=== design 1 ===
design_1/zoom.png
Bar = 10 um. Region (24, 7) to (64, 47) um. Cells in gray, sequential cells in the stronger gray; small squares are vias.
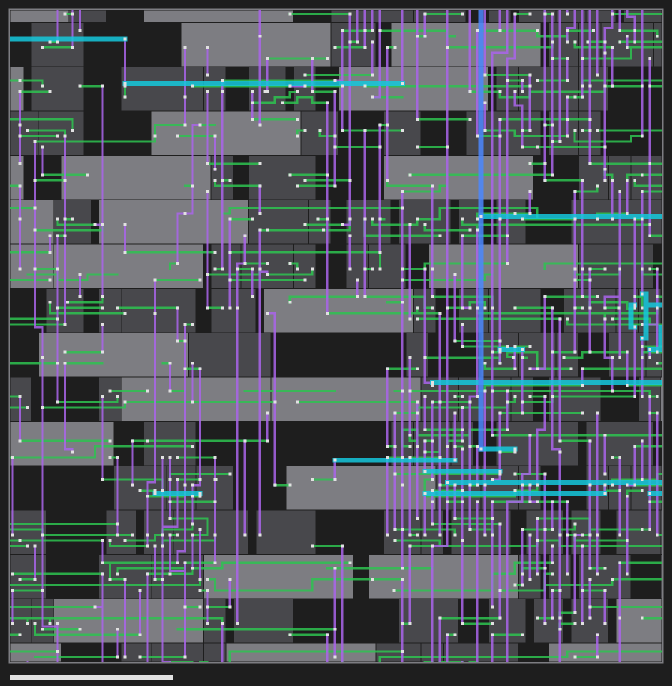

[src/rtl/stopwatch_pkg.sv]
// Shared types and defaults for the stopwatch control front end:
// FSM state encoding, button indices and counter width helper.
package stopwatch_pkg;

  typedef enum logic [1:0] {
    IDLE  = 2'd0,
    RUN   = 2'd1,
    PAUSE = 2'd2
  } state_e;

  localparam int DEF_DEB_CYCLES = 1_000_000;
  localparam int DEF_TICK_DIV   = 10_000_000;

  localparam int BTN_SS   = 0;
  localparam int BTN_CLR  = 1;
  localparam int BTN_LAP  = 2;
  localparam int NUM_BTNS = 3;

  // Counter width for a modulus of n; never narrower than one bit.
  function automatic int cnt_width(input int n);
    return (n < 2) ? 1 : $clog2(n);
  endfunction

endpackage

[src/rtl/btn_debounce.sv]
// One push-button conditioner: 2-flop synchronizer, stable-level debouncer
// and a one-cycle pulse when the accepted level rises.
module btn_debounce
  import stopwatch_pkg::*;
#(
  parameter int DEB_CYCLES = DEF_DEB_CYCLES
) (
  input  logic clk,
  input  logic r_n,
  input  logic i_btn,
  output logic o_press
);

  localparam int             CW      = cnt_width(DEB_CYCLES);
  localparam logic [CW-1:0]  CNT_MAX = CW'(DEB_CYCLES - 1);

  logic          r_sync1;
  logic          r_sync2;
  logic          r_level;
  logic          r_press;
  logic [CW-1:0] r_cnt;

  logic w_diff;
  logic w_accept;

  assign w_diff   = r_sync2 ^ r_level;
  assign w_accept = w_diff && (r_cnt == CNT_MAX);

  always_ff @(posedge clk or negedge r_n) begin
    if (!r_n) begin
      r_sync1 <= 1'b0;
      r_sync2 <= 1'b0;
      r_level <= 1'b0;
      r_press <= 1'b0;
      r_cnt   <= '0;
    end else begin
      r_sync1 <= i_btn;
      r_sync2 <= r_sync1;
      // Any cycle that agrees with the accepted level restarts the count.
      if (!w_diff) begin
        r_cnt <= '0;
      end else if (w_accept) begin
        r_cnt   <= '0;
        r_level <= r_sync2;
      end else begin
        r_cnt <= r_cnt + CW'(1);
      end
      r_press <= w_accept && r_sync2;
    end
  end

  assign o_press = r_press;

endmodule

[src/rtl/stopwatch_ctrl.sv]
// Stopwatch control: button conditioning, IDLE/RUN/PAUSE FSM, 0.1 s tick
// prescaler and power-on clear for the downstream BCD counter.
module stopwatch_ctrl
  import stopwatch_pkg::*;
#(
  parameter int DEB_CYCLES = DEF_DEB_CYCLES,
  parameter int TICK_DIV   = DEF_TICK_DIV
) (
  input  logic clk,
  input  logic r_n,
  input  logic btn_ss,
  input  logic btn_clr,
  input  logic btn_lap,
  output logic en,
  output logic clr,
  output logic running,
  output logic hold
);

  localparam int            PW      = cnt_width(TICK_DIV);
  localparam logic [PW-1:0] PRE_MAX = PW'(TICK_DIV - 1);

  logic [NUM_BTNS-1:0] w_btn_raw;
  logic [NUM_BTNS-1:0] w_press;

  assign w_btn_raw = {btn_lap, btn_clr, btn_ss};

  generate
    for (genvar gi = 0; gi < NUM_BTNS; gi++) begin : g_btn
      btn_debounce #(
        .DEB_CYCLES(DEB_CYCLES)
      ) u_deb (
        .clk    (clk),
        .r_n    (r_n),
        .i_btn  (w_btn_raw[gi]),
        .o_press(w_press[gi])
      );
    end
  endgenerate

  state_e        r_state;
  state_e        w_state_next;
  logic [PW-1:0] r_presc;
  logic [PW-1:0] w_presc_next;
  logic          r_hold;
  logic          w_hold_next;
  logic          r_clr;
  logic          w_clr_next;
  logic          r_por;

  logic w_ss;
  logic w_clrp;
  logic w_lap;

  assign w_ss   = w_press[BTN_SS];
  assign w_clrp = w_press[BTN_CLR];
  assign w_lap  = w_press[BTN_LAP];

  // r_por is set by reset and drops on the first edge afterwards.
  always_ff @(posedge clk or negedge r_n) begin
    if (!r_n) begin
      r_state <= IDLE;
      r_presc <= '0;
      r_hold  <= 1'b0;
      r_clr   <= 1'b0;
      r_por   <= 1'b1;
    end else begin
      r_state <= w_state_next;
      r_presc <= w_presc_next;
      r_hold  <= w_hold_next;
      r_clr   <= w_clr_next;
      r_por   <= 1'b0;
    end
  end

  always_comb begin
    w_state_next = r_state;
    w_hold_next  = r_hold;
    w_clr_next   = r_por;
    unique case (r_state)
      IDLE: begin
        w_hold_next = 1'b0;
        if (w_clrp) begin
          w_clr_next = 1'b1;
        end else if (w_ss) begin
          w_state_next = RUN;
        end
      end
      RUN: begin
        if (w_clrp) begin
          w_state_next = IDLE;
          w_clr_next   = 1'b1;
          w_hold_next  = 1'b0;
        end else begin
          if (w_ss)  w_state_next = PAUSE;
          if (w_lap) w_hold_next  = ~r_hold;
        end
      end
      PAUSE: begin
        if (w_clrp) begin
          w_state_next = IDLE;
          w_clr_next   = 1'b1;
          w_hold_next  = 1'b0;
        end else begin
          if (w_ss)  w_state_next = RUN;
          if (w_lap) w_hold_next  = 1'b0;
        end
      end
      default: begin
        w_state_next = IDLE;
        w_hold_next  = 1'b0;
      end
    endcase

    // PAUSE keeps the partial interval so a resumed tick is not shortened.
    if (r_state == IDLE || w_state_next == IDLE) begin
      w_presc_next = '0;
    end else if (r_state == RUN) begin
      w_presc_next = (r_presc == PRE_MAX) ? '0 : r_presc + PW'(1);
    end else begin
      w_presc_next = r_presc;
    end
  end

  always_comb begin
    running = (r_state == RUN);
    en      = (r_state == RUN) && (r_presc == PRE_MAX);
  end

  assign hold = r_hold;
  assign clr  = r_clr;

endmodule

[config.mk]
export PLATFORM = sky130hd
export DESIGN_NAME = stopwatch_ctrl
export DESIGN_NICKNAME = d
export VERILOG_FILES = /design/src/rtl/stopwatch_pkg.sv /design/src/rtl/btn_debounce.sv /design/src/rtl/stopwatch_ctrl.sv
export SDC_FILE = /design/constraint.sdc
export NUM_CORES = 1
export LEC_CHECK = 0
export CORE_UTILIZATION = 65
export DETAILED_ROUTE_END_ITERATION = 8
export PLACE_DENSITY_LB_ADDON = 0.05
export SLEW_MARGIN = 25
export SYNTH_ARGS = -nofsm -noshare
export SYNTH_HDL_FRONTEND = slang
export SYNTH_SLANG_ARGS = --single-unit
[constraint.sdc]
create_clock -name clk -period 5.5 [get_ports clk]
set_input_delay 0.825 -clock clk [delete_from_list [all_inputs] [get_ports clk]]
set_output_delay 0.825 -clock clk [all_outputs]
set_load 0.02 [all_outputs]
=== design 2 ===
==> src/rtl/fetch_pkg.sv <==
// fetch_pkg: shared state encoding, branch LUT geometry and immediate field position
package fetch_pkg;
  typedef enum logic [1:0] {IDLE, RUN, DONE} state_t;
  localparam int LUT_DEPTH = 32;
  localparam int LUT_IDX_W = 5;
  localparam int IMM_LSB = 0;
  localparam int IMM_MSB = 4;
endpackage

==> src/rtl/branch_lut.sv <==
// branch_lut: 32 x PC_W branch-target register file, sync write, comb read, async clear (Clk, Reset, we/waddr/wdata, raddr -> rdata)
module branch_lut
  import fetch_pkg::*;
#(
  parameter int PC_W = 10
) (
  input  logic                 Clk,
  input  logic                 Reset,
  input  logic                 we,
  input  logic [LUT_IDX_W-1:0] waddr,
  input  logic [PC_W-1:0]      wdata,
  input  logic [LUT_IDX_W-1:0] raddr,
  output logic [PC_W-1:0]      rdata
);
  logic [PC_W-1:0] mem [LUT_DEPTH];
  always_ff @(posedge Clk or posedge Reset)
    if (Reset) for (int i = 0; i < LUT_DEPTH; i++) mem[i] <= '0;
    else if (we) mem[waddr] <= wdata;
  assign rdata = mem[raddr];
endmodule

==> src/rtl/fetch_unit.sv <==
// fetch_unit: PC + instruction fetch with LUT branch targets and start/done handshake; ports Clk, Reset, start, instr_in, br_comp, lut_we/waddr/wdata -> pc_out, instr_out, instr_valid, done, pc_wrap (+ cyc_cnt, br_taken_cnt when FETCH_PERF_EN is defined)
module fetch_unit
  import fetch_pkg::*;
#(
  parameter int                   PC_W       = 10,
  parameter int                   INSTR_W    = 9,
  parameter logic [PC_W-1:0]      START_PC   = '0,
  parameter logic [INSTR_W-1:0]   HALT_INSTR = 9'h1FF
) (
  input  logic                 Clk,
  input  logic                 Reset,
  input  logic                 start,
  input  logic [INSTR_W-1:0]   instr_in,
  input  logic                 br_comp,
  input  logic                 lut_we,
  input  logic [LUT_IDX_W-1:0] lut_waddr,
  input  logic [PC_W-1:0]      lut_wdata,
  output logic [PC_W-1:0]      pc_out,
  output logic [INSTR_W-1:0]   instr_out,
  output logic                 instr_valid,
  output logic                 done,
  output logic                 pc_wrap
`ifdef FETCH_PERF_EN
  ,
  output logic [15:0]          cyc_cnt,
  output logic [15:0]          br_taken_cnt
`endif
);
  state_t state;
  logic [PC_W-1:0] target;
  logic halt, take_br, launch;
  branch_lut #(.PC_W(PC_W)) u_lut (
    .Clk(Clk), .Reset(Reset), .we(lut_we), .waddr(lut_waddr), .wdata(lut_wdata),
    .raddr(instr_in[IMM_MSB:IMM_LSB]), .rdata(target)
  );
  assign instr_valid = state == RUN;
  assign instr_out = instr_valid ? instr_in : '0;
  assign done = state == DONE;
  assign halt = instr_valid && instr_in == HALT_INSTR;
  assign take_br = instr_valid && br_comp && !halt;
  assign launch = !instr_valid && start;
  always_ff @(posedge Clk or posedge Reset)
    if (Reset) begin
      state <= IDLE;
      pc_out <= '0;
      pc_wrap <= 1'b0;
    end else if (launch) begin
      state <= RUN;
      pc_out <= START_PC;
      pc_wrap <= 1'b0;
    end else if (halt) state <= DONE;
    else if (take_br) pc_out <= target;
    else if (instr_valid) begin
      pc_out <= pc_out + 1'b1;
      if (&pc_out) pc_wrap <= 1'b1;
    end
`ifdef FETCH_PERF_EN
  always_ff @(posedge Clk or posedge Reset)
    if (Reset || launch) begin
      cyc_cnt <= '0;
      br_taken_cnt <= '0;
    end else if (instr_valid) begin
      cyc_cnt <= cyc_cnt + {15'd0, ~&cyc_cnt};
      br_taken_cnt <= br_taken_cnt + {15'd0, take_br && ~&br_taken_cnt};
    end
`endif
endmodule
==> config.mk <==
export PLATFORM = sky130hd
export DESIGN_NAME = fetch_unit
export DESIGN_NICKNAME = d
export VERILOG_FILES = /design/src/rtl/fetch_pkg.sv /design/src/rtl/branch_lut.sv /design/src/rtl/fetch_unit.sv
export SDC_FILE = /design/constraint.sdc
export NUM_CORES = 1
export LEC_CHECK = 0
export CORE_MARGIN = 2
export CORE_UTILIZATION = 45
export CTS_CLUSTER_DIAMETER = 120
export DETAILED_ROUTE_END_ITERATION = 10
export GPL_ROUTABILITY_DRIVEN = 0
export PLACE_DENSITY = 0.71
export SETUP_SLACK_MARGIN = 0.02
export SYNTH_ARGS = -nofsm -noshare
export SYNTH_HDL_FRONTEND = slang
export SYNTH_SLANG_ARGS = --single-unit
==> constraint.sdc <==
create_clock -name Clk -period 23.5 [get_ports Clk]
set_input_delay 4.7 -clock Clk [delete_from_list [all_inputs] [get_ports Clk]]
set_output_delay 4.7 -clock Clk [all_outputs]
set_load 0.01 [all_outputs]
=== design 3 ===
===== config.mk =====
export PLATFORM = sky130hd
export DESIGN_NAME = alarm_controller
export DESIGN_NICKNAME = d
export VERILOG_FILES = /design/src/rtl/alarm_controller.sv
export SDC_FILE = /design/constraint.sdc
export NUM_CORES = 1
export LEC_CHECK = 0
export CORE_ASPECT_RATIO = 1.75
export CORE_MARGIN = 5
export CORE_UTILIZATION = 50
export CTS_CLUSTER_SIZE = 10
export DETAILED_ROUTE_END_ITERATION = 7
export PLACE_DENSITY = 0.71
export SETUP_SLACK_MARGIN = 0.02
export SLEW_MARGIN = 25
export SYNTH_ARGS = -nofsm -noshare
export SYNTH_HDL_FRONTEND = slang
export SYNTH_SLANG_ARGS = --single-unit
export TNS_END_PERCENT = 1

===== constraint.sdc =====
create_clock -name i_clk -period 4.3 [get_ports i_clk]
set_clock_uncertainty 0.1 [all_clocks]
set_input_delay 0.43 -clock i_clk [delete_from_list [all_inputs] [get_ports i_clk]]
set_output_delay 0.43 -clock i_clk [all_outputs]
set_load 0.005 [all_outputs]

===== src/rtl/alarm_controller.sv =====
// Alarm-system control stage: input conditioning, arming FSM with exit/entry delays, siren and status code.
// Optional feature macro: ALARM_SIREN_TIMEOUT_EN (siren times out back to ARMED after SIREN_SECONDS).
module alarm_controller #(
  parameter int DEBOUNCE_CYCLES = 1_000_000,
  parameter int TICK_CYCLES     = 100_000_000,
  parameter int EXIT_SECONDS    = 10,
  parameter int ENTRY_SECONDS   = 15,
  parameter int SIREN_SECONDS   = 60
) (
  input  logic       i_clk,
  input  logic       i_rst_n,
  input  logic       i_door_raw,
  input  logic       i_btn_raw,
  output logic [2:0] o_status,
  output logic       o_siren,
  output logic       o_armed,
  output logic [7:0] o_seconds_left
);

  localparam int DW = (DEBOUNCE_CYCLES > 1) ? $clog2(DEBOUNCE_CYCLES) : 1;
  localparam int TW = (TICK_CYCLES > 1) ? $clog2(TICK_CYCLES) : 1;

  if (EXIT_SECONDS < 1 || EXIT_SECONDS > 255 || ENTRY_SECONDS < 1 || ENTRY_SECONDS > 255 ||
      SIREN_SECONDS < 1 || SIREN_SECONDS > 255) begin : g_param_check
    $error("alarm_controller: delay parameters must lie in 1..255");
  end

  typedef enum logic [2:0] {
    S_DISARMED,
    S_EXIT_DELAY,
    S_ARMED,
    S_ENTRY_DELAY,
    S_ALARM
  } state_e;

  // Bit 0 carries the door, bit 1 the button through the shared conditioning path.
  logic [1:0]    sync1_q, sync1_d;
  logic [1:0]    sync2_q, sync2_d;
  logic [1:0]    deb_q, deb_d;
  logic [DW-1:0] db_cnt_q [2];
  logic [DW-1:0] db_cnt_d [2];
  logic          btn_prev_q, btn_prev_d;

  state_e        state_q, state_d;
  logic [TW-1:0] tick_cnt_q, tick_cnt_d;
  logic [7:0]    sec_q, sec_d;
  logic [2:0]    status_q, status_d;
  logic          siren_q, siren_d;
  logic          armed_q, armed_d;

  logic btn_pulse;
  logic door_open;
  logic tick;
  logic expire;
  logic entering;

  assign btn_pulse = deb_q[1] & ~btn_prev_q;
  assign door_open = deb_q[0];
  assign tick      = (tick_cnt_q == TW'(TICK_CYCLES - 1));
  assign expire    = tick && (sec_q == 8'd1);
  assign entering  = (state_d != state_q);

  always_comb begin
    sync1_d    = {i_btn_raw, i_door_raw};
    sync2_d    = sync1_q;
    btn_prev_d = deb_q[1];
    deb_d      = deb_q;
    for (int i = 0; i < 2; i++) begin
      db_cnt_d[i] = '0;
      if (sync2_q[i] != deb_q[i]) begin
        if (db_cnt_q[i] == DW'(DEBOUNCE_CYCLES - 1)) begin
          deb_d[i] = sync2_q[i];
        end else begin
          db_cnt_d[i] = db_cnt_q[i] + 1'b1;
        end
      end
    end
  end

  // A button pulse outranks every door event and delay expiry.
  always_comb begin
    state_d = state_q;
    case (state_q)
      S_DISARMED: begin
        if (btn_pulse) state_d = S_EXIT_DELAY;
      end
      S_EXIT_DELAY: begin
        if (btn_pulse)   state_d = S_DISARMED;
        else if (expire) state_d = door_open ? S_ENTRY_DELAY : S_ARMED;
      end
      S_ARMED: begin
        if (btn_pulse)      state_d = S_DISARMED;
        else if (door_open) state_d = S_ENTRY_DELAY;
      end
      S_ENTRY_DELAY: begin
        if (btn_pulse)   state_d = S_DISARMED;
        else if (expire) state_d = S_ALARM;
      end
      S_ALARM: begin
        if (btn_pulse) state_d = S_DISARMED;
`ifdef ALARM_SIREN_TIMEOUT_EN
        else if (expire) state_d = S_ARMED;
`endif
      end
      default: state_d = S_DISARMED;
    endcase
  end

  always_comb begin
    sec_d      = 8'd0;
    tick_cnt_d = tick ? '0 : tick_cnt_q + 1'b1;
    case (state_d)
      S_EXIT_DELAY: begin
        if (entering)  sec_d = 8'(EXIT_SECONDS);
        else if (tick) sec_d = sec_q - 8'd1;
        else           sec_d = sec_q;
      end
      S_ENTRY_DELAY: begin
        if (entering)  sec_d = 8'(ENTRY_SECONDS);
        else if (tick) sec_d = sec_q - 8'd1;
        else           sec_d = sec_q;
      end
`ifdef ALARM_SIREN_TIMEOUT_EN
      S_ALARM: begin
        if (entering)  sec_d = 8'(SIREN_SECONDS);
        else if (tick) sec_d = sec_q - 8'd1;
        else           sec_d = sec_q;
      end
`else
      S_ALARM: sec_d = 8'd0;
`endif
      default: sec_d = 8'd0;
    endcase
    // Every timed phase starts on a fresh prescaler so it lasts exactly N whole ticks.
    if (entering) tick_cnt_d = '0;
  end

  // Outputs are computed from the next state so they register alongside it.
  always_comb begin
    status_d = 3'b000;
    case (state_d)
      S_DISARMED:    status_d = door_open ? 3'b001 : 3'b000;
      S_EXIT_DELAY:  status_d = 3'b100;
      S_ARMED:       status_d = 3'b010;
      S_ENTRY_DELAY: status_d = 3'b001;
      S_ALARM:       status_d = 3'b011;
      default:       status_d = 3'b000;
    endcase
    siren_d = (state_d == S_ALARM);
    armed_d = (state_d != S_DISARMED);
  end

  always_ff @(posedge i_clk or negedge i_rst_n) begin
    if (!i_rst_n) begin
      sync1_q     <= '0;
      sync2_q     <= '0;
      deb_q       <= '0;
      db_cnt_q[0] <= '0;
      db_cnt_q[1] <= '0;
      btn_prev_q  <= 1'b0;
      state_q     <= S_DISARMED;
      tick_cnt_q  <= '0;
      sec_q       <= 8'd0;
      status_q    <= 3'b000;
      siren_q     <= 1'b0;
      armed_q     <= 1'b0;
    end else begin
      sync1_q     <= sync1_d;
      sync2_q     <= sync2_d;
      deb_q       <= deb_d;
      db_cnt_q[0] <= db_cnt_d[0];
      db_cnt_q[1] <= db_cnt_d[1];
      btn_prev_q  <= btn_prev_d;
      state_q     <= state_d;
      tick_cnt_q  <= tick_cnt_d;
      sec_q       <= sec_d;
      status_q    <= status_d;
      siren_q     <= siren_d;
      armed_q     <= armed_d;
    end
  end

  assign o_status       = status_q;
  assign o_siren        = siren_q;
  assign o_armed        = armed_q;
  assign o_seconds_left = sec_q;

endmodule


=== design 4 ===
<file path="config.mk">
export PLATFORM = sky130hd
export DESIGN_NAME = ser_arbiter
export DESIGN_NICKNAME = d
export VERILOG_FILES = /design/src/rtl/ser_arbiter.sv
export SDC_FILE = /design/constraint.sdc
export NUM_CORES = 1
export LEC_CHECK = 0
export ABC_AREA = 0
export CORE_MARGIN = 2
export CORE_UTILIZATION = 40
export DETAILED_ROUTE_END_ITERATION = 8
export GPL_ROUTABILITY_DRIVEN = 0
export PLACE_DENSITY_LB_ADDON = 0.12
export SYNTH_ARGS = -nofsm -noshare
export SYNTH_HDL_FRONTEND = slang
export SYNTH_SLANG_ARGS = --single-unit
</file>
<file path="constraint.sdc">
create_clock -name clk_i -period 2.66 [get_ports clk_i]
set_input_delay 0.266 -clock clk_i [delete_from_list [all_inputs] [get_ports clk_i]]
set_output_delay 0.266 -clock clk_i [all_outputs]
set_load 0.02 [all_outputs]
</file>
<file path="src/rtl/ser_arbiter.sv">
// Round-robin scheduler sharing one serializer among N_REQ requesters.
// Grants one request, issues a single-cycle load, then follows the
// serializer busy flag to completion. Bit counts 1 and 2 are rejected
// up front, and a load that never raises busy is abandoned after BUSY_TO
// cycles. Both cases report a drop pulse.
module ser_arbiter #(
    parameter int N_REQ   = 4,
    parameter int DATA_W  = 16,
    parameter int MOD_W   = 4,
    parameter int BUSY_TO = 4,
    localparam int IDW    = $clog2(N_REQ)
) (
    input  logic                    clk_i,
    input  logic                    arstn_i,
    input  logic [N_REQ*DATA_W-1:0] req_data_i,
    input  logic [N_REQ*MOD_W-1:0]  req_mod_i,
    input  logic [N_REQ-1:0]        req_val_i,
    output logic [N_REQ-1:0]        req_ready_o,
    output logic [DATA_W-1:0]       ser_data_o,
    output logic [MOD_W-1:0]        ser_data_mod_o,
    output logic                    ser_data_val_o,
    input  logic                    ser_busy_i,
    output logic                    gnt_active_o,
    output logic [IDW-1:0]          gnt_id_o,
    output logic                    drop_o,
    output logic [IDW-1:0]          drop_id_o
);

    localparam int CW = $clog2(BUSY_TO + 1);

    typedef enum logic [1:0] {IDLE, ISSUE, WAIT_BUSY, WAIT_DONE} state_t;

    state_t              state, state_d;
    logic [IDW-1:0]      ptr, gnt_q, drop_id_q, pick;
    logic [CW-1:0]       cnt;
    logic [DATA_W-1:0]   data_q;
    logic [MOD_W-1:0]    mod_q;
    logic                drop_q;
    logic                found, grant_ok, bad_mod;
    logic                hs, bad_hs, tmo, done;
    logic [IDW:0]        idx;
    logic [DATA_W-1:0]   data_arr [N_REQ];
    logic [MOD_W-1:0]    mod_arr  [N_REQ];

    for (genvar k = 0; k < N_REQ; k++) begin : g_unpack
        assign data_arr[k] = req_data_i[k*DATA_W +: DATA_W];
        assign mod_arr[k]  = req_mod_i[k*MOD_W +: MOD_W];
    end

    function automatic logic [IDW-1:0] next_id(input logic [IDW-1:0] id);
        return (id == IDW'(N_REQ - 1)) ? '0 : id + 1'b1;
    endfunction

    // First valid requester scanning upward from ptr, with wrap-around
    always_comb begin
        found = 1'b0;
        pick  = '0;
        idx   = '0;
        for (int i = 0; i < N_REQ; i++) begin
            idx = {1'b0, ptr} + (IDW+1)'(i);
            if (idx >= (IDW+1)'(N_REQ)) idx = idx - (IDW+1)'(N_REQ);
            if (!found && req_val_i[idx[IDW-1:0]]) begin
                found = 1'b1;
                pick  = idx[IDW-1:0];
            end
        end
    end

    // Ready only in a quiet IDLE cycle; suppressed during reset and drop cycles
    assign grant_ok    = arstn_i && (state == IDLE) && !ser_busy_i && !drop_q && found;
    assign req_ready_o = grant_ok ? (N_REQ'(1) << pick) : '0;
    assign bad_mod     = (mod_arr[pick] == MOD_W'(1)) || (mod_arr[pick] == MOD_W'(2));

    // Next-state logic and per-cycle control strobes
    always_comb begin
        state_d = state;
        hs      = 1'b0;
        bad_hs  = 1'b0;
        tmo     = 1'b0;
        done    = 1'b0;
        case (state)
            IDLE: if (grant_ok) begin
                hs      = 1'b1;
                bad_hs  = bad_mod;
                state_d = bad_mod ? IDLE : ISSUE;
            end
            ISSUE: state_d = WAIT_BUSY;
            WAIT_BUSY: begin
                if (ser_busy_i) state_d = WAIT_DONE;
                else if (cnt == CW'(BUSY_TO - 1)) begin
                    state_d = IDLE;
                    tmo     = 1'b1;
                end
            end
            WAIT_DONE: if (!ser_busy_i) begin
                state_d = IDLE;
                done    = 1'b1;
            end
            default: state_d = IDLE;
        endcase
    end

    // State register
    always_ff @(posedge clk_i or negedge arstn_i) begin
        if (!arstn_i) state <= IDLE;
        else          state <= state_d;
    end

    // Holding registers, pointer, timeout counter and drop reporting
    always_ff @(posedge clk_i or negedge arstn_i) begin
        if (!arstn_i) begin
            ptr       <= '0;
            gnt_q     <= '0;
            data_q    <= '0;
            mod_q     <= '0;
            cnt       <= '0;
            drop_q    <= 1'b0;
            drop_id_q <= '0;
        end else begin
            drop_q <= bad_hs | tmo;
            if (bad_hs)   drop_id_q <= pick;
            else if (tmo) drop_id_q <= gnt_q;
            if (hs) begin
                gnt_q <= pick;
                // Rejected words never reach the serializer outputs
                if (bad_hs) ptr <= next_id(pick);
                else begin
                    data_q <= data_arr[pick];
                    mod_q  <= mod_arr[pick];
                end
            end
            if (tmo || done) ptr <= next_id(gnt_q);
            if (state == ISSUE)                        cnt <= '0;
            else if (state == WAIT_BUSY && !ser_busy_i) cnt <= cnt + 1'b1;
        end
    end

    assign ser_data_o     = data_q;
    assign ser_data_mod_o = mod_q;
    assign ser_data_val_o = (state == ISSUE);
    assign gnt_active_o   = (state != IDLE);
    assign gnt_id_o       = gnt_q;
    assign drop_o         = drop_q;
    assign drop_id_o      = drop_id_q;

endmodule

</file>
=== design 5 ===
[config.mk]
export PLATFORM = sky130hd
export DESIGN_NAME = spi_regbank_flat
export DESIGN_NICKNAME = d
export VERILOG_FILES = /design/src/rtl/spi_regbank_if.sv /design/src/rtl/spi_regbank.sv /design/src/flat_wrapper.sv
export SDC_FILE = /design/constraint.sdc
export NUM_CORES = 1
export LEC_CHECK = 0
export CELL_PAD_IN_SITES_DETAIL_PLACEMENT = 0
export CELL_PAD_IN_SITES_GLOBAL_PLACEMENT = 2
export CORE_AREA = 5 5 138 140
export DETAILED_ROUTE_END_ITERATION = 10
export DIE_AREA = 0 0 143 145
export GPL_ROUTABILITY_DRIVEN = 0
export PLACE_DENSITY_LB_ADDON = 0.1
export SLEW_MARGIN = 0
export SYNTH_ARGS = -nofsm -noshare
export SYNTH_HDL_FRONTEND = slang
export SYNTH_SLANG_ARGS = --single-unit
[constraint.sdc]
create_clock -name clk -period 1.99 [get_ports clk]
set_input_delay 0.398 -clock clk [delete_from_list [all_inputs] [get_ports clk]]
set_output_delay 0.398 -clock clk [all_outputs]
set_load 0.02 [all_outputs]
[src/rtl/spi_regbank_if.sv]
`default_nettype none
// ============================================================================
// Module   : spi_regbank_if
// Brief    : Parallel write/read bus between the SPI slave and the register bank.
// Revision : 1.0
// ============================================================================
interface spi_regbank_if;
    logic       spien;
    logic       wrt;
    logic [3:0] addr;
    logic [7:0] wrtdata;
    logic [7:0] rddata;

    modport master (
        output spien,
        output wrt,
        output addr,
        output wrtdata,
        input  rddata
    );

    modport slave (
        input  spien,
        input  wrt,
        input  addr,
        input  wrtdata,
        output rddata
    );
endinterface
`default_nettype wire

[src/rtl/spi_regbank.sv]
`default_nettype none
// ============================================================================
// Module   : spi_regbank
// Brief    : 16 x 8 register map committing SPI-slave writes in the clk domain.
// Revision : 1.0
// ============================================================================
module spi_regbank #(
    parameter logic [7:0] ID = 8'hA5
) (
    input  logic          clk,
    input  logic          reset,
    spi_regbank_if.slave  bus,
    output logic [95:0]   ctrl,
    input  logic [23:0]   status,
    output logic          wrstb,
    output logic [3:0]    wraddr
);

    localparam logic [3:0] c_FIRST_STATUS = 4'hC;

    logic       wrt_s1_q,   wrt_s1_d;
    logic       wrt_s2_q,   wrt_s2_d;
    logic       wrt_s3_q,   wrt_s3_d;
    logic       spien_s1_q, spien_s1_d;
    logic       spien_s2_q, spien_s2_d;
    logic [7:0] ctrl_q [0:11];
    logic [7:0] ctrl_d [0:11];
    logic [7:0] rddata_q,   rddata_d;
    logic       wrstb_q,    wrstb_d;
    logic [3:0] wraddr_q,   wraddr_d;
    logic       w_commit;

    // addr/wrtdata are quiescent when wrt falls with SS still high, so they
    // are sampled directly; requiring both SS stages high rejects aborts.
    always_comb begin
        wrt_s1_d   = bus.wrt;
        wrt_s2_d   = wrt_s1_q;
        wrt_s3_d   = wrt_s2_q;
        spien_s1_d = bus.spien;
        spien_s2_d = spien_s1_q;

        w_commit = ~wrt_s2_q & wrt_s3_q & spien_s1_q & spien_s2_q;

        ctrl_d   = ctrl_q;
        wrstb_d  = w_commit;
        wraddr_d = wraddr_q;
        if (w_commit) begin
            wraddr_d = bus.addr;
            if (bus.addr < c_FIRST_STATUS) begin
                ctrl_d[bus.addr] = bus.wrtdata;
            end
        end

        case (bus.addr)
            4'hC:    rddata_d = status[7:0];
            4'hD:    rddata_d = status[15:8];
            4'hE:    rddata_d = status[23:16];
            4'hF:    rddata_d = ID;
            default: rddata_d = ctrl_q[bus.addr];
        endcase
    end

    always_ff @(posedge clk) begin
        if (reset) begin
            wrt_s1_q   <= 1'b0;
            wrt_s2_q   <= 1'b0;
            wrt_s3_q   <= 1'b0;
            spien_s1_q <= 1'b0;
            spien_s2_q <= 1'b0;
            for (int i = 0; i < 12; i++) begin
                ctrl_q[i] <= 8'h00;
            end
            rddata_q   <= 8'h00;
            wrstb_q    <= 1'b0;
            wraddr_q   <= 4'h0;
        end else begin
            wrt_s1_q   <= wrt_s1_d;
            wrt_s2_q   <= wrt_s2_d;
            wrt_s3_q   <= wrt_s3_d;
            spien_s1_q <= spien_s1_d;
            spien_s2_q <= spien_s2_d;
            ctrl_q     <= ctrl_d;
            rddata_q   <= rddata_d;
            wrstb_q    <= wrstb_d;
            wraddr_q   <= wraddr_d;
        end
    end

    for (genvar g = 0; g < 12; g++) begin : g_ctrl
        assign ctrl[8*g +: 8] = ctrl_q[g];
    end

    assign bus.rddata = rddata_q;
    assign wrstb      = wrstb_q;
    assign wraddr     = wraddr_q;

endmodule
`default_nettype wire

[src/flat_wrapper.sv]
// flat-port wrapper written by rule: the top's interface ports become plain ports
module spi_regbank_flat 
#(
    parameter logic [7:0] ID = 8'hA5
)
  (clk, reset, ctrl, status, wrstb, wraddr, bus_spien, bus_wrt, bus_addr, bus_wrtdata, bus_rddata);
  spi_regbank_if bus_i ();
  input  logic clk;
  input  logic reset;
  output logic [95:0] ctrl;
  input  logic [23:0] status;
  output logic wrstb;
  output logic [3:0] wraddr;
  input wire logic [$bits(bus_i.spien)-1:0] bus_spien;
  input wire logic [$bits(bus_i.wrt)-1:0] bus_wrt;
  input wire logic [$bits(bus_i.addr)-1:0] bus_addr;
  input wire logic [$bits(bus_i.wrtdata)-1:0] bus_wrtdata;
  output wire logic [$bits(bus_i.rddata)-1:0] bus_rddata;
  assign bus_i.spien = bus_spien;
  assign bus_i.wrt = bus_wrt;
  assign bus_i.addr = bus_addr;
  assign bus_i.wrtdata = bus_wrtdata;
  assign bus_rddata = bus_i.rddata;
  spi_regbank #(.ID(ID)) u_core (.clk(clk), .reset(reset), .bus(bus_i), .ctrl(ctrl), .status(status), .wrstb(wrstb), .wraddr(wraddr));
endmodule
design_1/final_congestion.png
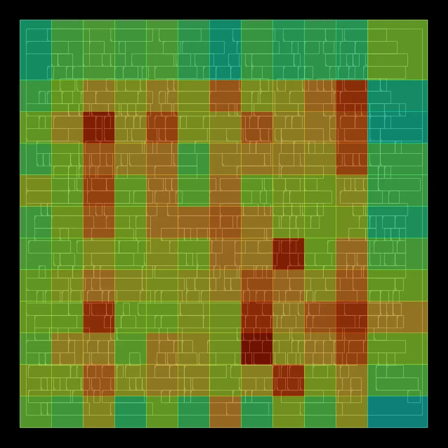
gr busiest metal: met2
Tot GR Track Use: 0.2419
GR Util met2: 0.4098
Final Core Density: 0.7215

## Picture notes: design_1/zoom.png
met3: drawn in cyan. met1: drawn in green. met4: drawn in blue. met2: drawn in purple.
Sequential cells in the window: 18. 118 logic cells have their middle in the window. Most frequent: dfrtp_1 (18), nand2_1 (16), nor2_1 (12). Netlist names of flops here include r_presc (8), g_btn.u_deb.r_cnt (6), r_state (2).

==> flow_summary.toml, design 1 <==
# implementation run metrics
[pwr]
power_leakage_nw = 2.275
vdd_ir_drop_max_mv = 0.1817
swShare = 0.2201

[synthesis]
synth_adder_area_share = 0.01018
aoi_share = 0.06512
yosys.area.top_type = "dfrtp_1"
synth.distinct_cells = 56

[finish]
flops = 101
buf_share = 0.01760
diodes = 0

[floorplan]
taps = 99

[detailed_routing]
vias = 3536
wl_met1_um = 4041

[run]
warnings = 26

[setup_path]
required_ns = 4.68
max_stage_delay_ns = 0.61

[status]
status = "completed"

[global_routing]
grt_overflow = 0
design 1: stage by stage:
step                power [mW]  instance area [um^2]  std cells  setup WS, ns  hold slack, ns
floorplan               0.7880                  4918        485         3.182          0.3312
global placement        0.8095                  5061        582         2.681          0.3351
detailed placement      0.8103                  5061        582         2.669          0.3378
CTS                      1.282                  5261        598         2.277          0.3605
global route             1.318                  5261        598         2.163          0.3645
finish                   1.265                  5261        598         2.281          0.3565
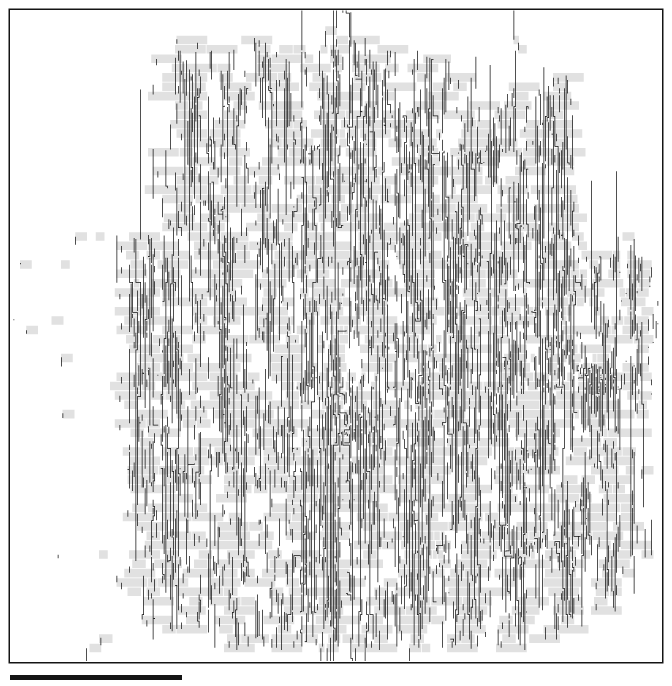
design_2/met2.png
Bar = 50 um.
The wires run mostly vertical. 1036 nets have wire on it. The layer holds 48% of the routed length. The longest straight run is 86.4 um.
vias: 9155
GR Util met2: 0.3480
Post-Route WL: 36790 um

==> flow_summary.toml, design 2 <==
# implementation run metrics
[setup_path]
rr_startpoint = "state[0]"
crit_arrival_ns = 6.38
r2r.worst_path.cells = 7
endpoint = "instr_out[4]"
critPathKind = "in -> out"
critical-path-top-delay-family = "buffers and inverters"

[run]
warnings = 28

[status]
status = "completed"

[global_routing]
grt_overflow = 0
grt_max_degree = 104
antenna_found_initial = 0

[pwr]
powerClk_uw = 545
clkPwrFrac = 0.352
seq_power_uw = 743
power_leader = "registers"
p_seq_frac = 0.480

[synthesis]
ys_sh_mux = 0.3671
top_cells_by_area = "dfrtp_1 54%, mux2_2 23%, mux4_2 9.6%"
top_area_frac = 0.5376
netlist_area_um2 = 15500
simple_gate_area_frac = 0.04205
ys_seq_frac = 0.5376

[cts]
tritoncts = "yes"
clock_latency_ns = 0.51
cts_hold_buf = 0
postCtsSetupBuffers = 0
cts_root_buf = "clkbuf_16"
cts_max_path_buffers = 3

[finish]
lay_top_count = "dfrtp_1"
n_fill_cell = 2807

[floorplan]
rows = 67
chipWidth_um = 189.6
die_h_um = 189.6

[placement]
placed_cells = 1480
pre_cts_slack_ns = 12.45

[detailed_routing]
route.detailed.vias_per_inst = 5.953
drc = 0
wl_per_cell_um = 23.92

[timing]
timing.hold.ws_ns = 0.4832

[worst_hold_path]
hold_start = "u_lut.mem[199]"
-- design 2: layout make-up --
type,count,area [um^2],share of cell area
inverters,4,22.52,0.001289
well taps,448,560.5,0.03208
multi-input cells,625,6808,0.3896
flip-flops and latches,333,8333,0.4768
clock inverters,10,131.4,0.007518
repair buffers,70,635.6,0.03637
clock buffers,48,984.7,0.05635
-- design 2: per-layer routing --
metal / global-route usage / up-vias / part of all wire
met5: 0 / - / 0
met2: 0.3480 / 236 / 0.48
met1: 0.3033 / 4955 / 0.45
met4: 0.04979 / 0 / 0.017
met3: 0.02970 / 46 / 0.045
li1: - / 3918 / -
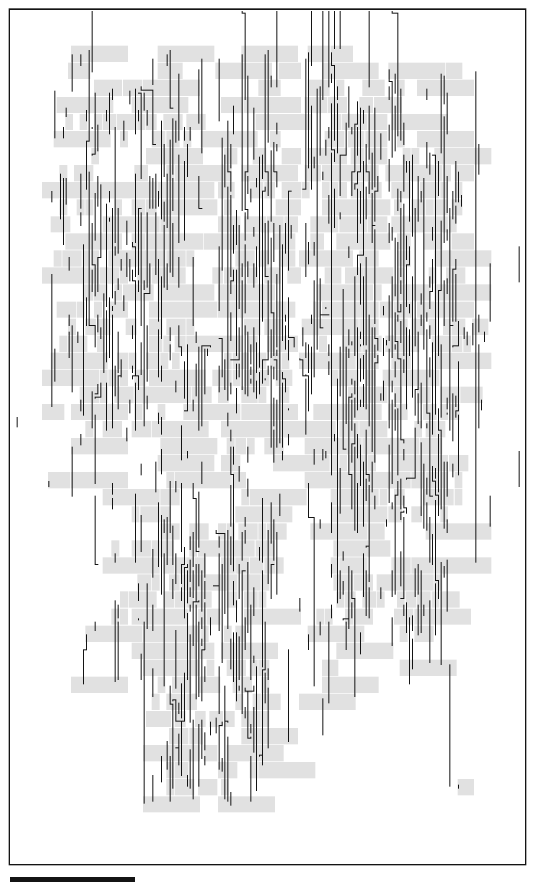
design_3/met2.png
Bar = 20 um.
408 nets have wire on it. The longest straight run is 78.2 um. The wires run mostly vertical.
GR Util met2: 0.3051
Post-Route WL: 8739 um
vias: 3245

==> flow_summary.toml, design 3 <==
# implementation run metrics
[status]
status = "completed"

[timing]
final-hold-violation-count = 0
post-route-min-period_ns = 2.625

[floorplan]
chipWidth_um = 82.11
ios = 17

[finish]
combGateArea_um2 = 2115
flops = 90
areaGrowthSynthToFinish_pct = 11.77
nClkBuffers = 9

[pwr]
vdd_ir_drop_max_mv = 0.2213

[cts]
clock-sinks = 90
htree_num_levels = 3

[setup_path]
path_cells = "nor4b_1, nand4_4, nor2_2, or3_1, nor2_1"
rr_startpoint = "tick_cnt_q[10]"

[synthesis]
syn_inst = 463
-- design 3: state kept, by name (all words and copies together), names as in the netlist, 2 cells and up --
| register | flops |
|---|---|
| sync2_q | 2 |
| state_q | 3 |
| o_seconds_left | 8 |
| deb_q | 2 |
| db_cnt_q | 40 |
| o_status | 3 |
| tick_cnt_q | 27 |
| sync1_q | 2 |
-- design 3: layer usage --
metal	GRT usage	routed length, um
met2	0.3051	4805
met4	0.06932	155
met1	0.2062	3560
met5	0	0
met3	0.03846	217
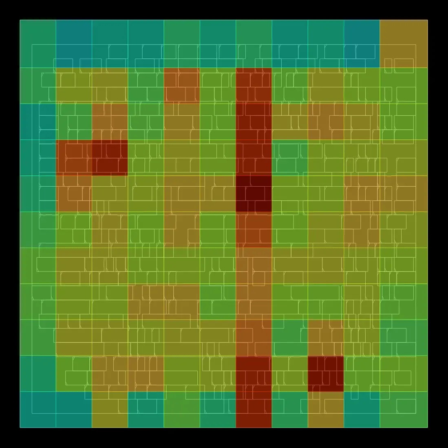
design_4/final_congestion.png
GR Util met2: 0.3914
Final Core Density: 0.7317
gr busiest metal: met2
met1 GRT Util: 0.2621
drt wl/cell: 14.89 um

design_4/met2.png
Bar = 20 um.
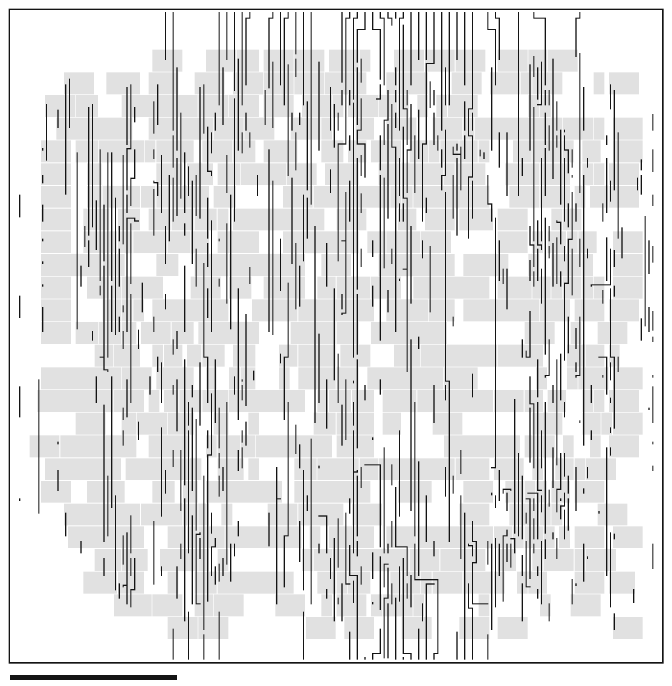
The longest straight run is 32.3 um. The wires run mostly vertical. The layer holds 48% of the routed length. The layer carries 3300 um of wire.
Post-Route WL: 6911 um
vias: 2398

==> flow_summary.toml, design 4 <==
# implementation run metrics
[worst_hold_path]
hp-class = "in -> async"

[cts]
path_clk_slew_ns = 0.07
cts_max_path_buffers = 2
clock_latency_ns = 0.28
clock-sinks = 32
numCtsBuffers = 5
tritoncts = "yes"

[finish]
areaGrowthSynthToFinish_pct = 73.15
largest_register_ffs = 16
clock_area_frac = 0.03318
inv_count = 6
lay_top_count = "clkdlybuf4s50_1"
nClkBuffers = 7
flops = 32
comb_share = 0.3505
n_fill_cell = 399

[timing]
relSlewSlack = 0.6323
fmax_ghz = 0.3828
setup_viol = 0
timing.hold.ws_ns = 0.4707
final-hold-violation-count = 0
finalSetupTns_ns = 0

[setup_path]
critPathKind = "in -> reg"
cp-startpoint = "req_val_i[0]"
r2r_end = "ser_data_o[15]"
crit_path_end_kind = "flop"
path_buffers = 3
rr_startpoint = "ptr[0]"
slowest_stage = "clkdlybuf4s50_1"
cp_common_cell = "mux2i_1"
r2r.worst_path.cells = 10

[detailed_routing]
route.detailed.vias_per_inst = 5.168
detail_route.first_pass.iterations = 4
first_iter_violations = 117
drtAntennaViolNets = 0

[synthesis]
syn_avg_cell_area_um2 = 8.660
syn_inst = 254
ys_sh_mux = 0.1342
flop_cell = "dfrtp_1"

[pwr]
switchingPower_mw = 1.303
clkPwrFrac = 0.150
p_seq_frac = 0.259
powerClk_uw = 511

[global_routing]
grt_max_degree = 33
grt_overflow = 0

[floorplan]
die_h_um = 78.16

[status]
status = "completed"
-- design 4: per-stage QoR --
step                      worst slack [ns]  instances    util
after floorplan                     0.2163        254       -
after global placement             -0.2593        448  0.6825
after detailed placement           -0.2930        448  0.6825
after CTS                         0.009122        457  0.7091
after global routing              -0.06818        464  0.7317
final                              0.04782        464  0.7317
-- design 4: what timing repair did --
| item | 4_1_cts | 5_1_grt |
|---|---|---|
| buffers inserted | 1 | 6 |
| pin swaps | 1 | 5 |
| gates resized | 7 | 14 |
| gates cloned | 0 | 1 |
| endpoints found under the setup margin | 8 | 24 |
| hold buffers | 0 | 0 |
design_5/met2.png
Bar = 50 um.
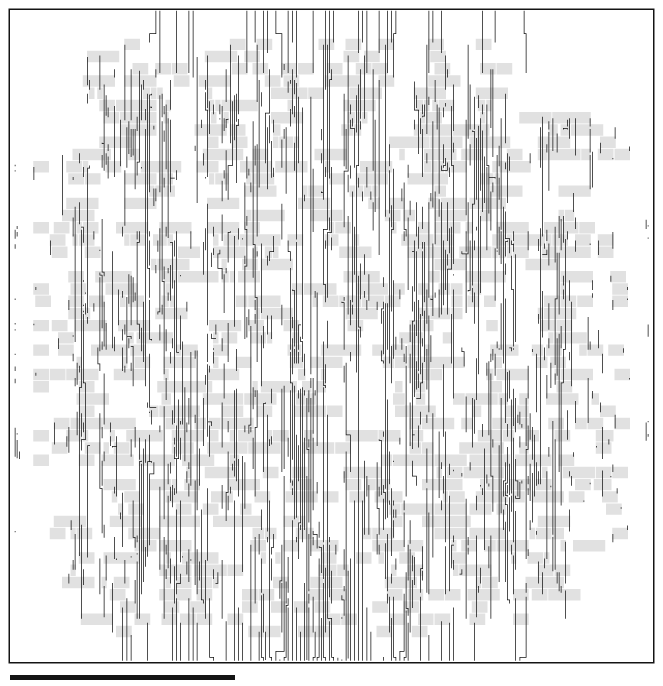
606 nets have wire on it. The longest straight run is 73.6 um. The layer carries 8960 um of wire.
Post-Route WL: 18080 um
vias: 4396

design_5/final_congestion.png
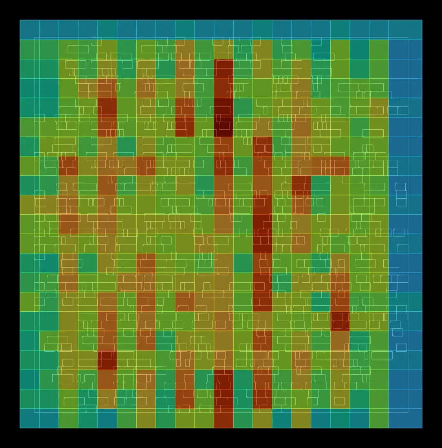
gr busiest metal: met2
met3 Use GR: 0.03949
GR Util met2: 0.2902
Tot GR Track Use: 0.1759
met1 GRT Util: 0.2259

==> flow_summary.toml, design 5 <==
# implementation run metrics
[status]
status = "completed"

[synthesis]
synthArstFlopShare = 0
top_cells_by_area = "dfxtp_1 45%, mux2i_1 18%, mux4_2 8.0%"
syn_avg_cell_area_um2 = 10.08
ys_chip_area_um2 = 5042
synth_warnings = 0
synth.distinct_cells = 34
ys_cells = 500
top_area_frac = 0.4526
ys_sh_xor = 0
yosys-top-cells-count = "114 x dfxtp_1, 91 x mux2i_1, 84 x nor2_1"

[cts]
cts_root_buf = "clkbuf_16"
clock_latency_ns = 0.41

[global_routing]
grt_overflow = 0
grt_max_degree = 42
antenna_found_initial = 0

[finish]
lay_top_count = "clkdlybuf4s50_1"
combGateArea_um2 = 2556
final_cell_area_um2 = 7701

[timing]
max_slew.worst_pin.slew_ns = 0.6412
drv_slew = 0
rsz0062_at_grt = "no"

[pwr]
swShare = 0.2158
power_density_nw_per_um2 = 778.2
power_leakage_nw = 2.857
seq_power_mw = 2.31
power_leader = "the clock network"

[setup_path]
cp.depth = 1
rr_startpoint = "u_core.spien_s1_q"
slowest_stage = "clkdlybuf4s50_1"
endpoint = "ctrl[37]"

[detailed_routing]
first_iter_violations = 251
wl_per_cell_um = 19.80
wl_met1_um = 7985
drc = 0

[floorplan]
die_h_um = 145
core_um2 = 17720
rows = 49

[placement]
post-dp-hpwl_um = 13320

[run]
warnings = 26

[worst_hold_path]
hold_start = "reset"
## design 5: registers in the layout, indices dropped and copies added, names as in the netlist
name               cells
u_core.ctrl           96
u_core.bus.rddata      8
u_core.wraddr          4
u_core.spien_s1_q      1
u_core.spien_s2_q      1
u_core.wrstb           1
u_core.wrt_s1_q        1
u_core.wrt_s2_q        1
u_core.wrt_s3_q        1
## design 5: layout make-up
| cell class | count | area share |
|---|---|---|
| multi-input cells | 340 | 0.3319 |
| clock buffers | 25 | 0.06824 |
| flip-flops and latches | 114 | 0.2963 |
| well taps | 229 | 0.03721 |
| clock inverters | 7 | 0.01543 |
| repair buffers | 198 | 0.2509 |

==> gallery <==
Sizing map.
image #1
Bar = 50 um.
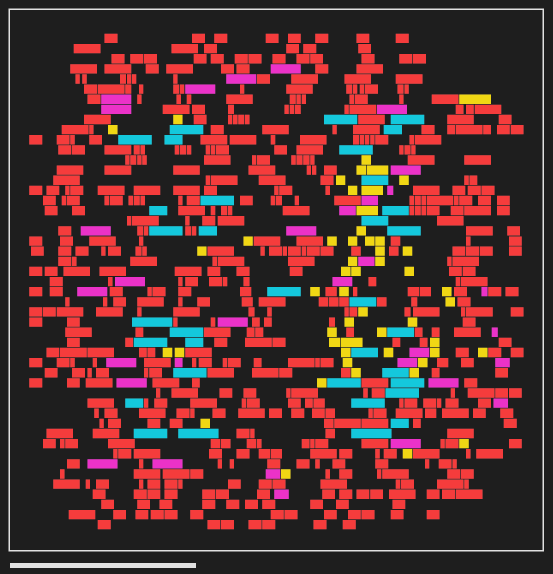
image #2
Bar = 50 um.
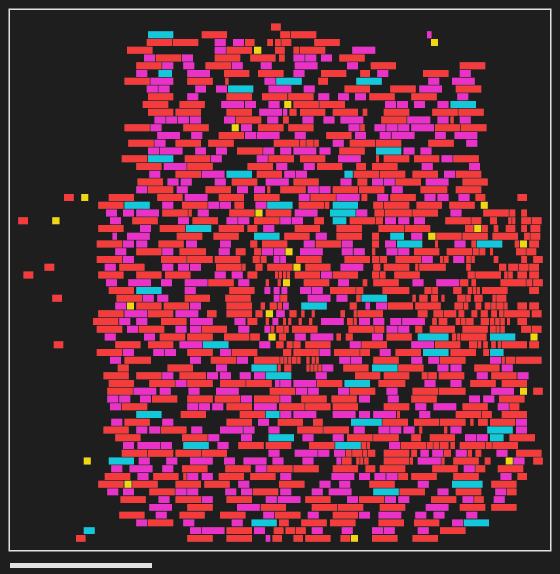
image #3
Bar = 20 um.
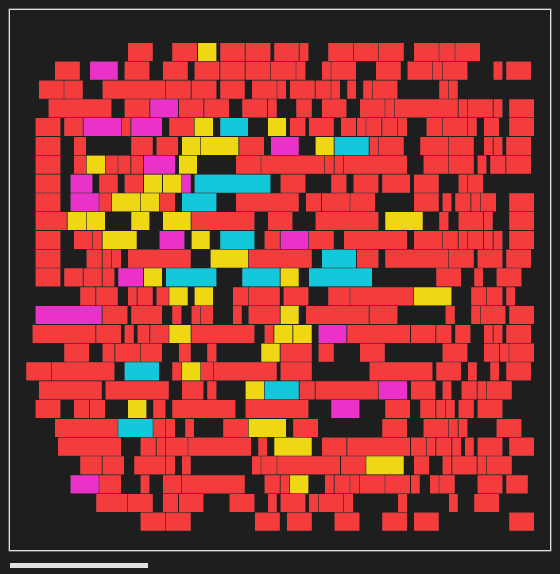
image #4
Bar = 20 um.
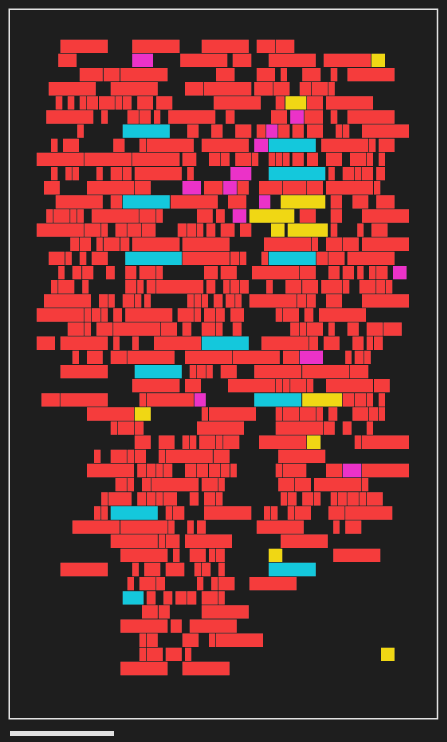
image #5
Bar = 20 um.
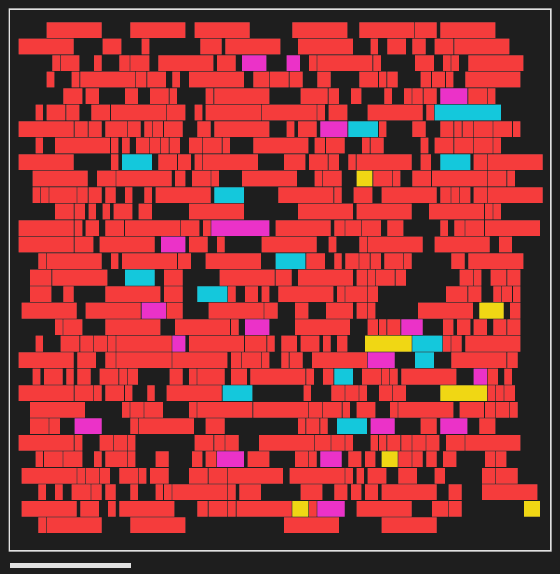
- design 1 = image #5
- design 2 = image #2
- design 4 = image #3
- design 5 = image #1
- design 3 = image #4
The one with the largest die is image #2.
The one with the fewest cells is image #3.

Key to image #5:
drive 2: drawn in magenta, cells 18. drive 6 and up: drawn in cyan, cells 13. drive 3 to 4: drawn in yellow, cells 7. drive 1 or less: drawn in red, cells 461.


=== design 6 ===
==> src/rtl/ahb_uart_bridge.sv <==
// rtl/ahb_uart_bridge.sv - AHB register bridge to a byte-stream UART with TX/RX byte FIFOs
// Define AHB_UART_IRQ_EN to add the irq output and the CTRL[17:16] interrupt enables.
`ifndef AHB_ADDR_WIDTH
`define AHB_ADDR_WIDTH 32
`endif

module ahb_uart_bridge_fifo #(
  parameter int DEPTH = 16,
  parameter int NB    = 4,
  parameter int LW    = $clog2(DEPTH + 1)
) (
  input  logic            clk,
  input  logic            rst,
  input  logic [LW-1:0]   push_cnt,
  input  logic [NB*8-1:0] push_data,
  input  logic [LW-1:0]   pop_cnt,
  output logic [NB*8-1:0] peek_data,
  output logic [LW-1:0]   level
);
  localparam int PW = $clog2(DEPTH);

  logic [7:0]    mem [DEPTH];
  logic [PW-1:0] wr_ptr;
  logic [PW-1:0] rd_ptr;

  // Callers only push into free space and only pop stored bytes, so the level never wraps.
  always_ff @(posedge clk) begin
    if (rst) begin
      wr_ptr <= '0;
      rd_ptr <= '0;
      level  <= '0;
    end else begin
      for (int i = 0; i < NB; i++) begin
        if (LW'(i) < push_cnt) mem[wr_ptr + PW'(i)] <= push_data[8*i +: 8];
      end
      wr_ptr <= wr_ptr + PW'(push_cnt);
      rd_ptr <= rd_ptr + PW'(pop_cnt);
      level  <= level + push_cnt - pop_cnt;
    end
  end

  always_comb begin
    peek_data = '0;
    for (int i = 0; i < NB; i++) peek_data[8*i +: 8] = mem[rd_ptr + PW'(i)];
  end
endmodule

module ahb_uart_bridge #(
  parameter int DATA_W   = 32,
  parameter int TX_DEPTH = 16,
  parameter int RX_DEPTH = 16
) (
  input  logic                       clk,
  input  logic                       rst,
  input  logic                       hsel,
  input  logic                       hwrite,
  input  logic [`AHB_ADDR_WIDTH-1:0] haddr,
  input  logic [DATA_W-1:0]          hwdata,
  output logic                       hready,
  output logic                       hresp,
  output logic [DATA_W-1:0]          hrdata,
  output logic                       tx_valid,
  output logic [7:0]                 tx_data,
  input  logic                       tx_ready,
  input  logic                       rx_valid,
  input  logic [7:0]                 rx_data,
  output logic                       rx_ready
`ifdef AHB_UART_IRQ_EN
  ,
  output logic                       irq
`endif
);
  localparam int NB  = DATA_W / 8;
  localparam int TLW = $clog2(TX_DEPTH + 1);
  localparam int RLW = $clog2(RX_DEPTH + 1);

  typedef enum logic [1:0] {IDLE, ACCESS, RESP} state_t;
  state_t state, state_nxt;

  logic              rx_en, wide, nonblock;
  logic [7:0]        rx_thresh;
  logic [1:0]        ier;
  logic [1:0]        isr;
  logic [1:0]        isr_set;
  logic [DATA_W-1:0] rdata_q, rdata_nxt;
  logic              resp_q, resp_nxt;
  logic              ctrl_we, isr_we;
  logic [63:0]       wdata, rd_word;
  logic [31:0]       status_word, ctrl_word;

  logic [TLW-1:0]    tx_level, tx_free, tx_k, tx_push_cnt, tx_pop_cnt;
  logic [RLW-1:0]    rx_level, rx_k, rx_push_cnt, rx_pop_cnt;
  logic [DATA_W-1:0] tx_peek, rx_peek;

  assign wdata       = 64'(hwdata);
  assign tx_free     = TLW'(TX_DEPTH) - tx_level;
  assign tx_k        = wide ? TLW'(NB) : TLW'(1);
  assign rx_k        = wide ? RLW'(NB) : RLW'(1);
  assign status_word = {13'd0, tx_level == '0, rx_level == '0, tx_level == TLW'(TX_DEPTH),
                        8'(rx_level), 8'(tx_level)};
  assign ctrl_word   = {14'd0, ier, rx_thresh, 5'd0, nonblock, wide, rx_en};

  always_ff @(posedge clk) begin
    if (rst) state <= IDLE;
    else     state <= state_nxt;
  end

  // ACCESS either completes (side effects fire on the edge into RESP) or holds for FIFO room/data.
  always_comb begin
    state_nxt   = state;
    rdata_nxt   = rdata_q;
    resp_nxt    = resp_q;
    tx_push_cnt = '0;
    rx_pop_cnt  = '0;
    ctrl_we     = 1'b0;
    isr_we      = 1'b0;
    rd_word     = '0;
    case (state)
      IDLE: if (hsel) state_nxt = ACCESS;
      ACCESS: begin
        state_nxt = RESP;
        resp_nxt  = 1'b0;
        case (haddr[4:2])
          3'd0: begin
            if (hwrite) begin
              if (tx_free >= tx_k) tx_push_cnt = tx_k;
              else if (nonblock)   resp_nxt = 1'b1;
              else                 state_nxt = ACCESS;
            end else begin
              if (rx_level >= rx_k) begin
                rx_pop_cnt = rx_k;
                for (int i = 0; i < NB; i++) begin
                  if (RLW'(i) < rx_k) rd_word[8*i +: 8] = rx_peek[8*i +: 8];
                end
              end else if (nonblock) begin
                resp_nxt = 1'b1;
              end else begin
                state_nxt = ACCESS;
              end
            end
          end
          3'd1: if (hwrite) resp_nxt = 1'b1; else rd_word = 64'(status_word);
          3'd2: if (hwrite) ctrl_we = 1'b1;  else rd_word = 64'(ctrl_word);
          3'd3: if (hwrite) isr_we = 1'b1;   else rd_word = {62'd0, isr};
          default: resp_nxt = 1'b1;
        endcase
        rdata_nxt = DATA_W'(rd_word);
      end
      RESP:    state_nxt = IDLE;
      default: state_nxt = IDLE;
    endcase
  end

  assign isr_set[0] = (rx_thresh != 8'd0) && (32'(rx_level) >= 32'(rx_thresh));
  assign isr_set[1] = rx_valid && rx_ready && (rx_level == RLW'(RX_DEPTH));

  always_ff @(posedge clk) begin
    if (rst) begin
      rdata_q   <= '0;
      resp_q    <= 1'b0;
      rx_en     <= 1'b0;
      wide      <= 1'b0;
      nonblock  <= 1'b0;
      rx_thresh <= 8'd0;
      isr       <= 2'b00;
    end else begin
      rdata_q <= rdata_nxt;
      resp_q  <= resp_nxt;
      if (ctrl_we) begin
        rx_en     <= wdata[0];
        wide      <= wdata[1];
        nonblock  <= wdata[2];
        rx_thresh <= wdata[15:8];
      end
      // A set event on the same edge as a write-1-to-clear wins.
      isr <= (isr & ~(isr_we ? wdata[1:0] : 2'b00)) | isr_set;
    end
  end

`ifdef AHB_UART_IRQ_EN
  always_ff @(posedge clk) begin
    if (rst)          ier <= 2'b00;
    else if (ctrl_we) ier <= wdata[17:16];
  end
  assign irq = |(isr & ier);
`else
  assign ier = 2'b00;
`endif

  assign hready = (state == RESP);
  assign hresp  = hready & resp_q;
  assign hrdata = hready ? rdata_q : '0;

  assign tx_valid    = (tx_level != '0);
  assign tx_data     = tx_valid ? tx_peek[7:0] : 8'h00;
  assign tx_pop_cnt  = TLW'(tx_valid && tx_ready);
  assign rx_ready    = rx_en;
  assign rx_push_cnt = RLW'(rx_valid && rx_en && (rx_level != RLW'(RX_DEPTH)));

  ahb_uart_bridge_fifo #(.DEPTH(TX_DEPTH), .NB(NB), .LW(TLW)) u_tx_fifo (
    .clk       (clk),
    .rst       (rst),
    .push_cnt  (tx_push_cnt),
    .push_data (hwdata),
    .pop_cnt   (tx_pop_cnt),
    .peek_data (tx_peek),
    .level     (tx_level)
  );

  ahb_uart_bridge_fifo #(.DEPTH(RX_DEPTH), .NB(NB), .LW(RLW)) u_rx_fifo (
    .clk       (clk),
    .rst       (rst),
    .push_cnt  (rx_push_cnt),
    .push_data (DATA_W'(rx_data)),
    .pop_cnt   (rx_pop_cnt),
    .peek_data (rx_peek),
    .level     (rx_level)
  );

  logic unused_bits;
  assign unused_bits = ^{haddr[1:0], |(haddr >> 5), wdata[63:16], wdata[7:3], tx_peek >> 8};
endmodule

==> config.mk <==
export PLATFORM = sky130hd
export DESIGN_NAME = ahb_uart_bridge
export DESIGN_NICKNAME = d
export VERILOG_FILES = /design/src/rtl/ahb_uart_bridge.sv
export SDC_FILE = /design/constraint.sdc
export NUM_CORES = 1
export LEC_CHECK = 0
export CORE_MARGIN = 1
export CORE_UTILIZATION = 35
export CTS_BUF_LIST = sky130_fd_sc_hd__clkbuf_4 sky130_fd_sc_hd__clkbuf_8
export CTS_CLUSTER_SIZE = 20
export DETAILED_ROUTE_END_ITERATION = 8
export PLACE_DENSITY = 0.49
export SLEW_MARGIN = 5
export SYNTH_ARGS = -nofsm -noshare
export SYNTH_HDL_FRONTEND = slang
export SYNTH_HIERARCHICAL = 1
export SYNTH_SLANG_ARGS = --single-unit
==> constraint.sdc <==
create_clock -name clk -period 4.91 [get_ports clk]
set_input_delay 0.982 -clock clk [delete_from_list [all_inputs] [get_ports clk]]
set_output_delay 0.982 -clock clk [all_outputs]
set_load 0.01 [all_outputs]
=== design 7 ===
==> config.mk <==
export PLATFORM = sky130hd
export DESIGN_NAME = verdict_frame_tx
export DESIGN_NICKNAME = d
export VERILOG_FILES = /design/src/rtl/verdict_pkg.sv /design/src/rtl/sync_fifo.sv /design/src/rtl/verdict_frame_tx.sv
export SDC_FILE = /design/constraint.sdc
export NUM_CORES = 1
export LEC_CHECK = 0
export CAP_MARGIN = 20
export CORE_ASPECT_RATIO = 0.75
export CORE_MARGIN = 4
export CORE_UTILIZATION = 41
export CTS_CLUSTER_DIAMETER = 30
export DETAILED_ROUTE_END_ITERATION = 8
export GPL_ROUTABILITY_DRIVEN = 0
export PLACE_DENSITY = 0.64
export SYNTH_ARGS = -nofsm -noshare
export SYNTH_HDL_FRONTEND = slang
export SYNTH_SLANG_ARGS = --single-unit
==> constraint.sdc <==
create_clock -name clk -period 8.9 [get_ports clk]
set_clock_uncertainty 0.15 [all_clocks]
set_input_delay 0.89 -clock clk [delete_from_list [all_inputs] [get_ports clk]]
set_output_delay 0.89 -clock clk [all_outputs]
set_load 0.1 [all_outputs]
==> src/rtl/verdict_pkg.sv <==
// Shared types for the verdict frame transmitter.
// Entry layout, FSM states and header helper.
package verdict_pkg;

    localparam int TS_W = 16;
    localparam int VAL_W = 8;
    localparam logic [3:0] HDR_MAGIC = 4'hA;

    typedef enum logic [2:0] {
        ST_IDLE,
        ST_HDR,
        ST_TS_HI,
        ST_TS_LO,
        ST_VAL_B,
        ST_VAL_C
    } tx_state_t;

    typedef struct packed {
        logic [TS_W-1:0]         ts;
        logic                    b_aktv;
        logic                    c_aktv;
        logic signed [VAL_W-1:0] b;
        logic signed [VAL_W-1:0] c;
    } verdict_entry_t;

    localparam int ENTRY_W = $bits(verdict_entry_t);

    function automatic logic [7:0] hdr_byte(input verdict_entry_t e);
        return {HDR_MAGIC, 2'b00, e.c_aktv, e.b_aktv};
    endfunction

endpackage

==> src/rtl/sync_fifo.sv <==
// Synchronous FIFO with first-word-fall-through head.
// Push while full is accepted only alongside a pop.
module sync_fifo #(
    parameter int WIDTH = 8,
    parameter int DEPTH = 8
) (
    input  logic                     clk,
    input  logic                     rst,
    input  logic                     push,
    input  logic                     pop,
    input  logic [WIDTH-1:0]         wdata,
    output logic [WIDTH-1:0]         rdata,
    output logic                     full,
    output logic                     empty,
    output logic [$clog2(DEPTH):0]   level
);

    localparam int AW = $clog2(DEPTH);

    logic [WIDTH-1:0] mem_q [DEPTH];
    logic [AW-1:0]    wr_ptr_q, wr_ptr_d;
    logic [AW-1:0]    rd_ptr_q, rd_ptr_d;
    logic [AW:0]      level_q, level_d;
    logic             do_push, do_pop;

    assign full    = (level_q == (AW+1)'(DEPTH));
    assign empty   = (level_q == '0);
    assign do_pop  = pop & ~empty;
    assign do_push = push & (~full | do_pop);
    assign rdata   = mem_q[rd_ptr_q];
    assign level   = level_q;

    // Pointer and occupancy bookkeeping.
    always_comb begin
        wr_ptr_d = wr_ptr_q;
        rd_ptr_d = rd_ptr_q;
        level_d  = level_q;
        if (do_push) wr_ptr_d = wr_ptr_q + AW'(1);
        if (do_pop)  rd_ptr_d = rd_ptr_q + AW'(1);
        if (do_push && !do_pop)      level_d = level_q + (AW+1)'(1);
        else if (!do_push && do_pop) level_d = level_q - (AW+1)'(1);
    end

    // Storage array; contents need no reset.
    always_ff @(posedge clk) begin
        if (do_push) mem_q[wr_ptr_q] <= wdata;
    end

    // Pointer and level registers.
    always_ff @(posedge clk) begin
        if (rst) begin
            wr_ptr_q <= '0;
            rd_ptr_q <= '0;
            level_q  <= '0;
        end else begin
            wr_ptr_q <= wr_ptr_d;
            rd_ptr_q <= rd_ptr_d;
            level_q  <= level_d;
        end
    end

endmodule

==> src/rtl/verdict_frame_tx.sv <==
// Timestamps active monitor verdicts, queues them and
// serialises each as a 4- or 5-byte valid/ready frame.
module verdict_frame_tx
    import verdict_pkg::*;
#(
    parameter int DATA_W     = 8,
    parameter int FIFO_DEPTH = 8
) (
    input  logic                          clk,
    input  logic                          rst,
    input  logic                          en,
    input  logic [DATA_W-1:0]             output_b,
    input  logic                          output_b_aktv,
    input  logic [DATA_W-1:0]             output_c,
    input  logic                          output_c_aktv,
    output logic [7:0]                    tx_data,
    output logic                          tx_valid,
    input  logic                          tx_ready,
    output logic                          overflow,
    output logic [$clog2(FIFO_DEPTH):0]   fifo_level
);

    logic [TS_W-1:0]    ts_q, ts_d;
    logic               ovf_q, ovf_d;
    tx_state_t          state_q, state_d;
    logic [7:0]         tx_data_q, tx_data_d;
    logic               tx_valid_q, tx_valid_d;
    verdict_entry_t     wr_e, head;
    logic [ENTRY_W-1:0] head_raw;
    logic               cap, push, pop, hs;
    logic               full, empty;

    assign cap  = en & (output_b_aktv | output_c_aktv);
    assign hs   = tx_valid_q & tx_ready;
    assign push = cap & (~full | pop);
    assign head = verdict_entry_t'(head_raw);
    assign wr_e = '{ts: ts_q,
                    b_aktv: output_b_aktv,
                    c_aktv: output_c_aktv,
                    b: VAL_W'(output_b),
                    c: VAL_W'(output_c)};

    sync_fifo #(
        .WIDTH (ENTRY_W),
        .DEPTH (FIFO_DEPTH)
    ) u_fifo (
        .clk   (clk),
        .rst   (rst),
        .push  (push),
        .pop   (pop),
        .wdata (wr_e),
        .rdata (head_raw),
        .full  (full),
        .empty (empty),
        .level (fifo_level)
    );

    // Timestamp advance and sticky drop flag.
    always_comb begin
        ts_d  = en ? ts_q + TS_W'(1) : ts_q;
        ovf_d = ovf_q | (cap & full & ~pop);
    end

    // Frame sequencing; head is popped with the last byte.
    always_comb begin
        state_d = state_q;
        unique case (state_q)
            ST_IDLE:  if (!empty) state_d = ST_HDR;
            ST_HDR:   if (hs) state_d = ST_TS_HI;
            ST_TS_HI: if (hs) state_d = ST_TS_LO;
            ST_TS_LO: if (hs) state_d = head.b_aktv ? ST_VAL_B :
                                        head.c_aktv ? ST_VAL_C : ST_IDLE;
            ST_VAL_B: if (hs) state_d = head.c_aktv ? ST_VAL_C : ST_IDLE;
            ST_VAL_C: if (hs) state_d = ST_IDLE;
            default:  state_d = ST_IDLE;
        endcase
        pop = hs & (state_d == ST_IDLE);
    end

    // Byte for the upcoming state, registered so it is stable under stall.
    always_comb begin
        tx_valid_d = (state_d != ST_IDLE);
        unique case (state_d)
            ST_HDR:   tx_data_d = hdr_byte(head);
            ST_TS_HI: tx_data_d = head.ts[15:8];
            ST_TS_LO: tx_data_d = head.ts[7:0];
            ST_VAL_B: tx_data_d = head.b;
            ST_VAL_C: tx_data_d = head.c;
            default:  tx_data_d = 8'h00;
        endcase
    end

    // State, timestamp and registered outputs.
    always_ff @(posedge clk) begin
        if (rst) begin
            state_q    <= ST_IDLE;
            ts_q       <= '0;
            ovf_q      <= 1'b0;
            tx_valid_q <= 1'b0;
            tx_data_q  <= 8'h00;
        end else begin
            state_q    <= state_d;
            ts_q       <= ts_d;
            ovf_q      <= ovf_d;
            tx_valid_q <= tx_valid_d;
            tx_data_q  <= tx_data_d;
        end
    end

    assign tx_data  = tx_data_q;
    assign tx_valid = tx_valid_q;
    assign overflow = ovf_q;

endmodule

=== design 8 ===
`src/rtl/lobster_ptw_if.sv`:
```
// Miss, memory and TLB/fault channels of the two-level page-table walker.
// master = environment (MMU + memory), slave = walker.
interface lobster_ptw_if #(
  parameter int ADDR_WIDTH = 36,
  parameter int PTE_WIDTH  = 64
);
  logic                  miss_valid;
  logic                  miss_ready;
  logic [ADDR_WIDTH-1:0] miss_vaddr;
  logic                  miss_write;
  logic                  miss_exec;

  logic                  mem_req_valid;
  logic                  mem_req_ready;
  logic [ADDR_WIDTH-1:0] mem_req_addr;
  logic                  mem_rsp_valid;
  logic [PTE_WIDTH-1:0]  mem_rsp_data;

  logic                  tlb_we;
  logic [23:0]           tlb_vpn;
  logic [PTE_WIDTH-1:0]  tlb_page;
  logic                  fault_valid;
  logic [1:0]            fault_cause;

  modport master (
    output miss_valid, miss_vaddr, miss_write, miss_exec,
           mem_req_ready, mem_rsp_valid, mem_rsp_data,
    input  miss_ready, mem_req_valid, mem_req_addr,
           tlb_we, tlb_vpn, tlb_page, fault_valid, fault_cause
  );

  modport slave (
    input  miss_valid, miss_vaddr, miss_write, miss_exec,
           mem_req_ready, mem_rsp_valid, mem_rsp_data,
    output miss_ready, mem_req_valid, mem_req_addr,
           tlb_we, tlb_vpn, tlb_page, fault_valid, fault_cause
  );
endinterface

```
`src/rtl/lobster_ptw.sv`:
```
// Two-level page-table walker: 36-bit VA, 4 KiB pages, 4096-entry tables.
// One walk in flight; flush drains any outstanding memory read before going idle.
module lobster_ptw #(
  parameter int ADDR_WIDTH = 36,
  parameter int PTE_WIDTH  = 64
) (
  input  logic                  clk,
  input  logic                  rst,
  input  logic [ADDR_WIDTH-1:0] ptbr,
  input  logic                  flush,
  output logic [31:0]           walk_count,
  lobster_ptw_if.slave          bus
);

  typedef enum logic [2:0] {
    IDLE, L1_REQ, L1_WAIT, L2_REQ, L2_WAIT, FILL, FAULT, DRAIN
  } state_e;

  state_e      state;
  logic [23:0] vpn_q;
  logic        write_q;
  logic        exec_q;
  logic [20:0] l1_base_q;

  logic pte_v, pte_w, pte_x;
  assign pte_v = bus.mem_rsp_data[0];
  assign pte_w = bus.mem_rsp_data[2];
  assign pte_x = bus.mem_rsp_data[3];

  assign bus.tlb_vpn = vpn_q;

  // ptbr is only looked at while the L1 request is being presented
  always_comb begin
    bus.mem_req_addr = '0;
    case (state)
      L1_REQ:  bus.mem_req_addr = {ptbr[35:15], vpn_q[23:12], 3'b000};
      L2_REQ:  bus.mem_req_addr = {l1_base_q, vpn_q[11:0], 3'b000};
      default: bus.mem_req_addr = '0;
    endcase
  end

  logic unused_bits;
  assign unused_bits = ^{ptbr[14:0], bus.miss_vaddr[11:0]};

  always_ff @(posedge clk or negedge rst) begin
    if (!rst) begin
      state             <= IDLE;
      vpn_q             <= '0;
      write_q           <= 1'b0;
      exec_q            <= 1'b0;
      l1_base_q         <= '0;
      bus.miss_ready    <= 1'b1;
      bus.mem_req_valid <= 1'b0;
      bus.tlb_we        <= 1'b0;
      bus.tlb_page      <= '0;
      bus.fault_valid   <= 1'b0;
      bus.fault_cause   <= 2'd0;
      walk_count        <= '0;
    end else begin
      case (state)
        IDLE: if (bus.miss_valid) begin
          vpn_q             <= bus.miss_vaddr[35:12];
          write_q           <= bus.miss_write;
          exec_q            <= bus.miss_exec;
          bus.miss_ready    <= 1'b0;
          bus.mem_req_valid <= 1'b1;
          state             <= L1_REQ;
        end
        L1_REQ, L2_REQ: begin
          if (flush) begin
            // once the request is accepted a response is owed and must be drained
            bus.mem_req_valid <= 1'b0;
            bus.miss_ready    <= !bus.mem_req_ready;
            state             <= bus.mem_req_ready ? DRAIN : IDLE;
          end else if (bus.mem_req_ready) begin
            bus.mem_req_valid <= 1'b0;
            state             <= (state == L1_REQ) ? L1_WAIT : L2_WAIT;
          end
        end
        L1_WAIT: begin
          if (flush) begin
            bus.miss_ready <= bus.mem_rsp_valid;
            state          <= bus.mem_rsp_valid ? IDLE : DRAIN;
          end else if (bus.mem_rsp_valid) begin
            if (!pte_v) begin
              bus.fault_valid <= 1'b1;
              bus.fault_cause <= 2'd0;
              state           <= FAULT;
            end else begin
              l1_base_q         <= bus.mem_rsp_data[35:15];
              bus.mem_req_valid <= 1'b1;
              state             <= L2_REQ;
            end
          end
        end
        L2_WAIT: begin
          if (flush) begin
            bus.miss_ready <= bus.mem_rsp_valid;
            state          <= bus.mem_rsp_valid ? IDLE : DRAIN;
          end else if (bus.mem_rsp_valid) begin
            if (!pte_v) begin
              bus.fault_valid <= 1'b1;
              bus.fault_cause <= 2'd1;
              state           <= FAULT;
            end else if ((write_q && !pte_w) || (exec_q && !pte_x)) begin
              bus.fault_valid <= 1'b1;
              bus.fault_cause <= 2'd2;
              state           <= FAULT;
            end else begin
              bus.tlb_we   <= 1'b1;
              bus.tlb_page <= bus.mem_rsp_data;
              state        <= FILL;
            end
          end
        end
        FILL: begin
          bus.tlb_we     <= 1'b0;
          bus.miss_ready <= 1'b1;
          walk_count     <= walk_count + 32'd1;
          state          <= IDLE;
        end
        FAULT: begin
          bus.fault_valid <= 1'b0;
          bus.miss_ready  <= 1'b1;
          walk_count      <= walk_count + 32'd1;
          state           <= IDLE;
        end
        DRAIN: if (bus.mem_rsp_valid) begin
          bus.miss_ready <= 1'b1;
          state          <= IDLE;
        end
        default: begin
          bus.miss_ready <= 1'b1;
          state          <= IDLE;
        end
      endcase
    end
  end

endmodule
```
`src/flat_wrapper.sv`:
```
// flat-port wrapper written by rule: the top's interface ports become plain ports
module lobster_ptw_flat 
#(
  parameter int ADDR_WIDTH = 36,
  parameter int PTE_WIDTH  = 64
)
  (clk, rst, ptbr, flush, walk_count, bus_miss_valid, bus_miss_vaddr, bus_miss_write, bus_miss_exec, bus_mem_req_ready, bus_mem_rsp_valid, bus_mem_rsp_data, bus_miss_ready, bus_mem_req_valid, bus_mem_req_addr, bus_tlb_we, bus_tlb_vpn, bus_tlb_page, bus_fault_valid, bus_fault_cause);
  lobster_ptw_if #(.ADDR_WIDTH(ADDR_WIDTH), .PTE_WIDTH(PTE_WIDTH)) bus_i ();
  input  logic clk;
  input  logic rst;
  input  logic [ADDR_WIDTH-1:0] ptbr;
  input  logic flush;
  output logic [31:0] walk_count;
  input wire logic [$bits(bus_i.miss_valid)-1:0] bus_miss_valid;
  input wire logic [$bits(bus_i.miss_vaddr)-1:0] bus_miss_vaddr;
  input wire logic [$bits(bus_i.miss_write)-1:0] bus_miss_write;
  input wire logic [$bits(bus_i.miss_exec)-1:0] bus_miss_exec;
  input wire logic [$bits(bus_i.mem_req_ready)-1:0] bus_mem_req_ready;
  input wire logic [$bits(bus_i.mem_rsp_valid)-1:0] bus_mem_rsp_valid;
  input wire logic [$bits(bus_i.mem_rsp_data)-1:0] bus_mem_rsp_data;
  output wire logic [$bits(bus_i.miss_ready)-1:0] bus_miss_ready;
  output wire logic [$bits(bus_i.mem_req_valid)-1:0] bus_mem_req_valid;
  output wire logic [$bits(bus_i.mem_req_addr)-1:0] bus_mem_req_addr;
  output wire logic [$bits(bus_i.tlb_we)-1:0] bus_tlb_we;
  output wire logic [$bits(bus_i.tlb_vpn)-1:0] bus_tlb_vpn;
  output wire logic [$bits(bus_i.tlb_page)-1:0] bus_tlb_page;
  output wire logic [$bits(bus_i.fault_valid)-1:0] bus_fault_valid;
  output wire logic [$bits(bus_i.fault_cause)-1:0] bus_fault_cause;
  assign bus_i.miss_valid = bus_miss_valid;
  assign bus_i.miss_vaddr = bus_miss_vaddr;
  assign bus_i.miss_write = bus_miss_write;
  assign bus_i.miss_exec = bus_miss_exec;
  assign bus_i.mem_req_ready = bus_mem_req_ready;
  assign bus_i.mem_rsp_valid = bus_mem_rsp_valid;
  assign bus_i.mem_rsp_data = bus_mem_rsp_data;
  assign bus_miss_ready = bus_i.miss_ready;
  assign bus_mem_req_valid = bus_i.mem_req_valid;
  assign bus_mem_req_addr = bus_i.mem_req_addr;
  assign bus_tlb_we = bus_i.tlb_we;
  assign bus_tlb_vpn = bus_i.tlb_vpn;
  assign bus_tlb_page = bus_i.tlb_page;
  assign bus_fault_valid = bus_i.fault_valid;
  assign bus_fault_cause = bus_i.fault_cause;
  lobster_ptw #(.ADDR_WIDTH(ADDR_WIDTH), .PTE_WIDTH(PTE_WIDTH)) u_core (.clk(clk), .rst(rst), .ptbr(ptbr), .flush(flush), .walk_count(walk_count), .bus(bus_i));
endmodule
```
`config.mk`:
```
export PLATFORM = sky130hd
export DESIGN_NAME = lobster_ptw_flat
export DESIGN_NICKNAME = d
export VERILOG_FILES = /design/src/rtl/lobster_ptw_if.sv /design/src/rtl/lobster_ptw.sv /design/src/flat_wrapper.sv
export SDC_FILE = /design/constraint.sdc
export NUM_CORES = 1
export LEC_CHECK = 0
export CORE_MARGIN = 5
export CORE_UTILIZATION = 42
export CTS_CLUSTER_SIZE = 8
export DETAILED_ROUTE_END_ITERATION = 6
export GPL_TIMING_DRIVEN = 0
export PLACE_DENSITY = 0.84
export REMOVE_ABC_BUFFERS = 1
export SKIP_CTS_REPAIR_TIMING = 1
export SLEW_MARGIN = 20
export SYNTH_ARGS = -nofsm -noshare
export SYNTH_HDL_FRONTEND = slang
export SYNTH_SLANG_ARGS = --single-unit
```
`constraint.sdc`:
```
create_clock -name clk -period 2.35 [get_ports clk]
set_input_delay 0.47 -clock clk [delete_from_list [all_inputs] [get_ports clk]]
set_output_delay 0.47 -clock clk [all_outputs]
set_load 0.1 [all_outputs]
```
design_8/met2.png
Bar = 50 um.
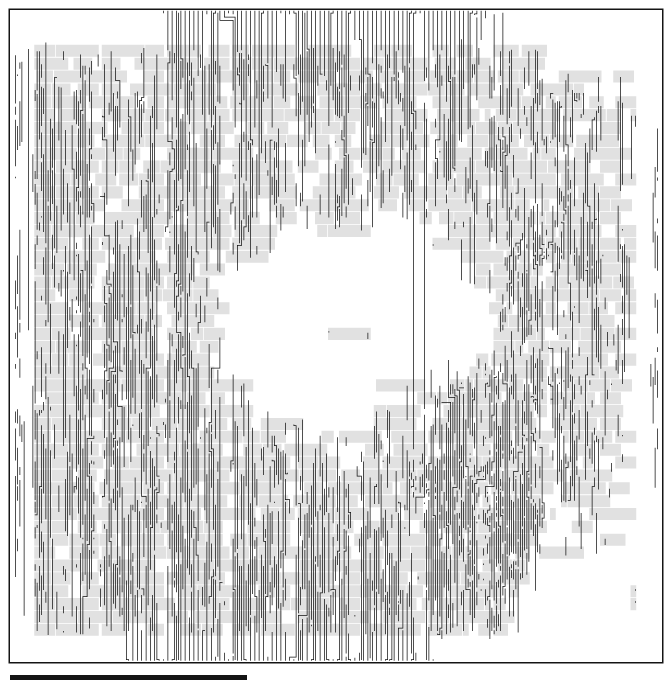
The layer carries 13400 um of wire. The longest straight run is 70.9 um. The layer holds 54% of the routed length. 893 nets have wire on it.
vias: 5723
GR Util met2: 0.3774
Post-Route WL: 24900 um

==> flow_summary.toml, design 8 <==
# implementation run metrics
[status]
status = "finished with violations"
failed_checks = "negative hold slack, negative setup slack"

[setup_path]
rr_startpoint = "u_core.state[2]"
required_ns = 1.88
crit_path_end_kind = "primary output"
start_kind = "flop"

[global_routing]
grt_pass1_wl_um = 31240
grt_busiest_layer = "met2"
antenna_found_initial = 0
grt_overflow = 0
first_global_vias = 5829
met3_usage = 0.07670

[finish]
seq_share = 0.3260
inv_count = 6
fin_nets = 958
diodes = 0
clock_area_frac = 0.05130

[floorplan]
fp_util = 0.4305
rows = 46
chipWidth_um = 137.8
dieArea_um2 = 19000

[synthesis]
ys_chip_area_um2 = 6863
ys_cells = 497
yosys.area.top_type = "dfrtp_1"
top_area_frac = 0.5506
syn_inst = 497
synthArstFlopShare = 1.000

[timing]
final.period_utilization = 1.073
finalSetupTns_ns = -2.502
timing.hold.ws_ns = -0.002385
postLayoutSetupSlackWorst_ns = -0.1707
max_slew.worst_pin.slew_ns = 1.087
setup_viol = 33
final-hold-violation-count = 1
post-route-min-period_ns = 2.521

[detailed_routing]
wl_per_cell_um = 23.90
met2WireLength_um = 13380
first_iter_violations = 406
top_layer = "met4"
route.detailed.vias_per_inst = 5.492

[placement]
gp_congestion = 0.8627

[cts]
htree_num_levels = 4
cts_root_buf = "clkbuf_16"
clock_latency_ns = 0.43

[run]
warnings = 53
-- design 8: worst max-delay path, cell delays in order, from the launching register on --
cell and delay (ns):
dfrtp_4 0.50, clkinvlp_4 0.19, nor2_4 0.19, buf_6 0.17
clkbuf_16 0.17, a22o_1 0.20, buf_12 0.19
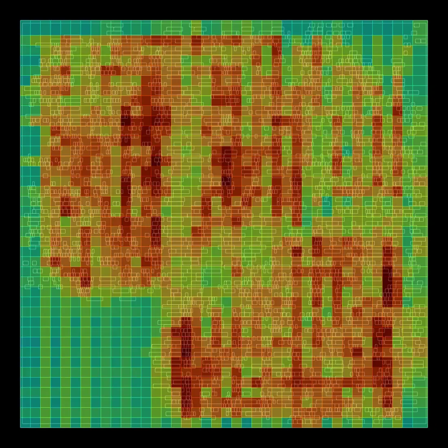
design_6/final_congestion.png
met3 Use GR: 0.06922
Final Core Density: 0.4044
Tot GR Track Use: 0.2913
gr busiest metal: met2

==> flow_summary.toml, design 6 <==
# implementation run metrics
[status]
status = "finished with violations"
failed_checks = "max-slew violations"

[worst_hold_path]
min_path_cells = 2
hold_start = "rdata_q[27]"
hp-class = "reg -> reg"

[timing]
final-hold-violation-count = 0
skew_ns = 0.04328
timing.hold.ws_ns = 0.4471
finalSetupTns_ns = 0
post-route-min-period_ns = 4.287
rsz0062_at_grt = "no"
drv_slew = 94
setup_viol = 0

[floorplan]
die_h_um = 279.3
ios = 122
chipWidth_um = 279.3
core_um2 = 76080

[cts]
clock_latency_ns = 0.66
cts_resized = 0
clock-sinks = 330
path_clk_slew_ns = 0.06
numCtsBuffers = 68
cts_root_buf = "clkbuf_8"

[placement]
pre_cts_slack_ns = 0.2685
gp_congestion = 0.9449
placed_cells = 3946
port_buffers = 92

[setup_path]
r2r.worst_path.cells = 12
critPathKind = "reg -> reg"
start_kind = "flop"
r2r_end = "u_tx_fifo/mem[12][2]"
required_ns = 5.18
regToRegSetupSlack_ns = 0.62
worstPathMaxFanout = 9
crit_arrival_ns = 4.55
crit_path_end_kind = "flop"
endpoint = "u_tx_fifo/mem[12][2]"
rr_startpoint = "wide"

[detailed_routing]
drtAntennaViolNets = 0
route.detailed.vias_per_inst = 6.254
first_iter_violations = 3530
vias = 25440
met2WireLength_um = 50090
wl_per_cell_um = 28.46
top_layer = "met5"

[synthesis]
netlist_area_um2 = 26920
synth_warnings = 6

[global_routing]
use_met1 = 0.4013
grt_pass1_wl_um = 167900
antenna_found_initial = 5
grt_overflow = 0
first_global_vias = 24150

[finish]
lay_top_count = "nand2_1"
biggestRegsByFlops = "u_rx_fifo/mem: 128 flops, u_tx_fifo/mem: 128 flops, rdata_q: 32 flops"

[run]
cap_viol_max_count = 0
design 6: critical path, cell delays in order (launching register included):
cell,delay (ns)
dfxtp_1,0.41
inv_1,0.17
ha_1,0.32
or3b_1,0.40
a21oi_1,0.19
a211o_1,0.16
nor3_1,0.05
buf_4,0.19
or4_1,0.53
nand2_1,0.20
or3_1,0.37
and2_1,0.45
nand3b_1,0.45
design 6: final cells by class:
class                   instances  area [um^2]
repair buffers                196         1712
inverters                      63        236.5
clock buffers                 102         1266
fillers                      7483        45310
diodes                          1        2.502
multi-input cells            2327        16870
clock inverters                19        215.2
flip-flops and latches        330         9176
well taps                    1030         1289
design_7/drive_strength.png
Bar = 50 um.
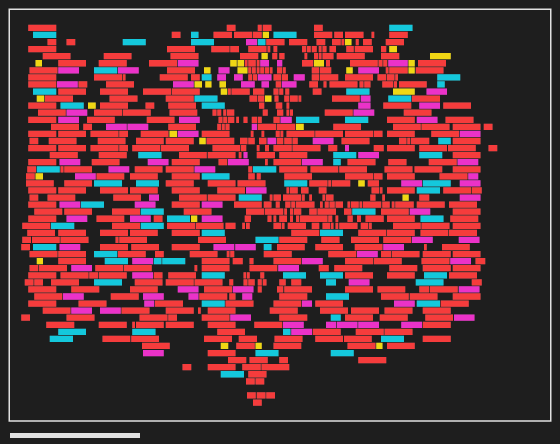
drive 1 or less: drawn in red, cells 554. drive 2: drawn in magenta, cells 94. drive 6 and up: drawn in cyan, cells 68. drive 3 to 4: drawn in yellow, cells 33.
area grow syn2layout: 20.82%
nonclk buf count: 50
setup ws final: 4.315 ns
Final Instance Area: 14830 um^2

design_7/met2.png
Bar = 50 um.
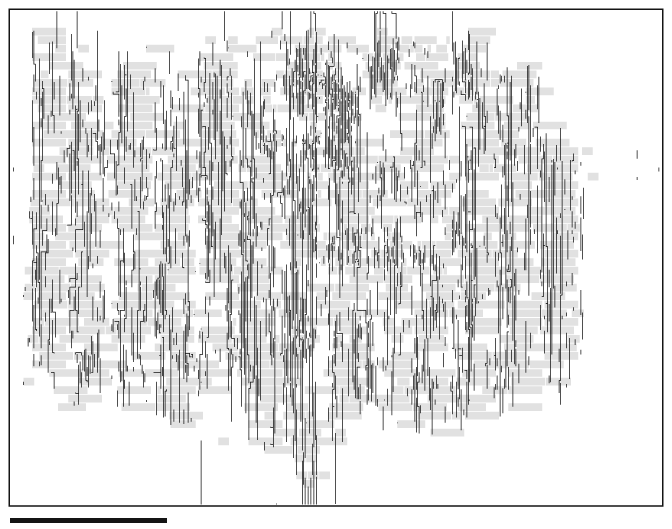
654 nets have wire on it. The layer carries 11900 um of wire.
GR Util met2: 0.2493
vias: 6213
Post-Route WL: 25100 um

==> flow_summary.toml, design 7 <==
# implementation run metrics
[synthesis]
synth_adder_area_share = 0.007746
top_cells_by_area = "edfxtp_1 67%, mux4_2 12%, dfxtp_1 6.8%"

[cts]
numCtsBuffers = 49
path_clk_slew_ns = 0.05
cts_root_buf = "clkbuf_16"

[finish]
nClkBuffers = 57
lay_top_count = "edfxtp_1"
buf_share = 0.03147
fin_nets = 737

[detailed_routing]
drc = 0
route.detailed.vias_per_inst = 5.445

[setup_path]
crit_path_end_kind = "flop"
start_kind = "flop"

[placement]
port_buffers = 35

[status]
status = "completed"

[run]
warnings = 26

[timing]
max_slew.worst_pin.slew_ns = 1.092

[worst_hold_path]
hold_start = "u_fifo.rd_ptr_q[2]"
min_path_cells = 2

[floorplan]
core_um2 = 29320

[global_routing]
grt_overflow = 0
-- design 7: critical path: cells and delay by family, from the launching register on --
kind / cells / cell delay, ns
simple gates: 3 / 0.61
fa+ha+maj: 2 / 0.50
mux: 2 / 0.92
buf+inv: 2 / 0.37
flops: 1 / 0.71
compound gates: 5 / 1.14
xor+xnor: 1 / 0.11
-- design 7: layer usage --
metal,track usage,up-vias,share of wire
li1,-,2750,-
met1,0.2161,3215,0.45
met2,0.2493,205,0.47
met3,0.03170,41,0.063
met4,0.03845,2,0.016
met5,0,-,0.00052

=== design 9 ===
**config.mk**
```make
export PLATFORM = sky130hd
export DESIGN_NAME = hazard_ctrl_unit
export DESIGN_NICKNAME = d
export VERILOG_FILES = /design/src/rtl/hcu_pkg.sv /design/src/rtl/hcu_ovf_detect.sv /design/src/rtl/hazard_ctrl_unit.sv
export SDC_FILE = /design/constraint.sdc
export NUM_CORES = 1
export LEC_CHECK = 0
export ABC_AREA = 1
export CAP_MARGIN = 0
export CORE_MARGIN = 4
export CORE_UTILIZATION = 28
export CTS_BUF_LIST = sky130_fd_sc_hd__clkbuf_8
export CTS_CLUSTER_DIAMETER = 150
export DETAILED_ROUTE_END_ITERATION = 7
export PLACE_DENSITY_LB_ADDON = 0.1
export SYNTH_ARGS = -nofsm -noshare
export SYNTH_HDL_FRONTEND = slang
export SYNTH_SLANG_ARGS = --single-unit
```
**constraint.sdc**
```tcl
create_clock -name clk -period 5.2 [get_ports clk]
set_input_delay 1.56 -clock clk [delete_from_list [all_inputs] [get_ports clk]]
set_output_delay 1.56 -clock clk [all_outputs]
set_load 0.005 [all_outputs]
```
**src/rtl/hcu_pkg.sv**
```systemverilog
// Shared encodings for the hazard/exception controller: opcodes, exception causes,
// flush and PC-select codes, and the controller state enum.
package hcu_pkg;

  localparam int OPC_J   = 7;
  localparam int OPC_BEQ = 6;
  localparam int OPC_BLT = 5;
  localparam int OPC_BGT = 4;

  localparam logic [1:0] CAUSE_NONE    = 2'b00;
  localparam logic [1:0] CAUSE_ILLEGAL = 2'b01;
  localparam logic [1:0] CAUSE_OVF     = 2'b10;

  localparam logic [1:0] FLUSH_NONE  = 2'b00;
  localparam logic [1:0] FLUSH_IFID  = 2'b01;
  localparam logic [1:0] FLUSH_ALL   = 2'b10;

  localparam logic [1:0] PCSEL_SEQ    = 2'b00;
  localparam logic [1:0] PCSEL_TARGET = 2'b01;
  localparam logic [1:0] PCSEL_EXC    = 2'b10;

  typedef enum logic [1:0] {
    ST_RUN       = 2'b00,
    ST_LD_WAIT   = 2'b01,
    ST_EXC_FLUSH = 2'b10
  } hcu_state_e;

endpackage

```
**src/rtl/hcu_ovf_detect.sv**
```systemverilog
// Signed add/sub overflow flag: operands share a sign and the result's sign differs.
module hcu_ovf_detect #(
  parameter int DATA_W = 16
) (
  input  logic signed [DATA_W-1:0] op1,
  input  logic signed [DATA_W-1:0] op2,
  input  logic signed [DATA_W-1:0] result,
  input  logic                     chk,
  output logic                     ovf
);

  assign ovf = chk & (op1[DATA_W-1] == op2[DATA_W-1]) & (result[DATA_W-1] != op1[DATA_W-1]);

endmodule

```
**src/rtl/hazard_ctrl_unit.sv**
```systemverilog
// Hazard and exception controller for the in-order pipeline: load-use/branch stalls,
// exception flush/redirect and sticky cause. Define HCU_BR_FWD_EN when EX/MEM-to-ID branch forwarding exists.
module hazard_ctrl_unit
  import hcu_pkg::*;
#(
  parameter int                    DATA_W      = 16,
  parameter int                    REG_AW      = 4,
  parameter int                    OPC_W       = 4,
  parameter int                    LOAD_LAT    = 1,
  parameter logic [2**OPC_W-1:0]   ILLEGAL_MSK = 16'h4308
) (
  input  logic                     clk,
  input  logic                     rst_n,
  input  logic [OPC_W-1:0]         id_opcode,
  input  logic [REG_AW-1:0]        if_id_rs,
  input  logic [REG_AW-1:0]        if_id_rt,
  input  logic [REG_AW-1:0]        id_ex_rt,
  input  logic [REG_AW-1:0]        ex_mem_rt,
  input  logic                     id_ex_memread,
  input  logic                     id_ex_regwrite,
  input  logic                     ex_mem_regwrite,
  input  logic                     br_eq,
  input  logic                     br_lt,
  input  logic                     ex_ovf_chk,
  input  logic signed [DATA_W-1:0] ex_op1,
  input  logic signed [DATA_W-1:0] ex_op2,
  input  logic signed [DATA_W-1:0] ex_result,
  input  logic                     exc_ack,
  output logic                     pc_enable,
  output logic                     if_id_write,
  output logic                     id_ex_bubble,
  output logic [1:0]               flush_sel,
  output logic [1:0]               pc_sel,
  output logic                     exc_valid,
  output logic [1:0]               exc_cause,
  output logic                     exc_lost
);

  hcu_state_e state_q, state_nxt;
  logic [2:0] cnt_q;

  logic ovf, illegal, exc_det, load_use, is_branch, br_dep_ex, br_dep_mem, br_haz, taken;
  logic [1:0] new_cause;

  hcu_ovf_detect #(.DATA_W(DATA_W)) u_ovf (
    .op1    (ex_op1),
    .op2    (ex_op2),
    .result (ex_result),
    .chk    (ex_ovf_chk),
    .ovf    (ovf)
  );

  assign illegal   = ILLEGAL_MSK[id_opcode];
  assign exc_det   = (state_q == ST_RUN) & (ovf | illegal);
  assign new_cause = ovf ? CAUSE_OVF : CAUSE_ILLEGAL;

  // Register $0 is deliberately treated like any other register here.
  assign load_use  = id_ex_memread & ((id_ex_rt == if_id_rs) | (id_ex_rt == if_id_rt));
  assign is_branch = (id_opcode == OPC_W'(OPC_BEQ)) | (id_opcode == OPC_W'(OPC_BLT)) |
                     (id_opcode == OPC_W'(OPC_BGT));
  assign br_dep_ex  = id_ex_regwrite  & ((id_ex_rt  == if_id_rs) | (id_ex_rt  == if_id_rt));
  assign br_dep_mem = ex_mem_regwrite & ((ex_mem_rt == if_id_rs) | (ex_mem_rt == if_id_rt));
`ifdef HCU_BR_FWD_EN
  assign br_haz = is_branch & br_dep_ex;
`else
  assign br_haz = is_branch & (br_dep_ex | br_dep_mem);
`endif

  assign taken = (id_opcode == OPC_W'(OPC_J)) |
                 ((id_opcode == OPC_W'(OPC_BEQ)) & br_eq) |
                 ((id_opcode == OPC_W'(OPC_BLT)) & br_lt) |
                 ((id_opcode == OPC_W'(OPC_BGT)) & ~br_lt & ~br_eq);

  // State register and load-use wait counter
  always_ff @(posedge clk or negedge rst_n) begin
    if (!rst_n) begin
      state_q <= ST_RUN;
      cnt_q   <= 3'd0;
    end else begin
      state_q <= state_nxt;
      if (state_q == ST_RUN && !exc_det && load_use)
        cnt_q <= 3'(LOAD_LAT - 1);
      else if (state_q == ST_LD_WAIT)
        cnt_q <= cnt_q - 3'd1;
    end
  end

  always_comb begin
    state_nxt = state_q;
    case (state_q)
      ST_RUN: begin
        if (exc_det)
          state_nxt = ST_EXC_FLUSH;
        else if (load_use && LOAD_LAT > 1)
          state_nxt = ST_LD_WAIT;
      end
      ST_LD_WAIT:   if (cnt_q <= 3'd1) state_nxt = ST_RUN;
      ST_EXC_FLUSH: state_nxt = ST_RUN;
      default:      state_nxt = ST_RUN;
    endcase
  end

  // The detecting cycle lets the pipeline advance; the flush in EXC_FLUSH kills the faulting work.
  always_comb begin
    pc_enable    = 1'b1;
    if_id_write  = 1'b1;
    id_ex_bubble = 1'b0;
    flush_sel    = FLUSH_NONE;
    pc_sel       = PCSEL_SEQ;
    if (!rst_n) begin
      pc_enable    = 1'b0;
      if_id_write  = 1'b0;
      id_ex_bubble = 1'b1;
    end else begin
      case (state_q)
        ST_RUN: begin
          if (exc_det) begin
            pc_enable = 1'b1;
          end else if (load_use || br_haz) begin
            pc_enable    = 1'b0;
            if_id_write  = 1'b0;
            id_ex_bubble = 1'b1;
          end else if (taken) begin
            flush_sel = FLUSH_IFID;
            pc_sel    = PCSEL_TARGET;
          end
        end
        ST_LD_WAIT: begin
          pc_enable    = 1'b0;
          if_id_write  = 1'b0;
          id_ex_bubble = 1'b1;
        end
        ST_EXC_FLUSH: begin
          id_ex_bubble = 1'b1;
          flush_sel    = FLUSH_ALL;
          pc_sel       = PCSEL_EXC;
        end
        default: ;
      endcase
    end
  end

  // Exception status: a new exception outranks a same-cycle acknowledge.
  always_ff @(posedge clk or negedge rst_n) begin
    if (!rst_n) begin
      exc_valid <= 1'b0;
      exc_cause <= CAUSE_NONE;
      exc_lost  <= 1'b0;
    end else if (exc_det) begin
      if (exc_valid && !exc_ack) begin
        exc_lost <= 1'b1;
      end else begin
        exc_valid <= 1'b1;
        exc_cause <= new_cause;
      end
    end else if (exc_ack && exc_valid) begin
      exc_valid <= 1'b0;
      exc_cause <= CAUSE_NONE;
    end
  end

endmodule

```
=== design 10 ===
--- config.mk ---
export PLATFORM = sky130hd
export DESIGN_NAME = jtag_host_driver
export DESIGN_NICKNAME = d
export VERILOG_FILES = /design/src/rtl/jtag_host_driver.sv
export SDC_FILE = /design/constraint.sdc
export NUM_CORES = 1
export LEC_CHECK = 0
export ABC_AREA = 1
export CAP_MARGIN = 0
export CORE_AREA = 2 2 140 142
export DETAILED_ROUTE_END_ITERATION = 8
export DIE_AREA = 0 0 142 144
export HOLD_SLACK_MARGIN = 0.1
export PLACE_DENSITY = 0.83
export SETUP_SLACK_MARGIN = 0.1
export SLEW_MARGIN = 20
export SYNTH_ARGS = -nofsm -noshare
export SYNTH_HDL_FRONTEND = slang
export SYNTH_SLANG_ARGS = --single-unit
--- constraint.sdc ---
create_clock -name clk -period 9.8 [get_ports clk]
set_input_delay 1.47 -clock clk [delete_from_list [all_inputs] [get_ports clk]]
set_output_delay 1.47 -clock clk [all_outputs]
set_load 0.005 [all_outputs]
--- src/rtl/jtag_host_driver.sv ---
// jtag_host_driver: JTAG initiator that runs TAP-reset, IR/DR shift and run-idle commands on a TAP
// Ports:
//   clk, rst             system clock and asynchronous active-high reset
//   cmd_valid/cmd_ready  command handshake; cmd_op (0 RESET, 1 SHIFT_IR, 2 SHIFT_DR, 3 RUNTEST),
//                        cmd_len (shift bits or TCK count), cmd_data (TDI bits, LSB first)
//   rsp_valid/rsp_ready  response handshake; rsp_data (captured TDO, bit i = i-th shifted bit),
//                        rsp_err (command rejected, no TCK issued)
//   tck, tms, tdi, tdo   JTAG pins; trst is the active-high JTAG test reset
// Build option: define JTAG_HOST_TRST_EN to hold trst high for 2 TCK periods ahead of the TMS reset
// sequence of every RESET op; when undefined trst is tied to 0.
module jtag_host_driver #(
   parameter int MAX_LEN = 64,
   parameter int LEN_W   = 7,
   parameter int TCK_DIV = 2
) (
   input  logic               clk,
   input  logic               rst,
   input  logic               cmd_valid,
   output logic               cmd_ready,
   input  logic [1:0]         cmd_op,
   input  logic [LEN_W-1:0]   cmd_len,
   input  logic [MAX_LEN-1:0] cmd_data,
   output logic               rsp_valid,
   input  logic               rsp_ready,
   output logic [MAX_LEN-1:0] rsp_data,
   output logic               rsp_err,
   output logic               tck,
   output logic               tms,
   output logic               tdi,
   input  logic               tdo,
   output logic               trst
);
   localparam int DW = $clog2(TCK_DIV + 1);
   localparam logic [1:0] OP_RESET = 2'd0, OP_IR = 2'd1, OP_DR = 2'd2, OP_RUN = 2'd3;
   typedef enum logic [2:0] {IDLE, PRE, SHIFT, POST, RST_SEQ, RUN, RESP, TRST_HOLD} state_t;
   state_t state, adv_state;
   logic [LEN_W-1:0] cnt, adv_cnt, len;
   logic [DW-1:0] div;
   logic [1:0] op;
   logic [MAX_LEN-1:0] data, cap;
   logic synced, phase_end, last, adv_tms, adv_tdi, bad, is_shift;
   // cnt is the TCK index inside the current state; adv_* describe the TCK period that follows it
   always_comb begin
      phase_end = div == DW'(TCK_DIV - 1);
      is_shift  = cmd_op == OP_IR || cmd_op == OP_DR;
      bad       = (cmd_op != OP_RESET && !synced) || (is_shift && (cmd_len == '0 || cmd_len > LEN_W'(MAX_LEN)));
      last      = (state == RST_SEQ) ? cnt == LEN_W'(5)
                : (state == PRE)     ? cnt == ((op == OP_IR) ? LEN_W'(3) : LEN_W'(2))
                : (state == POST)    ? cnt == LEN_W'(1)
                :                      cnt == len - 1'b1;
      adv_state = !last ? state : (state == PRE) ? SHIFT : (state == SHIFT) ? POST : RESP;
      adv_cnt   = last ? '0 : cnt + 1'b1;
      // PRE walks Select-DR(-IR) to Shift; the final shift bit and POST leave through Update to Run-Test/Idle
      adv_tms   = (adv_state == PRE)     ? ((op == OP_IR) ? adv_cnt < LEN_W'(2) : adv_cnt == '0)
                : (adv_state == SHIFT)   ? adv_cnt == len - 1'b1
                : (adv_state == POST)    ? adv_cnt == '0
                : (adv_state == RST_SEQ) ? adv_cnt < LEN_W'(5)
                :                          1'b0;
      adv_tdi   = adv_state == SHIFT && |(data & (MAX_LEN'(1) << adv_cnt));
   end
   always_ff @(posedge clk or posedge rst) begin
      if (rst) begin
         state     <= IDLE;
         cnt       <= '0;
         div       <= '0;
         len       <= '0;
         op        <= OP_RESET;
         data      <= '0;
         cap       <= '0;
         synced    <= 1'b0;
         tck       <= 1'b0;
         tms       <= 1'b1;
         tdi       <= 1'b0;
         cmd_ready <= 1'b1;
         rsp_valid <= 1'b0;
         rsp_data  <= '0;
         rsp_err   <= 1'b0;
`ifdef JTAG_HOST_TRST_EN
         trst      <= 1'b0;
`endif
      end else begin
         case (state)
            IDLE: if (cmd_valid) begin
               op        <= cmd_op;
               len       <= cmd_len;
               data      <= cmd_data;
               cap       <= '0;
               cnt       <= '0;
               div       <= '0;
               tdi       <= 1'b0;
               cmd_ready <= 1'b0;
               if (bad || (cmd_op == OP_RUN && cmd_len == '0)) begin
                  state     <= RESP;
                  rsp_valid <= 1'b1;
                  rsp_err   <= bad;
                  rsp_data  <= '0;
               end else if (cmd_op == OP_RESET) begin
`ifdef JTAG_HOST_TRST_EN
                  state <= TRST_HOLD;
                  trst  <= 1'b1;
`else
                  state <= RST_SEQ;
                  tms   <= 1'b1;
`endif
               end else begin
                  state <= (cmd_op == OP_RUN) ? RUN : PRE;
                  tms   <= cmd_op != OP_RUN;
               end
            end
            RESP: if (rsp_ready) begin
               rsp_valid <= 1'b0;
               cmd_ready <= 1'b1;
               state     <= IDLE;
            end
`ifdef JTAG_HOST_TRST_EN
            // four tck-low phases, i.e. two TCK periods, with trst asserted
            TRST_HOLD: begin
               div <= phase_end ? '0 : div + 1'b1;
               if (phase_end) cnt <= cnt + 1'b1;
               if (phase_end && cnt == LEN_W'(3)) begin
                  trst  <= 1'b0;
                  state <= RST_SEQ;
                  cnt   <= '0;
                  tms   <= 1'b1;
               end
            end
`endif
            default: begin
               div <= phase_end ? '0 : div + 1'b1;
               if (phase_end && !tck) begin
                  tck <= 1'b1;
                  if (state == SHIFT) cap <= cap | (MAX_LEN'(tdo) << cnt);
               end else if (phase_end) begin
                  tck   <= 1'b0;
                  state <= adv_state;
                  cnt   <= adv_cnt;
                  tms   <= adv_tms;
                  tdi   <= adv_tdi;
                  if (adv_state == RESP) begin
                     rsp_valid <= 1'b1;
                     rsp_err   <= 1'b0;
                     rsp_data  <= cap;
                     if (state == RST_SEQ) synced <= 1'b1;
                  end
               end
            end
         endcase
      end
   end
`ifdef JTAG_HOST_TRST_EN
   // trst is a sequencer register driven above
`else
   assign trst = 1'b0;
`endif
endmodule

=== design 11 ===
==> config.mk <==
export PLATFORM = sky130hd
export DESIGN_NAME = p405s_dcu_linefillbuf
export DESIGN_NICKNAME = d
export VERILOG_FILES = /design/src/rtl/p405s_dcu_linefillbuf.sv
export SDC_FILE = /design/constraint.sdc
export NUM_CORES = 1
export LEC_CHECK = 0
export CAP_MARGIN = 15
export CORE_MARGIN = 3
export CORE_UTILIZATION = 50
export DETAILED_ROUTE_END_ITERATION = 10
export GPL_TIMING_DRIVEN = 0
export PLACE_DENSITY = 0.76
export SLEW_MARGIN = 25
export SYNTH_ARGS = -nofsm -noshare
export SYNTH_HDL_FRONTEND = slang
export SYNTH_SLANG_ARGS = --single-unit
==> constraint.sdc <==
create_clock -name CB -period 8.1 [get_ports CB]
set_input_delay 2.43 -clock CB [delete_from_list [all_inputs] [get_ports CB]]
set_output_delay 2.43 -clock CB [all_outputs]
set_load 0.03 [all_outputs]
==> src/rtl/p405s_dcu_linefillbuf.sv <==
`default_nettype none
// +----------------------------------------------------------------------------+
// | p405s_dcu_linefillbuf                                                      |
// | DCU line-fill buffer: captures an 8-word critical-word-first PLB fill,     |
// | forwards received words to the load bypass mux, then drains the line to    |
// | the data array through a req/ack handshake.                                |
// | Revision: 1.0                                                              |
// +----------------------------------------------------------------------------+
module p405s_dcu_linefillbuf #(
  parameter int LFB_WORDS = 8
) (
  input  logic        CB,
  input  logic        reset,
  input  logic        fillStart,
  input  logic [0:2]  fillCritWord,
  input  logic        fillAbort,
  input  logic        plbRdDAck,
  input  logic [0:31] plbRdData,
  input  logic        lookupReq,
  input  logic [0:2]  lookupWord,
  output logic [0:31] bypassMuxOut,
  output logic        bypassHit,
  output logic        fillBusy,
  output logic        arrayWrReq,
  output logic [0:2]  arrayWrWord,
  output logic [0:31] arrayWrData,
  input  logic        arrayWrAck,
  output logic        fillDone
);

  typedef enum logic [1:0] {
    ST_IDLE  = 2'd0,
    ST_FILL  = 2'd1,
    ST_DRAIN = 2'd2
  } state_t;

  state_t               r_state;
  state_t               w_stateNext;
  logic [0:31]          r_data [LFB_WORDS];
  logic [LFB_WORDS-1:0] r_wv;
  logic [2:0]           r_fPtr;
  logic [3:0]           r_fCnt;
  logic [2:0]           r_dPtr;

  logic w_ackAcc;
  logic w_drainAck;
  logic w_fwdHit;
  logic w_lookHit;

  // Abort outranks a same-cycle data ack, so the word is never written.
  assign w_ackAcc   = (r_state == ST_FILL) && plbRdDAck && !fillAbort;
  assign w_drainAck = (r_state == ST_DRAIN) && arrayWrAck;
  assign w_fwdHit   = w_ackAcc && (r_fPtr == lookupWord);
  assign w_lookHit  = lookupReq && (r_wv[lookupWord] || w_fwdHit);

  always_comb begin
    w_stateNext = r_state;
    case (r_state)
      ST_IDLE:  if (fillStart) w_stateNext = ST_FILL;
      ST_FILL: begin
        if (fillAbort)                         w_stateNext = ST_IDLE;
        else if (plbRdDAck && r_fCnt == 4'd7)  w_stateNext = ST_DRAIN;
      end
      ST_DRAIN: if (arrayWrAck && r_dPtr == 3'd7) w_stateNext = ST_IDLE;
      default:  w_stateNext = ST_IDLE;
    endcase
  end

  always_comb begin
    fillBusy    = 1'b0;
    arrayWrReq  = 1'b0;
    arrayWrWord = 3'd0;
    arrayWrData = 32'd0;
    if (r_state != ST_IDLE) fillBusy = 1'b1;
    if (r_state == ST_DRAIN) begin
      arrayWrReq  = 1'b1;
      arrayWrWord = r_dPtr;
      arrayWrData = r_data[r_dPtr];
    end
  end

  always_ff @(posedge CB) begin
    if (reset) begin
      r_state      <= ST_IDLE;
      r_wv         <= '0;
      r_fPtr       <= 3'd0;
      r_fCnt       <= 4'd0;
      r_dPtr       <= 3'd0;
      bypassHit    <= 1'b0;
      bypassMuxOut <= 32'd0;
      fillDone     <= 1'b0;
    end else begin
      r_state  <= w_stateNext;
      fillDone <= 1'b0;
      case (r_state)
        ST_IDLE: begin
          if (fillStart) begin
            r_fPtr <= fillCritWord;
            r_fCnt <= 4'd0;
            r_wv   <= '0;
          end
        end
        ST_FILL: begin
          if (fillAbort) begin
            r_wv <= '0;
          end else if (plbRdDAck) begin
            r_wv[r_fPtr] <= 1'b1;
            r_fPtr       <= r_fPtr + 3'd1;
            r_fCnt       <= r_fCnt + 4'd1;
            if (r_fCnt == 4'd7) r_dPtr <= 3'd0;
          end
        end
        ST_DRAIN: begin
          if (arrayWrAck) begin
            r_dPtr <= r_dPtr + 3'd1;
            if (r_dPtr == 3'd7) begin
              r_wv     <= '0;
              fillDone <= 1'b1;
            end
          end
        end
        default: r_wv <= '0;
      endcase
      // Lookup samples wv before this edge's clear, so a final-ack lookup hits.
      bypassHit    <= w_lookHit;
      bypassMuxOut <= !w_lookHit ? 32'd0 : (w_fwdHit ? plbRdData : r_data[lookupWord]);
    end
  end

  always_ff @(posedge CB) begin
    if (w_ackAcc) r_data[r_fPtr] <= plbRdData;
  end

  logic w_unusedDrainAck;
  assign w_unusedDrainAck = w_drainAck;

endmodule
`default_nettype wire

=== design 12 ===
**config.mk**
```make
export PLATFORM = sky130hd
export DESIGN_NAME = diag_ebus_seq
export DESIGN_NICKNAME = d
export VERILOG_FILES = /design/src/rtl/diag_pkg.sv /design/src/rtl/diag_func_decode.sv /design/src/rtl/diag_ebus_seq.sv
export SDC_FILE = /design/constraint.sdc
export NUM_CORES = 1
export LEC_CHECK = 0
export CAP_MARGIN = 20
export CORE_UTILIZATION = 40
export CTS_BUF_LIST = sky130_fd_sc_hd__clkbuf_8
export CTS_CLUSTER_SIZE = 28
export DETAILED_ROUTE_END_ITERATION = 8
export PLACE_DENSITY = 0.74
export SYNTH_ARGS = -nofsm -noshare
export SYNTH_HDL_FRONTEND = slang
export SYNTH_SLANG_ARGS = --single-unit
```
**constraint.sdc**
```tcl
create_clock -name clk -period 3.8 [get_ports clk]
set_input_delay 0.38 -clock clk [delete_from_list [all_inputs] [get_ports clk]]
set_output_delay 0.38 -clock clk [all_outputs]
set_load 0.02 [all_outputs]
```
**src/rtl/diag_pkg.sv**
```systemverilog
// Shared types and constants for the diagnostic EBUS sequencer.
package diag_pkg;

    typedef enum logic [2:0] {
        IDLE,
        SETUP,
        STROBE,
        HOLD,
        RWAIT,
        CAPT,
        DONE,
        CPU
    } state_t;

    localparam int READ_WAIT_DEF = 4;

    // Group indices are the upper octal digit pair of the function code (reqFunc[0:3]).
    localparam int GRP_00X = 0;
    localparam int GRP_04X = 4;
    localparam int GRP_06X = 6;
    localparam int GRP_07X = 7;
    localparam int GRP_11X = 9;
    localparam int GRP_12X = 10;
    localparam int GRP_13X = 11;
    localparam int GRP_14X = 12;

    function automatic logic oddParity(input logic [35:0] data);
        return ~^data;
    endfunction

endpackage

```
**src/rtl/diag_func_decode.sv**
```systemverilog
// One-hot decode of the function group (top four bits of the diagnostic code).
module diag_func_decode (
    input  logic [0:3]  i_grp,
    input  logic        i_en,
    output logic [15:0] o_grp
);

    always_comb begin
        o_grp = '0;
        if (i_en) begin
            o_grp[i_grp] = 1'b1;
        end
    end

endmodule

```
**src/rtl/diag_ebus_seq.sv**
```systemverilog
// Diagnostic function sequencer arbitrating the EBUS between diag requests and microcode transfers.
// Optional EBUS parity generation/checking is enabled with the EBUS_PARITY_EN macro.
module diag_ebus_seq
    import diag_pkg::*;
#(
    parameter int READ_WAIT = READ_WAIT_DEF
) (
    input  logic        clk,
    input  logic        CROBAR,
    input  logic        req,
    input  logic [0:6]  reqFunc,
    input  logic [35:0] reqWdata,
    output logic        reqAck,
    output logic        done,
    output logic [35:0] rdata,
    output logic        rdErr,
    input  logic        cpuXferReq,
    output logic        cpuXferGnt,
    output logic [0:6]  DIAG_DIAG,
    output logic [15:0] funcGrp,
    output logic        DIAG_STROBE,
    output logic        DIAG_READ,
    output logic        EBUS_XFER,
    output logic        EBUS_T_TO_E_EN,
    output logic        EBUS_E_TO_T_EN,
    output logic [35:0] ebusDataOut,
    input  logic [35:0] ebusDataIn,
    output logic        EBUS_PARITY_OUT,
    input  logic        ebusParityIn
);

    state_t      r_state;
    state_t      w_next;
    logic [0:6]  r_func;
    logic [35:0] r_wdata;
    logic [35:0] r_rdata;
    logic [3:0]  r_cnt;
    logic        r_fair;
    logic        r_done;
    logic        r_strobe;
    logic        r_read;
    logic        r_xfer;
    logic        r_tToE;
    logic        r_gnt;
    logic        r_valid;
    logic        r_drive;
    logic        w_accept;
    logic        w_nextRead;

    // A CPU request displaces a diag request unless the diag side is owed a turn.
    assign w_accept   = (r_state == IDLE) && req && (!cpuXferReq || r_fair) && !CROBAR;
    assign w_nextRead = w_accept ? reqFunc[0] : r_func[0];

    always_comb begin
        w_next = r_state;
        case (r_state)
            IDLE: begin
                if (w_accept) begin
                    w_next = SETUP;
                end else if (cpuXferReq) begin
                    w_next = CPU;
                end
            end
            SETUP:   w_next = r_func[0] ? RWAIT : STROBE;
            STROBE:  w_next = HOLD;
            HOLD:    w_next = DONE;
            RWAIT:   w_next = (r_cnt == 4'd0) ? CAPT : RWAIT;
            CAPT:    w_next = DONE;
            DONE:    w_next = IDLE;
            CPU:     w_next = cpuXferReq ? CPU : IDLE;
            default: w_next = IDLE;
        endcase
    end

`ifdef EBUS_PARITY_EN
    logic r_rdErr;
`endif

    // Outputs are registered from the next state so they change cleanly on the clock edge.
    always_ff @(posedge clk or posedge CROBAR) begin
        if (CROBAR) begin
            r_state  <= IDLE;
            r_func   <= '0;
            r_wdata  <= '0;
            r_rdata  <= '0;
            r_cnt    <= '0;
            r_fair   <= 1'b0;
            r_done   <= 1'b0;
            r_strobe <= 1'b0;
            r_read   <= 1'b0;
            r_xfer   <= 1'b0;
            r_tToE   <= 1'b0;
            r_gnt    <= 1'b0;
            r_valid  <= 1'b0;
            r_drive  <= 1'b0;
`ifdef EBUS_PARITY_EN
            r_rdErr  <= 1'b0;
`endif
        end else begin
            r_state <= w_next;
            if (w_accept) begin
                r_func  <= reqFunc;
                r_wdata <= reqWdata;
                r_fair  <= 1'b0;
            end else if (r_state == CPU && w_next == IDLE) begin
                r_fair  <= 1'b1;
            end
            if (r_state == SETUP) begin
                r_cnt <= 4'(READ_WAIT - 1);
            end else if (r_state == RWAIT && r_cnt != 4'd0) begin
                r_cnt <= r_cnt - 4'd1;
            end
            if (r_state == CAPT) begin
                r_rdata <= ebusDataIn;
`ifdef EBUS_PARITY_EN
                r_rdErr <= (ebusParityIn != oddParity(ebusDataIn));
`endif
            end
            r_gnt    <= (w_next == CPU);
            r_strobe <= (w_next == STROBE);
            r_done   <= (w_next == DONE);
            r_valid  <= (w_next inside {SETUP, STROBE, HOLD, RWAIT, CAPT, DONE});
            r_xfer   <= (w_next inside {SETUP, STROBE, HOLD, RWAIT, CAPT, CPU});
            r_drive  <= !w_nextRead && (w_next inside {SETUP, STROBE, HOLD});
            r_tToE   <= (w_next == CPU) || (!w_nextRead && (w_next inside {SETUP, STROBE, HOLD}));
            r_read   <= w_nextRead && (w_next inside {SETUP, RWAIT, CAPT});
        end
    end

    diag_func_decode u_decode (
        .i_grp (r_func[0:3]),
        .i_en  (r_valid),
        .o_grp (funcGrp)
    );

    assign reqAck         = w_accept;
    assign done           = r_done;
    assign rdata          = r_rdata;
    assign cpuXferGnt     = r_gnt;
    assign DIAG_DIAG      = r_valid ? r_func : '0;
    assign DIAG_STROBE    = r_strobe;
    assign DIAG_READ      = r_read;
    assign EBUS_XFER      = r_xfer;
    assign EBUS_T_TO_E_EN = r_tToE;
    assign EBUS_E_TO_T_EN = r_read;
    assign ebusDataOut    = r_drive ? r_wdata : '0;

`ifdef EBUS_PARITY_EN
    assign rdErr           = r_rdErr;
    assign EBUS_PARITY_OUT = r_tToE ? oddParity(ebusDataOut) : 1'b0;
`else
    logic w_unusedParity;
    assign w_unusedParity  = ebusParityIn;
    assign rdErr           = 1'b0;
    assign EBUS_PARITY_OUT = 1'b0;
`endif

endmodule

```

==> gallery <==
Metal 2.
panel A
Bar = 50 um.
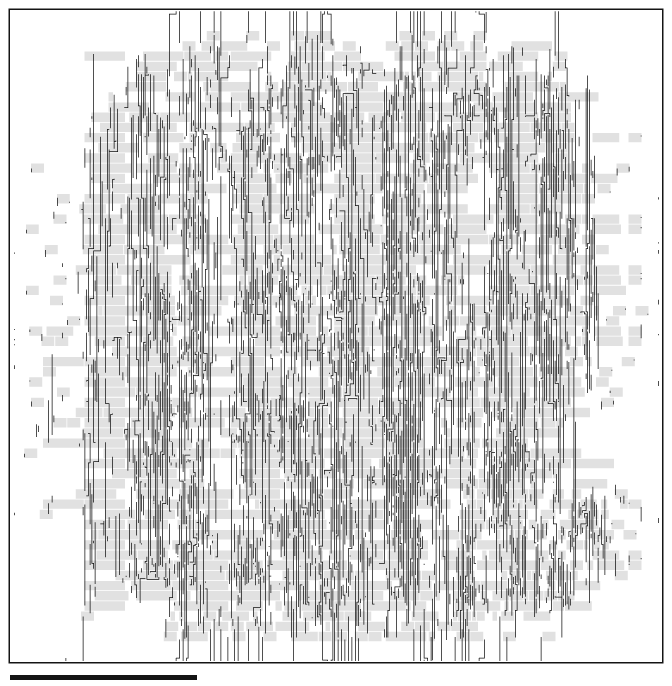
panel B
Bar = 20 um.
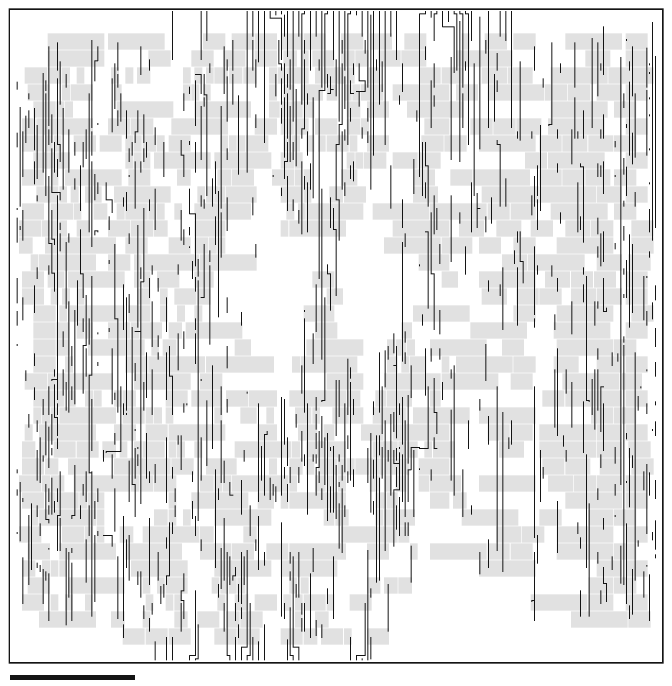
panel C
Bar = 20 um.
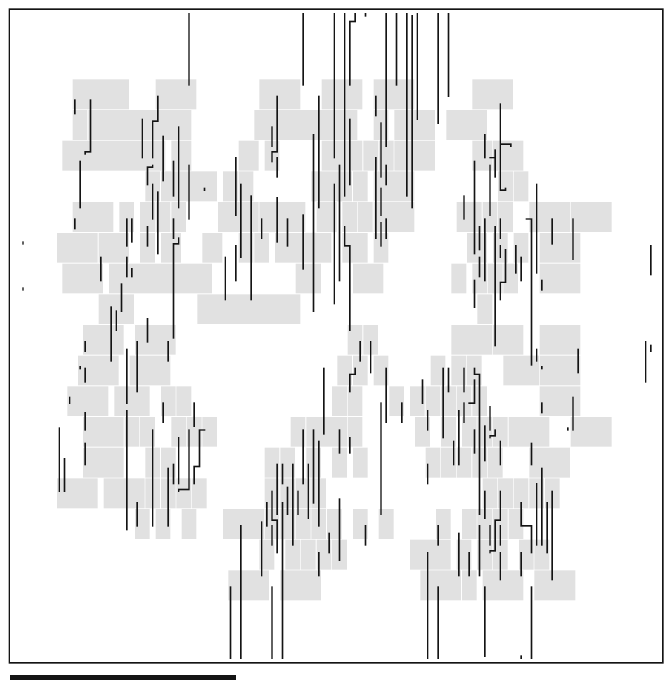
panel D
Bar = 50 um.
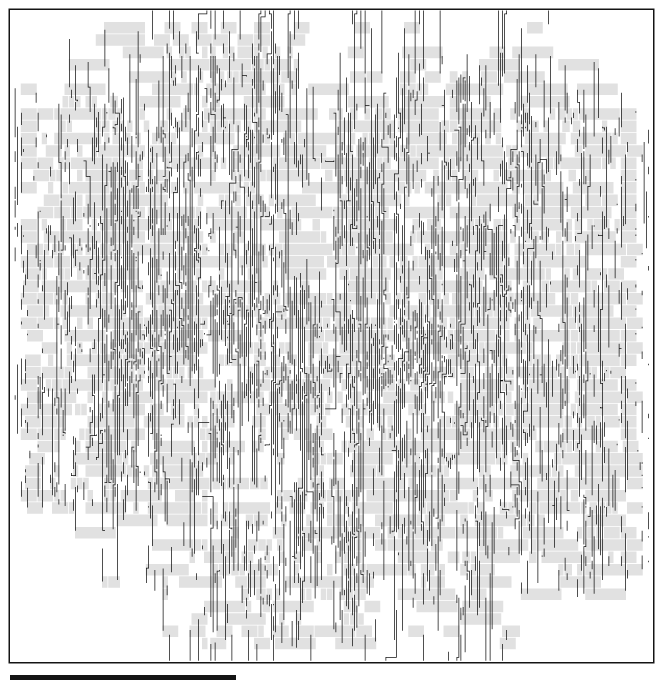
For design 11, see panel A.
For design 12, see panel B.
For design 10, see panel D.
For design 9, see panel C.
- smallest die: panel C
- largest die: panel A

Key to panel C:
162 nets have wire on it. The wires run mostly vertical. The layer carries 796 um of wire.

design_9/final_congestion.png
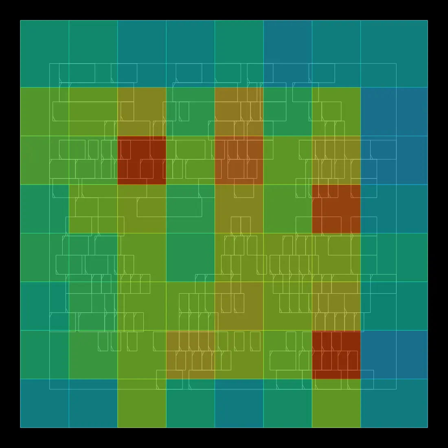
drt wl/cell: 8.928 um
met1 GRT Util: 0.1518
GR Util met2: 0.1871
met3 Use GR: 0.03786

==> flow_summary.toml, design 9 <==
# implementation run metrics
[pwr]
p_int_uw = 153.5
power_frac_comb = 0.450
p_seq_frac = 0.232
seq_power_uw = 51.3
powerClk_uw = 70.2

[timing]
setup_viol = 0
skew_ns = 0.005715
max_slew.worst_pin.slew_ns = 0.2282
final.period_utilization = 0.9482
final-hold-violation-count = 0
timing.hold.ws_ns = 0.4735
drv_slew = 0

[detailed_routing]
met3_wirelength_um = 159
wl_met1_um = 904
drtAntennaViolNets = 0
route.detailed.vias_per_inst = 4.201
vias = 878

[worst_hold_path]
hold_start = "exc_lost"
hp-class = "reg -> reg"
min_to = "exc_lost"
min_path_cells = 1

[setup_path]
crit_path_end_kind = "primary output"
slowest_stage = "clkdlybuf4s50_1"
start_kind = "input port"
max_stage_delay_ns = 0.56
regToRegSetupSlack_ns = 4.31
r2r_end = "exc_cause[0]"
path_cells = "clkdlybuf4s50_1, nand2_1, a31o_2, nand2_1, nand2_1, nor3_1, clkdlybuf4s50_1"
cp_common_cell = "nand2_1"
rr_startpoint = "state_q[1]"

[synthesis]
synth_warnings = 0
top_area_frac = 0.4000
syn_avg_cell_area_um2 = 5.069
ys_sh_xor = 0.02523
synthArstFlopShare = 1.000
syn-num-nets = 214
syn_inst = 137
top_cells_by_area = "nand2_1 40%, dfrtp_1 18%, inv_1 12%"
aoi_share = 0.04865

[cts]
cts_root_buf = "clkbuf_8"
path_clk_slew_ns = 0.04
clock_latency_ns = 0.22

[finish]
clock_area_frac = 0.03818
seq_area_um2 = 125.1
logic_gate_count = 105
buf_share = 0.3627
n_fill_cell = 234
diodes = 0
fin_nets = 259

[placement]
pre_cts_slack_ns = 0.2506
post-dp-hpwl_um = 1594
dpl_cell_area_um2 = 1135

[status]
status = "completed"

[floorplan]
die_h_um = 57.80

[run]
warnings = 71
==> design 9: placed cells by master, fill, tap and decap left out <==
master	n
clkinv_2	1
nand3_2	2
a31o_2	1
nand2_1	74
nand2_4	1
and3_2	1
clkbuf_8	3
o31ai_1	1
nor2_1	13
o21ai_1	1
dfrtp_1	5
inv_1	24
a21oi_1	1
xnor2_1	1
o21bai_1	1
nand4_1	1
xor2_1	1
buf_4	1
nand2_2	2
clkdlybuf4s50_1	42
nand3_1	3
nor3_1	1
==> design 9: state kept, by name, summed over array words and instances (netlist names) <==
name and cells:
exc_cause 2, exc_lost 1, exc_valid 1, state_q 1
design_11/final_congestion.png
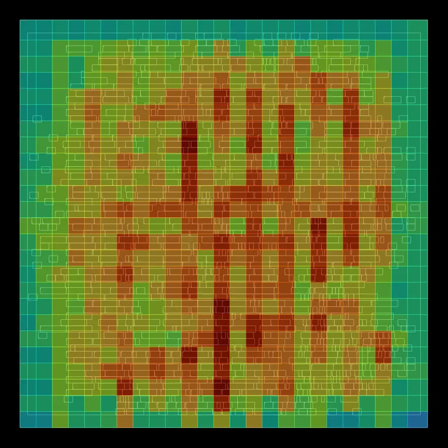
drt wl/cell: 26.85 um
met3 Use GR: 0.04980

==> flow_summary.toml, design 11 <==
# implementation run metrics
[synthesis]
synth_warnings = 0
topCombFamilyByArea = "multiplexers"
netlist_area_um2 = 14140
syn_avg_cell_area_um2 = 17.99
top_cell = "edfxtp_1"
flop_cell = "edfxtp_1"
top_cells_by_area = "edfxtp_1 54%, mux4_2 20%, dfxtp_1 8.1%"
yosys-top-cells-count = "256 x edfxtp_1, 128 x mux4_2, 71 x mux2i_1"
synth.distinct_cells = 50
ys_sh_mux = 0.2549
numSynthFlops = 313
aoi_share = 0.03831
top_area_frac = 0.5436
synth_adder_area_share = 0.003539

[timing]
postLayoutSetupSlackWorst_ns = 2.341
skew_ns = 0.01087
final.period_utilization = 0.7110
timing.hold.ws_ns = 0.4739
final-hold-violation-count = 0
max_slew.worst_pin.slew_ns = 0.9909
relSlewSlack = 0.3394
drv_slew = 0

[cts]
postCtsSetupBuffers = 0
cts_max_path_buffers = 3
path_clk_slew_ns = 0.06
htree_num_levels = 1

[finish]
diodes = 0
logic_gate_count = 404
final_cell_area_um2 = 17140
nClkBuffers = 34
clock_area_frac = 0.06338
inv_count = 5
biggestRegsByFlops = "r_data: 256 flops, bypassMuxOut: 32 flops, r_wv: 8 flops"
areaGrowthSynthToFinish_pct = 21.18
final_layout_top_logic_cells = "256 x edfxtp_1, 128 x mux4_2, 113 x clkdlybuf4s50_1"
flops = 313
buf_share = 0.1022
buffers = 194
comb_share = 0.2910

[detailed_routing]
drtAntennaViolNets = 0
detail_route.first_pass.iterations = 5
met2WireLength_um = 17830
drc = 0
wl_met1_um = 14450
first_iter_violations = 869
route.detailed.vias_per_inst = 6.198

[global_routing]
use_met1 = 0.3277
grt_usage = 0.2369

[floorplan]
fp_util = 0.5161
taps = 372
ios = 116
chipWidth_um = 174.2

[pwr]
power_leakage_nw = 5.522
power_mw = 3.488
power_frac_comb = 0.059
p_int_mw = 2.765
power_density_nw_per_um2 = 203.5

[setup_path]
critPathKind = "reg -> out"
crit_arrival_ns = 3.33
path_cells = "clkbuf_2, buf_1, mux4_2, mux2i_1, nor2_1, clkdlybuf4s50_1"
regToRegSetupSlack_ns = 5.21
crit_path_end_kind = "primary output"
start_kind = "flop"
slowest_stage = "buf_1"
r2r.worst_path.cells = 9

[status]
status = "completed"

[placement]
port_buffers = 113
[design 11: critical path, delay by kind of cell (launching register included)]
kind                   cells  cell delay, ns
buffers and inverters      3            1.77
multiplexers               2            0.45
flip-flops                 1            0.31
AND/OR/NAND/NOR            1            0.23
[design 11: power groups by stage]
stage,combinational (mW),clock (mW),sequential (mW)
after detailed placement,0.204,0,1.79
after global placement,0.197,0,1.79
after global routing,0.218,1.61,1.76
final,0.205,1.52,1.76
after CTS,0.205,1.54,1.76
after floorplan,0.109,0,1.80
design_10/final_congestion.png
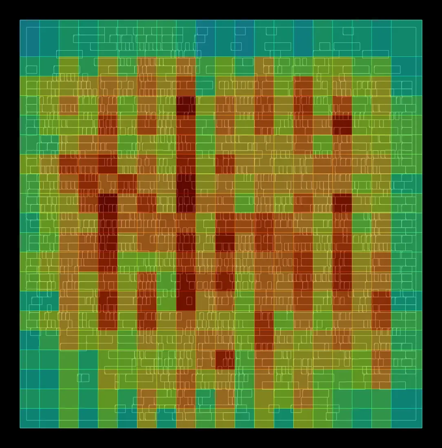
drt wl/cell: 15.53 um
Final Core Density: 0.6481
gr busiest metal: met2
met1 GRT Util: 0.3360

==> flow_summary.toml, design 10 <==
# implementation run metrics
[global_routing]
grt_max_degree = 140
antenna_found_initial = 0
grt_overflow = 0
grt_pass1_wl_um = 41210
first_global_vias = 8372

[finish]
final_layout_top_logic_cells = "476 x nand2_1, 218 x dfrtp_1, 147 x clkdlybuf4s50_1"
final_cell_area_um2 = 12370
combGateArea_um2 = 3805
lay_top_count = "nand2_1"
n_fill_cell = 1586

[floorplan]
rows = 51
core_um2 = 19080
fp_util = 0.5254
die_h_um = 144
dieArea_um2 = 20450

[detailed_routing]
totalWireLength_um = 25370
first_iter_violations = 811
detail_route.first_pass.iterations = 7
top_layer = "met4"

[pwr]
comb-power_mw = 1.25
p_int_mw = 2.348
clkPwrFrac = 0.253
powerClk_uw = 929
power_frac_comb = 0.340

[timing]
skew_ns = 0.01518
setup_viol = 0
finalSetupTns_ns = 0
relSlewSlack = 0.3328
drv_slew = 0

[cts]
cts_hold_buf = 0
clock-sinks = 220
clock_latency_ns = 0.52

[synthesis]
flop_cell = "dfrtp_1"
yosys-top-cells-count = "476 x nand2_1, 218 x dfrtp_1, 107 x inv_1"
syn-num-nets = 1345
yosys.area.top_type = "dfrtp_1"
syn_avg_cell_area_um2 = 7.937
synth_adder_area_share = 0.004993
syn_inst = 1263
ys_chip_area_um2 = 10020
netlist_area_um2 = 10020
synth.distinct_cells = 39

[placement]
placed_cells = 1596
port_buffers = 147
gp_congestion = 0.9048
post-dp-hpwl_um = 17270
dpl_cell_area_um2 = 11570

[setup_path]
crit_path_end_kind = "flop"
r2r_end = "rsp_err"
r2r.worst_path.cells = 16
critical-path-top-delay-family = "buffers and inverters"
regToRegSetupSlack_ns = 5.49
path_cells = "clkinv_1, nand3_1, nand2_1, nor2_1, nand3_4, clkinv_2, o21ai_1, o21ai_2, nand2_2, inv_2, nand2_2, nand2_1, nand2_1, nor2_2, clkinv_2, a22o_1"
start_kind = "flop"
endpoint = "rsp_err"

[status]
status = "completed"

[run]
cap_viol_max_count = 0
warnings = 29

[worst_hold_path]
hp-class = "reg -> reg"
[design 10: how the worst min path moves through the flow]
stage,start,to,slack (ns),cells past startpoint
after detailed placement,data[62],data[62],0.46,2
after CTS,data[33],data[33],0.47,2
after global placement,cmd_ready,cmd_ready,0.45,2
after global routing,data[26],data[26],0.49,2
final,cmd_ready,cmd_ready,0.47,2
after floorplan,synced,synced,0.43,2
[design 10: final cells by class]
cell class	count	share of cell area
clock buffers	25	0.04543
clock inverters	13	0.01872
inverters	117	0.03633
multi-input cells	869	0.3077
flip-flops and latches	220	0.4454
well taps	238	0.02408
repair buffers	152	0.1223
design_12/drive_strength.png
Bar = 20 um.
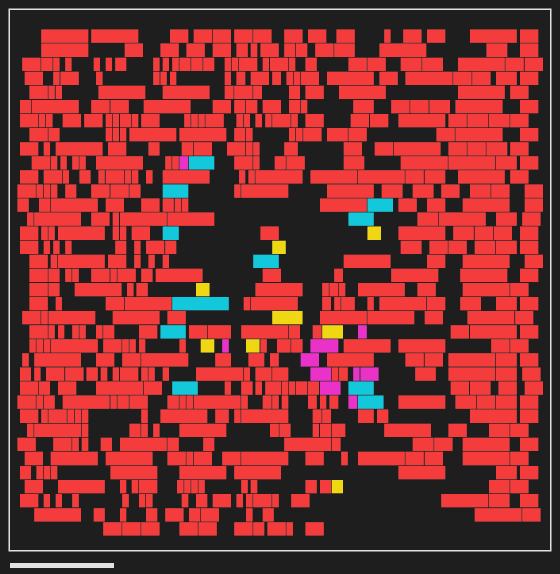
drive 1 or less: drawn in red, cells 570. drive 2: drawn in magenta, cells 10. drive 6 and up: drawn in cyan, cells 11. drive 3 to 4: drawn in yellow, cells 8.
nonclk buf count: 189
area grow syn2layout: 50.48%
Final Instance Area: 6304 um^2
setup ws final: 1.208 ns

==> flow_summary.toml, design 12 <==
# implementation run metrics
[cts]
clock-sinks = 95
htree_num_levels = 3
cts_root_buf = "clkbuf_8"
cts_max_path_buffers = 2
tritoncts = "yes"
path_clk_slew_ns = 0.09
clock_latency_ns = 0.35

[floorplan]
ios = 189
die_h_um = 104.3
fp_util = 0.4208
chipWidth_um = 104.3
rows = 36
taps = 133

[synthesis]
ys_sh_mux = 0.09916
yosys-top-cells-count = "138 x nand2_1, 95 x dfrtp_1, 45 x and2_1"
synthArstFlopShare = 1.000
ys_cells = 418
ys_seq_frac = 0.5675
aoi_share = 0.03136
edf_count = 0
simple_gate_area_frac = 0.2521
flop_cell = "dfrtp_1"
synth_warnings = 0
topCombFamilyByArea = "simple AND/OR/NAND/NOR gates"

[finish]
seq_share = 0.3771
buf_share = 0.2985
drive_above_1_share = 0.04841
diodes = 0
logic_gate_count = 289
largest_cell_class = "registers"
fin_nets = 680

[global_routing]
grt_usage = 0.1990
use_met1 = 0.2453
first_global_vias = 3518

[setup_path]
cp.depth = 2
slowest_stage = "dfrtp_1"
r2r_end = "rdata[26]"
path_buffers = 1
r2r.worst_path.cells = 2
regToRegSetupSlack_ns = 1.54

[placement]
post-dp-hpwl_um = 7397
pre_cts_slack_ns = 1.444
gp_congestion = 0.7805

[pwr]
swShare = 0.3866
p_seq_frac = 0.389
p_int_mw = 2.936
switchingPower_mw = 1.851
power_density_nw_per_um2 = 759.3

[detailed_routing]
drtAntennaViolNets = 0
first_iter_violations = 121
met3_wirelength_um = 992
met2WireLength_um = 4672

[timing]
max_slew.worst_pin.slew_ns = 0.9664
fmax_ghz = 0.3858
final-hold-violation-count = 0
timing.hold.ws_ns = 0.4744

[worst_hold_path]
min_to = "r_wdata[32]"
hold_start = "r_wdata[32]"

[run]
warnings = 27

[status]
status = "completed"
==> design 12: cell usage in the layout (no fill, tap or decap), types with 5 or more instances in the layout <==
master,Yosys,routed
and2_1,45,45
nor3_1,6,6
inv_1,9,8
mux2_1,36,36
a21oi_1,6,6
nor2_1,16,16
nand2_1,138,138
dfrtp_1,95,95
and3_1,5,5
clkdlybuf4s50_1,0,185
clkbuf_8,0,9
==> design 12: stage by stage <==
stage               cell area (um^2)  instances  power (mW)
floorplan                       4193        419       3.100
global placement                6118        717       4.111
detailed placement              6118        717       4.187
CTS                             6304        732       4.838
global route                    6304        732       5.132
finish                          6304        732       4.787


## Gallery

Zoomed window.
picture 1
Bar = 10 um. Region (21, 21) to (61, 61) um. Cells in gray, sequential cells in the stronger gray; small squares are vias.
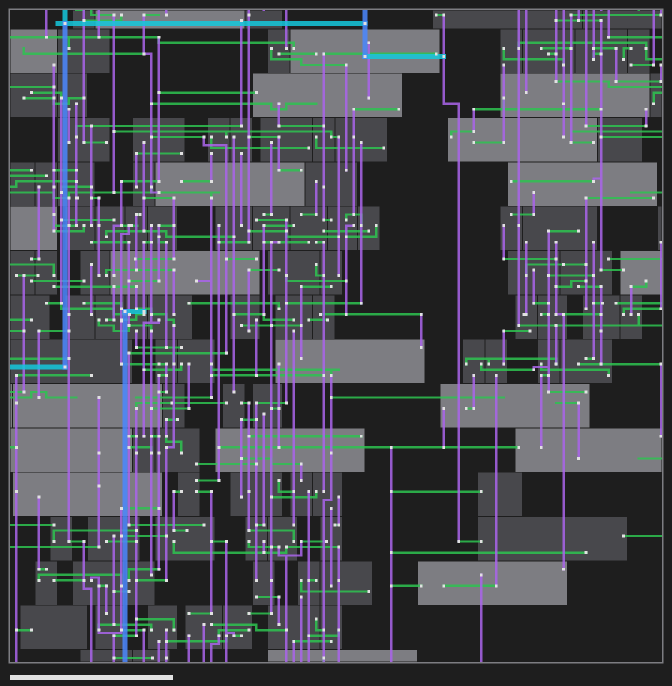
picture 2
Bar = 10 um. Region (32, 11) to (72, 51) um. Cells in gray, sequential cells in the stronger gray; small squares are vias.
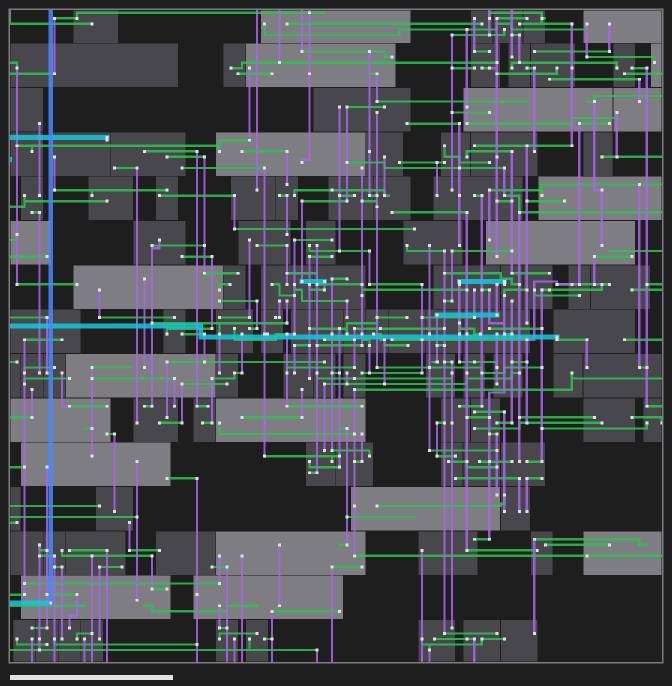
picture 3
Bar = 10 um. Region (84, 27) to (124, 67) um. Cells in gray, sequential cells in the stronger gray; small squares are vias.
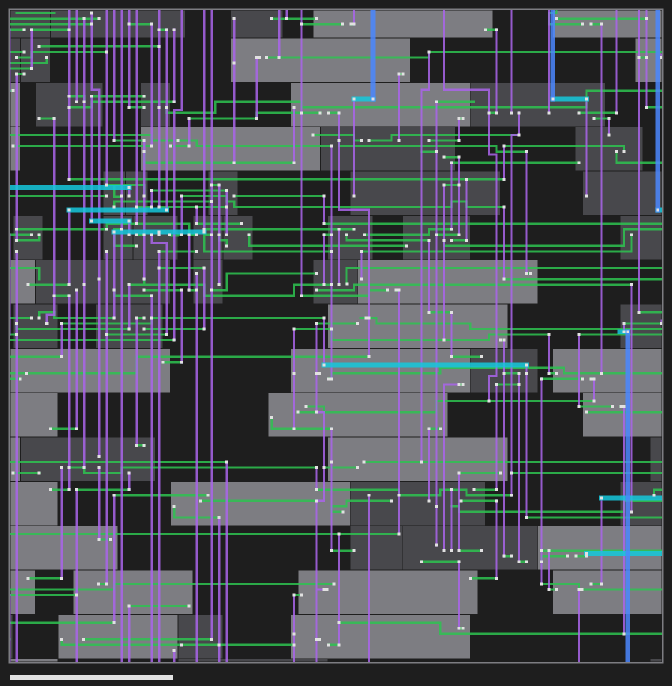
picture 4
Bar = 10 um. Region (52, 24) to (92, 64) um. Cells in gray, sequential cells in the stronger gray; small squares are vias.
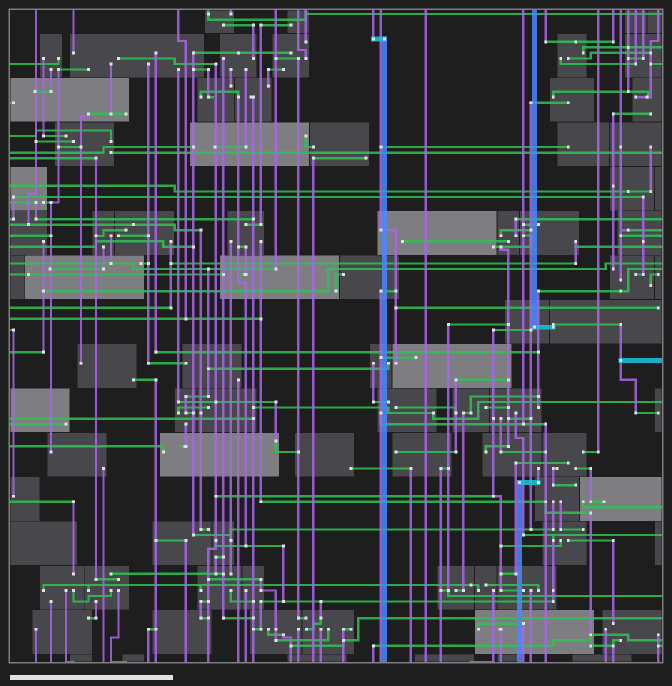
picture 5
Bar = 10 um. Region (49, 21) to (89, 61) um. Cells in gray, sequential cells in the stronger gray; small squares are vias.
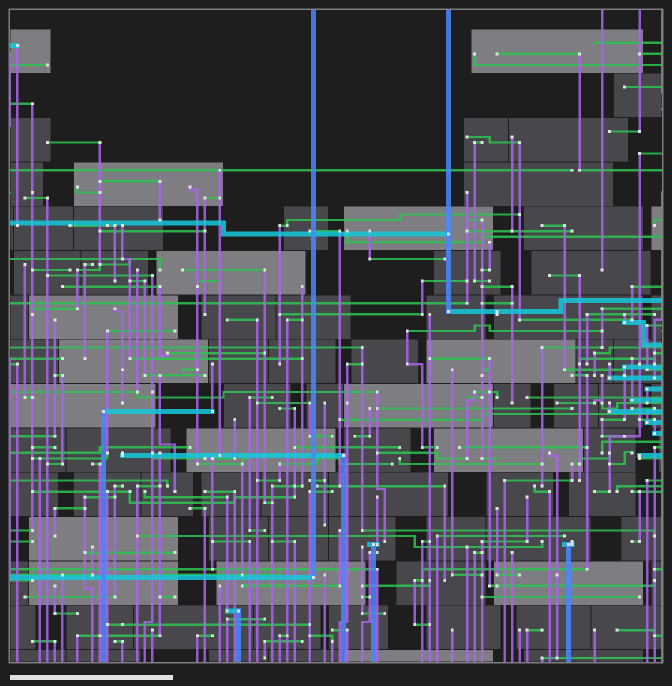
picture 6
Bar = 10 um. Region (67, 32) to (107, 72) um. Cells in gray, sequential cells in the stronger gray; small squares are vias.
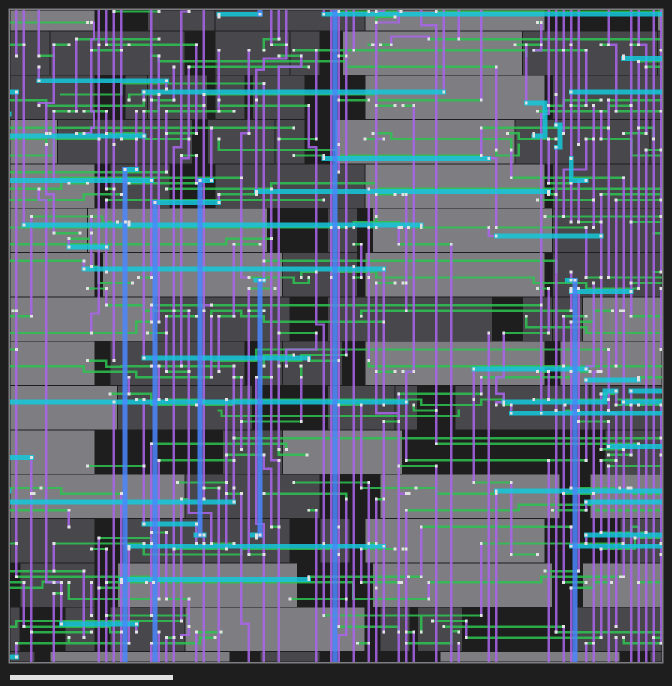
design 7: picture 3
design 11: picture 6
design 3: picture 1
design 12: picture 2
design 5: picture 4
design 8: picture 5

Key to picture 2:
met3: drawn in cyan. met2: drawn in purple. met1: drawn in green. met4: drawn in blue.
Most frequent: dfrtp_1 (17), nand2_1 (14), nor2_1 (8). Netlist names of flops here include r_wdata (5), r_cnt (4), r_state (3). Sequential cells in the window: 17. 105 logic cells have their middle in the window.


==> layout pictures side by side <==
Sizing map.
shot_01.png
Bar = 50 um.
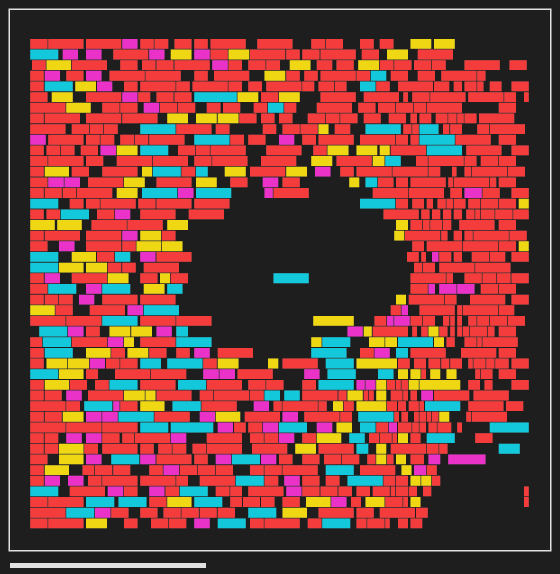
shot_02.png
Bar = 20 um.
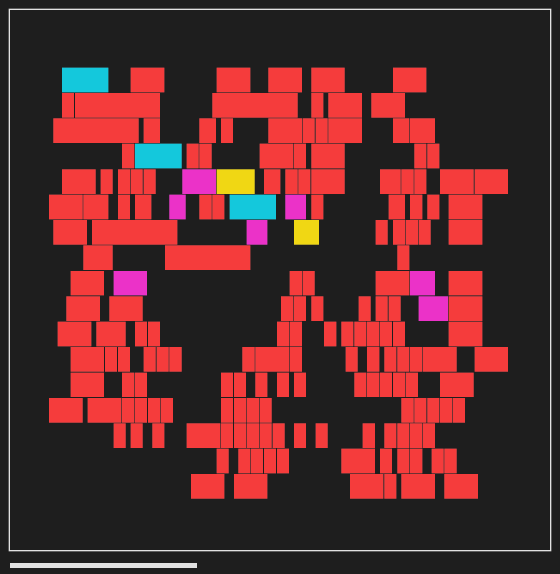
shot_03.png
Bar = 50 um.
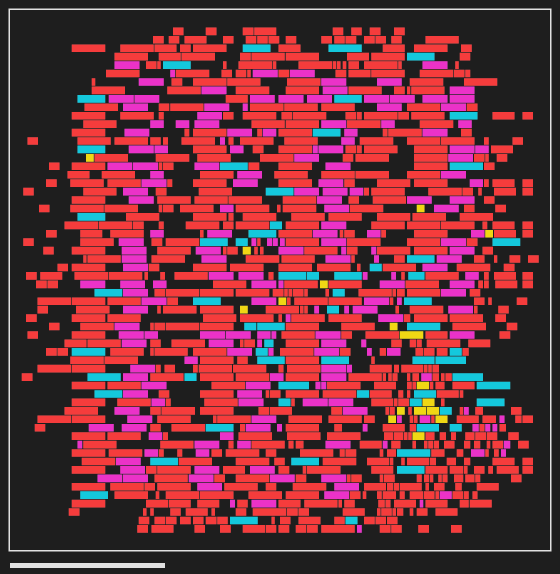
shot_04.png
Bar = 100 um.
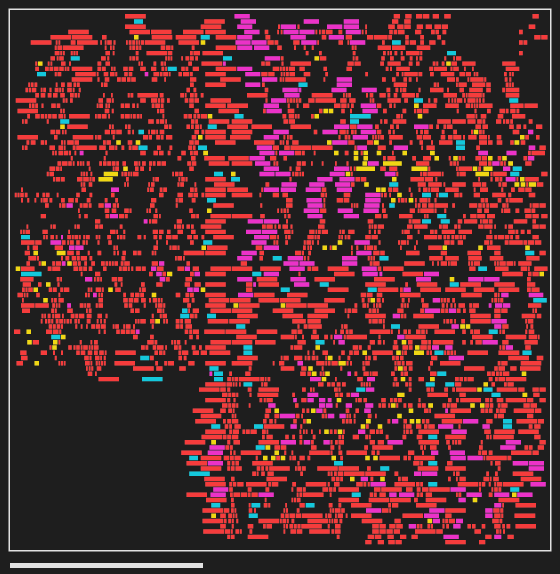
shot_05.png
Bar = 50 um.
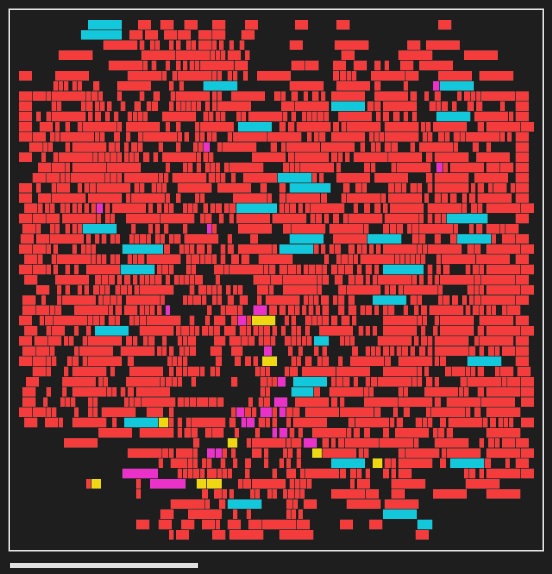
- shot_02.png = design 9
- shot_03.png = design 11
- shot_04.png = design 6
- shot_01.png = design 8
- shot_05.png = design 10
Of these, largest die: shot_04.png
Of these, most cells: shot_04.png

Key to shot_04.png:
drive 2: drawn in magenta, cells 237. drive 3 to 4: drawn in yellow, cells 143. drive 1 or less: drawn in red, cells 2569. drive 6 and up: drawn in cyan, cells 88.

Power figures rest on the tool's default switching activity, not on a simulated workload.
